# design 1

==> design_1/m1.png <==
Supply wires on this layer in grey.
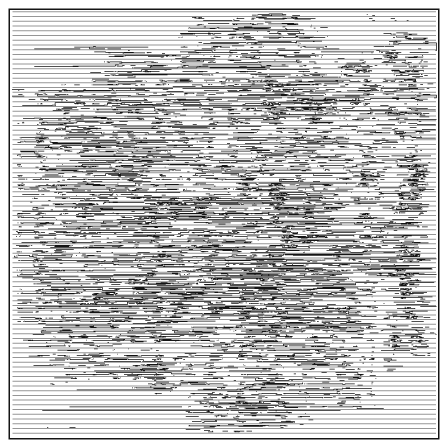
### src/rtl/bist_pkg.sv
// bist_pkg: pattern modes, checker states and PRBS-7 constants for loopback_bist
package bist_pkg;
  localparam logic [1:0] MODE_TOGGLE = 2'd0;
  localparam logic [1:0] MODE_COUNT  = 2'd1;
  localparam logic [1:0] MODE_WALK   = 2'd2;
  localparam logic [1:0] MODE_PRBS7  = 2'd3;
  localparam logic [1:0] ST_IDLE     = 2'd0;
  localparam logic [1:0] ST_HUNT     = 2'd1;
  localparam logic [1:0] ST_LOCKED   = 2'd2;
  localparam logic [6:0] PRBS_SEED   = 7'h7F;
  localparam int         PRBS_TAP_A  = 6;
  localparam int         PRBS_TAP_B  = 5;
endpackage

### src/rtl/bist_hist_ram.sv
// bist_hist_ram: circular history of i_din (write every i_we cycle), o_dout = value i_lat cycles back, i_lat=0 bypasses to i_din
module bist_hist_ram #(
  parameter int W  = 8,
  parameter int AW = 6
) (
  input  logic          i_clk,
  input  logic          i_res_n,
  input  logic          i_we,
  input  logic [W-1:0]  i_din,
  input  logic [AW-1:0] i_lat,
  output logic [W-1:0]  o_dout
);
  logic [W-1:0]  r_mem [2**AW];
  logic [AW-1:0] r_wp;
  always_ff @(posedge i_clk)
    if (i_we) r_mem[r_wp] <= i_din;
  always_ff @(posedge i_clk or negedge i_res_n)
    if (!i_res_n) r_wp <= '0;
    else if (i_we) r_wp <= r_wp + 1'b1;
  assign o_dout = (i_lat == '0) ? i_din : r_mem[r_wp - i_lat];
endmodule

### src/rtl/loopback_bist.sv
// loopback_bist: divided pattern generator (o_ptn/o_ptn_stb) plus loopback checker on i_rx at latency i_lat (o_locked/o_err/o_err_cnt)
module loopback_bist
  import bist_pkg::*;
#(
  parameter int CH_NUM     = 8,
  parameter int DIV_W      = 16,
  parameter int LAT_W      = 6,
  parameter int ERR_W      = 16,
  parameter int LOCK_CNT   = 16,
  parameter int UNLOCK_CNT = 4
) (
  input  logic              i_clk,
  input  logic              i_res_n,
  input  logic              i_en,
  input  logic [1:0]        i_mode,
  input  logic [DIV_W-1:0]  i_div,
  input  logic [LAT_W-1:0]  i_lat,
  input  logic [CH_NUM-1:0] i_rx,
  input  logic              i_err_clr,
  output logic [CH_NUM-1:0] o_ptn,
  output logic              o_ptn_stb,
  output logic              o_locked,
  output logic              o_err,
  output logic [ERR_W-1:0]  o_err_cnt
);
  localparam int CW = $clog2((LOCK_CNT > UNLOCK_CNT ? LOCK_CNT : UNLOCK_CNT) + 1);
  localparam logic [2*CH_NUM-1:0] ALT = {CH_NUM{2'b01}};
  localparam logic [CH_NUM-1:0] P55 = ALT[CH_NUM-1:0];
  logic              r_en_d;
  logic [1:0]        r_mode_d;
  logic [LAT_W-1:0]  r_lat_d;
  logic [DIV_W-1:0]  r_pre;
  logic [6:0]        r_lfsr;
  logic [LAT_W:0]    r_fill;
  logic [CH_NUM-1:0] r_rx, r_exp, w_exp, w_nxt;
  logic              r_vld;
  logic [1:0]        r_state;
  logic [CW-1:0]     r_cnt, w_cnt_inc, w_lim;
  logic              w_restart, w_tick, w_fb, w_vld, w_match, w_miss, w_hunt, w_hit, w_drop, w_err;
  bist_hist_ram #(.W(CH_NUM), .AW(LAT_W)) u_hist (
    .i_clk   (i_clk),
    .i_res_n (i_res_n),
    .i_we    (i_en),
    .i_din   (o_ptn),
    .i_lat   (i_lat),
    .o_dout  (w_exp)
  );
  always_comb begin
    w_restart = i_en & (~r_en_d | (i_mode != r_mode_d) | (i_lat != r_lat_d));
    w_tick    = i_en & ~w_restart & (r_pre == i_div);
    w_fb      = r_lfsr[PRBS_TAP_A] ^ r_lfsr[PRBS_TAP_B];
    w_nxt     = (i_mode == MODE_TOGGLE) ? ((o_ptn == P55) ? ~P55 : P55) :
                (i_mode == MODE_COUNT)  ? o_ptn + 1'b1 :
                (i_mode == MODE_WALK)   ? ((o_ptn == '0) ? CH_NUM'(1) : {o_ptn[CH_NUM-2:0], o_ptn[CH_NUM-1]}) :
                                          {o_ptn[CH_NUM-2:0], w_fb};
    w_vld     = i_en & ~w_restart & (r_fill >= {1'b0, i_lat});
    w_match   = r_vld & (r_rx == r_exp);
    w_miss    = r_vld & (r_rx != r_exp);
    w_hunt    = r_state == ST_HUNT;
    w_hit     = w_hunt ? w_match : w_miss;
    w_drop    = w_hunt ? w_miss : w_match;
    w_lim     = w_hunt ? CW'(LOCK_CNT) : CW'(UNLOCK_CNT);
    w_cnt_inc = r_cnt + 1'b1;
    w_err     = i_en & ~w_restart & (r_state == ST_LOCKED) & w_miss;
  end
  always_ff @(posedge i_clk or negedge i_res_n)
    if (!i_res_n) begin
      r_en_d    <= 1'b0;
      r_mode_d  <= '0;
      r_lat_d   <= '0;
      r_pre     <= '0;
      r_lfsr    <= PRBS_SEED;
      r_fill    <= '0;
      o_ptn     <= '0;
      o_ptn_stb <= 1'b0;
      r_rx      <= '0;
      r_exp     <= '0;
      r_vld     <= 1'b0;
    end else begin
      r_en_d    <= i_en;
      r_mode_d  <= i_mode;
      r_lat_d   <= i_lat;
      r_pre     <= (!i_en || w_restart || w_tick) ? '0 : r_pre + 1'b1;
      r_lfsr    <= (!i_en || w_restart) ? PRBS_SEED : (w_tick && i_mode == MODE_PRBS7) ? {r_lfsr[5:0], w_fb} : r_lfsr;
      r_fill    <= (!i_en || w_restart) ? '0 : (&r_fill) ? r_fill : r_fill + 1'b1;
      o_ptn     <= (!i_en || w_restart) ? '0 : w_tick ? w_nxt : o_ptn;
      o_ptn_stb <= w_tick;
      r_rx      <= i_rx;
      r_exp     <= w_exp;
      r_vld     <= w_vld;
    end
  always_ff @(posedge i_clk or negedge i_res_n)
    if (!i_res_n) begin
      r_state <= ST_IDLE;
      r_cnt   <= '0;
    end else if (!i_en) begin
      r_state <= ST_IDLE;
      r_cnt   <= '0;
    end else if (w_restart || r_state == ST_IDLE) begin
      r_state <= ST_HUNT;
      r_cnt   <= '0;
    end else if (w_drop) begin
      r_cnt   <= '0;
    end else if (w_hit) begin
      r_cnt   <= (w_cnt_inc == w_lim) ? '0 : w_cnt_inc;
      if (w_cnt_inc == w_lim) r_state <= w_hunt ? ST_LOCKED : ST_HUNT;
    end
  always_ff @(posedge i_clk or negedge i_res_n)
    if (!i_res_n) begin
      o_err     <= 1'b0;
      o_err_cnt <= '0;
    end else begin
      o_err     <= w_err;
      o_err_cnt <= i_err_clr ? '0 : (w_err && o_err_cnt != '1) ? o_err_cnt + 1'b1 : o_err_cnt;
    end
  assign o_locked = r_state == ST_LOCKED;
endmodule

### config.mk
export PLATFORM = sky130hd
export DESIGN_NAME = loopback_bist
export DESIGN_NICKNAME = d
export VERILOG_FILES = /design/src/rtl/bist_pkg.sv /design/src/rtl/bist_hist_ram.sv /design/src/rtl/loopback_bist.sv
export SDC_FILE = /design/constraint.sdc
export NUM_CORES = 1
export LEC_CHECK = 0
export CAP_MARGIN = 20
export CORE_UTILIZATION = 42
export DETAILED_ROUTE_END_ITERATION = 16
export HOLD_SLACK_MARGIN = 0.15
export PLACE_DENSITY = 0.55
export REMOVE_ABC_BUFFERS = 1
export SLEW_MARGIN = 20
export SYNTH_ARGS = -nofsm -noshare
export SYNTH_HDL_FRONTEND = slang
export SYNTH_SLANG_ARGS = --single-unit
### constraint.sdc
create_clock -name i_clk -period 4.05 [get_ports i_clk]
set_input_delay 0.6075 -clock i_clk [delete_from_list [all_inputs] [get_ports i_clk]]
set_output_delay 0.6075 -clock i_clk [all_outputs]
set_load 0.05 [all_outputs]
==> commit_impl_results.txt <==
Add synthesis and place-and-route results

- Result of the run: complete, no violations
* Maximum resistive drop on vdd: 0.458 mV
* Type of the setup path with the least slack: reg -> reg
- Data arrives at the worst endpoint at 3910 ps.
- Share of the clock period used by the worst path after layout: 85.0%
- The highest clock rate this design can be run at is 291 MHz.
- Filler Cells Inserted: 4816
* Final non-filler cell total: 2425
* Number of flops mapped to enable cells by yosys: 512
- The design received a total of 773 well taps at floorplan.
* Logic inverters: 20
- The final timing report lists a hold violation count of 0.
* Combinational Power Share: 30.1%
- Summing all flip-flop and latch instances after layout gives 17800 sq um.
- Die width: 246 um
- The skew report gives the latency at the later pin of the worst-skew pair as 600 ps.
* Via count of the first global-routing pass: 13800
- Max transition margin: 31.7%
* Number of clock buffers in the layout: 83
- DRC Markers: 0
- In this design, the stage delay of the slowest critical-path cell is 800 ps.
- The worst path in the final design needs a cycle of 3440 ps, including I/O delays and setup.
* First-pass GRT wire length: 90000 um
* Int Pwr: 13.0 mW
- Leading post-synthesis cells by instance count: 512 x edfxtp_1, 141 x nor2_1, 134 x mux4_2
- Crit. Startpoint: u_hist.r_wp[0]
- In this run the power density over the cells is 641 nW/um^2.
- Post-synthesis share of cell area spent on and-or and or-and gates: 2.93%
* Yosys-reported design area after synthesis: 25000 sq um
- The main area contributors are edfxtp_1 62%, mux4_2 12%, dfrtp_1 8.8%, nor2_1 2.1%, xor2_1 1.3%.
- The final layout contains 1657 nets.
- After clock tree synthesis, the clock-pin slew on the worst setup and hold paths is 60 ps.
- Placed instance count: 2304
- Static Leakage: 10.6 nW
- Per the log, the first TritonRoute iteration ended with a DRC count of 1078.
* Top fanout value on the critical path: 23
- Total global-route track usage: 20.5%
- In this run the number of cells on the critical path is 9.
- Entering global routing, the biggest net connects 69 pins.
* Post-layout worst setup margin: 608 ps
* YS warnings: 0
* Sequential share of the synthesized area: 71.1%
- For the pin with the worst max-slew slack, the measured transition is 1020 ps.
- Cell with the most instances after synthesis: edfxtp_1
- Looking at the power breakdown, sequential logic takes 37.9% of the total.
* Final tally of max-slew violations: 0
- The post-placement cell area is 27200 sq um.
- Rows: 89
- Measured along the y axis, the die boundary spans 246 um.
- Top cell category: registers
* Tally of buffers added on design ports: 62
- Initial antenna violation count: 1
- DP Worst Slack: 97.4 ps
- Across all hold checks on the routed design, the worst slack comes to 163 ps.
- Final weighted congestion in routability-driven placement: 0.814
* Share of synthesized cell area in full adder, half adder and majority cells: 1.03%
- Setup repair after global routing missed its margin: false
- Count of state elements after synthesis: 607
- The fraction of final cell area spent on non-clock buffers in this run is 5.35%.
- CTS tree: done
- Inserted Clock Buffers: 68
- Traced cell by cell, the critical path runs through inv_1 > ha_4 > fa_4 > buf_12 > buf_12 > mux4_2 > mux4_1 > o22ai_1 > nor3_1.
- First-pass iteration count of the detailed router: 5
- Register-to-Register Setup Slack: 610 ps
- In the synthesized netlist, the dominant kind of combinational cell is multiplexers.
- In the synthesized netlist, mux cells make up 13.7% of the area.
- Area of the core: 58900 sq um
Notes on design_1/m1.png above:
share of all routed wire	45%
wire length on this layer	26.9 mm
met1 capacity usage during global routing: 29.3%
count of vias placed by the detailed router: 13500

-- sequential cells by signal, indices dropped and copies added (netlist names) --
name and cells:
r_fill 7, r_pre 16, o_err_cnt 16, o_ptn_stb 1, r_vld 1, r_cnt 5, r_lat_d 6, r_state 2
u_hist.r_mem 512, r_exp 8, r_rx 8, r_mode_d 2, o_err 1, r_en_d 1, u_hist.r_wp 6, r_lfsr 7
o_ptn 8
-- power by group through the flow --
stage / logic [mW] / registers (mW) / clock network (mW)
4_1_cts: 5.76 / 7.12 / 6.15
2_1_floorplan: 3.38 / 7.15 / 0
3_5_place_dp: 5.74 / 7.25 / 0
6_report: 5.67 / 7.13 / 6.02
3_3_place_gp: 5.74 / 7.24 / 0
5_1_grt: 6.02 / 7.14 / 6.38
-- per-layer routing --
layer	up-vias	track usage [%]	routed length (um)
met1	7014	29.3	26900
li1	5945	-	-
met3	103	3.43	3340
met4	0	7.23	1730
met5	-	0	0
met2	426	31.8	28300
-- layout by cell type, fill, tap and decap left out, drive strengths merged, types with 38 or more instances in the layout --
cell           instances
a21oi                 40
buf                  108
clkbuf                83
clkdlybuf4s50         61
dfrtp                 88
edfxtp               512
mux4                 144
nand2                 82
nand3                 38
nor2                 142

# design 2

File: config.mk
export PLATFORM = sky130hd
export DESIGN_NAME = regfile_wb_sink
export DESIGN_NICKNAME = d
export VERILOG_FILES = /design/src/rtl/regfile_wb_sink.sv
export SDC_FILE = /design/constraint.sdc
export NUM_CORES = 1
export LEC_CHECK = 0
export CAP_MARGIN = 40
export CORE_UTILIZATION = 60
export CTS_CLUSTER_DIAMETER = 40
export DETAILED_ROUTE_END_ITERATION = 8
export PLACE_DENSITY = 0.82
export SLEW_MARGIN = 10
export SYNTH_ARGS = -nofsm -noshare
export SYNTH_HDL_FRONTEND = slang
export SYNTH_SLANG_ARGS = --single-unit
export TNS_END_PERCENT = 1
File: constraint.sdc
create_clock -name clock -period 5.05 [get_ports clock]
set_input_delay 0.505 -clock clock [delete_from_list [all_inputs] [get_ports clock]]
set_output_delay 0.505 -clock clock [all_outputs]
set_load 0.02 [all_outputs]
File: src/rtl/regfile_wb_sink.sv
// Architectural register file with writeback sink, two combinational read ports
// and a per-register pending scoreboard. Optional forwarding: REGFILE_WB_BYPASS_EN.
module regfile_wb_sink #(
  parameter int IALU_WORD_WIDTH = 16,
  parameter int REG_IDX_WIDTH   = 4
) (
  input  logic                       clock,
  input  logic                       reset,
  input  logic                       in_act_write_res_to_reg,
  input  logic [IALU_WORD_WIDTH-1:0] in_res,
  input  logic [REG_IDX_WIDTH-1:0]   in_res_reg_idx,
  input  logic                       in_issue_valid,
  input  logic [REG_IDX_WIDTH-1:0]   in_issue_dst_idx,
  input  logic [REG_IDX_WIDTH-1:0]   in_rd_idx_a,
  input  logic [REG_IDX_WIDTH-1:0]   in_rd_idx_b,
  output logic [IALU_WORD_WIDTH-1:0] out_rd_data_a,
  output logic [IALU_WORD_WIDTH-1:0] out_rd_data_b,
  output logic                       out_pending_a,
  output logic                       out_pending_b,
  output logic                       out_stall
);

  localparam int NUM_REGS = 2 ** REG_IDX_WIDTH;

  logic [IALU_WORD_WIDTH-1:0] regs [NUM_REGS];
  logic [NUM_REGS-1:0]        pending;
  logic [NUM_REGS-1:0]        pending_next;

  // Clear first, then set: an issue in the same cycle is younger than the commit.
  always_comb begin
    pending_next = pending;
    if (in_act_write_res_to_reg)
      pending_next[in_res_reg_idx] = 1'b0;
    if (in_issue_valid)
      pending_next[in_issue_dst_idx] = 1'b1;
  end

  always_ff @(posedge clock) begin
    if (reset) begin
      for (int i = 0; i < NUM_REGS; i++)
        regs[i] <= '0;
      pending <= '0;
    end else begin
      if (in_act_write_res_to_reg)
        regs[in_res_reg_idx] <= in_res;
      pending <= pending_next;
    end
  end

  always_comb begin
    out_rd_data_a = regs[in_rd_idx_a];
    out_rd_data_b = regs[in_rd_idx_b];
    out_pending_a = pending[in_rd_idx_a];
    out_pending_b = pending[in_rd_idx_b];
`ifdef REGFILE_WB_BYPASS_EN
    // Forward the committing result; only a same-cycle re-issue keeps it pending.
    if (in_act_write_res_to_reg && (in_rd_idx_a == in_res_reg_idx)) begin
      out_rd_data_a = in_res;
      out_pending_a = in_issue_valid && (in_issue_dst_idx == in_rd_idx_a);
    end
    if (in_act_write_res_to_reg && (in_rd_idx_b == in_res_reg_idx)) begin
      out_rd_data_b = in_res;
      out_pending_b = in_issue_valid && (in_issue_dst_idx == in_rd_idx_b);
    end
`endif
    out_stall = out_pending_a | out_pending_b;
  end

endmodule

==> design_2/clock_nets.png <==
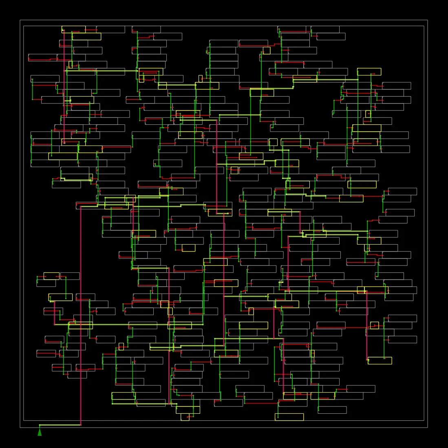
Inserted Clock Buffers: 37
number of clock buffers in the layout: 42

==> design_2/m4.png <==
Supply wires on this layer in grey.
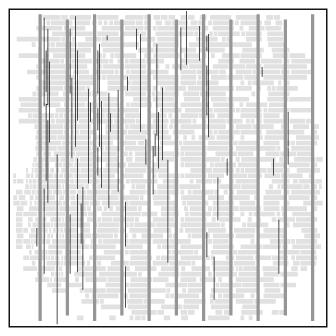
nets with wire on the layer	40
share of all routed wire	3.9%
wire length on this layer	1580 um
main direction	vertical
longest straight run	84.3 um
aggregate routed wire length: 40500 um
count of vias placed by the detailed router: 9062

==> commit_impl_results.txt <==
Add synthesis and place-and-route results

- Per the cell usage report, the commonest logic cell in the layout is and2_1.
* Maximum resistive drop on vdd: 0.259 mV
- Top fanout value on the critical path: 38
- Max-cap violation count: 0
* Result of the run: complete, no violations
* Global Route met2 Usage: 53.4%
- Summed over all nets, wire length on met2 after detailed routing comes to 19200 um.
- Final-report setup violation count: 0
- Power spread over the standard cell area amounts to 360 nW/um^2.
- Of the total synthesized cell area, the portion taken by AND-OR and OR-AND cells is 1.43%.
- Clock Root Buffer: clkbuf_16
- Before placement the cells fill 61.5% of the core.
- The report gives the cell count of the worst hold path as 2.
* Area of the chip: 24800 sq um
* Sequential cell fraction of total power: 43.0%
- The registers of the reported paths see a clock transition of 60 ps.
- The floorplan step set the die height to 157 um.
[area by class of cell]
| cell class | instances | area share [%] |
|---|---|---|
| Multi-Input combinational cell | 520 | 35.1 |
| Tap cell | 319 | 2.32 |
| Inverter | 18 | 0.392 |
| Antenna cell | 1 | 0.0145 |
| Sequential cell | 272 | 46.5 |
| Timing Repair Buffer | 114 | 8.04 |
| Clock inverter | 24 | 1.96 |
| Clock buffer | 42 | 5.67 |
[cell usage after synthesis, types with 4 or more instances]
cell | count | area [sq um]
clkbuf_1 | 43 | 161
buf_6 | 4 | 45.0
dfxtp_1 | 16 | 320
mux2i_1 | 6 | 60.1
buf_12 | 4 | 80.1
nand2_1 | 17 | 63.8
mux4_2 | 151 | 3400
edfxtp_1 | 256 | 7690
buf_2 | 15 | 75.1
inv_1 | 18 | 67.6
buf_1 | 5 | 18.8
a21o_1 | 16 | 120
o21ai_0 | 12 | 60.1
mux4_1 | 15 | 394
and2_1 | 258 | 1610
nor2_1 | 16 | 60.1
nor2b_1 | 5 | 31.3
nor3_1 | 5 | 25.0
[worst max-delay path, stage by stage]
cell	delay, ps
buf_4	510
buf_12	380
mux4_2	560
mux4_2	530
clkdlybuf4s50_1	580

# design 3

==> design_3/m1.png <==
Supply wires on this layer in grey.
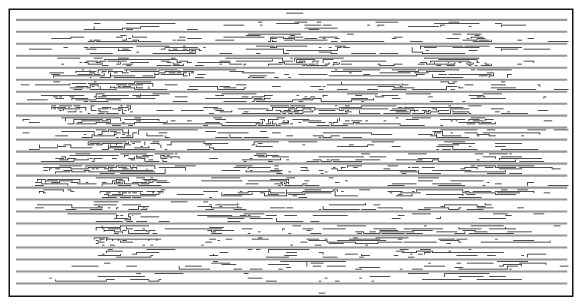
**src/rtl/sump_pkg.sv**
```systemverilog
// Shared definitions for the SUMP command decoder: opcodes, trigger
// sub-field encoding and the decoder state type.
package sump_pkg;

    // Short (single-byte) commands, bit 7 clear
    localparam logic [7:0] OP_RESET    = 8'h00;
    localparam logic [7:0] OP_ARM      = 8'h01;
    localparam logic [7:0] OP_ID       = 8'h02;
    localparam logic [7:0] OP_XON      = 8'h11;
    localparam logic [7:0] OP_XOFF     = 8'h13;

    // Long (opcode + 4 data bytes) commands, bit 7 set
    localparam logic [7:0] OP_DIV      = 8'h80;
    localparam logic [7:0] OP_CNT      = 8'h81;
    localparam logic [7:0] OP_FLGS     = 8'h82;
    localparam logic [7:0] OP_TRG_BASE = 8'hC0;

    // Low two bits of a trigger opcode select which stage register is loaded
    typedef enum logic [1:0] {
        TRG_MASK = 2'd0,
        TRG_VAL  = 2'd1,
        TRG_CFG  = 2'd2,
        TRG_NONE = 2'd3
    } trg_sub_t;

    typedef enum logic {
        IDLE = 1'b0,
        LONG = 1'b1
    } dec_state_t;

endpackage

```
**src/rtl/sump_cmd_dec.sv**
```systemverilog
// SUMP command decoder: turns received bytes into one-cycle control strobes
// and assembles the 32-bit payload of long commands onto cmd_o.
module sump_cmd_dec
    import sump_pkg::*;
#(
    parameter int NUM_STAGES = 4,
    parameter int TIMEOUT    = 1000000
) (
    input  logic                  clk_i,
    input  logic                  rst_in,
    input  logic                  rx_stb_i,
    input  logic [7:0]            rx_data_i,
    output logic [31:0]           cmd_o,
    output logic [NUM_STAGES-1:0] set_mask_o,
    output logic [NUM_STAGES-1:0] set_val_o,
    output logic [NUM_STAGES-1:0] set_cfg_o,
    output logic                  set_div_o,
    output logic                  set_cnt_o,
    output logic                  set_flgs_o,
    output logic                  arm_o,
    output logic                  sreset_o,
    output logic                  id_o,
    output logic                  xon_o,
    output logic                  xoff_o
);

    localparam int            TW       = $clog2(TIMEOUT);
    localparam logic [TW-1:0] TMO_LAST = TW'(TIMEOUT - 1);

    // Decoder state and datapath
    dec_state_t      state_q, state_d;
    logic [7:0]      opc_q, opc_d;
    logic [1:0]      cnt_q, cnt_d;
    // Holds the first three data bytes; the fourth goes straight to cmd
    logic [23:0]     shift_q, shift_d;
    logic [31:0]     cmd_q, cmd_d;
    logic [TW-1:0]   tmo_q, tmo_d;
    logic [TW-1:0]   tmo_inc;

    // Registered strobes
    logic [NUM_STAGES-1:0] set_mask_q, set_mask_d;
    logic [NUM_STAGES-1:0] set_val_q, set_val_d;
    logic [NUM_STAGES-1:0] set_cfg_q, set_cfg_d;
    logic set_div_q, set_div_d;
    logic set_cnt_q, set_cnt_d;
    logic set_flgs_q, set_flgs_d;
    logic arm_q, arm_d;
    logic sreset_q, sreset_d;
    logic id_q, id_d;
    logic xon_q, xon_d;
    logic xoff_q, xoff_d;

    // Completion of the fourth data byte of a long command
    logic long_done;
    logic trg_hit;

    assign long_done = (state_q == LONG) && rx_stb_i && (cnt_q == 2'd3);
    assign trg_hit   = long_done && (opc_q[7:4] == OP_TRG_BASE[7:4]);

    // State register: all flops, cleared asynchronously
    always_ff @(posedge clk_i or negedge rst_in) begin
        if (!rst_in) begin
            state_q    <= IDLE;
            opc_q      <= '0;
            cnt_q      <= '0;
            shift_q    <= '0;
            cmd_q      <= '0;
            tmo_q      <= '0;
            set_mask_q <= '0;
            set_val_q  <= '0;
            set_cfg_q  <= '0;
            set_div_q  <= 1'b0;
            set_cnt_q  <= 1'b0;
            set_flgs_q <= 1'b0;
            arm_q      <= 1'b0;
            sreset_q   <= 1'b0;
            id_q       <= 1'b0;
            xon_q      <= 1'b0;
            xoff_q     <= 1'b0;
        end else begin
            state_q    <= state_d;
            opc_q      <= opc_d;
            cnt_q      <= cnt_d;
            shift_q    <= shift_d;
            cmd_q      <= cmd_d;
            tmo_q      <= tmo_d;
            set_mask_q <= set_mask_d;
            set_val_q  <= set_val_d;
            set_cfg_q  <= set_cfg_d;
            set_div_q  <= set_div_d;
            set_cnt_q  <= set_cnt_d;
            set_flgs_q <= set_flgs_d;
            arm_q      <= arm_d;
            sreset_q   <= sreset_d;
            id_q       <= id_d;
            xon_q      <= xon_d;
            xoff_q     <= xoff_d;
        end
    end

    // Next state: byte assembly, payload capture and idle timeout
    always_comb begin
        state_d = state_q;
        opc_d   = opc_q;
        cnt_d   = cnt_q;
        shift_d = shift_q;
        cmd_d   = cmd_q;
        tmo_d   = tmo_q;
        // Saturating increment so the counter never wraps
        tmo_inc = (tmo_q == TMO_LAST) ? tmo_q : tmo_q + TW'(1);
        unique case (state_q)
            IDLE: begin
                tmo_d = '0;
                if (rx_stb_i && rx_data_i[7]) begin
                    opc_d   = rx_data_i;
                    cnt_d   = '0;
                    state_d = LONG;
                end
            end
            LONG: begin
                if (rx_stb_i) begin
                    // A byte always beats a timeout firing in the same cycle
                    shift_d = {rx_data_i, shift_q[23:8]};
                    cnt_d   = cnt_q + 2'd1;
                    tmo_d   = '0;
                    if (cnt_q == 2'd3) begin
                        cmd_d   = {rx_data_i, shift_q};
                        state_d = IDLE;
                    end
                end else begin
                    tmo_d = tmo_inc;
                    if (tmo_inc == TMO_LAST) begin
                        cnt_d   = '0;
                        state_d = IDLE;
                    end
                end
            end
            default: state_d = IDLE;
        endcase
    end

    // Output decode: short opcodes in IDLE, long opcodes on completion
    always_comb begin
        set_mask_d = '0;
        set_val_d  = '0;
        set_cfg_d  = '0;
        set_div_d  = 1'b0;
        set_cnt_d  = 1'b0;
        set_flgs_d = 1'b0;
        arm_d      = 1'b0;
        sreset_d   = 1'b0;
        id_d       = 1'b0;
        xon_d      = 1'b0;
        xoff_d     = 1'b0;

        if ((state_q == IDLE) && rx_stb_i && !rx_data_i[7]) begin
            sreset_d = (rx_data_i == OP_RESET);
            arm_d    = (rx_data_i == OP_ARM);
            id_d     = (rx_data_i == OP_ID);
            xon_d    = (rx_data_i == OP_XON);
            xoff_d   = (rx_data_i == OP_XOFF);
        end

        if (long_done) begin
            set_div_d  = (opc_q == OP_DIV);
            set_cnt_d  = (opc_q == OP_CNT);
            set_flgs_d = (opc_q == OP_FLGS);
        end

        // Stages beyond NUM_STAGES simply match no bit
        for (int i = 0; i < NUM_STAGES; i++) begin
            if (trg_hit && (opc_q[3:2] == 2'(i))) begin
                set_mask_d[i] = (trg_sub_t'(opc_q[1:0]) == TRG_MASK);
                set_val_d[i]  = (trg_sub_t'(opc_q[1:0]) == TRG_VAL);
                set_cfg_d[i]  = (trg_sub_t'(opc_q[1:0]) == TRG_CFG);
            end
        end
    end

    assign cmd_o      = cmd_q;
    assign set_mask_o = set_mask_q;
    assign set_val_o  = set_val_q;
    assign set_cfg_o  = set_cfg_q;
    assign set_div_o  = set_div_q;
    assign set_cnt_o  = set_cnt_q;
    assign set_flgs_o = set_flgs_q;
    assign arm_o      = arm_q;
    assign sreset_o   = sreset_q;
    assign id_o       = id_q;
    assign xon_o      = xon_q;
    assign xoff_o     = xoff_q;

endmodule
```
**config.mk**
```make
export PLATFORM = sky130hd
export DESIGN_NAME = sump_cmd_dec
export DESIGN_NICKNAME = d
export VERILOG_FILES = /design/src/rtl/sump_pkg.sv /design/src/rtl/sump_cmd_dec.sv
export SDC_FILE = /design/constraint.sdc
export NUM_CORES = 1
export LEC_CHECK = 0
export CAP_MARGIN = 20
export CORE_ASPECT_RATIO = 0.5
export CORE_UTILIZATION = 59
export DETAILED_ROUTE_END_ITERATION = 7
export PLACE_DENSITY = 0.83
export SYNTH_ARGS = -nofsm -noshare
export SYNTH_HDL_FRONTEND = slang
export SYNTH_SLANG_ARGS = --single-unit
```
**constraint.sdc**
```tcl
create_clock -name clk_i -period 6.3 [get_ports clk_i]
set_input_delay 1.26 -clock clk_i [delete_from_list [all_inputs] [get_ports clk_i]]
set_output_delay 1.26 -clock clk_i [all_outputs]
set_load 0.1 [all_outputs]
```
==> commit_impl_results.txt <==
Add synthesis and place-and-route results

* Most common cell after layout, fill and taps aside: dfrtp_1
- Per the run report, area growth between synthesis and finish was 21.0%.
* Global Route met2 Usage: 42.8%
- The worst hold path belongs to the class reg -> reg.
- Per the skew report, the later register of the worst-skew pair sees a clock latency of 350 ps.
- Cell count in the Yosys report: 363
* Nets: 435
- The launch point of the worst register-to-register path is recorded as tmo_q[5].
- Count of tool warnings: 26
- Sorting the Yosys area breakdown by cell type puts at the top dfrtp_1.
- DRC Markers: 0
- Cts-stage hold buffer count: 0
- In this run the VDD rail shows a maximum IR drop of 0.395 mV.
- Gate count of the mapped netlist: 363
* Via count of the first global-routing pass: 2973
- All stages included, the depth of the critical timing path comes to 1.
- Share of the clock period used by the worst path after layout: 49.5%
- Leading post-synthesis cells by instance count: 107 x dfrtp_1, 61 x mux2_2, 30 x nor2_1
- Detailed placement HPWL: 6130 um
* Endpoint of the worst setup timing path: cmd_o[21]
* YS warnings: 0
- Dominant register cell: dfrtp_1
- Ranking of synthesized cells by area: dfrtp_1 58%, mux2_2 15%, nor2_1 2.4%, buf_6 1.9%, xnor2_1 1.7%
* Register-to-Register Setup Slack: 3460 ps
* Largest buffer count on any clock path: 2
- I/O pin count: 63
- Sequential share of the synthesized area: 57.6%
- For reference, the placement row count at floorplan is 22.
- Max transition margin: 33.3%
- Period minus WS final: 3120 ps
- The run finished with clean final reports.
- Area of the chip: 8270 sq um
- PD cells: 516 nW/um^2
- The critical path is of the reg -> out type.
* Die width: 128 um
- For this run, global-route usage on met3 was measured as 6.36%.
* Post-detailed-placement cell area: 5280 sq um
- Cell with the most instances after synthesis: dfrtp_1
- Syn Nets: 376
## Picture notes: design_3/m1.png
longest straight run	19.8 um
main direction	horizontal
share of all routed wire	42%
nets with wire on the layer	402
wire length on this layer	3910 um
count of vias placed by the detailed router: 3079
met1 capacity usage during global routing: 30.4%
aggregate routed wire length: 9330 um

[layout make-up]
type / instances / area [sq um] / share of cell area, %
sequential: 107 / 2680 / 47.6
tap: 108 / 135 / 2.40
inverter: 4 / 15.0 / 0.267
multi-input combinational: 234 / 1820 / 32.4
timing repair buffer: 66 / 676 / 12.0
clock buffer: 10 / 229 / 4.07
clock inverter: 6 / 71.3 / 1.27
[power by group]
| group | internal [mW] | switching (mW) | leakage (nW) |
|---|---|---|---|
| clock | 0.312 | 0.250 | 0.145 |
| sequential | 0.889 | 0.144 | 1.36 |
| combinational | 0.367 | 0.939 | 0.805 |
| total | 1.57 | 1.33 | 2.31 |
[sequential cells by signal, indices dropped and copies added (netlist names), 2 cells and up]
register and cells:
cmd_o 32, cnt_q 2, opc_q 8, set_cfg_o 4, set_mask_o 4, set_val_o 4, shift_q 24, tmo_q 20
[kinds of logic after synthesis]
family | share of synthesized area [%]
adders and majority gates | 0.538
muxes | 15.2
and+or+nand+nor | 14.4
xor gates and xnor gates | 2.82
DFF | 57.6
buffers and inverters | 3.25
AOI/OAI and AO/OA | 6.27

# design 4

[src/rtl/bcd_display_scan4_if.sv]
// Signal bundle between the counter chain and the display scanner.
// The master drives the digit data; the slave (scanner) returns the pin levels.
interface bcd_display_scan4_if;
    logic [3:0] d0;
    logic [3:0] d1;
    logic [3:0] d2;
    logic [3:0] d3;
    logic [3:0] dp;
    logic       blank_lz;
    logic [6:0] seg;
    logic       dp_out;
    logic [3:0] an;

    modport master (
        output d0, d1, d2, d3, dp, blank_lz,
        input  seg, dp_out, an
    );

    modport slave (
        input  d0, d1, d2, d3, dp, blank_lz,
        output seg, dp_out, an
    );
endinterface

[src/rtl/bcd_display_scan4.sv]
// Time-multiplexes four BCD digits onto a common-anode 4-digit seven-segment display
// with a per-slot dead time, leading-zero blanking and registered pin outputs.
module bcd_display_scan4 #(
    parameter int unsigned REFRESH_DIV    = 50000,
    parameter int unsigned BLANK_CYCLES   = 500,
    parameter bit          SEG_ACTIVE_LOW = 1'b1,
    parameter bit          AN_ACTIVE_LOW  = 1'b1
) (
    input  logic                 clk,
    input  logic                 reset,
    bcd_display_scan4_if.slave   bus
);

    localparam int unsigned      CNT_W    = $clog2(REFRESH_DIV);
    localparam logic [CNT_W-1:0] CNT_LAST = CNT_W'(REFRESH_DIV - 1);
    localparam logic [CNT_W-1:0] CNT_ONE  = CNT_W'(1);
    localparam logic [6:0]       SEG_INV  = SEG_ACTIVE_LOW ? 7'h7F : 7'h00;
    localparam logic             DP_INV   = SEG_ACTIVE_LOW;
    localparam logic [3:0]       AN_INV   = AN_ACTIVE_LOW ? 4'hF : 4'h0;

    function automatic logic [6:0] bcd_to_seg(input logic [3:0] v);
        logic [6:0] s;
        case (v)
            4'd0:    s = 7'h3F;
            4'd1:    s = 7'h06;
            4'd2:    s = 7'h5B;
            4'd3:    s = 7'h4F;
            4'd4:    s = 7'h66;
            4'd5:    s = 7'h6D;
            4'd6:    s = 7'h7D;
            4'd7:    s = 7'h07;
            4'd8:    s = 7'h7F;
            4'd9:    s = 7'h6F;
            default: s = 7'h40;
        endcase
        return s;
    endfunction

    logic [CNT_W-1:0] count_q, count_d;
    logic [1:0]       index_q, index_d;
    logic [6:0]       seg_q, seg_d;
    logic             dp_out_q, dp_out_d;
    logic [3:0]       an_q, an_d;

    logic             dead_s;
    logic             lz3_s, lz2_s, lz1_s;
    logic [3:0]       digit_s;
    logic             blank_s;
    logic             dp_sel_s;
    logic [6:0]       seg_act_s;
    logic             dp_act_s;
    logic [3:0]       an_act_s;

    // With no dead time the comparison would be against zero, so it is removed entirely.
    if (BLANK_CYCLES == 0) begin : g_no_dead
        assign dead_s = 1'b0;
    end else begin : g_dead
        localparam logic [CNT_W-1:0] BLANK_L = CNT_W'(BLANK_CYCLES);
        assign dead_s = (count_q < BLANK_L);
    end

    // A digit is a leading zero only if it and every higher digit are zero; non-BCD counts as non-zero.
    assign lz3_s = bus.blank_lz && (bus.d3 == 4'd0);
    assign lz2_s = lz3_s && (bus.d2 == 4'd0);
    assign lz1_s = lz2_s && (bus.d1 == 4'd0);

    // Prescaler and digit index next state.
    always_comb begin
        count_d = count_q;
        index_d = index_q;
        if (count_q == CNT_LAST) begin
            count_d = '0;
            index_d = index_q + 2'd1;
        end else begin
            count_d = count_q + CNT_ONE;
            index_d = index_q;
        end
    end

    // Select the digit, blanking flag and decimal point for the current slot.
    always_comb begin
        digit_s  = 4'd0;
        blank_s  = 1'b0;
        dp_sel_s = 1'b0;
        case (index_q)
            2'd0: begin digit_s = bus.d0; blank_s = 1'b0;  dp_sel_s = bus.dp[0]; end
            2'd1: begin digit_s = bus.d1; blank_s = lz1_s; dp_sel_s = bus.dp[1]; end
            2'd2: begin digit_s = bus.d2; blank_s = lz2_s; dp_sel_s = bus.dp[2]; end
            2'd3: begin digit_s = bus.d3; blank_s = lz3_s; dp_sel_s = bus.dp[3]; end
            default: begin digit_s = 4'd0; blank_s = 1'b0; dp_sel_s = 1'b0; end
        endcase
    end

    // Active-high pin values, then polarity applied as an XOR mask.
    always_comb begin
        an_act_s  = 4'b0000;
        seg_act_s = 7'h00;
        dp_act_s  = 1'b0;
        if (dead_s) begin
            an_act_s  = 4'b0000;
            seg_act_s = 7'h00;
            dp_act_s  = 1'b0;
        end else begin
            an_act_s  = 4'b0001 << index_q;
            seg_act_s = blank_s ? 7'h00 : bcd_to_seg(digit_s);
            dp_act_s  = dp_sel_s;
        end
        an_d     = an_act_s ^ AN_INV;
        seg_d    = seg_act_s ^ SEG_INV;
        dp_out_d = dp_act_s ^ DP_INV;
    end

    // State and output registers; reset leaves every pin in its inactive level.
    always_ff @(posedge clk) begin
        if (reset) begin
            count_q  <= '0;
            index_q  <= 2'd0;
            seg_q    <= SEG_INV;
            dp_out_q <= DP_INV;
            an_q     <= AN_INV;
        end else begin
            count_q  <= count_d;
            index_q  <= index_d;
            seg_q    <= seg_d;
            dp_out_q <= dp_out_d;
            an_q     <= an_d;
        end
    end

    assign bus.seg    = seg_q;
    assign bus.dp_out = dp_out_q;
    assign bus.an     = an_q;

endmodule

[src/flat_wrapper.sv]
// flat-port wrapper written by rule: the top's interface ports become plain ports
module bcd_display_scan4_flat 
#(
    parameter int unsigned REFRESH_DIV    = 50000,
    parameter int unsigned BLANK_CYCLES   = 500,
    parameter bit          SEG_ACTIVE_LOW = 1'b1,
    parameter bit          AN_ACTIVE_LOW  = 1'b1
)
  (clk, reset, bus_d0, bus_d1, bus_d2, bus_d3, bus_dp, bus_blank_lz, bus_seg, bus_dp_out, bus_an);
  bcd_display_scan4_if bus_i ();
  input  logic clk;
  input  logic reset;
  input wire logic [$bits(bus_i.d0)-1:0] bus_d0;
  input wire logic [$bits(bus_i.d1)-1:0] bus_d1;
  input wire logic [$bits(bus_i.d2)-1:0] bus_d2;
  input wire logic [$bits(bus_i.d3)-1:0] bus_d3;
  input wire logic [$bits(bus_i.dp)-1:0] bus_dp;
  input wire logic [$bits(bus_i.blank_lz)-1:0] bus_blank_lz;
  output wire logic [$bits(bus_i.seg)-1:0] bus_seg;
  output wire logic [$bits(bus_i.dp_out)-1:0] bus_dp_out;
  output wire logic [$bits(bus_i.an)-1:0] bus_an;
  assign bus_i.d0 = bus_d0;
  assign bus_i.d1 = bus_d1;
  assign bus_i.d2 = bus_d2;
  assign bus_i.d3 = bus_d3;
  assign bus_i.dp = bus_dp;
  assign bus_i.blank_lz = bus_blank_lz;
  assign bus_seg = bus_i.seg;
  assign bus_dp_out = bus_i.dp_out;
  assign bus_an = bus_i.an;
  bcd_display_scan4 #(.REFRESH_DIV(REFRESH_DIV), .BLANK_CYCLES(BLANK_CYCLES), .SEG_ACTIVE_LOW(SEG_ACTIVE_LOW), .AN_ACTIVE_LOW(AN_ACTIVE_LOW)) u_core (.clk(clk), .reset(reset), .bus(bus_i));
endmodule
[config.mk]
export PLATFORM = sky130hd
export DESIGN_NAME = bcd_display_scan4_flat
export DESIGN_NICKNAME = d
export VERILOG_FILES = /design/src/rtl/bcd_display_scan4_if.sv /design/src/rtl/bcd_display_scan4.sv /design/src/flat_wrapper.sv
export SDC_FILE = /design/constraint.sdc
export NUM_CORES = 1
export LEC_CHECK = 0
export CORE_ASPECT_RATIO = 1.25
export CORE_UTILIZATION = 35
export DETAILED_ROUTE_END_ITERATION = 6
export GPL_ROUTABILITY_DRIVEN = 0
export HOLD_SLACK_MARGIN = 0.08
export PLACE_DENSITY_LB_ADDON = 0.2
export SETUP_SLACK_MARGIN = 0.2
export SLEW_MARGIN = 20
export SYNTH_ARGS = -nofsm -noshare
export SYNTH_HDL_FRONTEND = slang
export SYNTH_SLANG_ARGS = --single-unit
[constraint.sdc]
create_clock -name clk -period 1.8 [get_ports clk]
set_input_delay 0.36 -clock clk [delete_from_list [all_inputs] [get_ports clk]]
set_output_delay 0.36 -clock clk [all_outputs]
set_load 0.05 [all_outputs]
==> design_4/m2.png <==
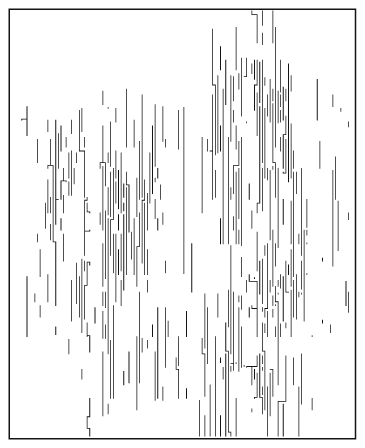
longest straight run	29.2 um
nets with wire on the layer	225
main direction	vertical
count of vias placed by the detailed router: 1389
aggregate routed wire length: 3630 um
Global Route met2 Usage: 30.0%

==> design_4/gates.png <==
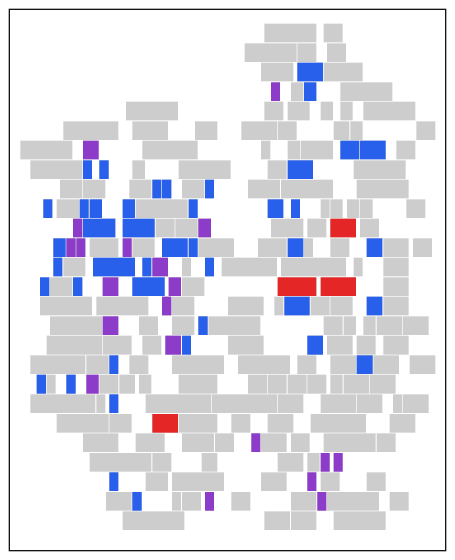
family	colour	cells	most used
mux cells	red	4	mux2i_1
nand cells	purple	20	nand2_1
nor cells	blue	43	nor2_1
most common cell after layout, fill and taps aside: buf_4
fraction of standard cell area in multi-input logic: 43.1%

==> design_4/clock_nets.png <==
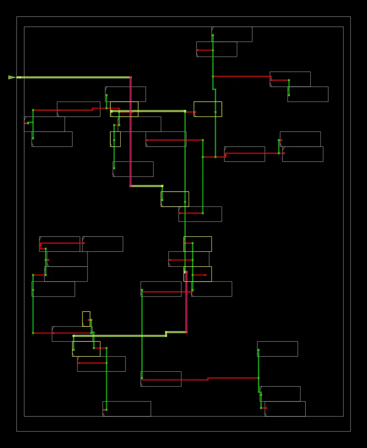
Inserted Clock Buffers: 5
power consumed by the clock network: 0.540 mW

==> commit_impl_results.txt <==
Add synthesis and place-and-route results

- Sort of element at the end of the critical path: register
* Ranking of synthesized cells by area: dfxtp_1 40%, ha_1 9.2%, xnor2_1 7.0%, nor2_1 5.7%, nand2_1 3.5%
- The flow measured a signed area growth from synthesis to layout of 49.9%.
- Once synthesis finished, the tally of register bits stood at 30.
- YS warnings: 0
* Buffers & Inverters on Critical Path: 3
* Clock-pin slew reported for the worst setup and hold paths after clock tree synthesis: 60 ps
- Maximum number of pins on one net before global-route repair: 10
- Across all hold checks on the routed design, the worst slack comes to 462 ps.
* Nets: 260
- In this run the tools logged warnings totalling 37.
- Violations in the final reports: negative setup slack
- After layout, the worst path uses 107% of the clock period.
- Gate count of the mapped netlist: 169
- Setup slack on the critical path of the routed design comes to -132 ps.
- For this run the aggregate overflow at the end of global routing stands at 0.
* Mean number of vias per cell: 4.91
* Tally of buffers added on design ports: 34
- Data on the critical path is required at its endpoint by 1970 ps.
* Inserted Diodes: 0
- Number of H-tree branching levels: 2
- The final power report lists total power as 1.36 mW.
- In the setup report, the worst path falls into the class reg -> reg.
- The pre-CTS setup check shows a worst slack of -386 ps.
* Final-report setup violation count: 6
* Slew at the pin closest to its max-slew limit: 543 ps
- Post-detailed-placement cell area: 2050 sq um
- The flow ran to the end, but the final reports show violations.
==> what timing repair did <==
action	4_1_cts	5_1_grt
gates resized	4	28
hold endpoints to repair	0	0
endpoints found under the setup margin	11	25
pin swaps	2	6
==> cell type report <==
class                   count  area (sq um)  area share [%]
multi-input cells         125           971            43.1
well taps                  56          70.1            3.11
inverters                  10          40.0            1.78
flip-flops and latches     30           614            27.2
repair buffers             54           468            20.8
clock inverters             1          5.00           0.222
clock buffers               7          86.3            3.83
==> flip-flops by register name, summed over array words and instances, names as in the netlist <==
signal             cells
u_core.bus.dp_out      1
u_core.count_q        16
u_core.bus.seg         7
u_core.index_q         2
u_core.bus.an          4
==> per-layer routing <==
metal,vias to the layer above,global-route usage [%],share of wire (%)
li1,698,-,-
met1,637,16.5,38
met2,43,30.0,54
met3,11,4.24,5.4
met4,0,10.1,2.7
met5,-,0,0
==> where the power goes <==
group          total [mW]  switching [mW]  internal, mW
Sequential          0.675         0.00753         0.668
Combinational       0.143          0.0596        0.0834
Clock               0.540           0.232         0.308
==> metrics by stage <==
step	utilization [%]	setup TNS, ps
detailed placement	49.9	-2250
floorplan	-	0
global placement	49.9	-2050
global route	55.0	-1150
finish	55.0	-419
CTS	52.5	-357

# design 5

==> design_5/m1.png <==
Supply wires on this layer in grey.
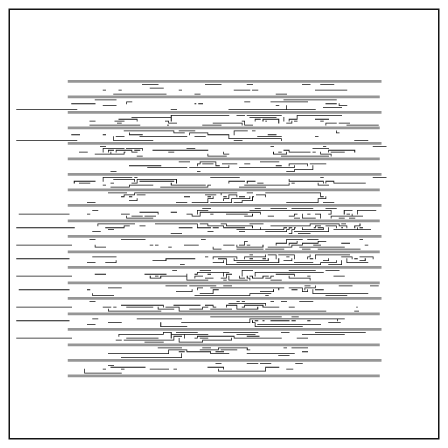
==> design_5/m2.png <==
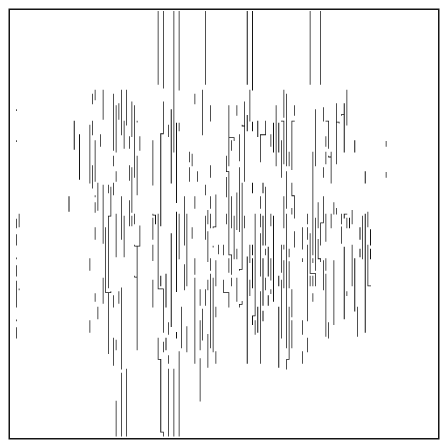
**src/rtl/alu_rr_sched_pkg.sv**
```systemverilog
// Shared definitions for the round-robin ALU scheduler: opcodes, FSM states, requester count.
package alu_rr_sched_pkg;

    localparam int NUM_REQ = 2;

    localparam logic [3:0] OP_ADD  = 4'd0;
    localparam logic [3:0] OP_SUB  = 4'd1;
    localparam logic [3:0] OP_AND  = 4'd2;
    localparam logic [3:0] OP_OR   = 4'd3;
    localparam logic [3:0] OP_SLL  = 4'd4;
    localparam logic [3:0] OP_XOR  = 4'd5;
    localparam logic [3:0] OP_SRL  = 4'd6;
    localparam logic [3:0] OP_SLT  = 4'd7;
    localparam logic [3:0] OP_SLTU = 4'd8;

    typedef enum logic [1:0] {
        IDLE = 2'd0,
        EXEC = 2'd1,
        RESP = 2'd2
    } state_t;

endpackage

```
**src/rtl/alu_rr_sched_alu_core.sv**
```systemverilog
// Combinational ALU datapath shared by both requesters; undefined opcodes flag err and yield 0.
module alu_core
    import alu_rr_sched_pkg::*;
#(
    parameter int DATA_W = 3
) (
    input  logic [3:0]        op,
    input  logic [DATA_W-1:0] a,
    input  logic [DATA_W-1:0] b,
    output logic [DATA_W-1:0] result,
    output logic              err
);

    logic shift_oob;

    // Shift amounts use the whole of b, so anything past the width clears the result.
    assign shift_oob = ({1'b0, b} >= (DATA_W + 1)'(DATA_W));

    always_comb begin
        result = '0;
        err    = 1'b0;
        case (op)
            OP_ADD:  result = a + b;
            OP_SUB:  result = a - b;
            OP_AND:  result = a & b;
            OP_OR:   result = a | b;
            OP_SLL:  result = shift_oob ? '0 : (a << b);
            OP_XOR:  result = a ^ b;
            OP_SRL:  result = shift_oob ? '0 : (a >> b);
            OP_SLT:  result[0] = ($signed(a) < $signed(b));
            OP_SLTU: result[0] = (a < b);
            default: err = 1'b1;
        endcase
    end

endmodule

```
**src/rtl/alu_rr_sched.sv**
```systemverilog
// Two-requester round-robin ALU scheduler with IDLE/EXEC/RESP handshake FSM.
// Define ALU_RR_SCHED_CNT_EN to add per-requester grant counters gnt_cnt0/gnt_cnt1.
module alu_rr_sched
    import alu_rr_sched_pkg::*;
#(
    parameter int DATA_W = 3,
    parameter int CNT_W  = 8
) (
    input  logic               clk,
    input  logic               rst,
    input  logic [NUM_REQ-1:0] req_valid,
    output logic [NUM_REQ-1:0] req_ready,
    input  logic [3:0]         req0_op,
    input  logic [DATA_W-1:0]  req0_a,
    input  logic [DATA_W-1:0]  req0_b,
    input  logic [3:0]         req1_op,
    input  logic [DATA_W-1:0]  req1_a,
    input  logic [DATA_W-1:0]  req1_b,
    output logic               rsp_valid,
    input  logic               rsp_ready,
    output logic [DATA_W-1:0]  rsp_data,
    output logic               rsp_id,
    output logic               rsp_err,
    output logic               busy
`ifdef ALU_RR_SCHED_CNT_EN
    ,
    output logic [CNT_W-1:0]   gnt_cnt0,
    output logic [CNT_W-1:0]   gnt_cnt1
`endif
);

    state_t            state;
    logic              last;
    logic              gnt_id;
    logic              accept;
    logic [3:0]        sel_op;
    logic [DATA_W-1:0] sel_a;
    logic [DATA_W-1:0] sel_b;
    logic [3:0]        cap_op;
    logic [DATA_W-1:0] cap_a;
    logic [DATA_W-1:0] cap_b;
    logic              cap_id;
    logic [DATA_W-1:0] alu_result;
    logic              alu_err;

    // On a tie the requester that did not win last time goes next.
    always_comb begin
        gnt_id = 1'b0;
        if (&req_valid) begin
            gnt_id = ~last;
        end else if (req_valid[1]) begin
            gnt_id = 1'b1;
        end
        req_ready = '0;
        if (state == IDLE && |req_valid) begin
            req_ready[gnt_id] = 1'b1;
        end
    end

    assign accept = |(req_valid & req_ready);
    assign sel_op = gnt_id ? req1_op : req0_op;
    assign sel_a  = gnt_id ? req1_a  : req0_a;
    assign sel_b  = gnt_id ? req1_b  : req0_b;
    assign busy   = (state != IDLE);

    alu_core #(
        .DATA_W (DATA_W)
    ) u_alu_core (
        .op     (cap_op),
        .a      (cap_a),
        .b      (cap_b),
        .result (alu_result),
        .err    (alu_err)
    );

    // The result lands in the output registers during EXEC; rsp_valid follows one cycle into RESP.
    always_ff @(posedge clk or posedge rst) begin
        if (rst) begin
            state     <= IDLE;
            last      <= 1'b1;
            cap_op    <= '0;
            cap_a     <= '0;
            cap_b     <= '0;
            cap_id    <= 1'b0;
            rsp_valid <= 1'b0;
            rsp_data  <= '0;
            rsp_id    <= 1'b0;
            rsp_err   <= 1'b0;
        end else begin
            case (state)
                IDLE: begin
                    if (accept) begin
                        cap_op <= sel_op;
                        cap_a  <= sel_a;
                        cap_b  <= sel_b;
                        cap_id <= gnt_id;
                        last   <= gnt_id;
                        state  <= EXEC;
                    end
                end
                EXEC: begin
                    rsp_data <= alu_result;
                    rsp_err  <= alu_err;
                    rsp_id   <= cap_id;
                    state    <= RESP;
                end
                RESP: begin
                    if (!rsp_valid) begin
                        rsp_valid <= 1'b1;
                    end else if (rsp_ready) begin
                        rsp_valid <= 1'b0;
                        state     <= IDLE;
                    end
                end
                default: state <= IDLE;
            endcase
        end
    end

`ifdef ALU_RR_SCHED_CNT_EN
    always_ff @(posedge clk or posedge rst) begin
        if (rst) begin
            gnt_cnt0 <= '0;
            gnt_cnt1 <= '0;
        end else if (accept) begin
            if (gnt_id) begin
                gnt_cnt1 <= gnt_cnt1 + 1'b1;
            end else begin
                gnt_cnt0 <= gnt_cnt0 + 1'b1;
            end
        end
    end
`endif

endmodule

```
**config.mk**
```make
export PLATFORM = sky130hd
export DESIGN_NAME = alu_rr_sched
export DESIGN_NICKNAME = d
export VERILOG_FILES = /design/src/rtl/alu_rr_sched_pkg.sv /design/src/rtl/alu_rr_sched_alu_core.sv /design/src/rtl/alu_rr_sched.sv
export SDC_FILE = /design/constraint.sdc
export NUM_CORES = 1
export LEC_CHECK = 0
export ABC_AREA = 1
export CORE_MARGIN = 10
export CORE_UTILIZATION = 50
export CTS_CLUSTER_DIAMETER = 60
export CTS_CLUSTER_SIZE = 28
export DETAILED_ROUTE_END_ITERATION = 8
export GPL_ROUTABILITY_DRIVEN = 1
export PLACE_DENSITY = 0.78
export SLEW_MARGIN = 20
export SYNTH_ARGS = -nofsm -noshare
export SYNTH_HDL_FRONTEND = slang
export SYNTH_SLANG_ARGS = --single-unit
```
**constraint.sdc**
```tcl
create_clock -name clk -period 1.9 [get_ports clk]
set_input_delay 0.57 -clock clk [delete_from_list [all_inputs] [get_ports clk]]
set_output_delay 0.57 -clock clk [all_outputs]
set_load 0.005 [all_outputs]
```
==> commit_impl_results.txt <==
Add synthesis and place-and-route results

- The run finished with clean final reports.
* Share of post-route cells with drive strength above 1: 17.4%
- The first routing iteration left 90 violations.
- TritonCTS built the clock tree.
- Max-cap violation count: 0
- Tally of buffers added on design ports: 33
- CP arrival: 1980 ps
- The transition time recorded at the tightest slew-check pin is 331 ps.
- The final timing report gives a worst setup slack of 122 ps.
- Clock network fraction of total power: 8.2%
- WL met2: 1590 um
* Flip-flop count of the largest register after layout: 4
- Area of the core: 2830 sq um
- Type of the setup path with the least slack: reg -> reg
- Final-report setup violation count: 0
* Clock-pin slew reported for the worst setup and hold paths after clock tree synthesis: 110 ps
- Once layout is complete, the cells apart from fillers number 272.
- Int Pwr: 1.57 mW
## Picture notes: design_5/m1.png
nets with wire on the layer	244
wire length on this layer	1590 um
share of all routed wire	47%
main direction	horizontal
met1 capacity usage during global routing: 17.5%
aggregate routed wire length: 3390 um
count of vias placed by the detailed router: 1356

## Picture notes: design_5/m2.png
longest straight run	24.7 um
main direction	vertical
nets with wire on the layer	212
wire length on this layer	1590 um
share of all routed wire	47%
Global Route met2 Usage: 22.4%

## logic make-up after synthesis
kind of cell / after synthesis / synth area share [%]
multiplexers: 10 / 6.60
AND/OR/NAND/NOR: 107 / 29.9
AND-OR/OR-AND: 19 / 9.56
XOR/XNOR: 2 / 1.15
adder cells (fa/ha/maj): 12 / 10.9
buffers and inverters: 29 / 8.82
flip-flops: 20 / 33.1
## final cells by class
type / instances / area (sq um) / area share [%]
Timing Repair Buffer: 43 / 404 / 20.6
Multi-Input combinational cell: 150 / 892 / 45.4
Sequential cell: 20 / 504 / 25.7
Clock buffer: 4 / 36.3 / 1.85
Inverter: 24 / 90.1 / 4.58
Tap cell: 31 / 38.8 / 1.97
## routing by layer
metal / global-route usage (%) / vias to the layer above
li1: - / 716
met1: 17.5 / 602
met2: 22.4 / 34
met3: 2.76 / 4
met4: 4.41 / 0
met5: 0 / -
## cells in the mapped netlist (2+ instances only)
cell	instances
buf_6	3
dfrtp_1	19
fa_1	2
ha_1	10
inv_1	20
inv_2	4
mux2i_1	10
nand2_1	62
nand3_1	18
nor2_1	19
nor2_2	4
nor2_4	2
o21ai_0	5
o21ai_2	9
xor2_1	2

# design 6

**src/rtl/fft_8.sv**
```systemverilog
// fft_8: fully pipelined 8-point radix-2 DIT FFT, eight unsigned 8-bit real samples in,
// eight complex bins out (low 8 bits of each part). Define FFT8_ROUND_EN to round the 1/sqrt(2) multiply.
module fft_8 (
    input  logic       clk,
    input  logic       rst,
    input  logic       in_valid,
    output logic       out_valid,
    input  logic [7:0] a0,
    input  logic [7:0] a1,
    input  logic [7:0] a2,
    input  logic [7:0] a3,
    input  logic [7:0] a4,
    input  logic [7:0] a5,
    input  logic [7:0] a6,
    input  logic [7:0] a7,
    output logic [7:0] xr0,
    output logic [7:0] xr1,
    output logic [7:0] xr2,
    output logic [7:0] xr3,
    output logic [7:0] xi0,
    output logic [7:0] xi1,
    output logic [7:0] xi2,
    output logic [7:0] xi3,
    output logic [7:0] xr4,
    output logic [7:0] xr5,
    output logic [7:0] xr6,
    output logic [7:0] xr7,
    output logic [7:0] xi4,
    output logic [7:0] xi5,
    output logic [7:0] xi6,
    output logic [7:0] xi7
);

    localparam int W = 20;
    typedef logic signed [W-1:0] sw_t;

    // Valid protocol: in_valid qualifies a0..a7 for exactly one edge and there is no
    // backpressure; out_valid pulses for one cycle per frame, two edges after the capture
    // edge. Stage registers and outputs load only on a valid frame and otherwise hold.

    // Multiply by 181/256 (about 1/sqrt(2)); arithmetic shift keeps negative values floored.
    function automatic sw_t scale(input sw_t v);
        sw_t p;
        p = v * sw_t'(181);
`ifdef FFT8_ROUND_EN
        p = p + sw_t'(128);
`endif
        return p >>> 8;
    endfunction

    // ------------------------------------------------------------------
    // Stage 1: length-2 butterflies on bit-reversed sample pairs
    // ------------------------------------------------------------------
    sw_t x [8];

    assign x[0] = sw_t'({12'd0, a0});
    assign x[1] = sw_t'({12'd0, a1});
    assign x[2] = sw_t'({12'd0, a2});
    assign x[3] = sw_t'({12'd0, a3});
    assign x[4] = sw_t'({12'd0, a4});
    assign x[5] = sw_t'({12'd0, a5});
    assign x[6] = sw_t'({12'd0, a6});
    assign x[7] = sw_t'({12'd0, a7});

    sw_t s1_a_d [4];
    sw_t s1_b_d [4];

    always_comb begin
        s1_a_d[0] = x[0] + x[4];
        s1_b_d[0] = x[0] - x[4];
        s1_a_d[1] = x[2] + x[6];
        s1_b_d[1] = x[2] - x[6];
        s1_a_d[2] = x[1] + x[5];
        s1_b_d[2] = x[1] - x[5];
        s1_a_d[3] = x[3] + x[7];
        s1_b_d[3] = x[3] - x[7];
    end

    sw_t  s1_a [4];
    sw_t  s1_b [4];
    logic s1_v;

    always_ff @(posedge clk) begin
        if (rst) begin
            s1_v <= 1'b0;
            for (int i = 0; i < 4; i++) begin
                s1_a[i] <= '0;
                s1_b[i] <= '0;
            end
        end else begin
            s1_v <= in_valid;
            if (in_valid) begin
                for (int i = 0; i < 4; i++) begin
                    s1_a[i] <= s1_a_d[i];
                    s1_b[i] <= s1_b_d[i];
                end
            end
        end
    end

    // ------------------------------------------------------------------
    // Stage 2: even 4-point sub-transform E[k] and twiddled odd terms T[k]
    // ------------------------------------------------------------------
    sw_t o0;
    sw_t o2;
    sw_t m1;
    sw_t m2;
    sw_t m3;
    sw_t s2_er_d [4];
    sw_t s2_ei_d [4];
    sw_t s2_tr_d [4];
    sw_t s2_ti_d [4];

    always_comb begin
        o0 = s1_a[2] + s1_a[3];
        o2 = s1_a[2] - s1_a[3];
        m1 = scale(s1_b[2] - s1_b[3]);
        m2 = scale(-(s1_b[2] + s1_b[3]));
        m3 = scale(s1_b[3] - s1_b[2]);

        // E0 = a0+a1, E1 = b0-j*b1, E2 = a0-a1, E3 = b0+j*b1
        s2_er_d[0] = s1_a[0] + s1_a[1];
        s2_ei_d[0] = '0;
        s2_er_d[1] = s1_b[0];
        s2_ei_d[1] = -s1_b[1];
        s2_er_d[2] = s1_a[0] - s1_a[1];
        s2_ei_d[2] = '0;
        s2_er_d[3] = s1_b[0];
        s2_ei_d[3] = s1_b[1];

        // T0 = O0, T1 = m1+j*m2, T2 = -j*O2, T3 = m3+j*m2
        s2_tr_d[0] = o0;
        s2_ti_d[0] = '0;
        s2_tr_d[1] = m1;
        s2_ti_d[1] = m2;
        s2_tr_d[2] = '0;
        s2_ti_d[2] = -o2;
        s2_tr_d[3] = m3;
        s2_ti_d[3] = m2;
    end

    sw_t  s2_er [4];
    sw_t  s2_ei [4];
    sw_t  s2_tr [4];
    sw_t  s2_ti [4];
    logic s2_v;

    always_ff @(posedge clk) begin
        if (rst) begin
            s2_v <= 1'b0;
            for (int i = 0; i < 4; i++) begin
                s2_er[i] <= '0;
                s2_ei[i] <= '0;
                s2_tr[i] <= '0;
                s2_ti[i] <= '0;
            end
        end else begin
            s2_v <= s1_v;
            if (s1_v) begin
                for (int i = 0; i < 4; i++) begin
                    s2_er[i] <= s2_er_d[i];
                    s2_ei[i] <= s2_ei_d[i];
                    s2_tr[i] <= s2_tr_d[i];
                    s2_ti[i] <= s2_ti_d[i];
                end
            end
        end
    end

    // ------------------------------------------------------------------
    // Stage 3: final butterflies X[k] = E+T, X[k+4] = E-T, wrapped to 8 bits
    // ------------------------------------------------------------------
    logic [7:0] xr_q [8];
    logic [7:0] xi_q [8];

    always_ff @(posedge clk) begin
        if (rst) begin
            out_valid <= 1'b0;
            for (int k = 0; k < 8; k++) begin
                xr_q[k] <= '0;
                xi_q[k] <= '0;
            end
        end else begin
            out_valid <= s2_v;
            if (s2_v) begin
                for (int k = 0; k < 4; k++) begin
                    xr_q[k]     <= 8'(s2_er[k] + s2_tr[k]);
                    xi_q[k]     <= 8'(s2_ei[k] + s2_ti[k]);
                    xr_q[k + 4] <= 8'(s2_er[k] - s2_tr[k]);
                    xi_q[k + 4] <= 8'(s2_ei[k] - s2_ti[k]);
                end
            end
        end
    end

    assign xr0 = xr_q[0];
    assign xr1 = xr_q[1];
    assign xr2 = xr_q[2];
    assign xr3 = xr_q[3];
    assign xr4 = xr_q[4];
    assign xr5 = xr_q[5];
    assign xr6 = xr_q[6];
    assign xr7 = xr_q[7];
    assign xi0 = xi_q[0];
    assign xi1 = xi_q[1];
    assign xi2 = xi_q[2];
    assign xi3 = xi_q[3];
    assign xi4 = xi_q[4];
    assign xi5 = xi_q[5];
    assign xi6 = xi_q[6];
    assign xi7 = xi_q[7];

endmodule

```
**config.mk**
```make
export PLATFORM = sky130hd
export DESIGN_NAME = fft_8
export DESIGN_NICKNAME = d
export VERILOG_FILES = /design/src/rtl/fft_8.sv
export SDC_FILE = /design/constraint.sdc
export NUM_CORES = 1
export LEC_CHECK = 0
export ABC_AREA = 1
export CAP_MARGIN = 20
export CORE_UTILIZATION = 54
export DETAILED_ROUTE_END_ITERATION = 8
export PLACE_DENSITY_LB_ADDON = 0.1
export SLEW_MARGIN = 15
export SYNTH_ARGS = -nofsm -noshare
export SYNTH_HDL_FRONTEND = slang
export SYNTH_SLANG_ARGS = --single-unit
```
**constraint.sdc**
```tcl
create_clock -name clk -period 5.4 [get_ports clk]
set_clock_uncertainty 0.05 [all_clocks]
set_input_delay 0.54 -clock clk [delete_from_list [all_inputs] [get_ports clk]]
set_output_delay 0.54 -clock clk [all_outputs]
set_load 0.01 [all_outputs]
```
==> design_6/m1.png <==
Supply wires on this layer in grey.
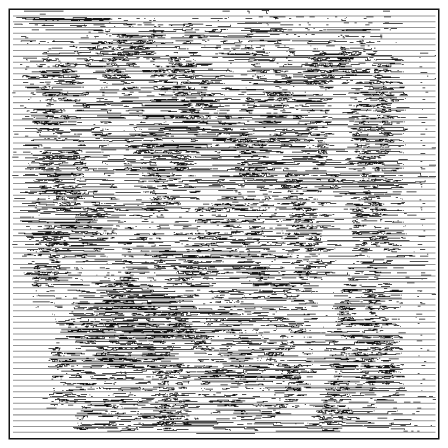
nets with wire on the layer	2935
share of all routed wire	46%
count of vias placed by the detailed router: 16700
aggregate routed wire length: 48700 um
met1 capacity usage during global routing: 32.1%

==> design_6/m2.png <==
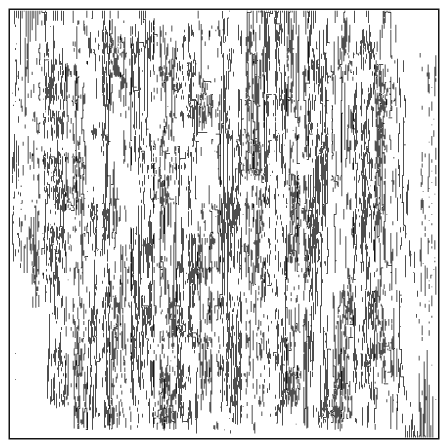
longest straight run	88.4 um
wire length on this layer	22.2 mm
nets with wire on the layer	2544
share of all routed wire	46%
main direction	vertical
Global Route met2 Usage: 38.8%

==> commit_impl_results.txt <==
Add synthesis and place-and-route results

* First-pass iteration count of the detailed router: 5
- Highest routed metal layer: met5
- Number of flops mapped to enable cells by yosys: 229
* Dominant register cell: edfxtp_1
- edfxtp_1 takes more of the synthesized area than any other cell.
* Result of the run: complete, no violations
- After synthesis, the netlist uses 48 different library cells.
- The smallest clock period supported by the final layout is computed as 5230 ps.
* Max-area cell share: 32.1%
* Final tally of max-slew violations: 0
- CTS tree: done
- Via count of the first global-routing pass: 16000
- Per STA, the startpoint of the critical path is s1_b[3][1].
* Worst r2r path cells: 27
* Average detailed-routed wire length per instance: 15.0 um
* Nets: 3209
- In the Yosys report, the sequential cells make up 33.8% of the chip area.
- For the worst setup path, the data arrival time is 5500 ps.
- The transition time recorded at the tightest slew-check pin is 756 ps.
* Final weighted congestion in routability-driven placement: 0.923
- Initial antenna violation count: 1
- Cell count in the Yosys report: 2462
- By area the synthesized netlist is led by edfxtp_1 32%, ha_1 19%, fa_1 9.6%, inv_1 9.6%, nand2_1 5.2%.
- The library cells used most frequently in the layout, excluding fill and tap cells, are 530 x inv_1, 297 x ha_1, 279 x nand2_1.
- The setup check on the worst reg-to-reg path leaves a slack of 170 ps.
* Largest buffer count on any clock path: 3
- Tally of buffers added on design ports: 179
- DP Worst Slack: -90.1 ps
- Total global-route track usage: 23.6%
- The critical path's slowest stage uses the library cell fa_1.
- Hold-check failures listed in the final report amount to 0.
- Floorplan-stage core utilization: 55.1%
* Number of gates resized after cts: 6
* Highest-utilization routing layer at the global route stage: met2
- Post-detailed-route count of antenna-violating nets: 0
- 0 antenna diodes ended up in the layout.
* Inserted Clock Buffers: 28
* Leading post-synthesis cells by instance count: 546 x inv_1, 325 x ha_1, 297 x nand2_1
- The flow measured a signed area growth from synthesis to layout of 20.4%.
* CP Depth: 27
* Detailed placement HPWL: 39200 um
- Worst setup SP type: register
- The top cell type in the final layout, fill and taps aside, is inv_1.
* Area of the chip: 40500 sq um
* Number of clock sinks: 248
* Max transition margin: 49.6%
- First-iteration detailed-routing DRC count: 1017
- In this run the worst path has a maximum fanout of 4.
- Global route total overflow: 0
* YS warnings: 0
* Maximum number of pins on one net before global-route repair: 63
* Routed met3 length: 2310 um
- Gate count of the mapped netlist: 2462
- The script reports the combined buffer and inverter count of the critical path as 6.
==> design_6/m3.png <==
Bar = 50 um.
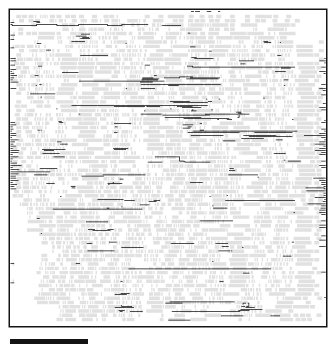
wire length on this layer	2310 um
main direction	horizontal
share of all routed wire	4.7%
met3 GRT Util: 3.01%

[registers in the layout (all words and copies together), names as in the netlist]
signal and flops:
xr_q 61, xi_q 45, s2_tr 23, s2_er 23
s2_v 1, s1_a 30, s1_v 1, out_valid 1
s2_ti 16, s1_b 32, s2_ei 15
[per-stage QoR]
step	setup TNS [ps]	area, sq um	std cells	hold slack [ps]
after CTS	0	25100	3234	404
after detailed placement	-316	24100	3182	393
after global routing	-254	25800	3254	437
after global placement	0	24100	3182	390
after floorplan	0	21500	2477	426
final	0	25800	3254	404
[layout make-up]
cell class / instances / area (sq um)
Clock buffer: 42 / 803
Clock inverter: 10 / 119
Fill cell: 3294 / 13100
Inverter: 555 / 2090
Multi-Input combinational cell: 1618 / 12500
Sequential cell: 248 / 7260
Tap cell: 518 / 648
Timing Repair Buffer: 263 / 2460
[logic make-up after synthesis]
family                     synth area share (%)
AOI/OAI and AO/OA                          12.7
xor gates and xnor gates                   1.59
adders and majority gates                  28.6
buffers and inverters                      11.1
DFF                                        33.8
other                                    0.0175
and+or+nand+nor                            12.2

# design 7

==> design_7/m1.png <==
Supply wires on this layer in grey.
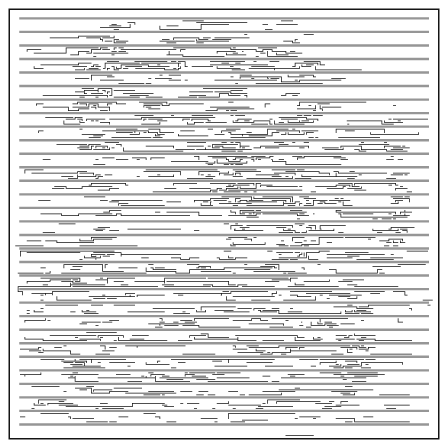
`config.mk`:
```
export PLATFORM = sky130hd
export DESIGN_NAME = keypad_hex_entry
export DESIGN_NICKNAME = d
export VERILOG_FILES = /design/src/rtl/keypad_hex_entry.sv
export SDC_FILE = /design/constraint.sdc
export NUM_CORES = 1
export LEC_CHECK = 0
export CORE_MARGIN = 1.5
export CORE_UTILIZATION = 60
export DETAILED_ROUTE_END_ITERATION = 6
export PLACE_DENSITY = 0.85
export SLEW_MARGIN = 10
export SYNTH_ARGS = -nofsm -noshare
export SYNTH_HDL_FRONTEND = slang
export SYNTH_SLANG_ARGS = --single-unit
```
`constraint.sdc`:
```
create_clock -name CLK -period 7.6 [get_ports CLK]
set_input_delay 1.52 -clock CLK [delete_from_list [all_inputs] [get_ports CLK]]
set_output_delay 1.52 -clock CLK [all_outputs]
set_load 0.1 [all_outputs]
```
`src/rtl/keypad_hex_entry.sv`:
```
// keypad_hex_entry: 4x4 active-low matrix keypad scanner with debounced
// hex-digit entry into a 32-bit shift register (newest digit in Data[3:0]).
// Optional build macro KEYPAD_AUTOREPEAT_EN adds auto-repeat while a key is
// held; without it a held key is accepted exactly once.
module keypad_hex_entry #(
  parameter int unsigned SCAN_DIV       = 50000,
  parameter int unsigned DEBOUNCE_SCANS = 4,
  parameter int unsigned REPEAT_FRAMES  = 32
) (
  input  logic        CLK,
  input  logic        RST_n,
  input  logic [3:0]  Col,
  input  logic        Clr,
  output logic [3:0]  Row,
  output logic [31:0] Data,
  output logic [3:0]  Key_Code,
  output logic        Key_Valid,
  output logic [3:0]  Digit_Cnt
);

  localparam logic [15:0] PrescLast = 16'(SCAN_DIV - 1);
  localparam logic [3:0]  DebLast   = 4'(DEBOUNCE_SCANS);

  typedef enum logic [1:0] {
    ST_IDLE,
    ST_DEBOUNCE,
    ST_HELD,
    ST_RELEASE
  } state_t;

  logic [3:0]  col_s1_q, col_s2_q;
  logic [15:0] presc_q;
  logic [1:0]  row_idx_q;
  logic [3:0]  row_drv_q;

  logic        acc_seen_q, acc_multi_q;
  logic [3:0]  acc_key_q;

  state_t      state_q;
  logic [3:0]  cand_q;
  logic [3:0]  cnt_q;

  logic [31:0] data_q;
  logic [3:0]  code_q;
  logic        valid_q;
  logic [3:0]  dcnt_q;

  logic        tick, frame_end;
  logic        samp_none, samp_one, samp_bad;
  logic [1:0]  samp_col;
  logic        frm_multi, frm_single, frm_none, frm_match;
  logic [3:0]  frm_key;
  logic [3:0]  cnt_inc;
  logic        deb_accept, rpt_fire, accept;

  // Two-flop synchronizer for the asynchronous column returns
  always_ff @(posedge CLK or negedge RST_n) begin
    if (!RST_n) begin
      col_s1_q <= '1;
      col_s2_q <= '1;
    end else begin
      col_s1_q <= Col;
      col_s2_q <= col_s1_q;
    end
  end

  assign tick      = (presc_q == PrescLast);
  assign frame_end = tick && (row_idx_q == 2'd3);

  // Row-step prescaler, wraps at SCAN_DIV-1
  always_ff @(posedge CLK or negedge RST_n) begin
    if (!RST_n) begin
      presc_q <= '0;
    end else if (tick) begin
      presc_q <= '0;
    end else begin
      presc_q <= presc_q + 16'd1;
    end
  end

  // Row index and registered active-low one-hot row drive
  always_ff @(posedge CLK or negedge RST_n) begin
    if (!RST_n) begin
      row_idx_q <= '0;
      row_drv_q <= 4'b0111;
    end else if (tick) begin
      row_idx_q <= row_idx_q + 2'd1;
      case (row_idx_q)
        2'd0:    row_drv_q <= 4'b1011;
        2'd1:    row_drv_q <= 4'b1101;
        2'd2:    row_drv_q <= 4'b1110;
        default: row_drv_q <= 4'b0111;
      endcase
    end
  end

  assign Row = row_drv_q;

  // Classify the synchronized sample of the row currently driven
  always_comb begin
    samp_one = 1'b1;
    samp_col = 2'd0;
    case (col_s2_q)
      4'b0111: samp_col = 2'd0;
      4'b1011: samp_col = 2'd1;
      4'b1101: samp_col = 2'd2;
      4'b1110: samp_col = 2'd3;
      default: samp_one = 1'b0;
    endcase
  end

  assign samp_none = (col_s2_q == 4'b1111);
  assign samp_bad  = !samp_none && !samp_one;

  // Frame result: accumulated rows 0..2 merged with the row-3 sample being taken now
  assign frm_multi  = acc_multi_q || samp_bad || (acc_seen_q && samp_one);
  assign frm_single = !frm_multi && (acc_seen_q || samp_one);
  assign frm_none   = !frm_multi && !frm_single;
  assign frm_key    = samp_one ? {row_idx_q, samp_col} : acc_key_q;
  assign frm_match  = frm_single && (frm_key == cand_q);
  assign cnt_inc    = cnt_q + 4'd1;

  // Per-frame accumulation of row samples, restarted at every frame end
  always_ff @(posedge CLK or negedge RST_n) begin
    if (!RST_n) begin
      acc_seen_q  <= 1'b0;
      acc_multi_q <= 1'b0;
      acc_key_q   <= '0;
    end else if (frame_end) begin
      acc_seen_q  <= 1'b0;
      acc_multi_q <= 1'b0;
      acc_key_q   <= '0;
    end else if (tick) begin
      if (samp_bad) begin
        acc_multi_q <= 1'b1;
      end
      if (samp_one) begin
        if (acc_seen_q) begin
          acc_multi_q <= 1'b1;
        end else begin
          acc_seen_q <= 1'b1;
          acc_key_q  <= {row_idx_q, samp_col};
        end
      end
    end
  end

  assign deb_accept = frame_end && (state_q == ST_DEBOUNCE) && frm_match &&
                      (cnt_inc == DebLast);
  assign accept     = deb_accept || rpt_fire;

`ifdef KEYPAD_AUTOREPEAT_EN
  localparam logic [7:0] RptLast = 8'(REPEAT_FRAMES);

  logic [7:0] rpt_q;
  logic [7:0] rpt_inc;

  assign rpt_inc  = rpt_q + 8'd1;
  assign rpt_fire = frame_end && (state_q == ST_HELD) && frm_match &&
                    (rpt_inc == RptLast);

  // Repeat counter: consecutive SINGLE(cand) frames while held
  always_ff @(posedge CLK or negedge RST_n) begin
    if (!RST_n) begin
      rpt_q <= '0;
    end else if (frame_end) begin
      if (state_q == ST_HELD && frm_match) begin
        rpt_q <= (rpt_inc == RptLast) ? 8'd0 : rpt_inc;
      end else begin
        rpt_q <= '0;
      end
    end
  end
`else
  // REPEAT_FRAMES has no effect in this build; the compare keeps it referenced
  assign rpt_fire = (REPEAT_FRAMES == 0) && 1'b0;
`endif

  // Debounce / hold / release state machine, stepped once per frame
  always_ff @(posedge CLK or negedge RST_n) begin
    if (!RST_n) begin
      state_q <= ST_IDLE;
      cand_q  <= '0;
      cnt_q   <= '0;
    end else if (frame_end) begin
      case (state_q)
        ST_IDLE: begin
          if (frm_single) begin
            state_q <= ST_DEBOUNCE;
            cand_q  <= frm_key;
            cnt_q   <= 4'd1;
          end
        end
        ST_DEBOUNCE: begin
          if (frm_match) begin
            if (cnt_inc == DebLast) begin
              state_q <= ST_HELD;
              cnt_q   <= '0;
            end else begin
              cnt_q <= cnt_inc;
            end
          end else begin
            state_q <= ST_IDLE;
            cnt_q   <= '0;
          end
        end
        ST_HELD: begin
          if (frm_none) begin
            state_q <= ST_RELEASE;
            cnt_q   <= 4'd1;
          end
        end
        default: begin
          if (frm_none) begin
            if (cnt_inc == DebLast) begin
              state_q <= ST_IDLE;
              cnt_q   <= '0;
            end else begin
              cnt_q <= cnt_inc;
            end
          end else begin
            state_q <= ST_HELD;
            cnt_q   <= '0;
          end
        end
      endcase
    end
  end

  // Accept strobe and key code; Clr never touches these
  always_ff @(posedge CLK or negedge RST_n) begin
    if (!RST_n) begin
      valid_q <= 1'b0;
      code_q  <= '0;
    end else begin
      valid_q <= accept;
      if (accept) begin
        code_q <= cand_q;
      end
    end
  end

  // Entry register and digit count; Clr takes priority over an accept
  always_ff @(posedge CLK or negedge RST_n) begin
    if (!RST_n) begin
      data_q <= '0;
      dcnt_q <= '0;
    end else if (Clr) begin
      data_q <= '0;
      dcnt_q <= '0;
    end else if (accept) begin
      data_q <= {data_q[27:0], cand_q};
      dcnt_q <= (dcnt_q == 4'd8) ? 4'd8 : dcnt_q + 4'd1;
    end
  end

  assign Data      = data_q;
  assign Key_Code  = code_q;
  assign Key_Valid = valid_q;
  assign Digit_Cnt = dcnt_q;

endmodule

```
==> commit_impl_results.txt <==
Add synthesis and place-and-route results

- Result of the run: complete, no violations
- The report puts the hold buffer count at CTS at 0.
- Period minus WS final: 3530 ps
- Worst hold path stage count: 0
* Sequential share of the synthesized area: 53.0%
- The number of cells reported by Yosys stat comes to 384.
- Clock Root Buffer: clkbuf_8
* Detailed placement HPWL: 5370 um
* Cell accounting for the most synthesized area: dfrtp_1
- Multi-input logic area: 1790 sq um
- In this run, placement finished with an instance count of 502.
- The fraction of cell area in sequential cells is reported as 44.9%.
- After clock tree synthesis, the repair step resized 0 gates.
* Total global-route track usage: 22.7%
- Dividing total power by cell area gives a power density of 170 nW/um^2.
- 0 antenna diodes ended up in the layout.
- Static Leakage: 2.18 nW
* First-iteration detailed-routing DRC count: 238
* Die width: 86.0 um
- I/O pin count: 52
- Looking at the cell usage after synthesis, the top flip-flop cell is dfrtp_1.
- Entering global routing, the biggest net connects 88 pins.
- The layout summary lists the proportion of cells stronger than drive strength 1 as 9.84%.
- Cell-by-cell trace of the critical path: clkdlybuf4s50_1
- Max-slew check failures listed in the final report amount to 0.
- Crit path largest cell delay: 1130 ps
* Most common cell after layout, fill and taps aside: dfrtp_1
- Global Route met2 Usage: 36.4%
- For this run, asynchronously set or reset flops after synthesis account for 100%.
- Tap insertion was completed with 80 tapcells.
- Per the timing report, the achievable frequency comes out to 283 MHz.
- Slew at the pin closest to its max-slew limit: 1050 ps
- Maximum resistive drop on vdd: 0.114 mV
Notes on design_7/m1.png above:
longest straight run	20.7 um
share of all routed wire	47%
wire length on this layer	3730 um
nets with wire on the layer	401
aggregate routed wire length: 7990 um
met1 capacity usage during global routing: 30.6%

[report_power, final]
| group | switching [mW] | internal [mW] |
|---|---|---|
| sequential | 0.00549 | 0.467 |
| combinational | 0.0182 | 0.00940 |
| clock | 0.161 | 0.169 |
| total | 0.185 | 0.645 |
[path summary, 6_finish.rpt]
check,startpoint,endpoint,slack (ps)
setup / recovery,Row[2],Row[2],4070
hold / removal,col_s1_q[0],col_s2_q[0],360
setup reg to reg,col_s2_q[2],Digit_Cnt[2],4090
hold reg to reg,col_s1_q[0],col_s2_q[0],360
max in group asynchronous,RST_n,cnt_q[0],5560
min in group asynchronous,RST_n,Digit_Cnt[2],1330
[routing by layer]
layer  wire length, um  share of wire [%]  vias up
met4                82                1.0        0
met3               278                3.5        8
li1                  -                  -     1427
met5                 0                  0        -
met2              3890                 49       57
met1              3730                 47     1445
[cell families (layout without fill, tap and decap cells)]
family,after synthesis,count (layout),share of synthesized area (%)
AOI/OAI and AO/OA,62,62,9.81
xor gates and xnor gates,19,19,4.03
adders and majority gates,10,10,2.97
buffers and inverters,30,83,3.63
DFF,87,87,53.0
muxes,43,43,10.6
and+or+nand+nor,133,133,16.0

# design 8

==> design_8/m1.png <==
Supply wires on this layer in grey.
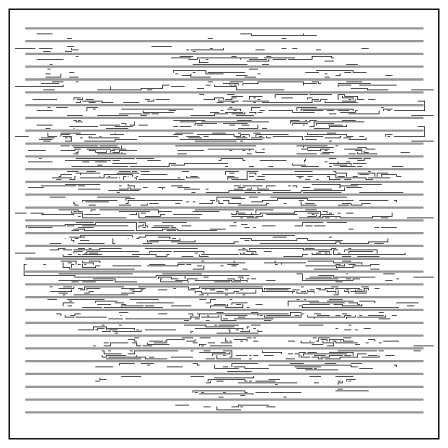
==> design_8/m2.png <==
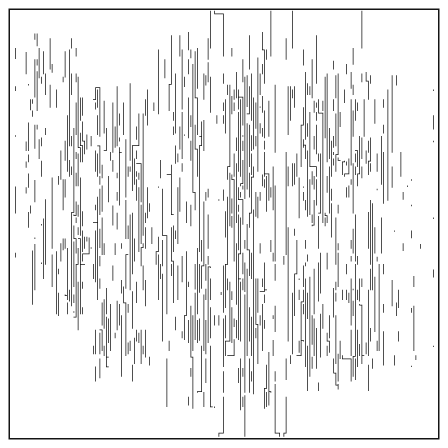
--- src/rtl/ic_number_to_hex.sv ---
// Binary IC part number (0..9999) to four 7-segment digit codes.
// Iterative double-dabble conversion with a load/busy/hex_valid handshake and a fixed 15-cycle latency.
module ic_number_to_hex #(
    parameter bit BLANK_LEADING  = 1'b0,
    parameter bit SEG_ACTIVE_LOW = 1'b1
) (
    input  logic        clk,
    input  logic        reset_n,
    input  logic [31:0] number,
    input  logic        load,
    output logic [6:0]  HEX0,
    output logic [6:0]  HEX1,
    output logic [6:0]  HEX2,
    output logic [6:0]  HEX3,
    output logic        busy,
    output logic        hex_valid,
    output logic        overflow
);

    typedef enum logic [1:0] {IDLE, SHIFT, ENCODE} state_t;

    localparam logic [6:0] SEG_BLANK = 7'b1111111;
    localparam logic [6:0] SEG_DASH  = 7'b0111111;

    // Segment codes are built active-low and flipped once at the output stage
    function automatic logic [6:0] seg_code(input logic [3:0] d);
        case (d)
            4'd0:    seg_code = 7'b1000000;
            4'd1:    seg_code = 7'b1111001;
            4'd2:    seg_code = 7'b0100100;
            4'd3:    seg_code = 7'b0110000;
            4'd4:    seg_code = 7'b0011001;
            4'd5:    seg_code = 7'b0010010;
            4'd6:    seg_code = 7'b0000010;
            4'd7:    seg_code = 7'b1111000;
            4'd8:    seg_code = 7'b0000000;
            4'd9:    seg_code = 7'b0011000;
            default: seg_code = SEG_DASH;
        endcase
    endfunction

    function automatic logic [6:0] polarity(input logic [6:0] c);
        polarity = SEG_ACTIVE_LOW ? c : ~c;
    endfunction

    function automatic logic [15:0] bcd_adjust(input logic [15:0] b);
        logic [15:0] r;
        r = b;
        for (int i = 0; i < 4; i++) begin
            if (r[i*4 +: 4] >= 4'd5)
                r[i*4 +: 4] = r[i*4 +: 4] + 4'd3;
        end
        bcd_adjust = r;
    endfunction

    state_t      state, next_state;
    logic [3:0]  count;
    logic [13:0] bin;
    logic [15:0] bcd;
    logic [15:0] bcd_adj;
    logic [6:0]  enc [4];

    always_ff @(posedge clk or negedge reset_n) begin
        if (!reset_n) state <= IDLE;
        else          state <= next_state;
    end

    always_comb begin
        next_state = state;
        case (state)
            IDLE:    if (load) next_state = SHIFT;
            SHIFT:   if (count == 4'd13) next_state = ENCODE;
            ENCODE:  next_state = IDLE;
            default: next_state = IDLE;
        endcase
    end

    assign bcd_adj = bcd_adjust(bcd);

    // Leading-zero blanking: a digit blanks only if it and every higher digit is zero
    always_comb begin
        logic z3, z2, z1;
        z3 = (bcd[15:12] == 4'd0);
        z2 = z3 && (bcd[11:8] == 4'd0);
        z1 = z2 && (bcd[7:4] == 4'd0);
        enc[0] = seg_code(bcd[3:0]);
        enc[1] = (BLANK_LEADING && z1) ? SEG_BLANK : seg_code(bcd[7:4]);
        enc[2] = (BLANK_LEADING && z2) ? SEG_BLANK : seg_code(bcd[11:8]);
        enc[3] = (BLANK_LEADING && z3) ? SEG_BLANK : seg_code(bcd[15:12]);
        if (overflow) begin
            for (int i = 0; i < 4; i++) enc[i] = SEG_DASH;
        end
    end

    always_ff @(posedge clk or negedge reset_n) begin
        if (!reset_n) begin
            HEX0      <= polarity(SEG_BLANK);
            HEX1      <= polarity(SEG_BLANK);
            HEX2      <= polarity(SEG_BLANK);
            HEX3      <= polarity(SEG_BLANK);
            busy      <= 1'b0;
            hex_valid <= 1'b0;
            overflow  <= 1'b0;
            count     <= 4'd0;
            bin       <= 14'd0;
            bcd       <= 16'd0;
        end else begin
            hex_valid <= 1'b0;
            case (state)
                IDLE: begin
                    if (load) begin
                        overflow <= (number > 32'd9999);
                        bin      <= (number > 32'd9999) ? 14'd0 : number[13:0];
                        bcd      <= 16'd0;
                        busy     <= 1'b1;
                        count    <= 4'd0;
                    end
                end
                SHIFT: begin
                    {bcd, bin} <= {bcd_adj[14:0], bin, 1'b0};
                    count      <= count + 4'd1;
                end
                ENCODE: begin
                    HEX0      <= polarity(enc[0]);
                    HEX1      <= polarity(enc[1]);
                    HEX2      <= polarity(enc[2]);
                    HEX3      <= polarity(enc[3]);
                    hex_valid <= 1'b1;
                    busy      <= 1'b0;
                end
                default: ;
            endcase
        end
    end

endmodule

--- config.mk ---
export PLATFORM = sky130hd
export DESIGN_NAME = ic_number_to_hex
export DESIGN_NICKNAME = d
export VERILOG_FILES = /design/src/rtl/ic_number_to_hex.sv
export SDC_FILE = /design/constraint.sdc
export NUM_CORES = 1
export LEC_CHECK = 0
export CAP_MARGIN = 15
export CORE_MARGIN = 3
export CORE_UTILIZATION = 50
export DETAILED_ROUTE_END_ITERATION = 8
export PLACE_DENSITY = 0.79
export SKIP_LAST_GASP = 1
export SLEW_MARGIN = 20
export SYNTH_ARGS = -nofsm -noshare
export SYNTH_HDL_FRONTEND = slang
export SYNTH_SLANG_ARGS = --single-unit
--- constraint.sdc ---
create_clock -name clk -period 3.2 [get_ports clk]
set_input_delay 0.8 -clock clk [delete_from_list [all_inputs] [get_ports clk]]
set_output_delay 0.8 -clock clk [all_outputs]
set_load 0.005 [all_outputs]
==> commit_impl_results.txt <==
Add synthesis and place-and-route results

- After detailed routing, the wire length on met1 is 3570 um.
* Growth of design area from synthesis to finish: 24.5%
* Sequential cell fraction of total power: 38.8%
* Post-Layout Inst Area: 4490 sq um
* DRC Markers: 0
- Ranking of synthesized cells by area: dfrtp_1 27%, dfstp_2 20%, ha_1 7.6%, nor2_1 4.5%, o21ai_0 4.0%
- According to the tapcell log, the count of inserted taps is 96.
- Clock buffers in the final layout number 14.
* Clock-pin slew reported for the worst setup and hold paths after clock tree synthesis: 70 ps
- Post-synthesis, Yosys gives the total cell area as 3610 sq um.
- Mean instance size in the synthesized netlist: 9.80 sq um
* PD cells: 725 nW/um^2
- The most used flip-flop cell after synthesis is dfrtp_1.
- The design draws 3.25 mW.
* Average detailed-routed wire length per instance: 15.0 um
- Number of H-tree branching levels: 3
- The data required time reported for the critical path is 3480 ps.
- Type of the setup path with the least slack: in -> reg
* Multi-input logic area: 1710 sq um
* Result of the run: complete, no violations
* Post-detailed-placement cell area: 4310 sq um
* Post-synthesis share of cell area spent on and-or and or-and gates: 20.4%
* Share of the clock period used by the worst path after layout: 76.2%
* Most flops, register: bcd
- Leading post-synthesis cells by instance count: 43 x nor2_1, 39 x dfrtp_1, 29 x o21ai_0
- Final hold analysis gives a worst-case slack of 368 ps.
* Distinct lib cells used: 40
- The power report puts the net switching power at 1.34 mW.
* Number of gates resized after cts: 0
- Filler Cells Inserted: 574
- In the synthesized netlist, the number of instances is 368.
- The overall die size recorded for this design is 8270 sq um.
- After layout, the buffer instance count without clock buffers stands at 70.
- At the end of routability-driven placement, the weighted congestion stood at 0.906.
- Met3 GRT Util: 3.75%
- The number of global-route vias before repair came to 2919.
* Max-cap violation count: 0
* Maximum number of pins on one net before global-route repair: 29
* Final hold violations: 0
- DP Worst Slack: 411 ps
- The highest metal layer carrying signal wires in the routed design is met4.
- Top cell category: registers
- Detailed placement HPWL: 5750 um
- The finished layout holds 528 standard cells, fillers aside.
- The internal power of the cells totals 1.92 mW.
- The design has 67 sequential cells.
About design_8/m1.png:
main direction	horizontal
longest straight run	31.7 um
share of all routed wire	45%
nets with wire on the layer	414
wire length on this layer	3570 um
met1 capacity usage during global routing: 25.3%
aggregate routed wire length: 7910 um

About design_8/m2.png:
wire length on this layer	3800 um
main direction	vertical
share of all routed wire	48%
nets with wire on the layer	411
Global Route met2 Usage: 33.6%
count of vias placed by the detailed router: 2998

==> worst paths after layout <==
check | endpoint | slack (ps) | cells after the start
min reg2reg | HEX1[6] | 470 | 2
min in group clk | HEX1[6] | 470 | 2
max reg2reg | bin[5] | 1270 | 3
min | hex_valid | 370 | 1
max in group asynchronous | HEX0[0] | 2110 | 2
max | bin[5] | 760 | 4
==> power groups by stage <==
stage               combinational (mW)  clock [mW]  sequential (mW)
finish                            1.34       0.647             1.26
CTS                               1.34       0.660             1.26
detailed placement                1.33           0             1.27
global placement                  1.27           0             1.26
global route                      1.51       0.700             1.30
floorplan                         1.13           0             1.12
==> cell usage in the layout (no fill, tap or decap), types with 2 or more instances in the layout <==
cell	instances
nand2b_1	5
clkinv_2	2
nand2_1	28
dfrtp_1	39
a21oi_1	27
a22o_1	6
ha_1	22
a31oi_1	5
nor3b_1	3
a221o_1	11
clkbuf_1	2
o41ai_1	4
clkbuf_8	12
o31ai_1	2
a211o_1	2
xnor2_1	5
and2_1	2
nand3_1	5
o211ai_1	5
nor2_1	43
nor4_1	5
buf_4	5
inv_1	21
nand4_1	3
dfstp_2	28
o21a_1	2
o22a_1	12
and3_1	13
mux2i_1	9
o21ai_0	29
clkdlybuf4s50_1	64

# design 9

--- src/rtl/nco_phase_gen.sv ---
// nco_phase_gen: NCO phase front end driving both address ports of a
// 1024x18 dual-port sine ROM. Port A addresses sine and port B, a quarter
// turn ahead, addresses cosine. dv is av delayed to line up with the ROM's
// registered read data.
// Optional feature macro: NCO_DITHER_EN adds LFSR phase dither ahead of
// address truncation. The dither never enters the accumulator.
module nco_phase_gen #(
  parameter int ACC_W       = 32,
  parameter int ADDR_W      = 10,
  parameter int QUAD_OFFSET = 256,
  parameter int ROM_LAT     = 2
) (
  input  logic              clk_i,
  input  logic              rst_i,       // active-low, asynchronous
  input  logic              run_i,
  input  logic [ACC_W-1:0]  freq_i,
  input  logic              freq_ld_i,
  input  logic [ADDR_W-1:0] phase_ofs_i,
  input  logic              ofs_ld_i,
  input  logic              sync_i,
  output logic [ADDR_W-1:0] aa_o,
  output logic [ADDR_W-1:0] ab_o,
  output logic              av_o,
  output logic              dv_o
);

  localparam int CNT_W = (ROM_LAT < 2) ? 1 : $clog2(ROM_LAT + 1);

  typedef enum logic [1:0] {IDLE, RUN, DRAIN} state_e;

  state_e             state_q, state_d;
  logic [CNT_W-1:0]   cnt_q, cnt_d;
  logic               adv;

  logic [ACC_W-1:0]   acc_q, acc_d, acc_tap;
  logic [ACC_W-1:0]   finc_q;
  logic [ADDR_W-1:0]  ofs_q;
  logic [ADDR_W-1:0]  aa_q, ab_q, aa_d, ab_d;
  logic               av_q;
  logic [ROM_LAT-1:0] vld_pipe_q;

  // State register and drain counter.
  always_ff @(posedge clk_i or negedge rst_i) begin
    if (!rst_i) begin
      state_q <= IDLE;
      cnt_q   <= '0;
    end else begin
      state_q <= state_d;
      cnt_q   <= cnt_d;
    end
  end

  // Next-state logic. The accumulator advances only in RUN with run held high.
  always_comb begin
    state_d = state_q;
    cnt_d   = cnt_q;
    adv     = 1'b0;
    case (state_q)
      IDLE:  if (run_i) state_d = RUN;
      RUN: begin
        if (run_i) begin
          adv = 1'b1;
        end else begin
          state_d = DRAIN;
          cnt_d   = CNT_W'(ROM_LAT);
        end
      end
      DRAIN: begin
        if (run_i)             state_d = RUN;
        else if (cnt_q == '0)  state_d = IDLE;
        else                   cnt_d   = cnt_q - CNT_W'(1);
      end
      default: state_d = IDLE;
    endcase
  end

`ifdef NCO_DITHER_EN
  localparam int DW = ((ACC_W - ADDR_W) < 15) ? (ACC_W - ADDR_W) : 15;
  logic [14:0] lfsr_q;

  // x^15 + x^14 + 1 Fibonacci LFSR. It steps only when an address is emitted.
  always_ff @(posedge clk_i or negedge rst_i) begin
    if (!rst_i)   lfsr_q <= 15'd1;
    else if (adv) lfsr_q <= {lfsr_q[13:0], lfsr_q[14] ^ lfsr_q[13]};
  end

  // The dither only perturbs the value being truncated.
  assign acc_tap = acc_q + {{(ACC_W-DW){1'b0}}, lfsr_q[DW-1:0]};
`else
  assign acc_tap = acc_q;
`endif

  // Addresses come from the accumulator value before this edge's increment.
  // sync overrides the increment but does not affect the address emitted now.
  always_comb begin
    aa_d  = acc_tap[ACC_W-1 -: ADDR_W] + ofs_q;
    ab_d  = aa_d + ADDR_W'(QUAD_OFFSET);
    acc_d = acc_q;
    if (sync_i)   acc_d = '0;
    else if (adv) acc_d = acc_q + finc_q;
  end

  // Tuning registers, accumulator and address outputs.
  always_ff @(posedge clk_i or negedge rst_i) begin
    if (!rst_i) begin
      finc_q <= '0;
      ofs_q  <= '0;
      acc_q  <= '0;
      aa_q   <= '0;
      ab_q   <= '0;
      av_q   <= 1'b0;
    end else begin
      if (freq_ld_i) finc_q <= freq_i;
      if (ofs_ld_i)  ofs_q  <= phase_ofs_i;
      acc_q <= acc_d;
      av_q  <= adv;
      if (adv) begin
        aa_q <= aa_d;
        ab_q <= ab_d;
      end
    end
  end

  // The valid delay line shifts in every state, so DRAIN flushes it.
  always_ff @(posedge clk_i or negedge rst_i) begin
    if (!rst_i) begin
      vld_pipe_q <= '0;
    end else begin
      vld_pipe_q[0] <= av_q;
      for (int i = 1; i < ROM_LAT; i++) vld_pipe_q[i] <= vld_pipe_q[i-1];
    end
  end

  assign aa_o = aa_q;
  assign ab_o = ab_q;
  assign av_o = av_q;
  assign dv_o = vld_pipe_q[ROM_LAT-1];

endmodule

--- config.mk ---
export PLATFORM = sky130hd
export DESIGN_NAME = nco_phase_gen
export DESIGN_NICKNAME = d
export VERILOG_FILES = /design/src/rtl/nco_phase_gen.sv
export SDC_FILE = /design/constraint.sdc
export NUM_CORES = 1
export LEC_CHECK = 0
export CAP_MARGIN = 5
export CORE_UTILIZATION = 38
export CTS_CLUSTER_DIAMETER = 150
export DETAILED_ROUTE_END_ITERATION = 6
export HOLD_SLACK_MARGIN = 0.1
export MAX_ROUTING_LAYER = met4
export SETUP_SLACK_MARGIN = 0.4
export SYNTH_ARGS = -nofsm -noshare
export SYNTH_HDL_FRONTEND = slang
export SYNTH_SLANG_ARGS = --single-unit
--- constraint.sdc ---
create_clock -name clk_i -period 2.64 [get_ports clk_i]
set_input_delay 0.528 -clock clk_i [delete_from_list [all_inputs] [get_ports clk_i]]
set_output_delay 0.528 -clock clk_i [all_outputs]
set_load 0.05 [all_outputs]
==> commit_impl_results.txt <==
Add synthesis and place-and-route results

* Count of tool warnings: 29
* First-iteration detailed-routing DRC count: 218
- The root buffer cell chosen for the clock tree is clkbuf_16.
- Maximum resistive drop on vdd: 0.418 mV
- Looking at the group totals, the largest power group turns out to be sequential cells.
- YS warnings: 0
- The run finished with clean final reports.
- The most common logic cells in the final layout are 92 x dfrtp_1, 68 x nand2_1, 68 x clkdlybuf4s50_1.
* Filler Cells Inserted: 1290
- Via count of the first global-routing pass: 4570
- As logged by OpenROAD, the buffers inserted on ports number 69.
- PD cells: 636 nW/um^2
- The final timing summary puts the cycle share of the worst path at 98.2%.
- Final tally of max-slew violations: 0
- Global route total overflow: 0
* Post-layout worst setup margin: 47.8 ps
- Final weighted congestion in routability-driven placement: 0.902
* Seq. pwr: 1.72 mW
- The report puts the cell count of the worst reg-to-reg path at 9.
- Slew at the pin closest to its max-slew limit: 713 ps
* Worst setup SP type: register
- Floorplan-stage core utilization: 39.6%
- Summing all non-filler instances in the final layout gives an area of 7400 sq um.
* Highest-utilization routing layer at the global route stage: met2
* Final-report setup violation count: 0
- Min-delay worst type: reg -> reg
- Area of the chip: 15200 sq um
- Sequential cell fraction of total power: 36.7%
* Max transition margin: 52.0%
- I/O pin count: 70
- Count of state elements after synthesis: 93
* Max-area cell share: 41.7%
- Die width: 123 um
- Cell count in the Yosys report: 576
- Share of post-route cells with drive strength above 1: 24.8%
- Dividing the detail-routed wire length by the instance count gives 15.4 um.
- Sorting the synthesis cell report by count puts at the top dfrtp_1.
## state kept, by name (all words and copies together), names as in the netlist
name / count
finc_q: 32
ofs_q: 10
ab_o: 2
state_q: 2
cnt_q: 2
av_o: 1
vld_pipe_q: 2
acc_q: 32
aa_o: 10
## how the worst max path moves through the flow
stage                         start        end  cells past startpoint
after floorplan            acc_q[6]  acc_q[29]                      9
after global placement    finc_q[6]  acc_q[31]                      9
after detailed placement  finc_q[6]  acc_q[31]                      9
after CTS                 finc_q[6]  acc_q[29]                      9
after global routing      finc_q[6]  acc_q[29]                      9
final                     finc_q[6]  acc_q[29]                      9
## kinds of logic after synthesis
| family | share of synthesized area, % |
|---|---|
| simple gates | 14.0 |
| compound gates | 17.6 |
| flops | 41.7 |
| buf+inv | 3.57 |
| mux | 8.64 |
| fa+ha+maj | 9.92 |
| xor+xnor | 4.56 |
## layout make-up
type	count	area, sq um	share of cell area [%]
Tap cell	180	225	3.04
Timing Repair Buffer	118	1100	14.9
Clock buffer	13	280	3.79
Sequential cell	93	2330	31.5
Multi-Input combinational cell	438	3380	45.8
Clock inverter	3	17.5	0.237
Inverter	16	60.1	0.812
==> design_9/m1.png <==
Supply wires on this layer in grey.
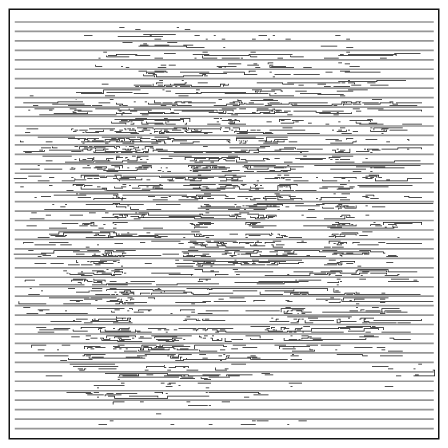
wire length on this layer	6000 um
share of all routed wire	45%
aggregate routed wire length: 13300 um
met1 capacity usage during global routing: 22.7%

==> design_9/m2.png <==
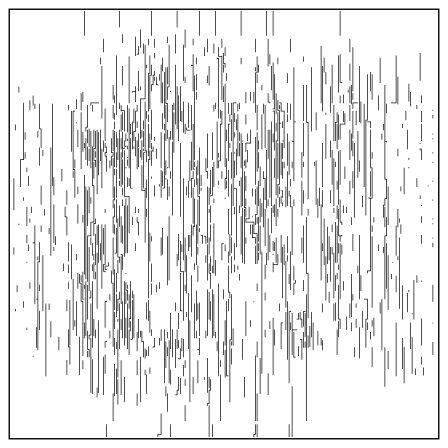
share of all routed wire	49%
nets with wire on the layer	665
main direction	vertical
longest straight run	39.8 um
Global Route met2 Usage: 30.9%
count of vias placed by the detailed router: 4632


# design 10

[config.mk]
export PLATFORM = sky130hd
export DESIGN_NAME = if_id_redirect
export DESIGN_NICKNAME = d
export VERILOG_FILES = /design/src/rtl/riscv_pkg.sv /design/src/rtl/branch_cmp.sv /design/src/rtl/if_id_redirect.sv
export SDC_FILE = /design/constraint.sdc
export NUM_CORES = 1
export LEC_CHECK = 0
export CORE_ASPECT_RATIO = 0.75
export CORE_MARGIN = 2
export CORE_UTILIZATION = 42
export CTS_CLUSTER_SIZE = 16
export DETAILED_ROUTE_END_ITERATION = 16
export PLACE_DENSITY = 0.81
export SLEW_MARGIN = 20
export SYNTH_ARGS = -nofsm -noshare
export SYNTH_HDL_FRONTEND = slang
export SYNTH_SLANG_ARGS = --single-unit
[constraint.sdc]
create_clock -name i_clock -period 5.1 [get_ports i_clock]
set_input_delay 1.02 -clock i_clock [delete_from_list [all_inputs] [get_ports i_clock]]
set_output_delay 1.02 -clock i_clock [all_outputs]
set_load 0.03 [all_outputs]
[src/rtl/riscv_pkg.sv]
// Shared RISC-V decode constants and immediate extractors for the IF/ID redirect logic.
package riscv_pkg;

   localparam int XLEN = 32;

   localparam logic [6:0] OP_BRANCH = 7'b1100011;
   localparam logic [6:0] OP_JAL    = 7'b1101111;
   localparam logic [6:0] OP_JALR   = 7'b1100111;

   localparam logic [2:0] F3_BEQ  = 3'b000;
   localparam logic [2:0] F3_BNE  = 3'b001;
   localparam logic [2:0] F3_BLT  = 3'b100;
   localparam logic [2:0] F3_BGE  = 3'b101;
   localparam logic [2:0] F3_BLTU = 3'b110;
   localparam logic [2:0] F3_BGEU = 3'b111;

   // addi x0,x0,0
   localparam logic [XLEN-1:0] NOP_INSN = 32'h0000_0013;

   typedef enum logic {
      ST_RUN,
      ST_SQUASH
   } redirect_state_e;

   function automatic logic [XLEN-1:0] imm_b(input logic [XLEN-1:0] insn);
      return {{20{insn[31]}}, insn[7], insn[30:25], insn[11:8], 1'b0};
   endfunction

   function automatic logic [XLEN-1:0] imm_j(input logic [XLEN-1:0] insn);
      return {{12{insn[31]}}, insn[19:12], insn[20], insn[30:21], 1'b0};
   endfunction

   function automatic logic [XLEN-1:0] imm_i(input logic [XLEN-1:0] insn);
      return {{21{insn[31]}}, insn[30:20]};
   endfunction

endpackage

[src/rtl/branch_cmp.sv]
// Conditional-branch comparator: funct3-selected compare of rs1 against rs2.
module branch_cmp
   import riscv_pkg::*;
#(
   parameter int DATA_W = 32
) (
   input  logic [2:0]        funct3_i,
   input  logic [DATA_W-1:0] rs1_i,
   input  logic [DATA_W-1:0] rs2_i,
   output logic              taken_o
);

   logic eq;
   logic lt_s;
   logic lt_u;

   assign eq   = (rs1_i == rs2_i);
   assign lt_s = ($signed(rs1_i) < $signed(rs2_i));
   assign lt_u = (rs1_i < rs2_i);

   // Reserved funct3 encodings (010, 011) fall through to not-taken.
   always_comb begin
      taken_o = 1'b0;
      case (funct3_i)
         F3_BEQ:  taken_o = eq;
         F3_BNE:  taken_o = ~eq;
         F3_BLT:  taken_o = lt_s;
         F3_BGE:  taken_o = ~lt_s;
         F3_BLTU: taken_o = lt_u;
         F3_BGEU: taken_o = ~lt_u;
         default: taken_o = 1'b0;
      endcase
   end

endmodule

[src/rtl/if_id_redirect.sv]
// IF/ID pipeline register with early BRANCH/JAL/JALR resolution, redirect to IF
// and a small squash FSM that discards wrong-path fetches after each redirect.
module if_id_redirect
   import riscv_pkg::*;
#(
   parameter int                ADDR_W    = 31,
   parameter int                DATA_W    = 32,
   parameter int                FETCH_LAT = 1,
   parameter logic [DATA_W-1:0] NOP       = NOP_INSN
) (
   input  logic              i_clock,
   input  logic              i_reset_n,
   input  logic [ADDR_W-1:0] i_address,
   input  logic [DATA_W-1:0] i_instruccion,
   input  logic              i_stall,
   input  logic              i_flush,
   input  logic [DATA_W-1:0] i_rs1_data,
   input  logic [DATA_W-1:0] i_rs2_data,
   output logic [ADDR_W-1:0] o_pc,
   output logic [DATA_W-1:0] o_instruccion,
   output logic              o_valid,
   output logic [ADDR_W-1:0] o_branch_address,
   output logic              o_select,
   output logic [DATA_W-1:0] o_link_data,
   output logic              o_misaligned
);

   localparam int              CNT_W       = 2;
   localparam logic [CNT_W-1:0] SQUASH_INIT = CNT_W'(FETCH_LAT);

   logic [ADDR_W-1:0] pc_q,    pc_d;
   logic [DATA_W-1:0] instr_q, instr_d;
   logic              valid_q, valid_d;
   redirect_state_e   state_q, state_d;
   logic [CNT_W-1:0]  cnt_q,   cnt_d;

   logic [6:0]        opcode;
   logic [2:0]        funct3;
   logic              is_branch;
   logic              is_jal;
   logic              is_jalr;
   logic              cmp_taken;
   logic              taken;
   logic [DATA_W-1:0] imm;
   logic [DATA_W-1:0] pc_byte;
   logic [DATA_W-1:0] jalr_sum;
   logic [DATA_W-1:0] tgt;
   logic              select;

   // ---------------------------------------------------------------- decode
   assign opcode    = instr_q[6:0];
   assign funct3    = instr_q[14:12];
   assign is_branch = (opcode == OP_BRANCH);
   assign is_jal    = (opcode == OP_JAL);
   assign is_jalr   = (opcode == OP_JALR);

   branch_cmp #(
      .DATA_W (DATA_W)
   ) u_branch_cmp (
      .funct3_i (funct3),
      .rs1_i    (i_rs1_data),
      .rs2_i    (i_rs2_data),
      .taken_o  (cmp_taken)
   );

   always_comb begin
      imm = DATA_W'(imm_b(XLEN'(instr_q)));
      if (is_jal) begin
         imm = DATA_W'(imm_j(XLEN'(instr_q)));
      end else if (is_jalr) begin
         imm = DATA_W'(imm_i(XLEN'(instr_q)));
      end
   end

   // ------------------------------------------------- target (byte domain)
   assign pc_byte  = DATA_W'({pc_q, 2'b00});
   assign jalr_sum = i_rs1_data + imm;

   always_comb begin
      tgt = pc_byte + imm;
      if (is_jalr) begin
         tgt = {jalr_sum[DATA_W-1:1], 1'b0};
      end
   end

   assign taken    = o_valid & (is_jal | is_jalr | (is_branch & cmp_taken));
   assign select   = taken & ~tgt[1] & ~i_stall & ~i_flush;

   assign o_pc             = pc_q;
   assign o_instruccion    = instr_q;
   assign o_valid          = valid_q;
   assign o_select         = select;
   assign o_misaligned     = taken & tgt[1];
   assign o_branch_address = ADDR_W'(tgt >> 2);
   assign o_link_data      = DATA_W'({pc_q + ADDR_W'(1), 2'b00});

   // ------------------------------------------- register + squash FSM next
   always_comb begin
      pc_d    = pc_q;
      instr_d = instr_q;
      valid_d = valid_q;
      state_d = state_q;
      cnt_d   = cnt_q;

      if (i_flush) begin
         instr_d = NOP;
         valid_d = 1'b0;
         state_d = ST_RUN;
         cnt_d   = '0;
      end else if (!i_stall) begin
         if (select || (cnt_q != '0)) begin
            instr_d = NOP;
            valid_d = 1'b0;
         end else begin
            pc_d    = i_address;
            instr_d = i_instruccion;
            valid_d = 1'b1;
         end

         case (state_q)
            ST_RUN: begin
               // With zero fetch latency the redirect edge itself is the only bubble.
               if (select && (SQUASH_INIT != '0)) begin
                  state_d = ST_SQUASH;
                  cnt_d   = SQUASH_INIT;
               end
            end
            ST_SQUASH: begin
               cnt_d = cnt_q - CNT_W'(1);
               if (cnt_q <= CNT_W'(1)) begin
                  state_d = ST_RUN;
                  cnt_d   = '0;
               end
            end
            default: begin
               state_d = ST_RUN;
               cnt_d   = '0;
            end
         endcase
      end
   end

   always_ff @(posedge i_clock or negedge i_reset_n) begin
      if (!i_reset_n) begin
         pc_q    <= '0;
         instr_q <= NOP;
         valid_q <= 1'b0;
         state_q <= ST_RUN;
         cnt_q   <= '0;
      end else begin
         pc_q    <= pc_d;
         instr_q <= instr_d;
         valid_q <= valid_d;
         state_q <= state_d;
         cnt_q   <= cnt_d;
      end
   end

endmodule

==> design_10/m1.png <==
Supply wires on this layer in grey.
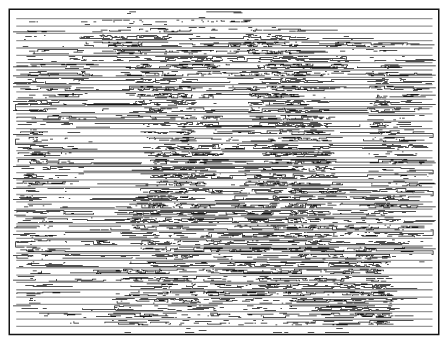
share of all routed wire	47%
nets with wire on the layer	1302
main direction	horizontal
longest straight run	56.1 um
aggregate routed wire length: 27700 um
met1 capacity usage during global routing: 39.8%
count of vias placed by the detailed router: 8334

==> commit_impl_results.txt <==
Add synthesis and place-and-route results

- Result of the run: complete, no violations
* Clock-pin slew reported for the worst setup and hold paths after clock tree synthesis: 60 ps
- Top fanout value on the critical path: 8
* Int Pwr: 1.83 mW
- Type of the setup path with the least slack: reg -> out
- MUX area fraction: 6.88%
- CP arrival: 4080 ps
- RePlAce ended its routability-driven mode at a weighted congestion of 0.976.
- The switching portion of total power comes to 41.7%.
- Distinct lib cells used: 75
- YS warnings: 0
- Summed over all combinational cells, the power is 1.79 mW.
- Row generation in the floorplan step produced 42 rows.
- Proportion of register bits with asynchronous set or reset after synthesis: 100%
- Biggest power consumer among the groups: combinational cells
- Placed instance count: 1420
- Per report_power, the Sequential row totals 0.692 mW.
- In the global route stage, overall resource usage came out at 27.7%.
- The flow reports power dissipated in the clock network as 0.647 mW.
* Final hold violations: 0
- Via count of the first global-routing pass: 7886
* Height of the chip: 120 um
- The placement stage leaves a total instance area of 11000 sq um.
- Cell-by-cell trace of the critical path: and3_4 > and4b_2 > buf_8 > nand2_1 > nand2_4 > ha_1 > a211oi_2 > o21bai_2 > o41ai_2 > a211o_1 > a311oi_2 > buf_4 > a221oi_4 > xor2_1 > o21ai_1 > xor2_1 > buf_4
- Max-area cell share: 21.2%
* CTS tree: done
- Growth of design area from synthesis to finish: 58.9%
- At the floorplan stage, the core utilization is reported as 42.8%.
- The clock network accounts for 20.7% of the total power.
- Looking at area per cell type in the netlist, the leader is dfrtp_1.
## final cells by class
| class | instances | area share, % |
|---|---|---|
| inverters | 52 | 1.62 |
| multi-input cells | 721 | 50.6 |
| clock inverters | 6 | 0.593 |
| repair buffers | 363 | 28.7 |
| flip-flops and latches | 67 | 14.0 |
| well taps | 242 | 2.52 |
| clock buffers | 10 | 1.99 |
## worst max-delay path by stage
stage / slack (ps) / to / startpoint / cells past startpoint
floorplan: 8 / o_branch_address[18] / o_instruccion[1] / 17
global placement: -100 / o_branch_address[28] / i_rs1_data[1] / 14
detailed placement: -120 / o_branch_address[25] / i_rs1_data[18] / 13
CTS: -2 / o_branch_address[29] / o_instruccion[1] / 17
global route: -140 / o_branch_address[28] / o_instruccion[0] / 19
finish: 0.03 / o_branch_address[29] / o_instruccion[0] / 17
## layer usage
metal  vias to the layer above  global-route usage [%]
li1                       3925                       -
met1                      3988                    39.8
met2                       376                    42.0
met3                        45                    6.93
met4                         0                    6.42
met5                         -                       0
## what timing repair did
action                                  in CTS  in global routing
setup buffers                               10                 15
endpoints found under the setup margin      18                 20
resized                                     50                 71
pin swaps                                   13                 36

# design 11

==> design_11/m1.png <==
Supply wires on this layer in grey.
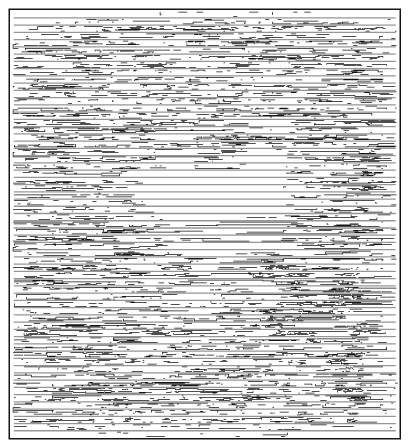
==> design_11/m2.png <==
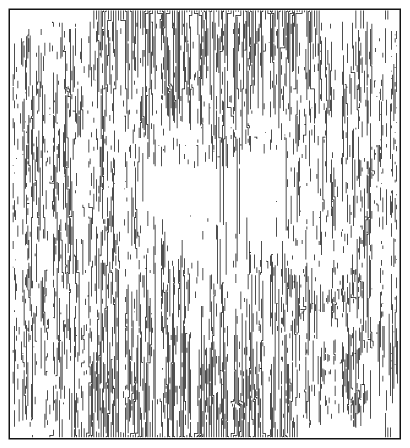
## src/rtl/axis_fork_arbiter_n.sv

```systemverilog
// AXI4-Stream 1-to-M_COUNT frame router: broadcast (fork) or round-robin single-target mode.
// Optional macro AXIS_FORK_DROP_EN: frames with no eligible target are consumed and counted as drops.
module axis_fork_arbiter_n #(
   parameter int M_COUNT    = 4,
   parameter int DATA_WIDTH = 64,
   parameter int CNT_WIDTH  = 16
) (
   input  logic                          clk,
   input  logic                          rst_n,
   input  logic [M_COUNT-1:0]            oen,
   input  logic                          fork_enable,
   input  logic [M_COUNT-1:0]            single_mask,
   output logic                          s_axis_tready,
   input  logic [DATA_WIDTH-1:0]         s_axis_tdata,
   input  logic                          s_axis_tlast,
   input  logic                          s_axis_tvalid,
   input  logic [M_COUNT-1:0]            m_axis_tready,
   output logic [M_COUNT*DATA_WIDTH-1:0] m_axis_tdata,
   output logic [M_COUNT-1:0]            m_axis_tlast,
   output logic [M_COUNT-1:0]            m_axis_tvalid,
   output logic [CNT_WIDTH-1:0]          frame_cnt,
   output logic [CNT_WIDTH-1:0]          drop_cnt
);

   localparam int IDX_W = (M_COUNT > 1) ? $clog2(M_COUNT) : 1;

   localparam logic [0:0] ST_IDLE = 1'b0;
   localparam logic [0:0] ST_BUSY = 1'b1;

   logic [0:0]                    state;
   logic [IDX_W-1:0]              last_grant;
   logic [IDX_W-1:0]              grant_idx;
   logic [IDX_W-1:0]              rr_idx;
   logic                          grant_found;
   logic [M_COUNT-1:0]            elig;
   logic [M_COUNT-1:0]            tgt_new;
   logic [M_COUNT-1:0]            tgt_lat;
   logic [M_COUNT-1:0]            tgt_cur;
   logic [M_COUNT-1:0]            slice_rdy;
   logic [M_COUNT-1:0]            valid_q;
   logic [M_COUNT-1:0]            last_q;
   logic [M_COUNT*DATA_WIDTH-1:0] data_q;
   logic                          all_rdy;
   logic                          drop_cur;
   logic                          accept;

   // Round-robin search starting one past the previous grant, wrapping at M_COUNT.
   always_comb begin
      elig        = oen & single_mask;
      grant_idx   = '0;
      rr_idx      = '0;
      grant_found = 1'b0;
      for (int k = 1; k <= M_COUNT; k++) begin
         rr_idx = IDX_W'((int'(last_grant) + k) % M_COUNT);
         if (!grant_found && elig[rr_idx]) begin
            grant_found = 1'b1;
            grant_idx   = rr_idx;
         end
      end
   end

   always_comb begin
      if (fork_enable) begin
         tgt_new = oen;
      end else if (grant_found) begin
         tgt_new = M_COUNT'(1) << grant_idx;
      end else begin
         tgt_new = '0;
      end
   end

   assign tgt_cur = (state == ST_IDLE) ? tgt_new : tgt_lat;

`ifdef AXIS_FORK_DROP_EN
   logic drop_lat;
   assign drop_cur = (state == ST_IDLE) ? (tgt_new == '0) : drop_lat;
`else
   assign drop_cur = 1'b0;
`endif

   // Accept only when every targeted slice can take the beat, keeping broadcast in lockstep.
   assign slice_rdy     = ~valid_q | m_axis_tready;
   assign all_rdy       = &(slice_rdy | ~tgt_cur);
   assign s_axis_tready = rst_n & (drop_cur | ((tgt_cur != '0) & all_rdy));
   assign accept        = s_axis_tvalid & s_axis_tready;

   // Frame-level routing state: target latched at first beat, held until tlast is accepted.
   always_ff @(posedge clk or negedge rst_n) begin
      if (!rst_n) begin
         state      <= ST_IDLE;
         tgt_lat    <= '0;
         last_grant <= IDX_W'(M_COUNT - 1);
`ifdef AXIS_FORK_DROP_EN
         drop_lat   <= 1'b0;
`endif
      end else if (accept) begin
         if (state == ST_IDLE) begin
            tgt_lat <= tgt_new;
`ifdef AXIS_FORK_DROP_EN
            drop_lat <= (tgt_new == '0);
`endif
            if (!fork_enable && grant_found) begin
               last_grant <= grant_idx;
            end
            if (!s_axis_tlast) begin
               state <= ST_BUSY;
            end
         end else if (s_axis_tlast) begin
            state <= ST_IDLE;
         end
      end
   end

   // One-beat output slices; drain and refill may happen in the same cycle.
   always_ff @(posedge clk or negedge rst_n) begin
      if (!rst_n) begin
         valid_q <= '0;
         last_q  <= '0;
         data_q  <= '0;
      end else begin
         for (int i = 0; i < M_COUNT; i++) begin
            if (accept && tgt_cur[i]) begin
               valid_q[i]                          <= 1'b1;
               last_q[i]                           <= s_axis_tlast;
               data_q[i*DATA_WIDTH +: DATA_WIDTH]  <= s_axis_tdata;
            end else if (m_axis_tready[i]) begin
               valid_q[i] <= 1'b0;
            end
         end
      end
   end

   assign m_axis_tvalid = valid_q;
   assign m_axis_tlast  = last_q;
   assign m_axis_tdata  = data_q;

   always_ff @(posedge clk or negedge rst_n) begin
      if (!rst_n) begin
         frame_cnt <= '0;
      end else if (accept && s_axis_tlast) begin
         frame_cnt <= frame_cnt + 1'b1;
      end
   end

`ifdef AXIS_FORK_DROP_EN
   always_ff @(posedge clk or negedge rst_n) begin
      if (!rst_n) begin
         drop_cnt <= '0;
      end else if (accept && s_axis_tlast && drop_cur) begin
         drop_cnt <= drop_cnt + 1'b1;
      end
   end
`else
   assign drop_cnt = '0;
`endif

endmodule

```

## config.mk

```make
export PLATFORM = sky130hd
export DESIGN_NAME = axis_fork_arbiter_n
export DESIGN_NICKNAME = d
export VERILOG_FILES = /design/src/rtl/axis_fork_arbiter_n.sv
export SDC_FILE = /design/constraint.sdc
export NUM_CORES = 1
export LEC_CHECK = 0
export CAP_MARGIN = 25
export CORE_ASPECT_RATIO = 1.1
export CORE_UTILIZATION = 49
export CTS_CLUSTER_SIZE = 10
export DETAILED_ROUTE_END_ITERATION = 16
export PLACE_DENSITY = 0.81
export SKIP_CTS_REPAIR_TIMING = 1
export SYNTH_ARGS = -nofsm -noshare
export SYNTH_HDL_FRONTEND = slang
export SYNTH_SLANG_ARGS = --single-unit
```

## constraint.sdc

```tcl
create_clock -name clk -period 3.7 [get_ports clk]
set_input_delay 0.74 -clock clk [delete_from_list [all_inputs] [get_ports clk]]
set_output_delay 0.74 -clock clk [all_outputs]
set_load 0.02 [all_outputs]
```

==> commit_impl_results.txt <==
Add synthesis and place-and-route results

- Result of the run: complete, no violations
- Worst setup SP type: input pin
- Cells with a size suffix above 1 make up 25.3% of the layout.
- Summing every instance area after synthesis gives 11200 sq um.
* Post-layout worst setup margin: 139 ps
* Ranking of synthesized cells by area: dfrtp_1 64%, mux2_2 20%, mux2_1 6.1%, buf_4 1.7%, xnor2_1 1.2%
* Largest buffer count on any clock path: 3
* Non-clock buffers: 395
- Average detailed-routed wire length per instance: 20.6 um
* First-pass GRT wire length: 45700 um
- Height of the chip: 161 um
- YS warnings: 0
- The last timing report of the flow puts the setup violation total at 0.
* Fraction of area in registers: 44.0%
- Period minus WS final: 3560 ps
* DP Worst Slack: -218 ps
* Multi-input logic area: 3830 sq um
- The worst setup path is captured at an output pin.
* Max-cap violation count: 0
- Per the post-synthesis stats, the area per cell is 15.7 sq um.
- For the worst reg-to-reg path, the endpoint reported by OpenROAD is m_axis_tdata[59].
- Area of the chip: 23500 sq um
- Looking at the critical path, the single cell with the biggest stage delay is clkdlybuf4s50_1.
## Picture notes: design_11/m1.png
share of all routed wire	37%
nets with wire on the layer	1028
main direction	horizontal
wire length on this layer	10700 um
aggregate routed wire length: 29200 um
count of vias placed by the detailed router: 7383
met1 capacity usage during global routing: 28.5%

## Picture notes: design_11/m2.png
share of all routed wire	52%
nets with wire on the layer	1164
Global Route met2 Usage: 44.3%

## how the worst max path moves through the flow
stage            from               end  slack (ps)  cells after the start
5_1_grt        oen[2]     s_axis_tready          50                      8
6_report       oen[2]     s_axis_tready         140                      8
4_1_cts        oen[2]     s_axis_tready        -210                      8
3_5_place_dp   oen[2]  m_axis_tdata[59]        -220                     12
2_1_floorplan  oen[0]     s_axis_tready         270                      8
3_3_place_gp   oen[2]     s_axis_tready        -220                      8
## power breakdown
part           leakage, nW  switching, mW  internal (mW)
combinational         3.18           3.68           3.93
clock                0.438           1.16           1.66
sequential            3.46          0.813           4.67
## logic make-up (layout without fill, tap and decap cells)
group                      after synthesis  after routing  share of synthesized area, %
and+or+nand+nor                         70             70                          3.49
AOI/OAI and AO/OA                       28             28                          2.02
other                                    1             16                        0.0334
DFF                                    287            287                          64.0
xor gates and xnor gates                15             15                          1.17
buffers and inverters                   49            442                          2.73
muxes                                  264            264                          26.5
adders and majority gates                1              1                         0.111
## registers in the layout (all words and copies together) (netlist names)
register,cells
state,1
m_axis_tdata,256
frame_cnt,16
m_axis_tlast,4
tgt_lat,4
last_grant,2
m_axis_tvalid,4

# design 12

==> design_12/m1.png <==
Supply wires on this layer in grey.
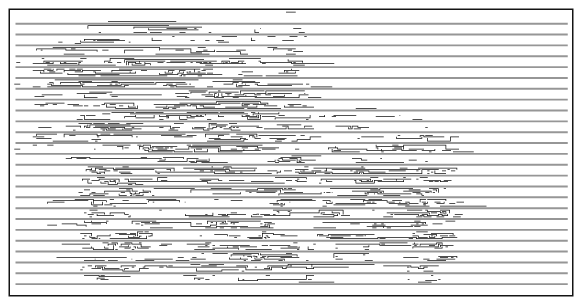
File: src/rtl/led_share_sched_if.sv
// Requester-side bundle for led_share_sched: request/colour/blink in, grant/busy out.
interface led_share_sched_if #(
  parameter int unsigned NREQ = 4
) ();
  logic [NREQ-1:0]   req;
  logic [3*NREQ-1:0] colour;
  logic [NREQ-1:0]   blink;
  logic [NREQ-1:0]   grant;
  logic              busy;

  modport master (output req, colour, blink, input grant, busy);
  modport slave  (input req, colour, blink, output grant, busy);
endinterface

File: src/rtl/led_share_sched.sv
// Round-robin time-slicing of one RGB LED among NREQ requesters with dark gaps.
// Optional LED_ACTIVE_LOW_EN: drive the LED pins active-low (common-anode LED).
module led_share_sched #(
  parameter int unsigned NREQ     = 4,
  parameter int unsigned TICK_DIV = 20000,
  parameter int unsigned SLOT_MS  = 500,
  parameter int unsigned BLINK_MS = 250,
  parameter int unsigned GAP_MS   = 100
) (
  input  logic              clk,
  input  logic              rst,
  led_share_sched_if.slave  bus,
  output logic              redled,
  output logic              greenled,
  output logic              blueled
);

`ifdef LED_ACTIVE_LOW_EN
  localparam logic LED_INV = 1'b1;
`else
  localparam logic LED_INV = 1'b0;
`endif

  localparam int unsigned PW     = (TICK_DIV > 1) ? $clog2(TICK_DIV) : 1;
  localparam int unsigned MS_MAX = (SLOT_MS > GAP_MS) ? SLOT_MS : GAP_MS;
  localparam int unsigned MW     = $clog2(MS_MAX + 1);
  localparam int unsigned BW     = $clog2(BLINK_MS + 1);
  localparam int unsigned OW     = $clog2(NREQ);

  localparam logic [PW-1:0] PRESC_LAST = PW'(TICK_DIV - 1);
  localparam logic [MW-1:0] SLOT_LAST  = MW'(SLOT_MS - 1);
  localparam logic [MW-1:0] GAP_LAST   = MW'((GAP_MS > 0) ? GAP_MS - 1 : 0);
  localparam logic [BW-1:0] BLINK_LAST = BW'(BLINK_MS - 1);

  typedef enum logic [1:0] {IDLE, SHOW, GAP} state_t;

  state_t          state_q, state_d;
  logic [PW-1:0]   presc_q, presc_d;
  logic [MW-1:0]   ms_cnt_q, ms_cnt_d;
  logic [BW-1:0]   blink_cnt_q, blink_cnt_d;
  logic            phase_q, phase_d;
  logic [OW-1:0]   owner_q, owner_d;
  logic [OW-1:0]   last_owner_q, last_owner_d;
  logic [2:0]      col_q, col_d;
  logic            blink_en_q, blink_en_d;
  logic [NREQ-1:0] grant_q, grant_d;
  logic            busy_q, busy_d;
  logic [2:0]      led_q, led_d;

  logic            tick;
  logic [OW-1:0]   arb_base;
  logic [OW-1:0]   cand;
  logic            pick_vld;
  logic [OW-1:0]   pick_idx;
  logic [2:0]      sel_col;
  logic            sel_blink;
  logic            owner_req;
  logic            launch, to_gap, to_idle;
  logic [2:0]      lit;

  always_comb begin
    state_d      = state_q;
    presc_d      = presc_q;
    ms_cnt_d     = ms_cnt_q;
    blink_cnt_d  = blink_cnt_q;
    phase_d      = phase_q;
    owner_d      = owner_q;
    last_owner_d = last_owner_q;
    col_d        = col_q;
    blink_en_d   = blink_en_q;
    launch       = 1'b0;
    to_gap       = 1'b0;
    to_idle      = 1'b0;
    cand         = '0;
    pick_vld     = 1'b0;
    pick_idx     = '0;
    sel_col      = '0;
    sel_blink    = 1'b0;

    tick      = (presc_q == PRESC_LAST);
    owner_req = bus.req[owner_q];

    // With no gap, re-arbitration happens straight out of SHOW, so search after the current owner.
    arb_base = (state_q == SHOW) ? owner_q : last_owner_q;
    for (int unsigned k = 1; k <= NREQ; k++) begin
      cand = OW'((32'(arb_base) + k) % NREQ);
      if (!pick_vld && bus.req[cand]) begin
        pick_vld = 1'b1;
        pick_idx = cand;
      end
    end
    for (int unsigned i = 0; i < NREQ; i++) begin
      if (OW'(i) == pick_idx) begin
        sel_col   = bus.colour[3*i +: 3];
        sel_blink = bus.blink[i];
      end
    end

    unique case (state_q)
      IDLE: begin
        presc_d = '0;
        if (pick_vld) launch = 1'b1;
      end
      SHOW: begin
        presc_d = tick ? '0 : presc_q + 1'b1;
        if (tick) ms_cnt_d = ms_cnt_q + 1'b1;
        if (tick && blink_en_q) begin
          if (blink_cnt_q == BLINK_LAST) begin
            blink_cnt_d = '0;
            phase_d     = ~phase_q;
          end else begin
            blink_cnt_d = blink_cnt_q + 1'b1;
          end
        end
        if ((tick && ms_cnt_q == SLOT_LAST) || !owner_req) begin
          last_owner_d = owner_q;
          if (GAP_MS != 0) to_gap = 1'b1;
          else if (pick_vld) launch = 1'b1;
          else to_idle = 1'b1;
        end
      end
      GAP: begin
        presc_d = tick ? '0 : presc_q + 1'b1;
        if (tick) ms_cnt_d = ms_cnt_q + 1'b1;
        if (tick && ms_cnt_q == GAP_LAST) begin
          if (pick_vld) launch = 1'b1;
          else to_idle = 1'b1;
        end
      end
      default: to_idle = 1'b1;
    endcase

    if (launch) begin
      state_d    = SHOW;
      owner_d    = pick_idx;
      col_d      = sel_col;
      blink_en_d = sel_blink;
      phase_d    = 1'b1;
    end else if (to_gap) begin
      state_d = GAP;
    end else if (to_idle) begin
      state_d = IDLE;
    end
    if (launch || to_gap || to_idle) begin
      presc_d     = '0;
      ms_cnt_d    = '0;
      blink_cnt_d = '0;
    end

    // Outputs are derived from next-state values so the pins change on the same edge as the FSM.
    grant_d = '0;
    if (state_d == SHOW) grant_d[owner_d] = 1'b1;
    busy_d = (state_d != IDLE);
    lit    = (state_d == SHOW && (!blink_en_d || phase_d)) ? col_d : 3'b000;
    led_d  = lit ^ {3{LED_INV}};
  end

  always_ff @(posedge clk) begin
    if (rst) begin
      state_q      <= IDLE;
      presc_q      <= '0;
      ms_cnt_q     <= '0;
      blink_cnt_q  <= '0;
      phase_q      <= 1'b0;
      owner_q      <= '0;
      last_owner_q <= OW'(NREQ - 1);
      col_q        <= '0;
      blink_en_q   <= 1'b0;
      grant_q      <= '0;
      busy_q       <= 1'b0;
      led_q        <= {3{LED_INV}};
    end else begin
      state_q      <= state_d;
      presc_q      <= presc_d;
      ms_cnt_q     <= ms_cnt_d;
      blink_cnt_q  <= blink_cnt_d;
      phase_q      <= phase_d;
      owner_q      <= owner_d;
      last_owner_q <= last_owner_d;
      col_q        <= col_d;
      blink_en_q   <= blink_en_d;
      grant_q      <= grant_d;
      busy_q       <= busy_d;
      led_q        <= led_d;
    end
  end

  assign bus.grant = grant_q;
  assign bus.busy  = busy_q;
  assign {redled, greenled, blueled} = led_q;

endmodule

File: src/flat_wrapper.sv
// flat-port wrapper written by rule: the top's interface ports become plain ports
module led_share_sched_flat 
#(
  parameter int unsigned NREQ     = 4,
  parameter int unsigned TICK_DIV = 20000,
  parameter int unsigned SLOT_MS  = 500,
  parameter int unsigned BLINK_MS = 250,
  parameter int unsigned GAP_MS   = 100
)
  (clk, rst, redled, greenled, blueled, bus_req, bus_colour, bus_blink, bus_grant, bus_busy);
  led_share_sched_if #(.NREQ(NREQ)) bus_i ();
  input  logic clk;
  input  logic rst;
  output logic redled;
  output logic greenled;
  output logic blueled;
  input wire logic [$bits(bus_i.req)-1:0] bus_req;
  input wire logic [$bits(bus_i.colour)-1:0] bus_colour;
  input wire logic [$bits(bus_i.blink)-1:0] bus_blink;
  output wire logic [$bits(bus_i.grant)-1:0] bus_grant;
  output wire logic [$bits(bus_i.busy)-1:0] bus_busy;
  assign bus_i.req = bus_req;
  assign bus_i.colour = bus_colour;
  assign bus_i.blink = bus_blink;
  assign bus_grant = bus_i.grant;
  assign bus_busy = bus_i.busy;
  led_share_sched #(.NREQ(NREQ), .TICK_DIV(TICK_DIV), .SLOT_MS(SLOT_MS), .BLINK_MS(BLINK_MS), .GAP_MS(GAP_MS)) u_core (.clk(clk), .rst(rst), .bus(bus_i), .redled(redled), .greenled(greenled), .blueled(blueled));
endmodule
File: config.mk
export PLATFORM = sky130hd
export DESIGN_NAME = led_share_sched_flat
export DESIGN_NICKNAME = d
export VERILOG_FILES = /design/src/rtl/led_share_sched_if.sv /design/src/rtl/led_share_sched.sv /design/src/flat_wrapper.sv
export SDC_FILE = /design/constraint.sdc
export NUM_CORES = 1
export LEC_CHECK = 0
export CORE_ASPECT_RATIO = 0.5
export CORE_UTILIZATION = 29
export DETAILED_ROUTE_END_ITERATION = 10
export SLEW_MARGIN = 20
export SYNTH_ARGS = -nofsm -noshare
export SYNTH_HDL_FRONTEND = slang
export SYNTH_SLANG_ARGS = --single-unit
File: constraint.sdc
create_clock -name clk -period 2.3 [get_ports clk]
set_clock_uncertainty 0.1 [all_clocks]
set_input_delay 0.46 -clock clk [delete_from_list [all_inputs] [get_ports clk]]
set_output_delay 0.46 -clock clk [all_outputs]
set_load 0.01 [all_outputs]
==> commit_impl_results.txt <==
Add synthesis and place-and-route results

- Looking at the hold checks, the worst path lands on u_core.ms_cnt_q[1].
* Sequential share of the synthesized area: 36.5%
- Per the synthesis report, the adder-cell share of the synthesized area is 4.03%.
- Clock Root Buffer: clkbuf_16
- Via count of the first global-routing pass: 2556
* Worst setup SP type: register
- Net switching component of the power: 0.730 mW
* Count of state elements after synthesis: 51
- For the completed layout, the total cell area is recorded as 4130 sq um.
- Int Pwr: 1.86 mW
* Number of clock sinks: 51
* Type of the setup path with the least slack: reg -> reg
- Inserted Clock Buffers: 5
- Area used by sequential logic in the layout: 1030 sq um
- The clock network is responsible for 32.3% of the overall power.
* Worst hold path stage count: 2
* Area of the chip: 10100 sq um
- The register with the most flip-flops in the layout has 15 of them.
- Number of flops mapped to enable cells by yosys: 0
* Average detailed-routed wire length per instance: 13.1 um
- MUX area fraction: 3.89%
- Per the timing report, the biggest fanout along the worst path comes to 6.
- Xor and xnor fraction of the mapped netlist area: 4.07%
- In the routed layout, each cell is associated on average with a via count of 4.91.
* Maximum number of pins on one net before global-route repair: 15
- Dividing total power by cell area gives a power density of 628 nW/um^2.
* Proportion of register bits with asynchronous set or reset after synthesis: 0%
- Non-clock buffers: 94
- The design draws 2.59 mW.
* Post-synthesis share of cell area spent on and-or and or-and gates: 17.0%
- Measured along the y axis, the die boundary spans 71.4 um.
* Sort of element at the end of the critical path: register
- Maximum resistive drop on vdd: 0.301 mV
- 30 I/O pins were placed.
* Combinational Power: 0.782 mW
- The number of placed instances, taps included, is 538.
- Die width: 141 um
- Post-layout worst setup margin: 30.8 ps
- The commonest register cell is dfxtp_1.
* DP Worst Slack: -512 ps
- Switching portion of total power: 28.1%
- Tally of buffers added on design ports: 29
* Source-to-sink clock delay at the later pin of the worst-skew pair: 300 ps
- Measured in cells, the most critical reg-to-reg path has a length of 10.
- Dominant non-sequential cell family after synthesis: simple AND/OR/NAND/NOR gates
* Leading post-synthesis cells by instance count: 51 x dfxtp_1, 36 x nor2_1, 28 x a21oi_1
* DRC Markers: 0
* Result of the run: complete, no violations
* Summed negative setup slack over all endpoints: 0 ps
- Number of clock buffers in the layout: 6
* Post-detailed-route count of antenna-violating nets: 0
- After floorplanning, the core was divided into 24 placement rows.
* Multi-input combinational cell count: 264
* Filler Cells Inserted: 895
- The flow reports that sequential cells draw 37.6% of the design power.
- The capture point of the worst register-to-register path is recorded as u_core.led_q[2].
* Max transition margin: 67.0%
* Area of the core: 9040 sq um
* Clock-pin slew reported for the worst setup and hold paths after clock tree synthesis: 70 ps
* Max-cap violation count: 0
* Initial antenna violation count: 0
About design_12/m1.png:
wire length on this layer	3690 um
longest straight run	35.9 um
nets with wire on the layer	430
share of all routed wire	51%
count of vias placed by the detailed router: 2730
met1 capacity usage during global routing: 20.2%
aggregate routed wire length: 7310 um

==> how the worst max path moves through the flow <==
stage          slack (ps)                 end         startpoint  cells past startpoint
2_1_floorplan         -60  u_core.presc_q[10]         bus_req[0]                      8
3_3_place_gp         -490     u_core.led_q[0]         bus_req[1]                      8
3_5_place_dp         -510     u_core.led_q[0]         bus_req[1]                      8
4_1_cts                 3     u_core.led_q[2]  u_core.state_q[0]                     12
5_1_grt               -80   u_core.blink_en_q  u_core.state_q[1]                     10
6_report               30     u_core.led_q[2]  u_core.state_q[1]                     10
==> worst max-delay path, stage by stage, from the launching register on <==
cell	delay, ps
dfxtp_2	330
inv_2	70
ha_4	170
mux2i_4	310
a311oi_2	160
buf_4	170
nand3_4	130
buf_4	140
nand2_1	60
a311o_1	330
a211oi_2	210
==> routing by layer <==
| metal | vias up | track usage (%) | share of wire, % |
|---|---|---|---|
| met1 | 1269 | 20.2 | 51 |
| met4 | 0 | 4.83 | 1.5 |
| li1 | 1407 | - | - |
| met5 | - | 0 | 0 |
| met2 | 45 | 24.1 | 45 |
| met3 | 9 | 2.74 | 3.4 |

# design 13

==> design_13/gates.png <==
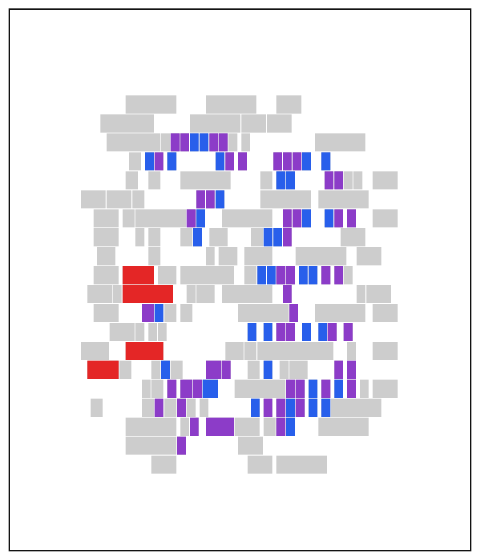
==> design_13/clock_nets.png <==
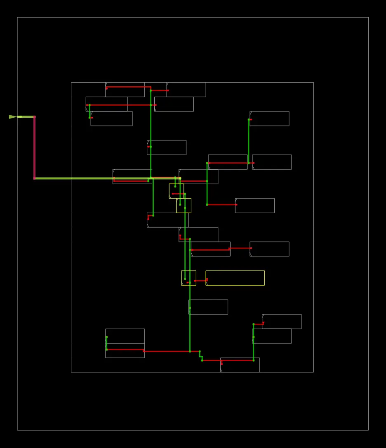
$ cat src/rtl/sqrt_pipe_ctrl.sv
// Purpose : flow control and result collection for the pipelined square-root datapath.
// Latency : operand accepted at edge k shows as out_valid_o after edge k+STAGES when there is no stall.
// Backpr. : en_pipe_o/in_ready_o drop only when the 2-entry result buffer is full (registered, no out_ready_i path).
//
// Ports:
//   clk, rst_n              clock, synchronous active-low reset
//   in_valid_i / in_ready_o operand handshake (in_ready_o == en_pipe_o)
//   en_pipe_o               shared advance enable for every datapath stage register
//   last_res_i              root result presented by the final datapath stage
//   out_valid_o/out_ready_i result handshake, out_res_o is the buffer head
//   busy_o, in_flight_o     status: anything pending / number of valid stages
module sqrt_pipe_ctrl #(
   parameter int STAGES    = 4,   // must be >= 2
   parameter int RES_WIDTH = 8
) (
   input  logic                         clk,
   input  logic                         rst_n,
   input  logic                         in_valid_i,
   output logic                         in_ready_o,
   output logic                         en_pipe_o,
   input  logic [RES_WIDTH-1:0]         last_res_i,
   output logic                         out_valid_o,
   input  logic                         out_ready_i,
   output logic [RES_WIDTH-1:0]         out_res_o,
   output logic                         busy_o,
   output logic [$clog2(STAGES+1)-1:0]  in_flight_o
);

   localparam int CNT_W = $clog2(STAGES + 1);

   localparam logic [1:0] BUF_EMPTY = 2'd0;
   localparam logic [1:0] BUF_ONE   = 2'd1;
   localparam logic [1:0] BUF_FULL  = 2'd2;

   // Per-stage valid bits shadowing the datapath registers.
   logic [STAGES-1:0]    vld_q,   vld_d;

   // Head-register FIFO: head_q is always the oldest entry, tail_q only
   // meaningful when two results are held.
   logic [1:0]           count_q, count_d;
   logic [RES_WIDTH-1:0] head_q,  head_d;
   logic [RES_WIDTH-1:0] tail_q,  tail_d;

   logic                 en_pipe;
   logic                 push;
   logic                 pop;
   logic [CNT_W-1:0]     in_flight;

   // Stall only on a full buffer. Because this depends on registered count
   // alone, a downstream pop frees the slot one cycle later rather than
   // combinationally, which keeps out_ready_i off the enable fan-out.
   assign en_pipe = (count_q != BUF_FULL);

   // A push can only happen while en_pipe is high, i.e. count < 2, so the
   // buffer cannot overflow.
   assign push = en_pipe && vld_q[STAGES-1];
   assign pop  = (count_q != BUF_EMPTY) && out_ready_i;

   // Valid shift: advances in lockstep with the datapath registers.
   always_comb begin
      vld_d = vld_q;
      if (en_pipe) begin
         vld_d = {vld_q[STAGES-2:0], in_valid_i};
      end
   end

   // Buffer next-state.
   always_comb begin
      count_d = count_q;
      head_d  = head_q;
      tail_d  = tail_q;
      case (count_q)
         BUF_EMPTY: begin
            if (push) begin
               head_d  = last_res_i;
               count_d = BUF_ONE;
            end
         end
         BUF_ONE: begin
            if (push && pop) begin
               // Head is consumed and replaced on the same edge.
               head_d = last_res_i;
            end else if (push) begin
               tail_d  = last_res_i;
               count_d = BUF_FULL;
            end else if (pop) begin
               count_d = BUF_EMPTY;
            end
         end
         BUF_FULL: begin
            if (pop) begin
               head_d  = tail_q;
               count_d = BUF_ONE;
            end
         end
         default: begin
            count_d = BUF_EMPTY;
         end
      endcase
   end

   // Population count of the stage valid bits.
   always_comb begin
      in_flight = '0;
      for (int i = 0; i < STAGES; i++) begin
         in_flight = in_flight + CNT_W'(vld_q[i]);
      end
   end

   always_ff @(posedge clk) begin
      if (!rst_n) begin
         vld_q   <= '0;
         count_q <= BUF_EMPTY;
         head_q  <= '0;
         tail_q  <= '0;
      end else begin
         vld_q   <= vld_d;
         count_q <= count_d;
         head_q  <= head_d;
         tail_q  <= tail_d;
      end
   end

   assign en_pipe_o   = en_pipe;
   assign in_ready_o  = en_pipe;
   assign out_valid_o = (count_q != BUF_EMPTY);
   assign out_res_o   = head_q;
   assign busy_o      = (|vld_q) || (count_q != BUF_EMPTY);
   assign in_flight_o = in_flight;

endmodule

$ cat config.mk
export PLATFORM = sky130hd
export DESIGN_NAME = sqrt_pipe_ctrl
export DESIGN_NICKNAME = d
export VERILOG_FILES = /design/src/rtl/sqrt_pipe_ctrl.sv
export SDC_FILE = /design/constraint.sdc
export NUM_CORES = 1
export LEC_CHECK = 0
export ABC_AREA = 1
export CAP_MARGIN = 10
export CORE_ASPECT_RATIO = 1.25
export CORE_MARGIN = 10
export CORE_UTILIZATION = 40
export DETAILED_ROUTE_END_ITERATION = 12
export GPL_TIMING_DRIVEN = 0
export PLACE_DENSITY = 0.67
export SLEW_MARGIN = 20
export SYNTH_ARGS = -nofsm -noshare
export SYNTH_HDL_FRONTEND = slang
export SYNTH_SLANG_ARGS = --single-unit
$ cat constraint.sdc
create_clock -name clk -period 2.4 [get_ports clk]
set_input_delay 0.48 -clock clk [delete_from_list [all_inputs] [get_ports clk]]
set_output_delay 0.48 -clock clk [all_outputs]
set_load 0.02 [all_outputs]
==> commit_impl_results.txt <==
Add synthesis and place-and-route results

- The design draws 0.735 mW.
- In this run the horizontal extent of the chip is 66.0 um.
- Hold timing on the final database bottoms out at a slack of 497 ps.
- In this run, distinct cell masters in the synthesized netlist total 18.
- Mean instance size in the synthesized netlist: 6.65 sq um
* Sort of element at the end of the critical path: output pin
* Switching portion of total power: 21.0%
- Clock skew on the completed layout was measured at 10.7 ps.
* Number of clock sinks: 22
- Register-to-Register Setup Slack: 1110 ps
- In this run, the combinational gates consume 11.2% of the power.
- Multi-input logic area: 498 sq um
* Endpoint, Worst Hold: tail_q[6]
- Cts-stage hold buffer count: 0
- Slew at the pin closest to its max-slew limit: 384 ps
* Mapped Area: 1060 sq um
* Static Leakage: 0.685 nW
- Result of the run: complete, no violations
- Routed met3 length: 220 um
* Max-area cell share: 41.7%
- Sequential cell fraction of total power: 50.9%
* Tally of buffers added on design ports: 26
- Clock network share of area: 3.72%
- Looking at the reg2reg group, the worst path starts from vld_q[3].
- The number of global-route vias before repair was 1016.
- The first global-routing pass estimated 4310 um of wire.
* Average detailed-routed wire length per instance: 10.7 um
- Post-detailed-placement cell area: 1360 sq um
- Summed over the clock group, the power is 0.279 mW.
* Worst setup SP type: register
- Crit. Startpoint: vld_q[0]
- Data required time at the worst endpoint: 1920 ps
* Period minus WS final: 2320 ps
- YS warnings: 0
- Worst hold path stage count: 2
- Cells fill 57.0% of the core in the end.
- PD cells: 521 nW/um^2
* Highest routed metal layer: met4
- Gate count of the mapped netlist: 159
- Clock network fraction of total power: 37.9%
- Floorplan-stage core utilization: 42.7%
* Setup repair after global routing missed its margin: true
- For reference, the clock transition at the flip-flops on the worst setup and hold paths is 130 ps.
* Placed instance count: 218
- Per the CTS log, the maximum H-tree level is 1.
- Cell accounting for the most synthesized area: dfxtp_1
- Buffers outside the clock tree occupy 21.0% of the routed design's cell area.
- met3 track demand over resource after global routing is 4.17%.
- The area growth from synthesis to layout is 33.5%.
* Endpoint of the worst setup timing path: in_flight_o[1]
- Post-Layout Inst Area: 1410 sq um
- Final weighted congestion in routability-driven placement: 0.779
- On the critical path the data arrives at 1840 ps.
- The synthesis stats list as the most numerous cell nand2_1.
- The net switching power in the latest report is 0.154 mW.
- Met1 layer wirelength in the final routing: 995 um
- Global Route met2 Usage: 17.7%
- Peak Freq: 430 MHz
- I/O pin count: 27
- Measured along the y axis, the die boundary spans 77.5 um.
- Final-report setup violation count: 0
- The most critical min-delay path falls under reg -> reg.
* Final tally of max-slew violations: 0
- The design received a total of 33 well taps at floorplan.
- Summing over every cut layer, the via total after detailed routing is 988.
## Picture notes: design_13/gates.png
family	colour	cells	most used
nor cells	blue	35	nor2_1
nand cells	purple	51	nand2_1
fa/ha/maj cells	red	4	ha_1
final non-filler cell total: 222
most common cell after layout, fill and taps aside: nand2_1
fraction of standard cell area in multi-input logic: 35.3%

## Picture notes: design_13/clock_nets.png
layout sequential cell count: 22
Inserted Clock Buffers: 3
source-to-sink clock delay at the later pin of the worst-skew pair: 300 ps

cell families (layout without fill, tap and decap cells):
family	Yosys count	count (layout)	synth area share, %
buf+inv	27	57	11.5
simple gates	86	86	32.0
compound gates	20	20	9.47
flops	22	22	41.7
fa+ha+maj	4	4	5.44
layout by cell type (no fill, tap or decap):
cell type	synthesis	final
nand3_1	2	2
ha_2	0	1
dfxtp_1	22	19
buf_1	1	1
nand2_2	1	1
clkdlybuf4s50_1	0	23
nand2_4	1	1
buf_4	2	3
o21ai_0	13	13
clkbuf_4	1	4
clkbuf_2	0	1
ha_1	3	2
inv_2	1	4
bufinv_16	0	1
nor2_2	1	1
nand2_1	47	47
nor2_1	34	34
inv_1	20	17
dfxtp_2	0	3
buf_6	1	2
a21oi_1	7	7
fa_1	1	1
buf_2	1	1
timing repair:
item | CTS | global route
setup buffers | 1 | 0
setup endpoints to repair | 3 | 4
resized | 11 | 9
worst max-delay path: stages, from the launching register on:
cell	delay, ps
dfxtp_2	340
inv_2	50
fa_1	530
inv_1	40
ha_2	160
ha_1	280
buf_6	130
sequential cells by signal, summed over array words and instances, names as in the netlist:
name / flops
out_res_o: 8
tail_q: 8
vld_q: 4
count_q: 2

# design 14

==> design_14/m1.png <==
Supply wires on this layer in grey.
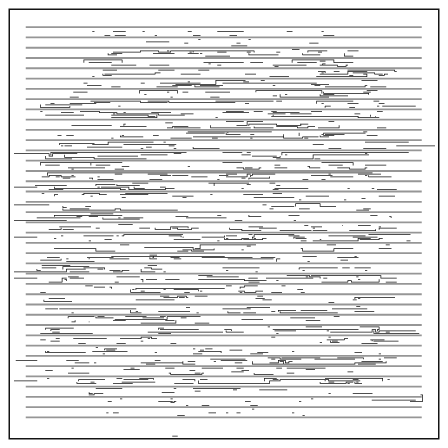
==> design_14/m2.png <==
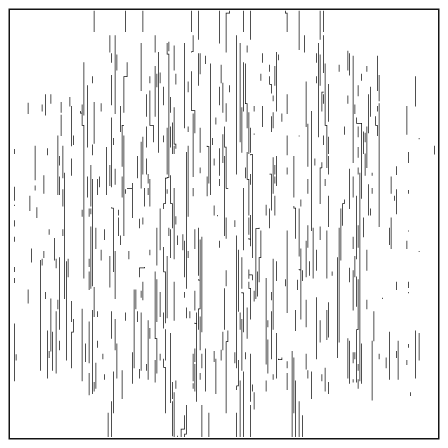
File: src/rtl/pipe_add_pkg.sv
// Shared constants and the parameter legality check for the pipelined adder.
package pipe_add_pkg;
    localparam int WIDTH_DEF  = 16;
    localparam int STAGES_DEF = 4;

    function automatic bit widths_ok(int width, int stages);
        return (width >= 1) && (stages >= 1) && ((width % stages) == 0);
    endfunction
endpackage

File: src/rtl/add_chunk.sv
// W-bit ripple-carry chunk built from full_add cells; also exposes the carry into its MSB.
module add_chunk #(
    parameter int W = 4
) (
    input  logic [W-1:0] a,
    input  logic [W-1:0] b,
    input  logic         ci,
    output logic [W-1:0] s,
    output logic         co,
    output logic         cmsb
);
    // Per-bit scalar carries keep the ripple free of self-referencing vectors.
    for (genvar i = 0; i < W; i++) begin : g_bit
        logic cin_b, cout_b;
        if (i == 0) begin : g_first
            assign cin_b = ci;
        end else begin : g_next
            assign cin_b = g_bit[i-1].cout_b;
        end
        full_add u_fa (.a(a[i]), .b(b[i]), .ci(cin_b), .s(s[i]), .co(cout_b));
    end

    assign co   = g_bit[W-1].cout_b;
    assign cmsb = g_bit[W-1].cin_b;
endmodule

File: src/rtl/full_add.sv
// One-bit full adder cell.
module full_add (
    input  logic a,
    input  logic b,
    input  logic ci,
    output logic s,
    output logic co
);
    assign s  = a ^ b ^ ci;
    assign co = (a & b) | (ci & (a ^ b));
endmodule

File: src/rtl/pipe_add.sv
// Pipelined ripple-carry adder: one C-bit chunk per stage, carry handed stage to stage,
// valid/ready flow control with a combinational stall chain.
module pipe_add
    import pipe_add_pkg::*;
#(
    parameter int WIDTH_P  = WIDTH_DEF,
    parameter int STAGES_P = STAGES_DEF
) (
    input  logic               clk_i,
    input  logic               rst_ni,
    input  logic               valid_i,
    output logic               ready_o,
    input  logic [WIDTH_P-1:0] a_i,
    input  logic [WIDTH_P-1:0] b_i,
    input  logic               c_i,
    input  logic               signed_i,
    output logic               valid_o,
    input  logic               ready_i,
    output logic [WIDTH_P-1:0] sum_o,
    output logic               c_o,
    output logic               ovf_o
);
    localparam int C = (STAGES_P >= 1) ? WIDTH_P / STAGES_P : 1;

    if (!widths_ok(WIDTH_P, STAGES_P)) begin : g_bad_params
        $error("pipe_add: WIDTH_P must be a positive multiple of STAGES_P");
    end

    logic [STAGES_P:1]   vld_pipe;
    logic [STAGES_P-1:0] en;

    // en_k = ~v_k | en_{k+1} unrolled: a stage may load unless it and everything after it is full and stalled.
    for (genvar k = 0; k < STAGES_P; k++) begin : g_en
        assign en[k] = ready_i | ~(&vld_pipe[STAGES_P:k+1]);
    end

    always_ff @(posedge clk_i or negedge rst_ni) begin
        if (!rst_ni) begin
            vld_pipe <= '0;
        end else begin
            if (en[0]) vld_pipe[1] <= valid_i;
            for (int k = 1; k < STAGES_P; k++)
                if (en[k]) vld_pipe[k+1] <= vld_pipe[k];
        end
    end

    for (genvar k = 0; k < STAGES_P; k++) begin : stg
        localparam int RW = WIDTH_P - k * C;

        logic [RW-1:0]      a_in, b_in;
        logic               cin, sgn_in;
        logic [C-1:0]       s;
        logic               co, cm;
        logic [(k+1)*C-1:0] sum_q;
        logic               co_q, sgn_q;

        add_chunk #(.W(C)) u_chunk (
            .a(a_in[C-1:0]), .b(b_in[C-1:0]), .ci(cin), .s(s), .co(co), .cmsb(cm)
        );

        if (k == 0) begin : g_src
            assign a_in   = a_i;
            assign b_in   = b_i;
            assign cin    = c_i;
            assign sgn_in = signed_i;
            always_ff @(posedge clk_i or negedge rst_ni) begin
                if (!rst_ni)    sum_q <= '0;
                else if (en[k]) sum_q <= s;
            end
        end else begin : g_src
            assign a_in   = stg[k-1].g_ops.a_q;
            assign b_in   = stg[k-1].g_ops.b_q;
            assign cin    = stg[k-1].co_q;
            assign sgn_in = stg[k-1].sgn_q;
            always_ff @(posedge clk_i or negedge rst_ni) begin
                if (!rst_ni)    sum_q <= '0;
                else if (en[k]) sum_q <= {s, stg[k-1].sum_q};
            end
        end

        always_ff @(posedge clk_i or negedge rst_ni) begin
            if (!rst_ni) begin
                co_q  <= 1'b0;
                sgn_q <= 1'b0;
            end else if (en[k]) begin
                co_q  <= co;
                sgn_q <= sgn_in;
            end
        end

        // Operand bits still waiting for a later chunk.
        if (k < STAGES_P - 1) begin : g_ops
            logic [RW-C-1:0] a_q, b_q;
            always_ff @(posedge clk_i or negedge rst_ni) begin
                if (!rst_ni) begin
                    a_q <= '0;
                    b_q <= '0;
                end else if (en[k]) begin
                    a_q <= a_in[RW-1:C];
                    b_q <= b_in[RW-1:C];
                end
            end
        end else begin : g_last
            logic cm_q;
            always_ff @(posedge clk_i or negedge rst_ni) begin
                if (!rst_ni)    cm_q <= 1'b0;
                else if (en[k]) cm_q <= cm;
            end
        end
    end

    assign ready_o = en[0];
    assign valid_o = vld_pipe[STAGES_P];
    assign sum_o   = stg[STAGES_P-1].sum_q;
    assign c_o     = stg[STAGES_P-1].co_q;
    assign ovf_o   = stg[STAGES_P-1].sgn_q ? (stg[STAGES_P-1].g_last.cm_q ^ stg[STAGES_P-1].co_q)
                                           : stg[STAGES_P-1].co_q;
endmodule

File: config.mk
export PLATFORM = sky130hd
export DESIGN_NAME = pipe_add
export DESIGN_NICKNAME = d
export VERILOG_FILES = /design/src/rtl/pipe_add_pkg.sv /design/src/rtl/add_chunk.sv /design/src/rtl/full_add.sv /design/src/rtl/pipe_add.sv
export SDC_FILE = /design/constraint.sdc
export NUM_CORES = 1
export LEC_CHECK = 0
export ABC_AREA = 0
export CAP_MARGIN = 5
export CELL_PAD_IN_SITES_DETAIL_PLACEMENT = 1
export CELL_PAD_IN_SITES_GLOBAL_PLACEMENT = 2
export CORE_MARGIN = 4
export CORE_UTILIZATION = 38
export CTS_BUF_LIST = sky130_fd_sc_hd__clkbuf_4
export DETAILED_ROUTE_END_ITERATION = 8
export GPL_ROUTABILITY_DRIVEN = 0
export GPL_TIMING_DRIVEN = 0
export MAX_ROUTING_LAYER = met4
export PLACE_DENSITY_LB_ADDON = 0.1
export SYNTH_ARGS = -nofsm -noshare
export SYNTH_HDL_FRONTEND = slang
export SYNTH_HIERARCHICAL = 1
export SYNTH_SLANG_ARGS = --single-unit
File: constraint.sdc
create_clock -name clk_i -period 2.15 [get_ports clk_i]
set_input_delay 0.215 -clock clk_i [delete_from_list [all_inputs] [get_ports clk_i]]
set_output_delay 0.215 -clock clk_i [all_outputs]
set_load 0.02 [all_outputs]
==> commit_impl_results.txt <==
Add synthesis and place-and-route results

* Multi-input combinational cell count: 123
- Sequential share of the synthesized area: 59.9%
* Mapped Area: 4220 sq um
- Setup repair after global routing missed its margin: true
* Most frequent cells in the layout: 101 x dfrtp_1, 64 x mux2_2, 55 x clkdlybuf4s50_1
- In this run the critical register-to-register path is captured at stg[1].sum_q[7].
- Result of the run: complete, but fails checks
- After floorplanning, the core was sized to cover 10800 sq um.
* Post-detailed-placement cell area: 5020 sq um
* Source-to-sink clock delay at the later pin of the worst-skew pair: 430 ps
* Violations in the final reports: negative setup slack
* Count of state elements after synthesis: 101
- For reference, XOR and XNOR gates occupy 0.208% of the area reported after synthesis.
* Reg2Reg Launch Point: stg[0].g_ops.a_q[0]
- Simple Share, Synth: 1.90%
* Max transition margin: 67.4%
* Post-Layout Inst Area: 5250 sq um
* Count of tool warnings: 29
- First-iteration detailed-routing DRC count: 55
* Rows: 38
- In the placement report, post-DP HPWL is listed as 5300 um.
- Per the final report, the share of cell area in non-clock buffers is 14.7%.
* PD cells: 1010 nW/um^2
- DRC Markers: 0
- Setup slack on the critical path of the routed design comes to -177 ps.
* Max-cap violation count: 0
- The CTS report gives the tree buffer count as 9.
* Final-report setup violation count: 6
About design_14/m1.png:
longest straight run	86.0 um
wire length on this layer	3570 um
aggregate routed wire length: 7710 um
count of vias placed by the detailed router: 2139
met1 capacity usage during global routing: 17.3%

About design_14/m2.png:
longest straight run	55.1 um
wire length on this layer	3800 um
Global Route met2 Usage: 20.9%

==> per-stage QoR <==
step | setup TNS [ps] | power (mW)
global route | -1150 | 5.63
finish | -761 | 5.28
floorplan | -210 | 3.70
CTS | -844 | 5.37
detailed placement | -1720 | 4.45
global placement | -305420 | 4.39
==> worst max-delay path, stage by stage (launching register included) <==
cell	delay (ps)
dfrtp_1	450
fa_2	400
fa_2	350
fa_2	360
fa_2	410
mux2_4	260
==> where the power goes <==
group	leakage (nW)	switching, mW	internal (mW)
registers	1.17	0.310	2.41
clock network	0.0661	0.610	0.250
logic	1.03	0.675	1.03
==> metal layers <==
metal	routed length (um)	up-vias	GRT usage, %
met5	0	-	-
met1	3570	1128	17.3
li1	-	968	-
met4	72	0	2.88
met2	3800	37	20.9
met3	270	6	3.53
==> flip-flops by register name, summed over array words and instances, names as in the netlist <==
register,flops
sum_o,16
vld_pipe,4
stg.g_ops.a_q,24
stg.co_q,3
stg.sgn_q,4
stg.g_last.cm_q,1
stg.g_ops.b_q,24
stg.sum_q,24
c_o,1
==> what timing repair did <==
action                     4_1_cts  5_1_grt
pin swaps                        1        0
setup endpoints to repair        8        7
gates resized                    6        2
hold buffers                     1        0
hold endpoints to repair        35        0
buffers inserted                 1        9

# design 15

==> design_15/m1.png <==
Supply wires on this layer in grey.
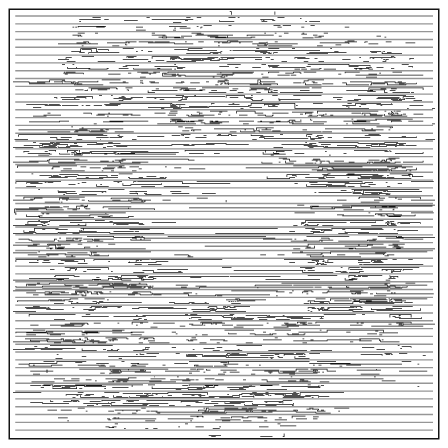
==> design_15/m2.png <==
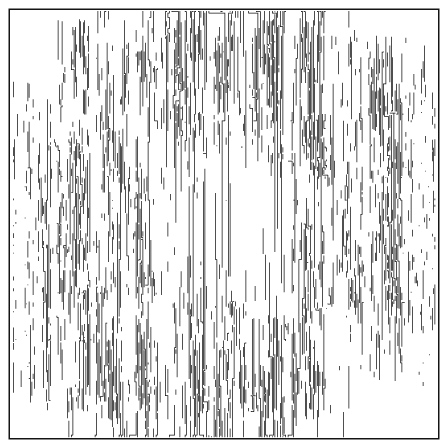
==> design_15/m3.png <==
Bar = 50 um.
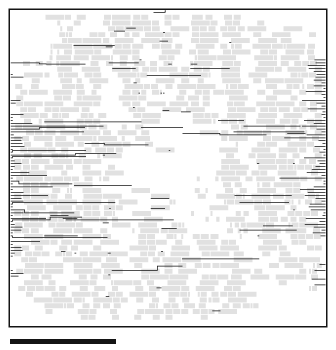
--- config.mk ---
export PLATFORM = sky130hd
export DESIGN_NAME = axi4lite_regfile
export DESIGN_NICKNAME = d
export VERILOG_FILES = /design/src/rtl/axi4lite_regfile.sv
export SDC_FILE = /design/constraint.sdc
export NUM_CORES = 1
export LEC_CHECK = 0
export CAP_MARGIN = 20
export CORE_MARGIN = 1.5
export CORE_UTILIZATION = 40
export CTS_CLUSTER_SIZE = 40
export DETAILED_ROUTE_END_ITERATION = 8
export GPL_ROUTABILITY_DRIVEN = 0
export GPL_TIMING_DRIVEN = 0
export HOLD_SLACK_MARGIN = 0.15
export PLACE_DENSITY = 0.68
export SETUP_SLACK_MARGIN = 0.2
export SKIP_LAST_GASP = 1
export SLEW_MARGIN = 20
export SYNTH_ARGS = -nofsm -noshare
export SYNTH_HDL_FRONTEND = slang
export SYNTH_SLANG_ARGS = --single-unit
export TNS_END_PERCENT = 1
--- constraint.sdc ---
create_clock -name s_axi_aclk -period 1.8 [get_ports s_axi_aclk]
set_input_delay 0.18 -clock s_axi_aclk [delete_from_list [all_inputs] [get_ports s_axi_aclk]]
set_output_delay 0.18 -clock s_axi_aclk [all_outputs]
set_load 0.02 [all_outputs]
--- src/rtl/axi4lite_regfile.sv ---
// axi4lite_regfile
//   AXI4-Lite slave exposing NUM_REGS registers of C_S_AXI_DATA_WIDTH bits.
//   AW and W are accepted independently, in either order, and held until both
//   are present; the write then commits on the next edge. Accesses whose index
//   is not below NUM_REGS complete with SLVERR and touch nothing.
//
//   Build option: define AXI4LITE_REGFILE_WSTRB_EN to honour s_axi_wstrb
//   byte lanes on commit. Left undefined, every in-range commit writes the
//   full word. Response and timing behaviour are the same either way.
//
// Ports
//   s_axi_aclk, s_axi_aresetn   clock, async active-low reset
//   s_axi_aw* / s_axi_w*        write address / write data channels
//   s_axi_b*                    write response channel
//   s_axi_ar* / s_axi_r*        read address / read data channels
//   reg_out                     all registers, register i at [i*DW +: DW]
//   reg_wr                      one-cycle pulse per register after its commit
module axi4lite_regfile #(
   parameter int C_S_AXI_ADDR_WIDTH = 4,
   parameter int C_S_AXI_DATA_WIDTH = 32,
   parameter int NUM_REGS           = 4
) (
   input  logic                                     s_axi_aclk,
   input  logic                                     s_axi_aresetn,
   input  logic [C_S_AXI_ADDR_WIDTH-1:0]            s_axi_awaddr,
   input  logic                                     s_axi_awvalid,
   output logic                                     s_axi_awready,
   input  logic [C_S_AXI_DATA_WIDTH-1:0]            s_axi_wdata,
   input  logic [C_S_AXI_DATA_WIDTH/8-1:0]          s_axi_wstrb,
   input  logic                                     s_axi_wvalid,
   output logic                                     s_axi_wready,
   output logic [1:0]                               s_axi_bresp,
   output logic                                     s_axi_bvalid,
   input  logic                                     s_axi_bready,
   input  logic [C_S_AXI_ADDR_WIDTH-1:0]            s_axi_araddr,
   input  logic                                     s_axi_arvalid,
   output logic                                     s_axi_arready,
   output logic [C_S_AXI_DATA_WIDTH-1:0]            s_axi_rdata,
   output logic [1:0]                               s_axi_rresp,
   output logic                                     s_axi_rvalid,
   input  logic                                     s_axi_rready,
   output logic [NUM_REGS*C_S_AXI_DATA_WIDTH-1:0]   reg_out,
   output logic [NUM_REGS-1:0]                      reg_wr
);

   localparam int DW       = C_S_AXI_DATA_WIDTH;
   localparam int STRB_W   = DW / 8;
   localparam int ADDR_LSB = $clog2(STRB_W);
   localparam int IDX_W    = C_S_AXI_ADDR_WIDTH - ADDR_LSB;

   localparam logic [1:0] RESP_OKAY   = 2'b00;
   localparam logic [1:0] RESP_SLVERR = 2'b10;

   logic                           aw_full_q, aw_full_d;
   logic [IDX_W-1:0]               aw_idx_q, aw_idx_d;
   logic                           w_full_q, w_full_d;
   logic [DW-1:0]                  wdata_q, wdata_d;
`ifdef AXI4LITE_REGFILE_WSTRB_EN
   logic [STRB_W-1:0]              wstrb_q, wstrb_d;
`endif
   logic                           bvalid_q, bvalid_d;
   logic [1:0]                     bresp_q, bresp_d;
   logic                           rvalid_q, rvalid_d;
   logic [DW-1:0]                  rdata_q, rdata_d;
   logic [1:0]                     rresp_q, rresp_d;
   logic [NUM_REGS-1:0][DW-1:0]    regs_q, regs_d;
   logic [NUM_REGS-1:0]            reg_wr_q, reg_wr_d;

   logic                           commit;
   logic [31:0]                    w_idx, r_idx;
   logic                           unused_inputs;

   assign s_axi_awready = !aw_full_q && !bvalid_q;
   assign s_axi_wready  = !w_full_q && !bvalid_q;
   assign s_axi_arready = !rvalid_q;
   assign s_axi_bvalid  = bvalid_q;
   assign s_axi_bresp   = bresp_q;
   assign s_axi_rvalid  = rvalid_q;
   assign s_axi_rdata   = rdata_q;
   assign s_axi_rresp   = rresp_q;
   assign reg_out       = regs_q;
   assign reg_wr        = reg_wr_q;

   // Only the word index of each address is decoded; sub-word address bits
   // (and wstrb when lane masking is compiled out) are intentionally ignored.
   assign unused_inputs = ^{s_axi_awaddr, s_axi_araddr, s_axi_wstrb};

   // Indices widened to 32 bits so NUM_REGS == 2^IDX_W compares correctly.
   assign w_idx  = 32'(aw_idx_q);
   assign r_idx  = 32'(s_axi_araddr[C_S_AXI_ADDR_WIDTH-1:ADDR_LSB]);
   assign commit = aw_full_q && w_full_q && !bvalid_q;

   always_comb begin
      aw_full_d = aw_full_q;
      aw_idx_d  = aw_idx_q;
      w_full_d  = w_full_q;
      wdata_d   = wdata_q;
`ifdef AXI4LITE_REGFILE_WSTRB_EN
      wstrb_d   = wstrb_q;
`endif
      bvalid_d  = bvalid_q;
      bresp_d   = bresp_q;
      rvalid_d  = rvalid_q;
      rdata_d   = rdata_q;
      rresp_d   = rresp_q;
      regs_d    = regs_q;
      reg_wr_d  = '0;

      // Commit and new AW/W handshakes are mutually exclusive: commit needs
      // both flags set, which already holds both readies low.
      if (commit) begin
         aw_full_d = 1'b0;
         w_full_d  = 1'b0;
         bvalid_d  = 1'b1;
         if (w_idx < NUM_REGS) begin
            bresp_d = RESP_OKAY;
            for (int i = 0; i < NUM_REGS; i++) begin
               if (w_idx == i) begin
                  reg_wr_d[i] = 1'b1;
`ifdef AXI4LITE_REGFILE_WSTRB_EN
                  for (int k = 0; k < STRB_W; k++) begin
                     if (wstrb_q[k]) regs_d[i][k*8 +: 8] = wdata_q[k*8 +: 8];
                  end
`else
                  regs_d[i] = wdata_q;
`endif
               end
            end
         end else begin
            bresp_d = RESP_SLVERR;
         end
      end else if (bvalid_q && s_axi_bready) begin
         bvalid_d = 1'b0;
      end

      if (s_axi_awvalid && s_axi_awready) begin
         aw_full_d = 1'b1;
         aw_idx_d  = s_axi_awaddr[C_S_AXI_ADDR_WIDTH-1:ADDR_LSB];
      end
      if (s_axi_wvalid && s_axi_wready) begin
         w_full_d = 1'b1;
         wdata_d  = s_axi_wdata;
`ifdef AXI4LITE_REGFILE_WSTRB_EN
         wstrb_d  = s_axi_wstrb;
`endif
      end

      // Reads sample regs_q, so a read on a commit edge sees the old value.
      if (s_axi_arvalid && s_axi_arready) begin
         rvalid_d = 1'b1;
         rdata_d  = '0;
         rresp_d  = RESP_SLVERR;
         if (r_idx < NUM_REGS) begin
            rresp_d = RESP_OKAY;
            for (int i = 0; i < NUM_REGS; i++) begin
               if (r_idx == i) rdata_d = regs_q[i];
            end
         end
      end else if (rvalid_q && s_axi_rready) begin
         rvalid_d = 1'b0;
      end
   end

   always_ff @(posedge s_axi_aclk or negedge s_axi_aresetn) begin
      if (!s_axi_aresetn) begin
         aw_full_q <= 1'b0;
         aw_idx_q  <= '0;
         w_full_q  <= 1'b0;
         wdata_q   <= '0;
`ifdef AXI4LITE_REGFILE_WSTRB_EN
         wstrb_q   <= '0;
`endif
         bvalid_q  <= 1'b0;
         bresp_q   <= 2'b00;
         rvalid_q  <= 1'b0;
         rdata_q   <= '0;
         rresp_q   <= 2'b00;
         regs_q    <= '0;
         reg_wr_q  <= '0;
      end else begin
         aw_full_q <= aw_full_d;
         aw_idx_q  <= aw_idx_d;
         w_full_q  <= w_full_d;
         wdata_q   <= wdata_d;
`ifdef AXI4LITE_REGFILE_WSTRB_EN
         wstrb_q   <= wstrb_d;
`endif
         bvalid_q  <= bvalid_d;
         bresp_q   <= bresp_d;
         rvalid_q  <= rvalid_d;
         rdata_q   <= rdata_d;
         rresp_q   <= rresp_d;
         regs_q    <= regs_d;
         reg_wr_q  <= reg_wr_d;
      end
   end

endmodule
==> commit_impl_results.txt <==
Add synthesis and place-and-route results

- The flow ran to the end, and the final reports show no timing, DRC or antenna violations.
- The share of the core area taken by cells at floorplan is 40.7%.
- Layout sequential cell count: 202
- Area of the core: 21000 sq um
- Setup repair after global routing could not meet its margin everywhere.
- Nets: 857
- Multi-input logic area: 3220 sq um
- The layout report lists the clock-cell share of area as 5.86%.
- The commonest register cell is dfrtp_1.
* DRC Markers: 0
- In this build the clock could be raised as far as 576 MHz.
- The most frequently used library cell after synthesis is dfrtp_1.
- Number of clock buffers in the layout: 31
- CP Depth: 1
- The tree is rooted in a clkbuf_16.
- Max-area cell share: 59.3%
- Fraction of area in registers: 42.4%
* Clock-pin slew reported for the worst setup and hold paths after clock tree synthesis: 60 ps
* Worst setup SP type: register
- Summed negative setup slack over all endpoints: 0 ps
* Met1 layer wirelength in the final routing: 9950 um
* I/O pin count: 224
* Crit path largest cell delay: 650 ps
* Non-clock buffers: 263
* Number of flops mapped to enable cells by yosys: 0
- After detailed placement, the design holds a cell count of 1045.
- Cell count in the Yosys report: 555
* Xor and xnor fraction of the mapped netlist area: 0%
- The startpoint identified for the worst register-to-register timing path is s_axi_bvalid.
- The first detailed-routing pass took 4 iterations.
- Routed met3 length: 1660 um
* Slew at the pin closest to its max-slew limit: 699 ps
* Die width: 149 um
- Growth of design area from synthesis to finish: 40.1%
- A synthesized cell averages 15.4 sq um.
- Together, buffers and inverters on the worst path number 1.
- Mean number of vias per cell: 5.20
- The data required time reported for the critical path is 1620 ps.
- Counting the fill cells in the layout gives 1716.
- Crit-path slowest cell: clkdlybuf4s50_1
* Min-delay worst type: in -> async
- Detailed placement HPWL: 15900 um
## Picture notes: design_15/m1.png
longest straight run	68.5 um
share of all routed wire	42%
wire length on this layer	9950 um
nets with wire on the layer	731
met1 capacity usage during global routing: 28.0%
count of vias placed by the detailed router: 5705
aggregate routed wire length: 23800 um

## Picture notes: design_15/m2.png
wire length on this layer	11700 um
nets with wire on the layer	800
Global Route met2 Usage: 36.6%

## Picture notes: design_15/m3.png
main direction	horizontal
wire length on this layer	1660 um
longest straight run	50.6 um
share of all routed wire	7.0%
nets with wire on the layer	153
met3 GRT Util: 4.59%

## timing repair
| item | in CTS | in global routing |
|---|---|---|
| gates resized | 16 | 9 |
| hold buffers | 2 | 0 |
| setup endpoints to repair | 350 | 347 |
| cloned | 0 | 1 |
| setup buffers | 2 | 7 |
| hold endpoints to repair | 119 | 0 |
| pin swaps | 1 | 1 |
## layout by cell type, fill, tap and decap left out, drive strengths merged, types with 4 or more instances in the layout
cell type	count
nand2	32
conb	4
clkdlybuf4s50	205
clkinv	7
dfrtp	202
nor2	4
mux2i	64
mux2	162
buf	43
o221ai	32
clkbuf	40
inv	4
## report_power, final
group          internal, mW  leakage [nW]  switching [mW]
combinational          6.08          2.58            5.03
sequential             6.79          2.48            2.06
clock                  2.51         0.345            1.80
total                  15.4          5.40            8.89
## registers in the layout, summed over array words and instances (netlist names)
name	count
reg_wr	4
aw_idx_q	2
s_axi_rdata	32
wdata_q	32
s_axi_bvalid	1
s_axi_rvalid	1
aw_full_q	1
w_full_q	1
reg_out	128

# design 16

==> design_16/m1.png <==
Supply wires on this layer in grey.
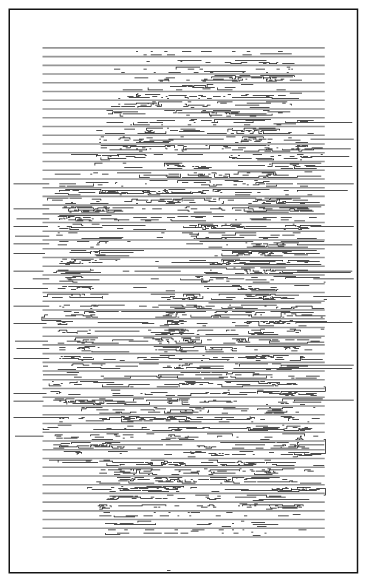
==> src/rtl/generic_serializer.sv <==
// Transmit end of the narrow serdes link: packs one 122-bit channel bundle into a 124-bit word
// and sends it LSB-first as FLIT_W-bit flits. Optional assertions: GENERIC_SERIALIZER_ASSERT_EN.
module generic_serializer #(
  parameter int FLIT_W = 4
) (
  input  logic              clock,
  input  logic              reset,
  input  logic              io_in_valid,
  output logic              io_in_ready,
  input  logic [2:0]        io_in_bits_chanId,
  input  logic [2:0]        io_in_bits_opcode,
  input  logic [2:0]        io_in_bits_param,
  input  logic [3:0]        io_in_bits_size,
  input  logic [3:0]        io_in_bits_source,
  input  logic [31:0]       io_in_bits_address,
  input  logic [63:0]       io_in_bits_data,
  input  logic              io_in_bits_corrupt,
  input  logic [7:0]        io_in_bits_union,
  output logic              io_out_valid,
  input  logic              io_out_ready,
  output logic [FLIT_W-1:0] io_out_bits
);

  localparam int WORD_W    = 124;
  localparam int NUM_FLITS = WORD_W / FLIT_W;
  // 5 bits covers the default 31 flits; narrower flits need a wider counter.
  localparam int CNT_W     = ($clog2(NUM_FLITS) > 5) ? $clog2(NUM_FLITS) : 5;

  localparam logic [0:0] IDLE = 1'b0;
  localparam logic [0:0] SEND = 1'b1;

  logic [0:0]        state;
  logic [WORD_W-1:0] shift;
  logic [WORD_W-1:0] word;
  logic [CNT_W-1:0]  flit_count;
  logic              in_fire;
  logic              out_fire;
  logic              last_flit;

  // Pad bits at both ends bring the 122-bit bundle up to a multiple of every legal flit width.
  assign word = {1'b0, io_in_bits_chanId, io_in_bits_opcode, io_in_bits_param,
                 io_in_bits_size, io_in_bits_source, io_in_bits_address,
                 io_in_bits_data, io_in_bits_corrupt, io_in_bits_union, 1'b0};

  assign io_in_ready  = (state == IDLE);
  assign io_out_valid = (state == SEND);
  assign io_out_bits  = shift[FLIT_W-1:0];

  assign in_fire   = io_in_valid && io_in_ready;
  assign out_fire  = io_out_valid && io_out_ready;
  assign last_flit = (flit_count == CNT_W'(NUM_FLITS - 1));

  always_ff @(posedge clock or negedge reset) begin
    if (!reset) begin
      state      <= IDLE;
      shift      <= '0;
      flit_count <= '0;
    end else begin
      case (state)
        IDLE: begin
          if (in_fire) begin
            shift      <= word;
            flit_count <= '0;
            state      <= SEND;
          end
        end
        default: begin
          if (out_fire) begin
            shift <= shift >> FLIT_W;
            if (last_flit) begin
              flit_count <= '0;
              state      <= IDLE;
            end else begin
              flit_count <= flit_count + 1'b1;
            end
          end
        end
      endcase
    end
  end

`ifdef GENERIC_SERIALIZER_ASSERT_EN
`ifndef STOP_COND_
`define STOP_COND_ 1
`endif
  a_hold_bits: assert property (@(posedge clock) disable iff (!reset)
    (io_out_valid && !io_out_ready) |=> $stable(io_out_bits))
    else begin $error("io_out_bits changed under backpressure"); if (`STOP_COND_) $stop; end

  a_no_accept_in_send: assert property (@(posedge clock) disable iff (!reset)
    (state == SEND) |-> !in_fire)
    else begin $error("bundle accepted while sending"); if (`STOP_COND_) $stop; end

  a_count_range: assert property (@(posedge clock) disable iff (!reset)
    flit_count < CNT_W'(NUM_FLITS))
    else begin $error("flit_count out of range"); if (`STOP_COND_) $stop; end

  a_pad_clear: assert property (@(posedge clock) disable iff (!reset)
    in_fire |=> !shift[WORD_W-1])
    else begin $error("upper pad bit set at capture"); if (`STOP_COND_) $stop; end
`endif

endmodule

==> config.mk <==
export PLATFORM = sky130hd
export DESIGN_NAME = generic_serializer
export DESIGN_NICKNAME = d
export VERILOG_FILES = /design/src/rtl/generic_serializer.sv
export SDC_FILE = /design/constraint.sdc
export NUM_CORES = 1
export LEC_CHECK = 0
export CORE_AREA = 10 10 98 165
export DETAILED_ROUTE_END_ITERATION = 7
export DIE_AREA = 0 0 108 175
export GPL_ROUTABILITY_DRIVEN = 0
export PLACE_DENSITY = 0.72
export SKIP_LAST_GASP = 1
export SYNTH_ARGS = -nofsm -noshare
export SYNTH_HDL_FRONTEND = slang
export SYNTH_SLANG_ARGS = --single-unit
==> constraint.sdc <==
create_clock -name clock -period 1.4 [get_ports clock]
set_clock_uncertainty 0.1 [all_clocks]
set_input_delay 0.14 -clock clock [delete_from_list [all_inputs] [get_ports clock]]
set_output_delay 0.14 -clock clock [all_outputs]
set_load 0.02 [all_outputs]
==> commit_impl_results.txt <==
Add synthesis and place-and-route results

- Util after Layout: 66.3%
- Via count of the first global-routing pass: 5226
- Of the synthesized area, sequential elements account for 53.5%.
* Maximum resistive drop on vdd: 0.841 mV
- Violations in the final reports: negative setup slack
- The run finished, with violations left.
- Initial antenna violation count: 0
* Multi-input combinational cell count: 396
- Non-clock buffers: 192
* Layout sequential cell count: 129
- Number of clock buffers in the layout: 18
- Setup slack on the critical path of the routed design comes to -193 ps.
- STA classifies the critical path endpoint as a register.
* Final-report setup violation count: 122
- In this run the worst setup path begins at io_out_valid.
- The flow reports an fmax of 628 MHz.
* Proportion of register bits with asynchronous set or reset after synthesis: 100%
* First-pass GRT wire length: 26500 um
- For flop-to-flop paths, the worst setup slack is -190 ps.
* Maximum number of pins on one net before global-route repair: 44
- Setup repair after global routing missed its margin: true
* Most frequent cells in the layout: 128 x dfrtp_1, 124 x clkdlybuf4s50_1, 123 x nand2_1
## Picture notes: design_16/m1.png
longest straight run	36.8 um
main direction	horizontal
wire length on this layer	6720 um
nets with wire on the layer	788
share of all routed wire	40%
aggregate routed wire length: 17000 um
count of vias placed by the detailed router: 4843

-- cells by family (layout without fill, tap and decap cells) --
logic type / after synthesis / in the layout / share of synthesized area (%)
buffers and inverters: 51 / 227 / 5.33
adder cells (fa/ha/maj): 2 / 2 / 0.415
multiplexers: 122 / 122 / 20.4
flip-flops: 129 / 129 / 53.5
AND-OR/OR-AND: 134 / 134 / 11.5
AND/OR/NAND/NOR: 138 / 138 / 8.81
-- layer usage --
| layer | track usage (%) | up-vias | routed length, um |
|---|---|---|---|
| li1 | - | 2316 | - |
| met1 | 19.9 | 2385 | 6720 |
| met2 | 30.9 | 133 | 9330 |
| met3 | 4.16 | 9 | 776 |
| met4 | 5.48 | 0 | 174 |
| met5 | 0 | - | 0 |
-- timing repair --
item                       in CTS  in global routing
gates resized                  52                 29
cloned                          6                  7
pin swaps                       1                  4
hold endpoints to repair      129                  0
setup endpoints to repair     121                126
hold buffers                    1                  0
buffers inserted                5                  5
-- power by group through the flow --
stage	Combinational, mW	Clock [mW]	Sequential [mW]
floorplan	0.551	0	4.22
global route	1.45	4.73	4.26
detailed placement	1.17	0	4.28
finish	1.33	4.47	4.24
global placement	1.13	0	4.26
CTS	1.27	4.55	4.22

# design 17

<file path="src/rtl/instr_encoder_loader_if.sv">
// instr_encoder_loader_if: handshake, instruction fields and memory write port of the encoder/loader
// master drives i_* (start/finish, in_valid, kind, rs/rt/rd, imm, target); slave drives o_* (in_ready, imem_we/addr/wdata, count, full, done, err_illegal)
interface instr_encoder_loader_if #(parameter int ADDR_W = 6);
  logic              i_start;
  logic              i_finish;
  logic              i_in_valid;
  logic [3:0]        i_kind;
  logic [4:0]        i_rs;
  logic [4:0]        i_rt;
  logic [4:0]        i_rd;
  logic [15:0]       i_imm;
  logic [25:0]       i_target;
  logic              o_in_ready;
  logic              o_imem_we;
  logic [ADDR_W-1:0] o_imem_addr;
  logic [31:0]       o_imem_wdata;
  logic [ADDR_W:0]   o_count;
  logic              o_full;
  logic              o_done;
  logic              o_err_illegal;
  modport master (
    output i_start, i_finish, i_in_valid, i_kind, i_rs, i_rt, i_rd, i_imm, i_target,
    input  o_in_ready, o_imem_we, o_imem_addr, o_imem_wdata, o_count, o_full, o_done, o_err_illegal
  );
  modport slave (
    input  i_start, i_finish, i_in_valid, i_kind, i_rs, i_rt, i_rd, i_imm, i_target,
    output o_in_ready, o_imem_we, o_imem_addr, o_imem_wdata, o_count, o_full, o_done, o_err_illegal
  );
endinterface

</file>
<file path="src/rtl/instr_encoder_loader.sv">
// instr_encoder_loader: encodes symbolic MIPS fields into 32-bit words and writes them sequentially to imem
// ports: clk, rst_n (async active-low), bus (slave modport of instr_encoder_loader_if)
module instr_encoder_loader #(
  parameter int ADDR_W = 6
) (
  input  logic                   clk,
  input  logic                   rst_n,
  instr_encoder_loader_if.slave  bus
);
  typedef enum logic [1:0] {IDLE, LOAD, DONE} state_t;
  localparam logic [ADDR_W:0] DEPTH = {1'b1, {ADDR_W{1'b0}}};
  state_t            r_state, w_next;
  logic [ADDR_W:0]   r_count, w_count_inc;
  logic              r_we, r_err;
  logic [ADDR_W-1:0] r_addr;
  logic [31:0]       r_wdata, w_word;
  logic [5:0]        w_funct, w_op;
  logic              w_full, w_accept, w_legal, w_write;
  assign w_full      = r_count == DEPTH;
  assign w_count_inc = r_count + 1'b1;
  assign w_legal     = bus.i_kind <= 4'd9;
  assign w_accept    = bus.i_in_valid & bus.o_in_ready;
  assign w_write     = w_accept & w_legal;
  assign w_funct = bus.i_kind == 4'd0 ? 6'b100000 :
                   bus.i_kind == 4'd1 ? 6'b100010 :
                   bus.i_kind == 4'd2 ? 6'b100100 :
                   bus.i_kind == 4'd3 ? 6'b100101 : 6'b101010;
  assign w_op    = bus.i_kind == 4'd5 ? 6'b100011 :
                   bus.i_kind == 4'd6 ? 6'b101011 :
                   bus.i_kind == 4'd7 ? 6'b000100 : 6'b001000;
  assign w_word  = bus.i_kind < 4'd5  ? {6'b000000, bus.i_rs, bus.i_rt, bus.i_rd, 5'b00000, w_funct} :
                   bus.i_kind == 4'd9 ? {6'b000010, bus.i_target} :
                                        {w_op, bus.i_rs, bus.i_rt, bus.i_imm};
  // the accept that fills the last slot leaves LOAD on the same edge
  always_comb begin
    w_next = r_state == LOAD ? ((bus.i_finish || (w_write && w_count_inc == DEPTH)) ? DONE : LOAD) :
             bus.i_start     ? LOAD : r_state;
  end
  always_ff @(posedge clk or negedge rst_n) begin
    if (!rst_n) r_state <= IDLE;
    else        r_state <= w_next;
  end
  always_ff @(posedge clk or negedge rst_n) begin
    if (!rst_n) begin
      r_count <= '0;
      r_we    <= 1'b0;
      r_addr  <= '0;
      r_wdata <= '0;
      r_err   <= 1'b0;
    end else begin
      r_we <= w_write;
      if (r_state != LOAD && bus.i_start) begin
        r_count <= '0;
        r_err   <= 1'b0;
      end
      if (w_write) begin
        r_addr  <= r_count[ADDR_W-1:0];
        r_wdata <= w_word;
        r_count <= w_count_inc;
      end
      if (w_accept && !w_legal) r_err <= 1'b1;
    end
  end
  assign bus.o_in_ready    = (r_state == LOAD) & !w_full;
  assign bus.o_imem_we     = r_we;
  assign bus.o_imem_addr   = r_addr;
  assign bus.o_imem_wdata  = r_wdata;
  assign bus.o_count       = r_count;
  assign bus.o_full        = w_full;
  assign bus.o_done        = r_state == DONE;
  assign bus.o_err_illegal = r_err;
endmodule

</file>
<file path="src/flat_wrapper.sv">
// flat-port wrapper written by rule: the top's interface ports become plain ports
module instr_encoder_loader_flat 
#(
  parameter int ADDR_W = 6
)
  (clk, rst_n, bus_i_start, bus_i_finish, bus_i_in_valid, bus_i_kind, bus_i_rs, bus_i_rt, bus_i_rd, bus_i_imm, bus_i_target, bus_o_in_ready, bus_o_imem_we, bus_o_imem_addr, bus_o_imem_wdata, bus_o_count, bus_o_full, bus_o_done, bus_o_err_illegal);
  instr_encoder_loader_if #(.ADDR_W(ADDR_W)) bus_i ();
  input  logic clk;
  input  logic rst_n;
  input wire logic [$bits(bus_i.i_start)-1:0] bus_i_start;
  input wire logic [$bits(bus_i.i_finish)-1:0] bus_i_finish;
  input wire logic [$bits(bus_i.i_in_valid)-1:0] bus_i_in_valid;
  input wire logic [$bits(bus_i.i_kind)-1:0] bus_i_kind;
  input wire logic [$bits(bus_i.i_rs)-1:0] bus_i_rs;
  input wire logic [$bits(bus_i.i_rt)-1:0] bus_i_rt;
  input wire logic [$bits(bus_i.i_rd)-1:0] bus_i_rd;
  input wire logic [$bits(bus_i.i_imm)-1:0] bus_i_imm;
  input wire logic [$bits(bus_i.i_target)-1:0] bus_i_target;
  output wire logic [$bits(bus_i.o_in_ready)-1:0] bus_o_in_ready;
  output wire logic [$bits(bus_i.o_imem_we)-1:0] bus_o_imem_we;
  output wire logic [$bits(bus_i.o_imem_addr)-1:0] bus_o_imem_addr;
  output wire logic [$bits(bus_i.o_imem_wdata)-1:0] bus_o_imem_wdata;
  output wire logic [$bits(bus_i.o_count)-1:0] bus_o_count;
  output wire logic [$bits(bus_i.o_full)-1:0] bus_o_full;
  output wire logic [$bits(bus_i.o_done)-1:0] bus_o_done;
  output wire logic [$bits(bus_i.o_err_illegal)-1:0] bus_o_err_illegal;
  assign bus_i.i_start = bus_i_start;
  assign bus_i.i_finish = bus_i_finish;
  assign bus_i.i_in_valid = bus_i_in_valid;
  assign bus_i.i_kind = bus_i_kind;
  assign bus_i.i_rs = bus_i_rs;
  assign bus_i.i_rt = bus_i_rt;
  assign bus_i.i_rd = bus_i_rd;
  assign bus_i.i_imm = bus_i_imm;
  assign bus_i.i_target = bus_i_target;
  assign bus_o_in_ready = bus_i.o_in_ready;
  assign bus_o_imem_we = bus_i.o_imem_we;
  assign bus_o_imem_addr = bus_i.o_imem_addr;
  assign bus_o_imem_wdata = bus_i.o_imem_wdata;
  assign bus_o_count = bus_i.o_count;
  assign bus_o_full = bus_i.o_full;
  assign bus_o_done = bus_i.o_done;
  assign bus_o_err_illegal = bus_i.o_err_illegal;
  instr_encoder_loader #(.ADDR_W(ADDR_W)) u_core (.clk(clk), .rst_n(rst_n), .bus(bus_i));
endmodule
</file>
<file path="config.mk">
export PLATFORM = sky130hd
export DESIGN_NAME = instr_encoder_loader_flat
export DESIGN_NICKNAME = d
export VERILOG_FILES = /design/src/rtl/instr_encoder_loader_if.sv /design/src/rtl/instr_encoder_loader.sv /design/src/flat_wrapper.sv
export SDC_FILE = /design/constraint.sdc
export NUM_CORES = 1
export LEC_CHECK = 0
export CORE_ASPECT_RATIO = 1.1
export CORE_MARGIN = 2
export CORE_UTILIZATION = 43
export CTS_BUF_LIST = sky130_fd_sc_hd__clkbuf_2 sky130_fd_sc_hd__clkbuf_4 sky130_fd_sc_hd__clkbuf_8
export DETAILED_ROUTE_END_ITERATION = 10
export PLACE_DENSITY = 0.86
export SKIP_CTS_REPAIR_TIMING = 1
export SLEW_MARGIN = 20
export SYNTH_ARGS = -nofsm -noshare
export SYNTH_HDL_FRONTEND = slang
export SYNTH_SLANG_ARGS = --single-unit
</file>
<file path="constraint.sdc">
create_clock -name clk -period 2.12 [get_ports clk]
set_input_delay 0.424 -clock clk [delete_from_list [all_inputs] [get_ports clk]]
set_output_delay 0.424 -clock clk [all_outputs]
set_load 0.01 [all_outputs]
</file>
==> design_17/m1.png <==
Supply wires on this layer in grey.
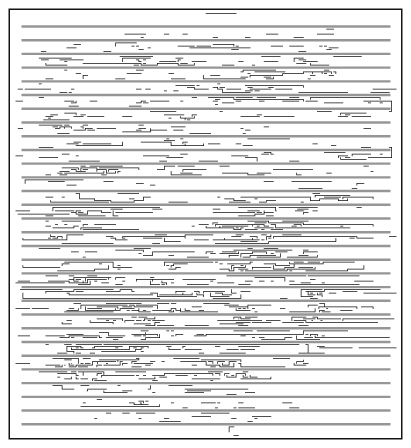
share of all routed wire	41%
nets with wire on the layer	389
wire length on this layer	2580 um
longest straight run	38.6 um
main direction	horizontal
count of vias placed by the detailed router: 2343
met1 capacity usage during global routing: 24.1%

==> design_17/m2.png <==
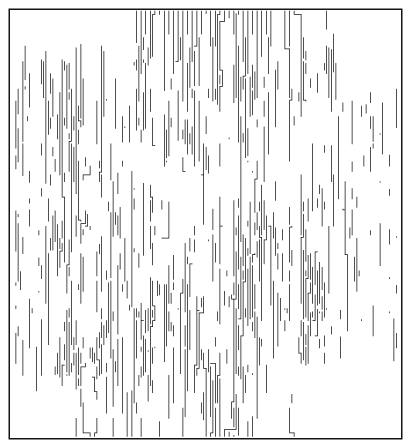
share of all routed wire	50%
wire length on this layer	3200 um
aggregate routed wire length: 6350 um
Global Route met2 Usage: 34.5%

==> commit_impl_results.txt <==
Add synthesis and place-and-route results

* Result of the run: complete, no violations
- After layout, the design draws a total of 3.65 mW.
* Clock network fraction of total power: 14.7%
- Multi-input logic area: 1200 sq um
* Period minus WS final: 1980 ps
- First-pass iteration count of the detailed router: 6
- The post-placement cell area is 3830 sq um.
- The transition time recorded at the tightest slew-check pin is 536 ps.
* Max-area cell share: 46.0%
* Sort of element at the end of the critical path: output pin
- Net switching component of the power: 1.24 mW
- The clock tree synthesis step divided the H-tree into 2 levels.
* Initial antenna violation count: 0
* Floorplan-stage core utilization: 44.3%
- In this run the maximum-capacitance check reported violations numbering 0.
* Endpoint of the worst setup timing path: bus_o_in_ready
- STA lists the startpoint of the worst register-to-register path as u_core.bus.o_count[0].
- Share of post-route cells with drive strength above 1: 9.97%
- The critical path endpoint has a required time of 1700 ps.
- The launch point of the critical path was reported as u_core.bus.o_count[0].
- Hold-check failures listed in the final report amount to 0.
- Inserted Diodes: 0
* Total global-route track usage: 20.0%
- Count of state elements after synthesis: 47
- The area growth from synthesis to layout is 53.5%.
- For met3 alone, demand over resource in global routing was 4.89%.
- Rows: 29
- For the final database, setup skew stands at 9.97 ps.
* Clock Root Buffer: clkbuf_8
- Highest-utilization routing layer at the global route stage: met2
- The wire-length estimate of the detail-placed layout is 5060 um.
## kinds of logic after synthesis
family                     share of synthesized area, %
AOI/OAI and AO/OA                                  16.7
DFF                                                46.0
buffers and inverters                              7.29
other                                             0.147
adders and majority gates                          1.47
muxes                                              9.01
and+or+nand+nor                                    17.0
xor gates and xnor gates                           2.40
## critical path: stages (launching register included)
cell,delay (ps)
dfrtp_1,390
inv_1,80
ha_1,140
nor4bb_4,240
and2_4,190
nor2_1,50
dlymetal6s2s_1,170
## cell type report
cell class                      count  share of cell area [%]
Timing Repair Buffer              135                    34.1
Multi-Input combinational cell    194                    30.5
Sequential cell                    47                    30.0
Tap cell                           77                    2.46
Clock buffer                        6                    1.95
Inverter                            7                   0.733
Clock inverter                      2                   0.319
## state kept, by name, summed over array words and instances, names as in the netlist
| signal | cells |
|---|---|
| u_core.bus.o_count | 7 |
| u_core.bus.o_imem_addr | 6 |
| u_core.bus.o_imem_we | 1 |
| u_core.r_state | 2 |
| u_core.bus.o_err_illegal | 1 |
| u_core.bus.o_imem_wdata | 30 |

# design 18

[src/rtl/bcd_sub16_seq.sv]
// Digit-serial 4-digit packed-BCD subtractor: a - b - bin, one digit per clock, LSD first.
// Operands and result move through valid/ready handshakes; no overlap between operations.
module bcd_sub16_seq (
  input  logic        clk,
  input  logic        rst,
  input  logic        in_valid,
  output logic        in_ready,
  input  logic [15:0] a,
  input  logic [15:0] b,
  input  logic        bin,
  output logic        out_valid,
  input  logic        out_ready,
  output logic [15:0] diff,
  output logic        bout,
  output logic        invalid
);

  typedef enum logic [1:0] {
    IDLE = 2'd0,
    CALC = 2'd1,
    DONE = 2'd2
  } state_t;

  state_t      state_q, state_d;
  logic [15:0] a_q, a_d;
  logic [15:0] b_q, b_d;
  logic [1:0]  idx_q, idx_d;
  logic        borrow_q, borrow_d;
  logic [15:0] diff_q, diff_d;
  logic        bout_q, bout_d;
  logic        invalid_q, invalid_d;
  logic        out_valid_q, out_valid_d;

  logic [3:0]  a_dig, b_dig;
  logic [4:0]  t_raw, t_adj;
  logic [3:0]  d_dig;
  logic        d_borrow;
  logic        cap_invalid;

  // Any of the eight incoming digits above 9 flags the whole operation.
  always_comb begin
    cap_invalid = 1'b0;
    for (int i = 0; i < 4; i++) begin
      if (a[4*i +: 4] > 4'd9) cap_invalid = 1'b1;
      if (b[4*i +: 4] > 4'd9) cap_invalid = 1'b1;
    end
  end

  // Single digit step; the 5-bit result spans -16..15 so bit 4 is the sign.
  always_comb begin
    a_dig    = a_q[{idx_q, 2'b00} +: 4];
    b_dig    = b_q[{idx_q, 2'b00} +: 4];
    t_raw    = {1'b0, a_dig} - {1'b0, b_dig} - {4'b0000, borrow_q};
    t_adj    = t_raw + 5'd10;
    d_borrow = t_raw[4];
    d_dig    = d_borrow ? t_adj[3:0] : t_raw[3:0];
  end

  always_comb begin
    state_d     = state_q;
    a_d         = a_q;
    b_d         = b_q;
    idx_d       = idx_q;
    borrow_d    = borrow_q;
    diff_d      = diff_q;
    bout_d      = bout_q;
    invalid_d   = invalid_q;
    out_valid_d = out_valid_q;

    case (state_q)
      IDLE: begin
        if (in_valid) begin
          a_d       = a;
          b_d       = b;
          idx_d     = 2'd0;
          borrow_d  = bin;
          invalid_d = cap_invalid;
          state_d   = CALC;
        end
      end
      CALC: begin
        diff_d[{idx_q, 2'b00} +: 4] = d_dig;
        borrow_d = d_borrow;
        if (idx_q == 2'd3) begin
          bout_d      = d_borrow;
          out_valid_d = 1'b1;
          state_d     = DONE;
        end else begin
          idx_d = idx_q + 2'd1;
        end
      end
      DONE: begin
        if (out_ready) begin
          out_valid_d = 1'b0;
          state_d     = IDLE;
        end
      end
      default: begin
        out_valid_d = 1'b0;
        state_d     = IDLE;
      end
    endcase
  end

  always_ff @(posedge clk or posedge rst) begin
    if (rst) begin
      state_q     <= IDLE;
      a_q         <= 16'h0000;
      b_q         <= 16'h0000;
      idx_q       <= 2'd0;
      borrow_q    <= 1'b0;
      diff_q      <= 16'h0000;
      bout_q      <= 1'b0;
      invalid_q   <= 1'b0;
      out_valid_q <= 1'b0;
    end else begin
      state_q     <= state_d;
      a_q         <= a_d;
      b_q         <= b_d;
      idx_q       <= idx_d;
      borrow_q    <= borrow_d;
      diff_q      <= diff_d;
      bout_q      <= bout_d;
      invalid_q   <= invalid_d;
      out_valid_q <= out_valid_d;
    end
  end

  assign in_ready  = (state_q == IDLE);
  assign out_valid = out_valid_q;
  assign diff      = diff_q;
  assign bout      = bout_q;
  assign invalid   = invalid_q;

endmodule

[config.mk]
export PLATFORM = sky130hd
export DESIGN_NAME = bcd_sub16_seq
export DESIGN_NICKNAME = d
export VERILOG_FILES = /design/src/rtl/bcd_sub16_seq.sv
export SDC_FILE = /design/constraint.sdc
export NUM_CORES = 1
export LEC_CHECK = 0
export CORE_UTILIZATION = 39
export CTS_BUF_LIST = sky130_fd_sc_hd__clkbuf_8
export DETAILED_ROUTE_END_ITERATION = 16
export PLACE_DENSITY_LB_ADDON = 0.1
export SLEW_MARGIN = 5
export SYNTH_ARGS = -nofsm -noshare
export SYNTH_HDL_FRONTEND = slang
export SYNTH_SLANG_ARGS = --single-unit
[constraint.sdc]
create_clock -name clk -period 6.2 [get_ports clk]
set_input_delay 0.93 -clock clk [delete_from_list [all_inputs] [get_ports clk]]
set_output_delay 0.93 -clock clk [all_outputs]
set_load 0.02 [all_outputs]
==> commit_impl_results.txt <==
Add synthesis and place-and-route results

- Entering global routing, the biggest net connects 57 pins.
- Post-CTS setup buffer count: 0
* Routed met3 length: 283 um
* Tally of buffers added on design ports: 56
- Type of the setup path with the least slack: reg -> reg
- The finished layout reports a core utilization of 51.9%.
* Post-Layout Inst Area: 3590 sq um
- Total global-route track usage: 16.7%
- The cell type that accounts for the most area after synthesis is dfrtp_1.
- DP Worst Slack: 2670 ps
- The clock passes through at most 2 buffers.
* Growth of design area from synthesis to finish: 26.1%
- Yosys reported a register bit count of 56.
- Per the timing report, the biggest fanout along the worst path comes to 17.
- Broken down by cell family, the worst path's largest delay share belongs to adder cells.
- In the synthesized netlist the async set-or-reset flop fraction comes to 100%.
* DRC Markers: 0
* Die width: 87.4 um
- The number of gates resized after CTS was 0.
- The worst setup path is launched from a register.
* Highest routed metal layer: met4
* Mapped Area: 2840 sq um
- For the worst-skew pair, the clock arrives at the later sink with an insertion delay of 300 ps.
* Leading post-synthesis cells by instance count: 56 x dfrtp_1, 24 x nand2_1, 20 x mux2_2
- Min-delay worst type: reg -> reg
- Area of the core: 6910 sq um
- In the final report, the number of endpoints failing setup comes to 0.
- In the CTS report, the clock slew at the register clock pins of the worst setup and hold paths is listed as 90 ps.
- Per the STA report, the cell with the highest stage delay on the worst path is mux4_1.
* Final weighted congestion in routability-driven placement: 0.791
* Result of the run: complete, no violations
* Summed negative setup slack over all endpoints: 0 ps
- The final timing report lists a hold violation count of 0.
* Placed instance count: 377
* Ranking of synthesized cells by area: dfrtp_1 49%, mux2_2 7.9%, mux4_1 6.5%, mux2_1 5.5%, ha_1 4.8%
- The tree is rooted in a clkbuf_8.
- The logs give a warning total of 31.
-- layout make-up --
type / instances / area, sq um / share of cell area, %
Tap cell: 96 / 120 / 3.35
Timing Repair Buffer: 59 / 583 / 16.3
Clock buffer: 5 / 68.8 / 1.92
Clock inverter: 3 / 16.3 / 0.453
Sequential cell: 56 / 1400 / 39.1
Inverter: 14 / 52.6 / 1.46
Multi-Input combinational cell: 152 / 1350 / 37.5
-- metal layers --
layer  vias up  GRT usage, %
li1        950             -
met1       921          23.3
met2        56          26.5
met3         7          3.79
met4         0          4.02
met5         -             0
-- final timing paths --
check,slack [ps],start,end
worst max-delay path,2650,idx_q[0],diff[10]
worst max register to register,2650,idx_q[0],diff[10]
worst min-delay path,480,out_valid,out_valid
min in group asynchronous,1130,rst,diff[8]
max in group asynchronous,4610,rst,borrow_q
worst min register to register,480,out_valid,out_valid
-- logic make-up after synthesis --
logic type	Yosys count	synth area share [%]
xor gates and xnor gates	3	1.45
AOI/OAI and AO/OA	43	10.2
and+or+nand+nor	51	9.15
DFF	56	49.3
adders and majority gates	13	6.25
muxes	42	20.3
buffers and inverters	22	3.43
==> design_18/m1.png <==
Supply wires on this layer in grey.
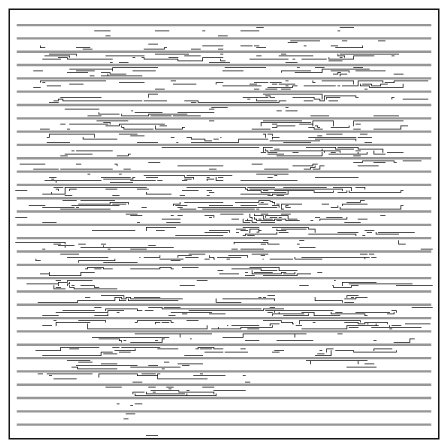
wire length on this layer	2670 um
share of all routed wire	48%
met1 capacity usage during global routing: 23.3%
aggregate routed wire length: 5550 um
count of vias placed by the detailed router: 1934

==> design_18/m2.png <==
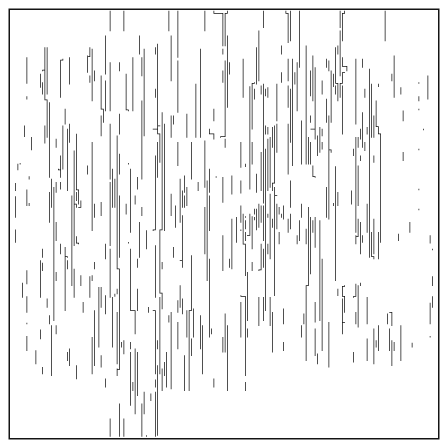
nets with wire on the layer	285
longest straight run	38.4 um
Global Route met2 Usage: 26.5%

==> design_18/m3.png <==
Bar = 20 um.
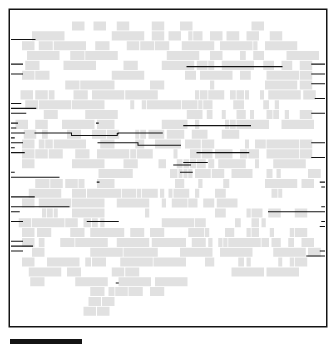
longest straight run	26.2 um
wire length on this layer	284 um
met3 GRT Util: 3.79%


# design 19

==> design_19/m1.png <==
Supply wires on this layer in grey.
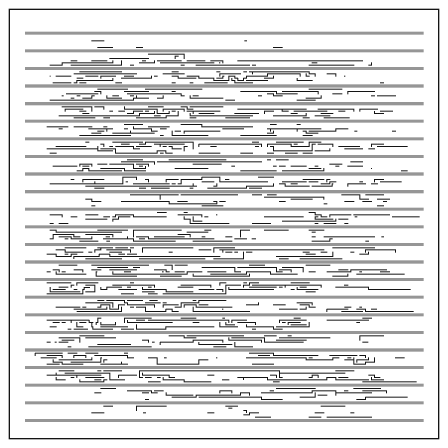
===== config.mk =====
export PLATFORM = sky130hd
export DESIGN_NAME = mitchell_log_adder
export DESIGN_NICKNAME = d
export VERILOG_FILES = /design/src/rtl/mitchell_log_adder.sv
export SDC_FILE = /design/constraint.sdc
export NUM_CORES = 1
export LEC_CHECK = 0
export ABC_CLOCK_PERIOD_IN_PS = 2950
export CORE_MARGIN = 2
export CORE_UTILIZATION = 55
export DETAILED_ROUTE_END_ITERATION = 10
export MAX_ROUTING_LAYER = met4
export PLACE_DENSITY = 0.8
export SLEW_MARGIN = 5
export SYNTH_ARGS = -nofsm -noshare
export SYNTH_HDL_FRONTEND = slang
export SYNTH_SLANG_ARGS = --single-unit

===== constraint.sdc =====
create_clock -name clk -period 2.95 [get_ports clk]
set_input_delay 0.7375 -clock clk [delete_from_list [all_inputs] [get_ports clk]]
set_output_delay 0.7375 -clock clk [all_outputs]
set_load 0.01 [all_outputs]

===== src/rtl/mitchell_log_adder.sv =====
// mitchell_log_adder
//   Two-stage pipelined Mitchell log-domain front end for the 8x8 approximate
//   multiplier. Each unsigned 8-bit operand becomes a 10-bit Mitchell log
//   {k[2:0], m[6:0]}. The two logs are added into an 11-bit log-sum word that
//   feeds mitchell_decoder directly. A valid/ready handshake provides
//   back-pressure, and up to two results can be in flight.
//
// Ports
//   clk        : single clock, rising edge
//   rst_n      : synchronous active-low reset
//   in_valid   : op_a/op_b valid this cycle
//   in_ready   : operand pair accepted this cycle (when in_valid=1)
//   op_a, op_b : unsigned 8-bit operands
//   out_valid  : log_sum/zero valid
//   out_ready  : downstream accepts the result this cycle
//   log_sum    : {k_a,m_a} + {k_b,m_b}; [10:7] characteristic, [6:0] mantissa
//   zero       : at least one operand was 0 (log_sum forced to 0)
module mitchell_log_adder (
  input  logic        clk,
  input  logic        rst_n,
  input  logic        in_valid,
  output logic        in_ready,
  input  logic [7:0]  op_a,
  input  logic [7:0]  op_b,
  output logic        out_valid,
  input  logic        out_ready,
  output logic [10:0] log_sum,
  output logic        zero
);

  // Mitchell encode: k is the leading-one index. m is the bits below the
  // leading one, left-aligned into 7 bits. x=0 encodes as 0.
  function automatic logic [9:0] mitchell_log(input logic [7:0] x);
    logic [2:0] k;
    logic [7:0] sh;
    k = 3'd0;
    for (int i = 0; i < 8; i++) begin
      if (x[i]) k = i[2:0];
    end
    sh = x << (3'd7 - k);
    return {k, sh[6:0]};
  endfunction

  // Full-width log add. A mantissa carry spills into the characteristic,
  // which is the Mitchell approximation of the product's mantissa overflow.
  function automatic logic [10:0] log_add(input logic [9:0] a, input logic [9:0] b,
                                          input logic z);
    logic [10:0] s;
    s = {1'b0, a} + {1'b0, b};
    return z ? 11'd0 : s;
  endfunction

  logic [9:0]  log_a_p1, log_b_p1;
  logic        zero_p1, vld_p1;
  logic [10:0] log_sum_p2;
  logic        zero_p2, vld_p2;
  logic        adv1, adv2;

  assign adv2     = !vld_p2 | out_ready;
  assign adv1     = !vld_p1 | adv2;
  assign in_ready = adv1 & rst_n;

  // ---- p0 -> p1: encode both operands ----
  always_ff @(posedge clk) begin
    if (!rst_n) begin
      vld_p1   <= 1'b0;
      log_a_p1 <= '0;
      log_b_p1 <= '0;
      zero_p1  <= 1'b0;
    end else if (adv1) begin
      vld_p1   <= in_valid & in_ready;
      log_a_p1 <= mitchell_log(op_a);
      log_b_p1 <= mitchell_log(op_b);
      zero_p1  <= (op_a == 8'd0) | (op_b == 8'd0);
    end
  end

  // ---- p1 -> p2: log-domain add ----
  always_ff @(posedge clk) begin
    if (!rst_n) begin
      vld_p2     <= 1'b0;
      log_sum_p2 <= '0;
      zero_p2    <= 1'b0;
    end else if (adv2) begin
      vld_p2     <= vld_p1;
      log_sum_p2 <= log_add(log_a_p1, log_b_p1, zero_p1);
      zero_p2    <= zero_p1;
    end
  end

  assign out_valid = vld_p2;
  assign log_sum   = log_sum_p2;
  assign zero      = zero_p2;

endmodule


==> commit_impl_results.txt <==
Add synthesis and place-and-route results

- TritonRoute reported its final design rule violation total as 0.
- Hold WS: 449 ps
* Yosys-reported design area after synthesis: 2120 sq um
* WL met2: 2370 um
* Largest buffer count on any clock path: 2
* Share of the clock period used by the worst path after layout: 94.2%
- Number of flops mapped to enable cells by yosys: 0
- Filler Cells Inserted: 329
- The clock network burns 31.6% of the power.
- For this run, the leading register cell type out of synthesis is dfxtp_1.
- The floorplan step defined a core boundary enclosing 3690 sq um.
* Result of the run: complete, no violations
- Global Route met2 Usage: 41.9%
- Most frequent cells in the layout: 35 x dfxtp_1, 34 x nor2_1, 33 x clkdlybuf4s50_1
- Tally of buffers added on design ports: 33
- Measured along the y axis, the die boundary spans 66.2 um.
* Register-to-Register Setup Slack: 920 ps
* Summed negative setup slack over all endpoints: 0 ps
Notes on design_19/m1.png above:
wire length on this layer	2250 um
share of all routed wire	45%
longest straight run	21.6 um
main direction	horizontal
nets with wire on the layer	302
count of vias placed by the detailed router: 2115
aggregate routed wire length: 5050 um
met1 capacity usage during global routing: 32.7%

-- logic make-up (layout without fill, tap and decap cells) --
group,Yosys count,in the layout,share of synthesized area (%)
AND-OR/OR-AND,89,89,27.1
XOR/XNOR,7,7,2.89
adder cells (fa/ha/maj),11,11,6.83
buffers and inverters,21,56,3.83
flip-flops,35,35,33.0
multiplexers,4,4,1.94
AND/OR/NAND/NOR,107,107,24.4
-- worst min path at each step --
| stage | endpoint | slack (ps) | cells after the start |
|---|---|---|---|
| floorplan | log_b_p1[0] | 440 | 2 |
| global placement | log_sum[8] | 440 | 2 |
| detailed placement | log_sum[6] | 440 | 2 |
| CTS | log_sum[6] | 460 | 2 |
| global route | log_sum[7] | 490 | 2 |
| finish | log_sum[8] | 450 | 2 |
-- critical path, stage by stage --
cell and delay, ps:
clkdlybuf4s50_1 460, nor2b_1 50, nand2_1 100, nand2_2 100, inv_1 70, clkdlybuf4s50_1 520
-- flip-flops by register name, summed over array words and instances, names as in the netlist --
register	flops
log_a_p1	10
log_b_p1	10
log_sum	11
out_valid	1
vld_p1	1
zero	1
zero_p1	1

# design 20

File: src/rtl/tiny5_csr_counters.sv
// tiny5 user counters (cycle/time/instret): 0-cycle combinational read, writes land on the next edge, no backpressure.
// Define TINY5_CSR_COUNTER_WR_EN to make cycle/instret writable; time is always read-only.
module tiny5_csr_counters #(
  parameter int unsigned TIME_DIV = 16
) (
  input  logic        clk_i,
  input  logic        reset_n_i,
  input  logic [11:0] rd_addr_i,
  output logic [31:0] rd_data_o,
  output logic        rd_illegal_o,
  input  logic        wr_en_i,
  input  logic [11:0] wr_addr_i,
  input  logic [31:0] wr_data_i,
  input  logic        retire_i,
  output logic        wr_illegal_o
);

  localparam logic [11:0] A_CYCLE    = 12'hC00;
  localparam logic [11:0] A_TIME     = 12'hC01;
  localparam logic [11:0] A_INSTRET  = 12'hC02;
  localparam logic [11:0] A_CYCLEH   = 12'hC80;
  localparam logic [11:0] A_TIMEH    = 12'hC81;
  localparam logic [11:0] A_INSTRETH = 12'hC82;
  localparam logic [15:0] DIV_LAST   = 16'(TIME_DIV - 1);

  logic [63:0] cycle_q, cycle_d;
  logic [63:0] time_q, time_d;
  logic [63:0] instret_q, instret_d;
  logic [15:0] div_q, div_d;
  logic        wr_illegal_q, wr_illegal_d;

  logic wr_cyc_lo, wr_cyc_hi, wr_ins_lo, wr_ins_hi, wr_legal;

  always_comb begin
    rd_data_o    = 32'd0;
    rd_illegal_o = 1'b0;
    case (rd_addr_i)
      A_CYCLE:    rd_data_o = cycle_q[31:0];
      A_TIME:     rd_data_o = time_q[31:0];
      A_INSTRET:  rd_data_o = instret_q[31:0];
      A_CYCLEH:   rd_data_o = cycle_q[63:32];
      A_TIMEH:    rd_data_o = time_q[63:32];
      A_INSTRETH: rd_data_o = instret_q[63:32];
      default:    rd_illegal_o = 1'b1;
    endcase
  end

`ifdef TINY5_CSR_COUNTER_WR_EN
  assign wr_cyc_lo = wr_en_i && (wr_addr_i == A_CYCLE);
  assign wr_cyc_hi = wr_en_i && (wr_addr_i == A_CYCLEH);
  assign wr_ins_lo = wr_en_i && (wr_addr_i == A_INSTRET);
  assign wr_ins_hi = wr_en_i && (wr_addr_i == A_INSTRETH);
`else
  logic unused_wr_data;
  assign unused_wr_data = ^wr_data_i;
  assign wr_cyc_lo = 1'b0;
  assign wr_cyc_hi = 1'b0;
  assign wr_ins_lo = 1'b0;
  assign wr_ins_hi = 1'b0;
`endif
  assign wr_legal = wr_cyc_lo | wr_cyc_hi | wr_ins_lo | wr_ins_hi;

  // A write replaces one half and blocks that counter's increment, so no carry leaks across.
  always_comb begin
    cycle_d = cycle_q + 64'd1;
    if (wr_cyc_lo)      cycle_d = {cycle_q[63:32], wr_data_i};
    else if (wr_cyc_hi) cycle_d = {wr_data_i, cycle_q[31:0]};

    instret_d = instret_q + {63'd0, retire_i};
    if (wr_ins_lo)      instret_d = {instret_q[63:32], wr_data_i};
    else if (wr_ins_hi) instret_d = {wr_data_i, instret_q[31:0]};

    div_d  = (div_q == DIV_LAST) ? 16'd0 : div_q + 16'd1;
    time_d = time_q + {63'd0, (div_q == DIV_LAST)};

    wr_illegal_d = wr_en_i && !wr_legal;
  end

  always_ff @(posedge clk_i or negedge reset_n_i) begin
    if (!reset_n_i) begin
      cycle_q      <= 64'd0;
      time_q       <= 64'd0;
      instret_q    <= 64'd0;
      div_q        <= 16'd0;
      wr_illegal_q <= 1'b0;
    end else begin
      cycle_q      <= cycle_d;
      time_q       <= time_d;
      instret_q    <= instret_d;
      div_q        <= div_d;
      wr_illegal_q <= wr_illegal_d;
    end
  end

  assign wr_illegal_o = wr_illegal_q;

endmodule

File: config.mk
export PLATFORM = sky130hd
export DESIGN_NAME = tiny5_csr_counters
export DESIGN_NICKNAME = d
export VERILOG_FILES = /design/src/rtl/tiny5_csr_counters.sv
export SDC_FILE = /design/constraint.sdc
export NUM_CORES = 1
export LEC_CHECK = 0
export ABC_AREA = 1
export CORE_MARGIN = 5
export CORE_UTILIZATION = 58
export CTS_BUF_LIST = sky130_fd_sc_hd__clkbuf_16
export DETAILED_ROUTE_END_ITERATION = 12
export MAX_ROUTING_LAYER = met4
export PLACE_DENSITY = 0.83
export SYNTH_ARGS = -nofsm -noshare
export SYNTH_HDL_FRONTEND = slang
export SYNTH_SLANG_ARGS = --single-unit
File: constraint.sdc
create_clock -name clk_i -period 2.6 [get_ports clk_i]
set_input_delay 0.52 -clock clk_i [delete_from_list [all_inputs] [get_ports clk_i]]
set_output_delay 0.52 -clock clk_i [all_outputs]
set_load 0.05 [all_outputs]
==> commit_impl_results.txt <==
Add synthesis and place-and-route results

- Pins over their slew limit in the final report were tallied at 0.
- In the synthesized netlist, the cells that appear most often are 755 x nand2_1, 448 x nor2_1, 215 x nand3_1.
- Cell count in the Yosys report: 2118
- Result of the run: complete, but fails checks
- In this run the remaining antenna-violating nets after routing total 0.
- On met3, the global router reports a usage of 8.28%.
* Multi-input combinational cell count: 1691
* Top fanout value on the critical path: 8
- After synthesis the cells add up to 13600 sq um.
- The commonest register cell is dfrtp_1.
* Crit-path slowest cell: dlygate4sd2_1
- Checking max transition, the worst relative margin is 60.7%.
- Inserted Diodes: 1
- Placed instance count: 2514
- Min-delay worst type: in -> async
* Most common cell after layout, fill and taps aside: nand2_1
* Post-CTS setup buffer count: 13
- Number of flops mapped to enable cells by yosys: 0
- Yosys-reported design area after synthesis: 13600 sq um
* Area of the core: 23300 sq um
* Inserted Clock Buffers: 25
- Clock network share of area: 4.24%
- Summing the sequential cell areas from Yosys gives 38.4% of the chip area.
- Initial antenna violation count: 0
- Counting plain and timing-repair buffers in the layout gives 141.
- Mean instance size in the synthesized netlist: 6.43 sq um
* Rows: 56
- The biggest area contributor in the post-synthesis netlist is dfrtp_1.
- Post-CTS repair ended up resizing 134 cells.
- Per the detail_route report, DRC violations left total 0.
- Number of tap instances: 319
* Skew final: 11.9 ps
- The post-route netlist has 14.7% of its cells at a drive strength greater than 1.
- At the end of the flow the core is filled with cells to 74.4%.
* Floorplan-stage core utilization: 58.5%
* Top cell category: combinational gates
* Number of clock sinks: 209
- Hold WS: -1.75 ps
- Maximum number of pins on one net before global-route repair: 66
- The worst VDD IR drop from the latest analysis is 0.403 mV.
- YS warnings: 0
- Per the synthesis report, the number of distinct cell types is 24.
- The final timing report gives a worst setup slack of -62.4 ps.
- Worst r2r dst: time_q[39]
* PD cells: 402 nW/um^2
- Growth of design area from synthesis to finish: 27.2%
* Cts-stage hold buffer count: 0
* I/O pin count: 94
* Summed negative setup slack over all endpoints: -88.9 ps
* Final non-filler cell total: 2588
- The final timing report lists a hold violation count of 3.
- Final-report setup violation count: 5
- Per the CTS log, the root buffer master is clkbuf_16.
- Largest registers in the final layout: cycle_q: 64 flops, instret_q: 64 flops, time_q: 64 flops
- Die width: 163 um
* Violations in the final reports: negative hold slack, negative setup slack
- Syn Nets: 2184
* Area used by sequential logic in the layout: 5230 sq um
- Summed over all routing layers, the global router reports a total usage of 39.1%.
## report_power, final
group          total [mW]  internal, mW  switching, mW
registers            3.39          3.31         0.0842
logic               0.340         0.135          0.205
clock network        3.23          1.83           1.41
total                6.97          5.27           1.70
## metal layers
metal  part of all wire [%]  up-vias
met3                     12      301
met1                     37     7020
li1                       -     6930
met2                     43     1023
met5                      0        -
met4                    8.0        0
## through the flow
step	cell area (sq um)	total power [mW]	setup slack, ps
finish	17300	6.97	-62.4
global placement	15300	3.72	-291
floorplan	13600	3.54	198
detailed placement	15300	3.74	-314
global route	17300	7.14	-84.4
CTS	16800	6.96	5.03
## cells by family (layout without fill, tap and decap cells)
| group | count (synthesis) | after routing | share of synthesized area, % |
|---|---|---|---|
| AND/OR/NAND/NOR | 1498 | 1498 | 45.1 |
| buffers and inverters | 218 | 368 | 6.21 |
| flip-flops | 209 | 209 | 38.4 |
| XOR/XNOR | 102 | 102 | 6.56 |
| AND-OR/OR-AND | 85 | 85 | 3.14 |
| adder cells (fa/ha/maj) | 6 | 6 | 0.552 |
| other | 0 | 1 | 0 |
## worst max-delay path: cells and delay by family
family	cells	cell delay, ps
and+or+nand+nor	6	800
buffers and inverters	5	820
==> design_20/m1.png <==
Supply wires on this layer in grey.
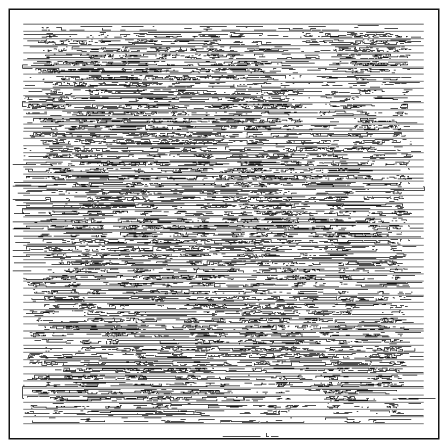
main direction	horizontal
wire length on this layer	19500 um
longest straight run	52.9 um
share of all routed wire	37%
nets with wire on the layer	2162
count of vias placed by the detailed router: 15300
aggregate routed wire length: 52100 um


# design 21

==> design_21/clock_nets.png <==
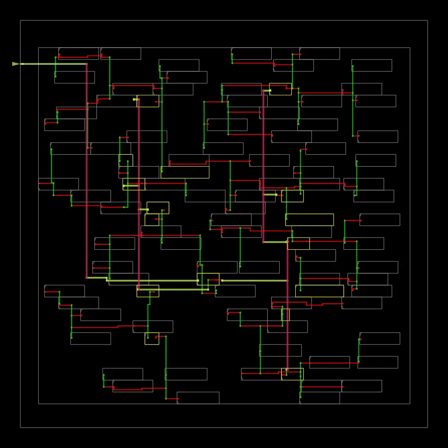
==> design_21/m1.png <==
Supply wires on this layer in grey.
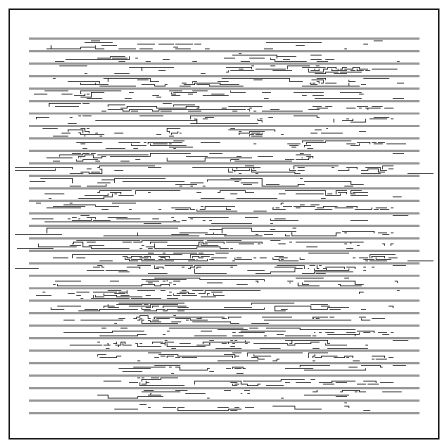
==> config.mk <==
export PLATFORM = sky130hd
export DESIGN_NAME = spi_sramlike_master
export DESIGN_NICKNAME = d
export VERILOG_FILES = /design/src/rtl/spi_sramlike_master.sv
export SDC_FILE = /design/constraint.sdc
export NUM_CORES = 1
export LEC_CHECK = 0
export CAP_MARGIN = 30
export CORE_MARGIN = 4
export CORE_UTILIZATION = 55
export DETAILED_ROUTE_END_ITERATION = 16
export MAX_ROUTING_LAYER = met4
export PLACE_DENSITY_LB_ADDON = 0.12
export SETUP_SLACK_MARGIN = 0.05
export SLEW_MARGIN = 20
export SYNTH_ARGS = -nofsm -noshare
export SYNTH_HDL_FRONTEND = slang
export SYNTH_SLANG_ARGS = --single-unit
==> constraint.sdc <==
create_clock -name clk -period 4.45 [get_ports clk]
set_clock_uncertainty 0.15 [all_clocks]
set_input_delay 0.89 -clock clk [delete_from_list [all_inputs] [get_ports clk]]
set_output_delay 0.89 -clock clk [all_outputs]
set_load 0.01 [all_outputs]
==> src/rtl/spi_sramlike_master.sv <==
// SPI master for the two-chip-select SRAM-like protocol: an address frame on spi_cs_addr, then a data frame on spi_cs_data.
// Completes in 66*CLK_DIV + 2*CS_GAP + 3 cycles from accept; a single request at a time, req_ready is low while busy.
module spi_sramlike_master #(
    parameter int CLK_DIV = 4,
    parameter int CS_GAP  = 2
) (
    input  logic        clk,
    input  logic        rst_n,
    input  logic        req_valid,
    output logic        req_ready,
    input  logic        req_rd,
    input  logic [7:0]  req_addr,
    input  logic [15:0] req_wdata,
    output logic        rsp_valid,
    output logic [15:0] rsp_rdata,
    output logic        busy,
    output logic        spi_scl,
    output logic        spi_sdo,
    input  logic        spi_sdi,
    output logic        spi_cs_addr,
    output logic        spi_cs_data
);

    localparam int HW = $clog2(CLK_DIV + 1);
    localparam int GW = $clog2(CS_GAP + 1);

    typedef enum logic [2:0] {
        IDLE,
        ADDR,
        GAP1,
        DATA,
        GAP2
    } state_t;

    state_t          state_q, state_d;
    logic [HW-1:0]   hcnt_q, hcnt_d;
    logic [3:0]      bit_q, bit_d;
    logic            last_q, last_d;
    logic [GW-1:0]   gcnt_q, gcnt_d;
    logic [15:0]     sh_q, sh_d;
    logic [15:0]     rx_q, rx_d;
    logic            rd_q, rd_d;
    logic [15:0]     wdata_q, wdata_d;
    logic            scl_q, scl_d;
    logic            sdo_q, sdo_d;
    logic            cs_addr_q, cs_addr_d;
    logic            cs_data_q, cs_data_d;
    logic            rsp_valid_q, rsp_valid_d;
    logic [15:0]     rsp_rdata_q, rsp_rdata_d;
    logic            req_ready_q, req_ready_d;
    logic            busy_q, busy_d;

    always_comb begin
        state_d     = state_q;
        hcnt_d      = hcnt_q;
        bit_d       = bit_q;
        last_d      = last_q;
        gcnt_d      = gcnt_q;
        sh_d        = sh_q;
        rx_d        = rx_q;
        rd_d        = rd_q;
        wdata_d     = wdata_q;
        scl_d       = scl_q;
        sdo_d       = sdo_q;
        cs_addr_d   = cs_addr_q;
        cs_data_d   = cs_data_q;
        rsp_valid_d = 1'b0;
        rsp_rdata_d = rsp_rdata_q;
        req_ready_d = req_ready_q;

        case (state_q)
            IDLE: begin
                if (req_valid && req_ready_q) begin
                    rd_d        = req_rd;
                    wdata_d     = req_wdata;
                    sh_d        = {req_rd, 7'b0, req_addr};
                    sdo_d       = req_rd;
                    cs_addr_d   = 1'b0;
                    req_ready_d = 1'b0;
                    hcnt_d      = '0;
                    bit_d       = '0;
                    last_d      = 1'b0;
                    state_d     = ADDR;
                end
            end
            ADDR, DATA: begin
                // Each frame is 33 half-periods: a low lead-in, 16 high/low pulses, and a low tail after the last fall.
                if (hcnt_q == HW'(CLK_DIV - 1)) begin
                    hcnt_d = '0;
                    if (scl_q) begin
                        scl_d = 1'b0;
                        if (bit_q == 4'd15) begin
                            last_d = 1'b1;
                        end else begin
                            bit_d = bit_q + 4'd1;
                            sh_d  = {sh_q[14:0], 1'b0};
                            sdo_d = sh_q[14];
                        end
                    end else if (last_q) begin
                        sdo_d  = 1'b0;
                        gcnt_d = '0;
                        if (state_q == ADDR) begin
                            cs_addr_d = 1'b1;
                            state_d   = GAP1;
                        end else begin
                            cs_data_d   = 1'b1;
                            rsp_valid_d = 1'b1;
                            rsp_rdata_d = rd_q ? rx_q : 16'h0000;
                            state_d     = GAP2;
                        end
                    end else begin
                        scl_d = 1'b1;
                        rx_d  = {rx_q[14:0], spi_sdi};
                    end
                end else begin
                    hcnt_d = hcnt_q + 1'b1;
                end
            end
            GAP1: begin
                if (gcnt_q == GW'(CS_GAP - 1)) begin
                    cs_data_d = 1'b0;
                    sh_d      = rd_q ? 16'h0000 : wdata_q;
                    sdo_d     = rd_q ? 1'b0 : wdata_q[15];
                    rx_d      = '0;
                    hcnt_d    = '0;
                    bit_d     = '0;
                    last_d    = 1'b0;
                    state_d   = DATA;
                end else begin
                    gcnt_d = gcnt_q + 1'b1;
                end
            end
            GAP2: begin
                // The response cycle precedes the CS_GAP idle cycles, so exit one count later than GAP1.
                if (gcnt_q == GW'(CS_GAP)) begin
                    req_ready_d = 1'b1;
                    state_d     = IDLE;
                end else begin
                    gcnt_d = gcnt_q + 1'b1;
                end
            end
            default: begin
                state_d = IDLE;
            end
        endcase

        busy_d = ~req_ready_d;
    end

    always_ff @(posedge clk or negedge rst_n) begin
        if (!rst_n) begin
            state_q     <= IDLE;
            hcnt_q      <= '0;
            bit_q       <= '0;
            last_q      <= 1'b0;
            gcnt_q      <= '0;
            sh_q        <= '0;
            rx_q        <= '0;
            rd_q        <= 1'b0;
            wdata_q     <= '0;
            scl_q       <= 1'b0;
            sdo_q       <= 1'b0;
            cs_addr_q   <= 1'b1;
            cs_data_q   <= 1'b1;
            rsp_valid_q <= 1'b0;
            rsp_rdata_q <= '0;
            req_ready_q <= 1'b1;
            busy_q      <= 1'b0;
        end else begin
            state_q     <= state_d;
            hcnt_q      <= hcnt_d;
            bit_q       <= bit_d;
            last_q      <= last_d;
            gcnt_q      <= gcnt_d;
            sh_q        <= sh_d;
            rx_q        <= rx_d;
            rd_q        <= rd_d;
            wdata_q     <= wdata_d;
            scl_q       <= scl_d;
            sdo_q       <= sdo_d;
            cs_addr_q   <= cs_addr_d;
            cs_data_q   <= cs_data_d;
            rsp_valid_q <= rsp_valid_d;
            rsp_rdata_q <= rsp_rdata_d;
            req_ready_q <= req_ready_d;
            busy_q      <= busy_d;
        end
    end

    assign req_ready   = req_ready_q;
    assign busy        = busy_q;
    assign rsp_valid   = rsp_valid_q;
    assign rsp_rdata   = rsp_rdata_q;
    assign spi_scl     = scl_q;
    assign spi_sdo     = sdo_q;
    assign spi_cs_addr = cs_addr_q;
    assign spi_cs_data = cs_data_q;

endmodule

==> commit_impl_results.txt <==
Add synthesis and place-and-route results

* Sequential cell fraction of total power: 51.9%
- Detailed-route iteration 0 reported a violation count of 140.
* Ranking of synthesized cells by area: dfrtp_1 51%, nand2_1 6.3%, mux2i_1 4.5%, mux2_1 4.5%, mux2_2 3.1%
- Looking at the worst setup and hold paths, the clock pins of their registers show a slew of 90 ps.
* Static Leakage: 2.20 nW
- Met3 GRT Util: 2.74%
* Routed met3 length: 254 um
- The post-route report lists met1 wire length as 3190 um.
* Count of state elements after synthesis: 84
* Clock network fraction of total power: 44.9%
* Yosys-reported design area after synthesis: 4000 sq um
* Total global-route track usage: 18.7%
* I/O pin count: 52
- The routed design shows a wire length per standard cell of 14.4 um.
- Mean number of vias per cell: 5.30
* Nets: 423
- Result of the run: complete, no violations
- The DRC violation total left in the routed layout is recorded as 0.
* First-pass iteration count of the detailed router: 4
- Post-detailed-route count of antenna-violating nets: 0
- Clock Root Buffer: clkbuf_8
- Logic inverters: 24
- Per the final timing report, the hold violations number 0.
- Per the breakdown, switching nets consume 20.6% of all power.
- For reference, the top logic cell family by area is multiplexers.
About design_21/clock_nets.png:
layout sequential cell count: 84
power consumed by the clock network: 0.659 mW
number of clock buffers in the layout: 9
source-to-sink clock delay at the later pin of the worst-skew pair: 360 ps
number of clock sinks: 84

About design_21/m1.png:
share of all routed wire	45%
longest straight run	29.4 um
nets with wire on the layer	370
aggregate routed wire length: 7060 um
count of vias placed by the detailed router: 2602
met1 capacity usage during global routing: 23.1%

-- stage by stage --
stage               hold slack, ps  cells  setup WS [ps]  utilization [%]  area (sq um)
finish                         324    491           1840             68.3          4750
global route                   346    491           1750             68.3          4750
CTS                            330    491           1840             68.3          4750
detailed placement             315    475           1450             64.8          4500
global placement               311    474           1490             64.4          4470
floorplan                      308    346           2410                -          4000
-- cells in the mapped netlist, drive strengths merged, types with 2 or more instances --
cell / count
a21o: 3
a21oi: 6
a22o: 10
a22oi: 7
and2: 2
buf: 18
clkbuf: 2
dfrtp: 81
dfstp: 3
ha: 4
inv: 24
mux2: 35
mux2i: 18
nand2: 67
nand2b: 3
nand3: 4
nand3b: 3
nor2: 9
nor2b: 2
o21ai: 24
o21bai: 2
or2: 2
-- worst max-delay path, stage by stage --
cell and delay (ps):
clkdlybuf4s50_1 550, and4b_1 830, mux2_2 410
-- power by group through the flow --
stage	clock network (mW)	logic, mW	registers, mW
global placement	0	0.0453	0.778
floorplan	0	0.00459	0.778
detailed placement	0	0.0488	0.778
finish	0.659	0.0471	0.763
global route	0.711	0.0530	0.763
CTS	0.673	0.0489	0.763

# design 22

==> design_22/m1.png <==
Supply wires on this layer in grey.
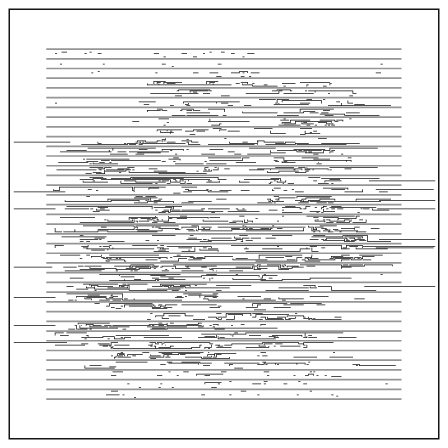
==> design_22/gates.png <==
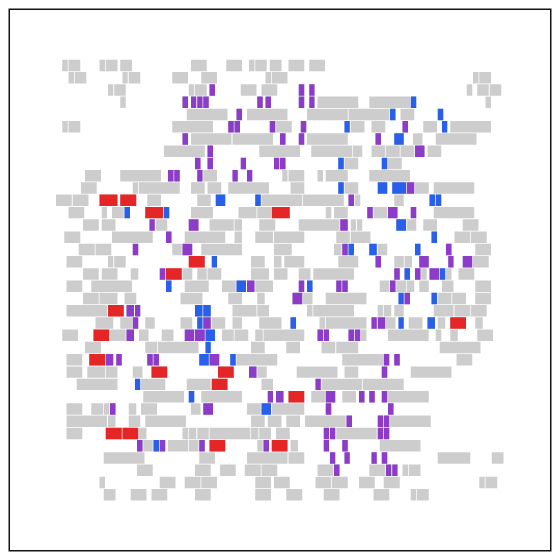
## src/rtl/tero_sweep_ctrl_pkg.sv

```systemverilog
`default_nettype none
// ============================================================================
// Module   : tero_sweep_ctrl_pkg
// Brief    : State codes and default widths shared by the TERO sweep logic.
// Revision : 1.0
// ============================================================================
package tero_sweep_ctrl_pkg;

    localparam logic [2:0] c_st_idle  = 3'd0;
    localparam logic [2:0] c_st_start = 3'd1;
    localparam logic [2:0] c_st_osc   = 3'd2;
    localparam logic [2:0] c_st_drain = 3'd3;
    localparam logic [2:0] c_st_next  = 3'd4;
    localparam logic [2:0] c_st_fini  = 3'd5;

    localparam int c_sel_w_def        = 20;
    localparam int c_samples_log2_def = 12;

endpackage : tero_sweep_ctrl_pkg
`default_nettype wire

```

## src/rtl/tero_osc_wdt.sv

```systemverilog
`default_nettype none
// ============================================================================
// Module   : tero_osc_wdt
// Brief    : OSC-state watchdog with a saturating expiry counter.
// Revision : 1.0
// ============================================================================
module tero_osc_wdt #(
    parameter int TIMEOUT_CYC = 65535
) (
    input  logic        CLK,
    input  logic        RST_N,
    input  logic        OSC_ACTIVE,
    input  logic        TERO_OE,
    output logic        TMO_PULSE,
    output logic [15:0] TMO_CNT
);

    localparam logic [15:0] c_wdt_last = 16'(TIMEOUT_CYC - 1);

    logic [15:0] r_wdt;
    logic [15:0] r_tmo_cnt;

    // r_wdt holds the number of OSC cycles already elapsed, so it reads 0 in the first one
    always_ff @(posedge CLK or negedge RST_N) begin
        if (!RST_N) begin
            r_wdt <= '0;
        end else if (!OSC_ACTIVE) begin
            r_wdt <= '0;
        end else if (r_wdt != 16'hFFFF) begin
            r_wdt <= r_wdt + 16'd1;
        end
    end

    assign TMO_PULSE = OSC_ACTIVE && !TERO_OE && (r_wdt == c_wdt_last);

    always_ff @(posedge CLK or negedge RST_N) begin
        if (!RST_N) begin
            r_tmo_cnt <= '0;
        end else if (TMO_PULSE && (r_tmo_cnt != 16'hFFFF)) begin
            r_tmo_cnt <= r_tmo_cnt + 16'd1;
        end
    end

    assign TMO_CNT = r_tmo_cnt;

endmodule : tero_osc_wdt
`default_nettype wire

```

## src/rtl/tero_sweep_ctrl.sv

```systemverilog
`default_nettype none
// ============================================================================
// Module   : tero_sweep_ctrl
// Brief    : TERO sample sequencer and RO_SEL sweeper; TERO_SWEEP_TIMEOUT_EN
//            adds an OSC watchdog that forces a sample on expiry.
// Revision : 1.0
// ============================================================================
module tero_sweep_ctrl
    import tero_sweep_ctrl_pkg::*;
#(
    parameter int SEL_W        = c_sel_w_def,
    parameter int SAMPLES_LOG2 = c_samples_log2_def,
    parameter int TIMEOUT_CYC  = 65535
) (
    input  logic             CLK,
    input  logic             RST_N,
    input  logic             START,
    input  logic             STOP,
    input  logic             FIXED,
    input  logic [SEL_W-1:0] SEL_FIRST,
    input  logic [SEL_W-1:0] SEL_LAST,
    output logic             CTR,
    output logic [SEL_W-1:0] RO_SEL,
    input  logic             TERO_OE,
    input  logic             UART_READY,
    input  logic             UART_EMPTY,
    input  logic             UART_FULL,
    output logic             BUSY,
    output logic             DONE,
    output logic             TMO_PULSE,
    output logic [15:0]      TMO_CNT
);

    logic [2:0]              r_state;
    logic [2:0]              w_state_nxt;
    logic                    r_fixed;
    logic [SEL_W-1:0]        r_sel;
    logic [SEL_W-1:0]        r_sel_last;
    logic [SAMPLES_LOG2-1:0] r_cnt;
    logic                    w_tmo_expire;
    logic                    w_sample;
    logic                    w_launch;

`ifdef TERO_SWEEP_TIMEOUT_EN
    tero_osc_wdt #(
        .TIMEOUT_CYC (TIMEOUT_CYC)
    ) u_osc_wdt (
        .CLK        (CLK),
        .RST_N      (RST_N),
        .OSC_ACTIVE (r_state == c_st_osc),
        .TERO_OE    (TERO_OE),
        .TMO_PULSE  (w_tmo_expire),
        .TMO_CNT    (TMO_CNT)
    );
    assign TMO_PULSE = w_tmo_expire;
`else
    logic w_unused_tmo_cfg;
    assign w_unused_tmo_cfg = ^(16'(TIMEOUT_CYC));
    assign w_tmo_expire     = 1'b0;
    assign TMO_PULSE        = 1'b0;
    assign TMO_CNT          = 16'd0;
`endif

    // A watchdog expiry is treated exactly like a real sample strobe
    assign w_sample = TERO_OE || w_tmo_expire;
    assign w_launch = START && !STOP && ((r_state == c_st_idle) || (r_state == c_st_fini));

    always_ff @(posedge CLK or negedge RST_N) begin
        if (!RST_N) begin
            r_state <= c_st_idle;
        end else begin
            r_state <= w_state_nxt;
        end
    end

    always_comb begin
        w_state_nxt = r_state;
        if (STOP) begin
            w_state_nxt = c_st_idle;
        end else begin
            case (r_state)
                c_st_idle, c_st_fini: begin
                    if (START) w_state_nxt = c_st_start;
                end
                c_st_start: w_state_nxt = c_st_osc;
                c_st_osc: begin
                    if (w_sample) begin
                        if (UART_FULL)    w_state_nxt = c_st_drain;
                        else if (r_fixed) w_state_nxt = c_st_start;
                        else if (&r_cnt)  w_state_nxt = c_st_next;
                        else              w_state_nxt = c_st_start;
                    end
                end
                c_st_drain: begin
                    // cnt has already wrapped to zero when the last sample of a setting detoured here
                    if (UART_EMPTY) begin
                        w_state_nxt = (!r_fixed && (r_cnt == '0)) ? c_st_next : c_st_start;
                    end
                end
                c_st_next: begin
                    if (UART_READY) begin
                        w_state_nxt = (r_sel == r_sel_last) ? c_st_fini : c_st_start;
                    end
                end
                default: w_state_nxt = c_st_idle;
            endcase
        end
    end

    always_comb begin
        CTR  = (r_state == c_st_osc);
        BUSY = (r_state == c_st_start) || (r_state == c_st_osc) ||
               (r_state == c_st_drain) || (r_state == c_st_next);
        DONE = (r_state == c_st_fini);
    end

    always_ff @(posedge CLK or negedge RST_N) begin
        if (!RST_N) begin
            r_fixed    <= 1'b0;
            r_sel      <= '0;
            r_sel_last <= '0;
            r_cnt      <= '0;
        end else if (!STOP) begin
            if (w_launch) begin
                r_fixed    <= FIXED;
                r_sel      <= SEL_FIRST;
                r_sel_last <= SEL_LAST;
                r_cnt      <= '0;
            end
            if ((r_state == c_st_osc) && w_sample) begin
                r_cnt <= r_cnt + SAMPLES_LOG2'(1);
            end
            if ((r_state == c_st_next) && UART_READY && (r_sel != r_sel_last)) begin
                r_sel <= r_sel + SEL_W'(1);
            end
        end
    end

    assign RO_SEL = r_sel;

endmodule : tero_sweep_ctrl
`default_nettype wire

```

## config.mk

```make
export PLATFORM = sky130hd
export DESIGN_NAME = tero_sweep_ctrl
export DESIGN_NICKNAME = d
export VERILOG_FILES = /design/src/rtl/tero_sweep_ctrl_pkg.sv /design/src/rtl/tero_osc_wdt.sv /design/src/rtl/tero_sweep_ctrl.sv
export SDC_FILE = /design/constraint.sdc
export NUM_CORES = 1
export LEC_CHECK = 0
export ABC_AREA = 0
export CORE_MARGIN = 10
export CORE_UTILIZATION = 35
export DETAILED_ROUTE_END_ITERATION = 6
export GPL_TIMING_DRIVEN = 0
export PLACE_DENSITY_LB_ADDON = 0.15
export SETUP_SLACK_MARGIN = 0.05
export SLEW_MARGIN = 20
export SYNTH_ARGS = -nofsm -noshare
export SYNTH_HDL_FRONTEND = slang
export SYNTH_SLANG_ARGS = --single-unit
```

## constraint.sdc

```tcl
create_clock -name CLK -period 5.9 [get_ports CLK]
set_input_delay 1.475 -clock CLK [delete_from_list [all_inputs] [get_ports CLK]]
set_output_delay 1.475 -clock CLK [all_outputs]
set_load 0.05 [all_outputs]
```

==> commit_impl_results.txt <==
Add synthesis and place-and-route results

- The run finished with clean final reports.
- The final antenna diode tally reported by the flow is 0.
- Sequential cell fraction of total power: 37.2%
* Tally of buffers added on design ports: 71
* Worst r2r dst: RO_SEL[19]
* Inserted Clock Buffers: 5
* Data required time at the worst endpoint: 4430 ps
- Final tally of max-slew violations: 0
* Gate count of the mapped netlist: 392
* Die width: 120 um
- Hold repair after CTS inserted 0 buffers.
- The final weighted congestion recorded by global placement is 0.860.
- Biggest power consumer among the groups: combinational cells
* Maximum resistive drop on vdd: 0.228 mV
* CP Depth: 5
- OpenSTA lists the critical path endpoint as BUSY.
- Number of flops mapped to enable cells by yosys: 0
- Fraction of area in registers: 31.0%
* Growth of design area from synthesis to finish: 30.0%
* Maximum number of pins on one net before global-route repair: 41
- Mapped Area: 3480 sq um
- Clock network share of area: 1.96%
- In the hold timing report, the worst path depth is 2.
* Net switching component of the power: 0.944 mW
* Multi-input combinational cell count: 306
* Highest-utilization routing layer at the global route stage: met2
- First-pass GRT wire length: 16700 um
* Type of the setup path with the least slack: reg -> out
- For this run, the chip area from Yosys synthesis comes to 3480 sq um.
Notes on design_22/m1.png above:
nets with wire on the layer	474
wire length on this layer	4340 um
main direction	horizontal
longest straight run	30.8 um
aggregate routed wire length: 10000 um
met1 capacity usage during global routing: 18.2%
count of vias placed by the detailed router: 3023

Notes on design_22/gates.png above:
family	colour	cells	most used
nand cells	purple	114	nand2_1
mux cells	red	18	mux2i_1
nor cells	blue	44	nor2_1
most common cell after layout, fill and taps aside: nand2_1
fraction of standard cell area in multi-input logic: 41.2%

## worst register-to-register path, delay by kind of cell, from the launching register on
kind	cells	cell delay, ps
AND/OR/NAND/NOR	3	1240
flip-flops	1	540
AND-OR/OR-AND	2	440
## stage by stage
| stage | setup slack [ps] | area [sq um] | instances |
|---|---|---|---|
| 6_report | 2070 | 4520 | 621 |
| 5_1_grt | 1890 | 4520 | 621 |
| 4_1_cts | 2040 | 4520 | 621 |
| 3_5_place_dp | 2380 | 4440 | 613 |
| 3_3_place_gp | 1450 | 4420 | 612 |
| 2_1_floorplan | 2700 | 3540 | 408 |
## cell families after synthesis
| logic type | Yosys count | synth area share, % |
|---|---|---|
| multiplexers | 18 | 5.28 |
| AND-OR/OR-AND | 60 | 14.3 |
| buffers and inverters | 46 | 7.91 |
| XOR/XNOR | 32 | 8.05 |
| other | 1 | 0.108 |
| adder cells (fa/ha/maj) | 3 | 1.08 |
| AND/OR/NAND/NOR | 176 | 23.0 |
| flip-flops | 56 | 40.3 |
## registers in the layout (all words and copies together) (netlist names)
name	cells
r_sel_last	20
RO_SEL	20
r_fixed	1
r_cnt	12
r_state	3

# design 23

==> config.mk <==
export PLATFORM = sky130hd
export DESIGN_NAME = fetch_ctrl
export DESIGN_NICKNAME = d
export VERILOG_FILES = /design/src/rtl/fetch_ctrl.sv
export SDC_FILE = /design/constraint.sdc
export NUM_CORES = 1
export LEC_CHECK = 0
export CAP_MARGIN = 30
export CELL_PAD_IN_SITES_DETAIL_PLACEMENT = 1
export CELL_PAD_IN_SITES_GLOBAL_PLACEMENT = 1
export CORE_MARGIN = 2
export CORE_UTILIZATION = 40
export DETAILED_ROUTE_END_ITERATION = 12
export GPL_TIMING_DRIVEN = 0
export PLACE_DENSITY = 0.9
export SLEW_MARGIN = 20
export SYNTH_ARGS = -nofsm -noshare
export SYNTH_HDL_FRONTEND = slang
export SYNTH_SLANG_ARGS = --single-unit
export TNS_END_PERCENT = 1
==> constraint.sdc <==
create_clock -name clk -period 15.4 [get_ports clk]
set_input_delay 1.54 -clock clk [delete_from_list [all_inputs] [get_ports clk]]
set_output_delay 1.54 -clock clk [all_outputs]
set_load 0.01 [all_outputs]
==> src/rtl/fetch_ctrl.sv <==
// fetch_ctrl: IF-stage sequencer. Owns the instruction-memory req/ack
// handshake, tells the PC when to advance or load a redirect target, and
// holds the fetched word (plus a one-entry skid) for the IF/ID register.
module fetch_ctrl #(
  parameter int                    WORD_WIDTH = 32,
  parameter logic [WORD_WIDTH-1:0] NOP_INST   = {WORD_WIDTH{1'b0}}
) (
  input  logic                  clk,
  input  logic                  rst,
  input  logic [WORD_WIDTH-1:0] i_pc_now,
  output logic                  o_pc_stall,
  output logic                  o_pc_src,
  output logic [WORD_WIDTH-1:0] o_pc_jumpaddr,
  input  logic                  i_redirect_valid,
  input  logic [WORD_WIDTH-1:0] i_redirect_addr,
  input  logic                  i_id_stall,
  output logic                  o_imem_req,
  output logic [WORD_WIDTH-1:0] o_imem_addr,
  input  logic                  i_imem_ack,
  input  logic [WORD_WIDTH-1:0] i_imem_rdata,
  output logic                  o_if_valid,
  output logic [WORD_WIDTH-1:0] o_if_inst,
  output logic [WORD_WIDTH-1:0] o_if_pc
);

  typedef enum logic [1:0] {
    S_BOOT  = 2'd0,
    S_FETCH = 2'd1,
    S_SKID  = 2'd2,
    S_DRAIN = 2'd3
  } state_t;

  state_t                r_state;
  logic                  r_if_valid;
  logic [WORD_WIDTH-1:0] r_if_inst;
  logic [WORD_WIDTH-1:0] r_if_pc;
  logic [WORD_WIDTH-1:0] r_skid_inst;
  logic [WORD_WIDTH-1:0] r_skid_pc;
  logic [WORD_WIDTH-1:0] r_drain_addr;

  logic w_buf_free;
  logic w_consume;

  assign o_if_valid = r_if_valid;
  assign o_if_inst  = r_if_inst;
  assign o_if_pc    = r_if_pc;

  // Handshake and PC controls; rst forces the idle values without waiting for an edge
  always_comb begin
    w_buf_free    = !r_if_valid || !i_id_stall;
    w_consume     = r_if_valid && !i_id_stall;
    o_pc_jumpaddr = i_redirect_addr;
    o_pc_src      = i_redirect_valid && !rst;
    o_imem_req    = 1'b0;
    o_imem_addr   = i_pc_now;
    o_pc_stall    = 1'b1;
    case (r_state)
      S_FETCH: begin
        o_imem_req = 1'b1;
        o_imem_addr = i_pc_now;
      end
      S_DRAIN: begin
        o_imem_req = 1'b1;
        o_imem_addr = r_drain_addr;
      end
      default: begin
        o_imem_req = 1'b0;
        o_imem_addr = i_pc_now;
      end
    endcase
    // A completed fetch lets the PC step; a redirect makes it load the target
    if (rst) begin
      o_pc_stall = 1'b1;
    end else if (i_redirect_valid) begin
      o_pc_stall = 1'b0;
    end else if (r_state == S_FETCH && i_imem_ack) begin
      o_pc_stall = 1'b0;
    end else begin
      o_pc_stall = 1'b1;
    end
  end

  // State machine plus the IF buffer, skid entry and drain address
  always_ff @(posedge clk or posedge rst) begin
    if (rst) begin
      r_state      <= S_BOOT;
      r_if_valid   <= 1'b0;
      r_if_inst    <= NOP_INST;
      r_if_pc      <= {WORD_WIDTH{1'b0}};
      r_skid_inst  <= NOP_INST;
      r_skid_pc    <= {WORD_WIDTH{1'b0}};
      r_drain_addr <= {WORD_WIDTH{1'b0}};
    end else if (i_redirect_valid) begin
      // Everything fetched so far is on the wrong path
      r_if_valid  <= 1'b0;
      r_if_inst   <= NOP_INST;
      r_skid_inst <= NOP_INST;
      r_skid_pc   <= {WORD_WIDTH{1'b0}};
      case (r_state)
        S_FETCH: begin
          if (i_imem_ack) begin
            r_state <= S_FETCH;
          end else begin
            // The request cannot be withdrawn, so remember it and swallow its ack
            r_drain_addr <= i_pc_now;
            r_state      <= S_DRAIN;
          end
        end
        S_DRAIN: r_state <= i_imem_ack ? S_FETCH : S_DRAIN;
        default: r_state <= S_FETCH;
      endcase
    end else begin
      case (r_state)
        S_BOOT: r_state <= S_FETCH;
        S_FETCH: begin
          if (i_imem_ack && w_buf_free) begin
            r_if_inst  <= i_imem_rdata;
            r_if_pc    <= i_pc_now;
            r_if_valid <= 1'b1;
          end else if (i_imem_ack) begin
            // ID is stalled on a live word: park the new one behind it
            r_skid_inst <= i_imem_rdata;
            r_skid_pc   <= i_pc_now;
            r_state     <= S_SKID;
          end else if (w_consume) begin
            r_if_valid <= 1'b0;
            r_if_inst  <= NOP_INST;
          end else begin
            r_if_valid <= r_if_valid;
          end
        end
        S_SKID: begin
          if (w_buf_free) begin
            r_if_inst  <= r_skid_inst;
            r_if_pc    <= r_skid_pc;
            r_if_valid <= 1'b1;
            r_state    <= S_FETCH;
          end else begin
            r_state <= S_SKID;
          end
        end
        S_DRAIN: begin
          if (w_consume) begin
            r_if_valid <= 1'b0;
            r_if_inst  <= NOP_INST;
          end else begin
            r_if_valid <= r_if_valid;
          end
          r_state <= i_imem_ack ? S_FETCH : S_DRAIN;
        end
        default: r_state <= S_BOOT;
      endcase
    end
  end

endmodule

==> commit_impl_results.txt <==
Add synthesis and place-and-route results

- STA shows the worst min-delay path finishing at r_drain_addr[9].
- The top cell type in the final layout, fill and taps aside, is clkdlybuf4s50_1.
- Period minus WS final: 5180 ps
* Total global-route track usage: 25.9%
* Distinct lib cells used: 43
- During placement, the flow inserted port buffers numbering 199.
- Inserted Clock Buffers: 17
* Worst setup SP type: input pin
- Number of H-tree branching levels: 4
* Count of tool warnings: 26
- Most frequent cells in the layout: 199 x clkdlybuf4s50_1, 163 x dfrtp_1, 69 x nand2_1
* Hold WS: 487 ps
* Multi-input logic area: 3470 sq um
- The most critical setup path has its endpoint at o_pc_stall.
- Static Leakage: 5.09 nW
- PD cells: 111 nW/um^2
* Post-detailed-placement cell area: 10600 sq um
* Worst r2r dst: o_if_inst[13]
- DP Worst Slack: 10130 ps
- Slew at the pin closest to its max-slew limit: 758 ps
* Cts-stage hold buffer count: 0
* Source-to-sink clock delay at the later pin of the worst-skew pair: 440 ps
- Per the run summary, max-cap violations total 0.
* Post-detailed-route count of antenna-violating nets: 0
- Area of the chip: 21800 sq um
- Dominant register cell: dfrtp_1
- The post-synth count of flops with an enable pin is 0.
- Nets: 1054
- The number of antenna violations at the first check in global routing is 1.
* Result of the run: complete, no violations
* Top fanout value on the critical path: 91
- Synthesis handed over a netlist of 733 instances.
* Clock-pin slew reported for the worst setup and hold paths after clock tree synthesis: 70 ps
* CTS tree: done
- Dominant non-sequential cell family after synthesis: AND-OR/OR-AND gates
- First-pass GRT wire length: 44100 um
- Global route total overflow: 0
* Inserted Diodes: 0
* Die width: 148 um
- The worst path uses 33.6% of the clock period.
- For the worst flop-to-flop path, the logic depth is 6.
- STA puts the critical path data required time at 13860 ps.
- The first TritonRoute pass finished after 4 iterations.
* CP arrival: 3640 ps
- The wire-length estimate of the detail-placed layout is 19000 um.
* Startpoint of the lowest-slack hold path: r_drain_addr[9]
* Via count of the first global-routing pass: 7797
- For this run, the detailed router reports a per-instance via density of 5.81.
* Min-delay worst type: reg -> reg
- Maximum resistive drop on vdd: 0.0781 mV
-- synth_stat cells (all sizes together) (3+ instances only) --
cell type  instances  share of area, %
o221ai            22               2.3
a22o              64               6.8
nand2b             3              0.23
a21o              23               2.1
buf               72               6.6
mux2i             32               3.9
o21ai             41               2.5
dfrtp            163                49
mux2              64               8.7
clkbuf            26               1.2
o211ai            25               2.3
and2              10              0.76
a21boi            34               3.1
nand3             33               2.0
inv               13              0.59
o311ai            18               1.9
nand2             70               3.2
nor2               4              0.18
-- power by group --
group / switching (mW) / internal [mW]
Combinational: 0.144 / 0.155
Clock: 0.198 / 0.237
Sequential: 0.0349 / 0.477
-- worst max-delay path: stages --
cell             delay (ps)
clkdlybuf4s50_1         520
inv_8                   520
buf_16                  380
nand2_1                  80
clkdlybuf4s50_1         550
-- layout make-up --
class | instances | share of cell area (%)
buffer | 98 | 5.75
clock buffer | 19 | 4.04
clock inverter | 13 | 1.22
inverter | 13 | 0.503
multi-input combinational | 459 | 31.0
sequential | 163 | 36.4
tap | 270 | 3.02
timing repair buffer | 201 | 18.1
-- routing by layer --
layer  part of all wire [%]  track usage, %
met5                  0.046               0
met1                     42            33.1
met4                    1.9            7.74
met2                     50            44.4
met3                    5.9            5.52
==> design_23/m1.png <==
Supply wires on this layer in grey.
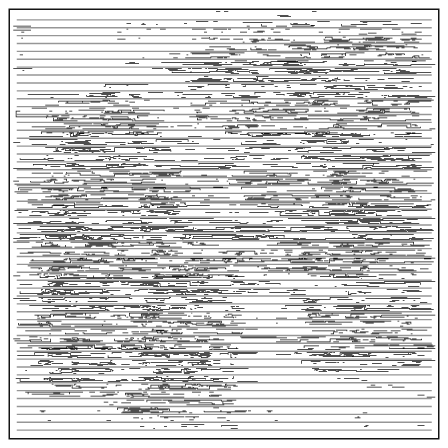
wire length on this layer	11800 um
longest straight run	46.0 um
met1 capacity usage during global routing: 33.1%
count of vias placed by the detailed router: 7184
aggregate routed wire length: 28100 um

==> design_23/m2.png <==
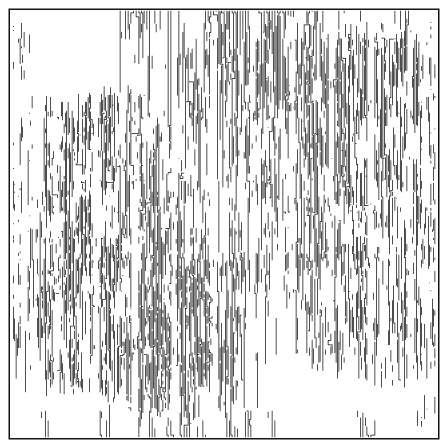
share of all routed wire	50%
longest straight run	70.0 um
main direction	vertical
Global Route met2 Usage: 44.4%

==> design_23/m3.png <==
Bar = 50 um.
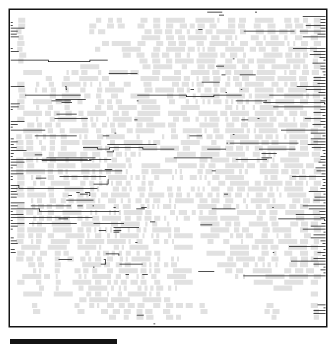
longest straight run	51.8 um
wire length on this layer	1650 um
met3 GRT Util: 5.52%


# design 24

$ cat config.mk
export PLATFORM = sky130hd
export DESIGN_NAME = keypad_scanner
export DESIGN_NICKNAME = d
export VERILOG_FILES = /design/src/rtl/keypad_pkg.sv /design/src/rtl/keypad_stable_cnt.sv /design/src/rtl/keypad_scanner.sv
export SDC_FILE = /design/constraint.sdc
export NUM_CORES = 1
export LEC_CHECK = 0
export CAP_MARGIN = 20
export CORE_MARGIN = 5
export CORE_UTILIZATION = 38
export DETAILED_ROUTE_END_ITERATION = 12
export RECOVER_POWER = 100
export SYNTH_ARGS = -nofsm -noshare
export SYNTH_HDL_FRONTEND = slang
export SYNTH_SLANG_ARGS = --single-unit
$ cat constraint.sdc
create_clock -name i_clk -period 2.3 [get_ports i_clk]
set_clock_uncertainty 0.1 [all_clocks]
set_input_delay 0.46 -clock i_clk [delete_from_list [all_inputs] [get_ports i_clk]]
set_output_delay 0.46 -clock i_clk [all_outputs]
set_load 0.02 [all_outputs]
$ cat src/rtl/keypad_pkg.sv
// Shared types and constants for the 4x4 keypad scanner.
package keypad_pkg;

  localparam int unsigned NUM_ROWS = 4;
  localparam int unsigned NUM_COLS = 4;
  localparam int unsigned KEY_W    = 4;

  typedef enum logic [1:0] {
    StScan,
    StDebounce,
    StPressed,
    StRelease
  } state_e;

  // Highest set column wins when several keys in one row are down.
  function automatic logic [1:0] f_col_idx(input logic [NUM_COLS-1:0] cols);
    logic [1:0] idx;
    idx = '0;
    for (int i = 0; i < NUM_COLS; i++) begin
      if (cols[i]) idx = i[1:0];
    end
    return idx;
  endfunction

endpackage

$ cat src/rtl/keypad_stable_cnt.sv
// Consecutive-match counter used to qualify both presses and releases.
module keypad_stable_cnt #(
  parameter int unsigned DEBOUNCE_CNT = 20000
) (
  input  logic i_clk,
  input  logic i_rst,
  input  logic i_match,
  input  logic i_clear,
  output logic o_done
);

  localparam int unsigned CW = $clog2(DEBOUNCE_CNT + 1);
  localparam logic [CW-1:0] CNT_LAST = CW'(DEBOUNCE_CNT - 1);
  localparam logic [CW-1:0] CNT_FULL = CW'(DEBOUNCE_CNT);

  logic [CW-1:0] r_cnt;

  always_ff @(posedge i_clk) begin
    if (i_rst || i_clear || !i_match) begin
      r_cnt <= '0;
    end else if (r_cnt != CNT_FULL) begin
      r_cnt <= r_cnt + 1'b1;
    end
  end

  // Done on the DEBOUNCE_CNT-th consecutive matching cycle itself.
  assign o_done = i_match && !i_clear && (r_cnt >= CNT_LAST);

endmodule

$ cat src/rtl/keypad_scanner.sv
// Row-scanning 4x4 keypad controller with debounce and valid/ack key output.
// Optional auto-repeat of a held key: define KEYPAD_REPEAT_EN.
module keypad_scanner
  import keypad_pkg::*;
#(
  parameter int unsigned SCAN_DIV     = 1000,
  parameter int unsigned DEBOUNCE_CNT = 20000,
  parameter int unsigned REPEAT_DLY   = 500000
) (
  input  logic                i_clk,
  input  logic                i_rst,
  output logic [1:0]          o_row_sel,
  input  logic [NUM_COLS-1:0] i_col_in,
  output logic [KEY_W-1:0]    o_key_code,
  output logic                o_key_valid,
  input  logic                i_key_ack,
  output logic                o_overrun
);

  if (SCAN_DIV < 2 || DEBOUNCE_CNT < 1 || REPEAT_DLY < 1) begin : g_param_check
    $error("keypad_scanner: illegal parameter value");
  end

  localparam int unsigned DW = $clog2(SCAN_DIV + 1);
  localparam logic [DW-1:0] DWELL_LAST = DW'(SCAN_DIV - 1);

  state_e              r_state;
  logic [1:0]          r_row;
  logic [DW-1:0]       r_dwell;
  logic [NUM_COLS-1:0] r_sample;
  logic [KEY_W-1:0]    r_key_code;
  logic                r_key_valid;
  logic                r_overrun;

  logic w_match;
  logic w_clear;
  logic w_done;
  logic w_qualify;
  logic w_repeat;
  logic w_emit;

  always_comb begin
    w_match   = (r_state == StRelease) ? (i_col_in == '0) : (i_col_in == r_sample);
    w_clear   = (r_state == StScan) || (r_state == StPressed);
    w_qualify = (r_state == StDebounce) && w_done;
    w_emit    = w_qualify || w_repeat;
  end

  keypad_stable_cnt #(
    .DEBOUNCE_CNT(DEBOUNCE_CNT)
  ) u_stable_cnt (
    .i_clk  (i_clk),
    .i_rst  (i_rst),
    .i_match(w_match),
    .i_clear(w_clear),
    .o_done (w_done)
  );

`ifdef KEYPAD_REPEAT_EN
  localparam int unsigned RW = $clog2(REPEAT_DLY + 1);
  localparam logic [RW-1:0] REP_LAST = RW'(REPEAT_DLY - 1);

  logic [RW-1:0] r_rep_cnt;

  // Runs only while a key is held in PRESSED; restarts after every repeat.
  always_ff @(posedge i_clk) begin
    if (i_rst || (r_state != StPressed) || (i_col_in == '0) || w_repeat) begin
      r_rep_cnt <= '0;
    end else begin
      r_rep_cnt <= r_rep_cnt + 1'b1;
    end
  end

  assign w_repeat = (r_state == StPressed) && (i_col_in != '0) && (r_rep_cnt == REP_LAST);
`else
  assign w_repeat = 1'b0;
`endif

  always_ff @(posedge i_clk) begin
    if (i_rst) begin
      r_state     <= StScan;
      r_row       <= '0;
      r_dwell     <= '0;
      r_sample    <= '0;
      r_key_code  <= '0;
      r_key_valid <= 1'b0;
      r_overrun   <= 1'b0;
    end else begin
      r_overrun <= 1'b0;
      if (w_emit) begin
        if (!r_key_valid || i_key_ack) begin
          r_key_code  <= {r_row, f_col_idx(r_sample)};
          r_key_valid <= 1'b1;
        end else begin
          r_overrun <= 1'b1;
        end
      end else if (i_key_ack) begin
        r_key_valid <= 1'b0;
      end

      unique case (r_state)
        StScan: begin
          if (r_dwell == DWELL_LAST) begin
            r_dwell <= '0;
            if (i_col_in == '0) begin
              r_row <= r_row + 1'b1;
            end else begin
              r_sample <= i_col_in;
              r_state  <= StDebounce;
            end
          end else begin
            r_dwell <= r_dwell + 1'b1;
          end
        end
        StDebounce: begin
          if (!w_match) begin
            r_state <= StScan;
            r_row   <= r_row + 1'b1;
            r_dwell <= '0;
          end else if (w_done) begin
            r_state <= StPressed;
          end
        end
        StPressed: begin
          if (i_col_in == '0) r_state <= StRelease;
        end
        StRelease: begin
          if (!w_match) begin
            r_state <= StPressed;
          end else if (w_done) begin
            r_state <= StScan;
            r_row   <= r_row + 1'b1;
            r_dwell <= '0;
          end
        end
        default: r_state <= StScan;
      endcase
    end
  end

  assign o_row_sel   = r_row;
  assign o_key_code  = r_key_code;
  assign o_key_valid = r_key_valid;
  assign o_overrun   = r_overrun;

endmodule
==> design_24/m1.png <==
Supply wires on this layer in grey.
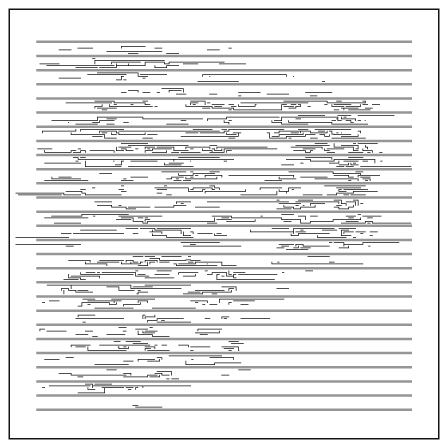
nets with wire on the layer	250
main direction	horizontal
wire length on this layer	2190 um
met1 capacity usage during global routing: 18.5%
count of vias placed by the detailed router: 1712
aggregate routed wire length: 4280 um

==> commit_impl_results.txt <==
Add synthesis and place-and-route results

- Entering global routing, the biggest net connects 16 pins.
- The run finished with clean final reports.
- Most common cell after layout, fill and taps aside: dfxtp_1
- Number of tap instances: 70
- The number of different library cells used by synthesis comes to 45.
- Syn Nets: 243
- First-iteration detailed-routing DRC count: 59
* Maximum resistive drop on vdd: 0.319 mV
- The number of global-route vias before repair was 1676.
- The data arrival time reported for the critical path is 2210 ps.
- Once synthesis finished, the tally of register bits stood at 39.
- Crit-path slowest cell: clkdlybuf4s50_1
* Top fanout value on the critical path: 5
- Leading post-synthesis cells by instance count: 39 x dfxtp_1, 36 x nor2_1, 20 x nand2_1
* Inserted Clock Buffers: 5
==> design_24/m2.png <==
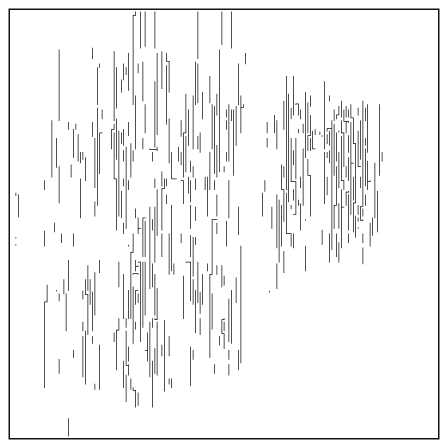
share of all routed wire	45%
main direction	vertical
nets with wire on the layer	223
longest straight run	24.8 um
wire length on this layer	1920 um
Global Route met2 Usage: 22.3%

per-layer routing:
layer / routed length, um / vias to the layer above / global-route usage [%]
met2: 1920 / 23 / 22.3
met4: 72 / 0 / 5.48
met5: 0 / - / 0
li1: - / 890 / -
met1: 2190 / 790 / 18.5
met3: 106 / 9 / 3.47
power by group:
part / switching (mW) / internal, mW / leakage [nW] / total [mW]
Sequential: 0.00504 / 0.679 / 0.315 / 0.684
Clock: 0.245 / 0.273 / 0.0505 / 0.518
Combinational: 0.0281 / 0.0257 / 0.471 / 0.0538
cells by family after synthesis:
| kind of cell | Yosys count | synth area share [%] |
|---|---|---|
| xor gates and xnor gates | 17 | 7.50 |
| muxes | 10 | 5.10 |
| adders and majority gates | 3 | 1.89 |
| and+or+nand+nor | 102 | 26.3 |
| DFF | 39 | 39.3 |
| buffers and inverters | 13 | 2.71 |
| AOI/OAI and AO/OA | 49 | 17.1 |
path summary, 6_finish.rpt:
path                                       to     startpoint  slack, ps
worst max-delay path               r_dwell[1]    i_col_in[0]        210
worst min-delay path            o_key_code[3]  o_key_code[3]        390
worst min register to register  o_key_code[3]  o_key_code[3]        390
worst max register to register    r_sample[3]     r_dwell[1]        230


## Gallery

Signal wires on met1.
Supply wires on this layer in grey.
image #1
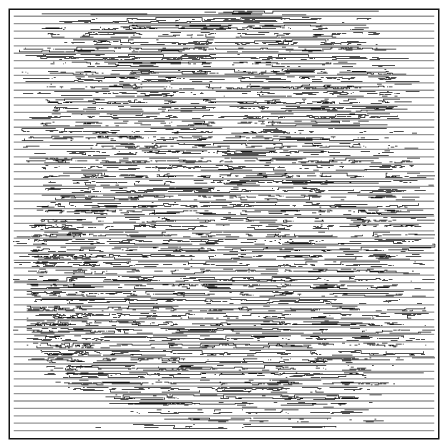
image #2
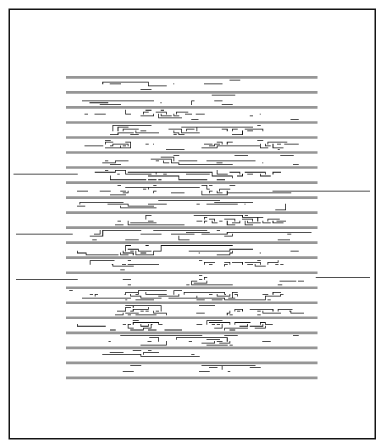
image #3
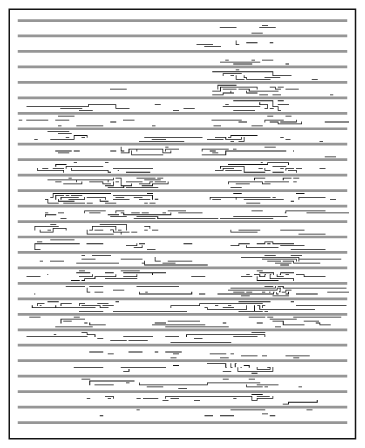
Design 13 is image #2.
Design 4 is image #3.
Design 2 is image #1.

Key to image #2:
main direction	horizontal
share of all routed wire	42%
wire length on this layer	995 um


==> gallery <==
Gate families picked out.
picture 1
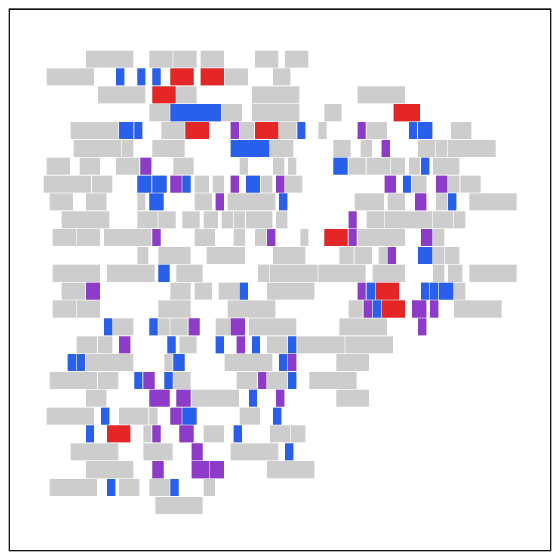
picture 2
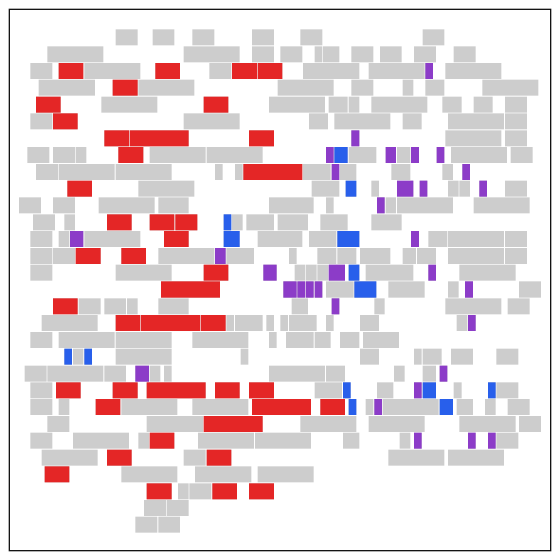
picture 3
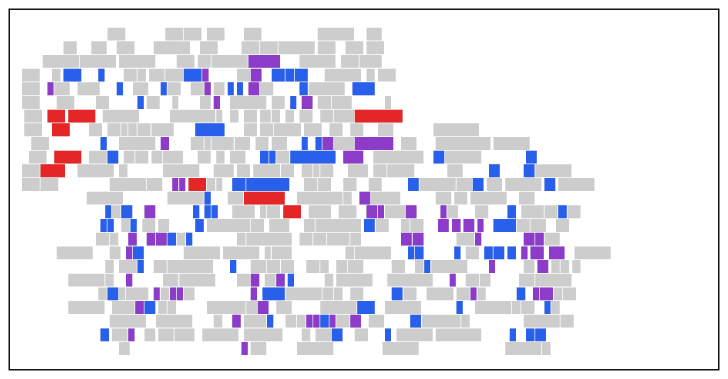
picture 4
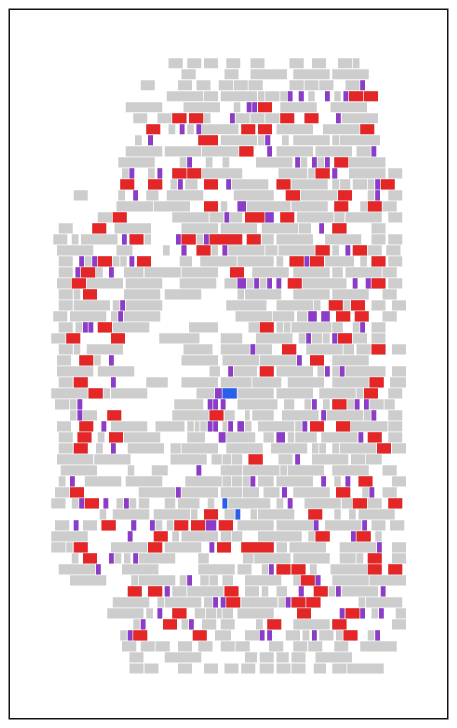
picture 5
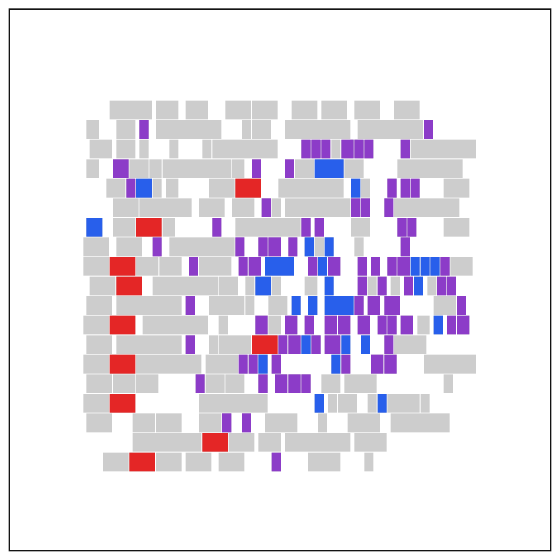
picture 6
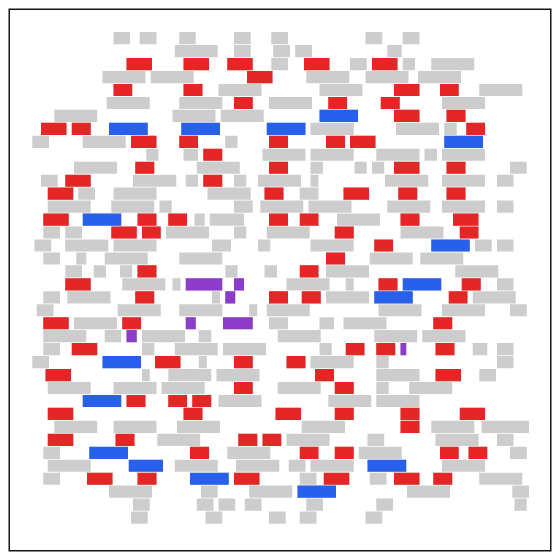
- picture 2 = design 18
- picture 5 = design 5
- picture 3 = design 12
- picture 6 = design 14
- picture 1 = design 24
- picture 4 = design 16
The one with the fewest cells is picture 5.

Key to picture 5:
family	colour	cells	most used
nand cells	purple	82	nand2_1
mux cells	red	10	mux2i_1
nor cells	blue	25	nor2_1

No activity file was given, so power comes from the tool's default toggle rates.
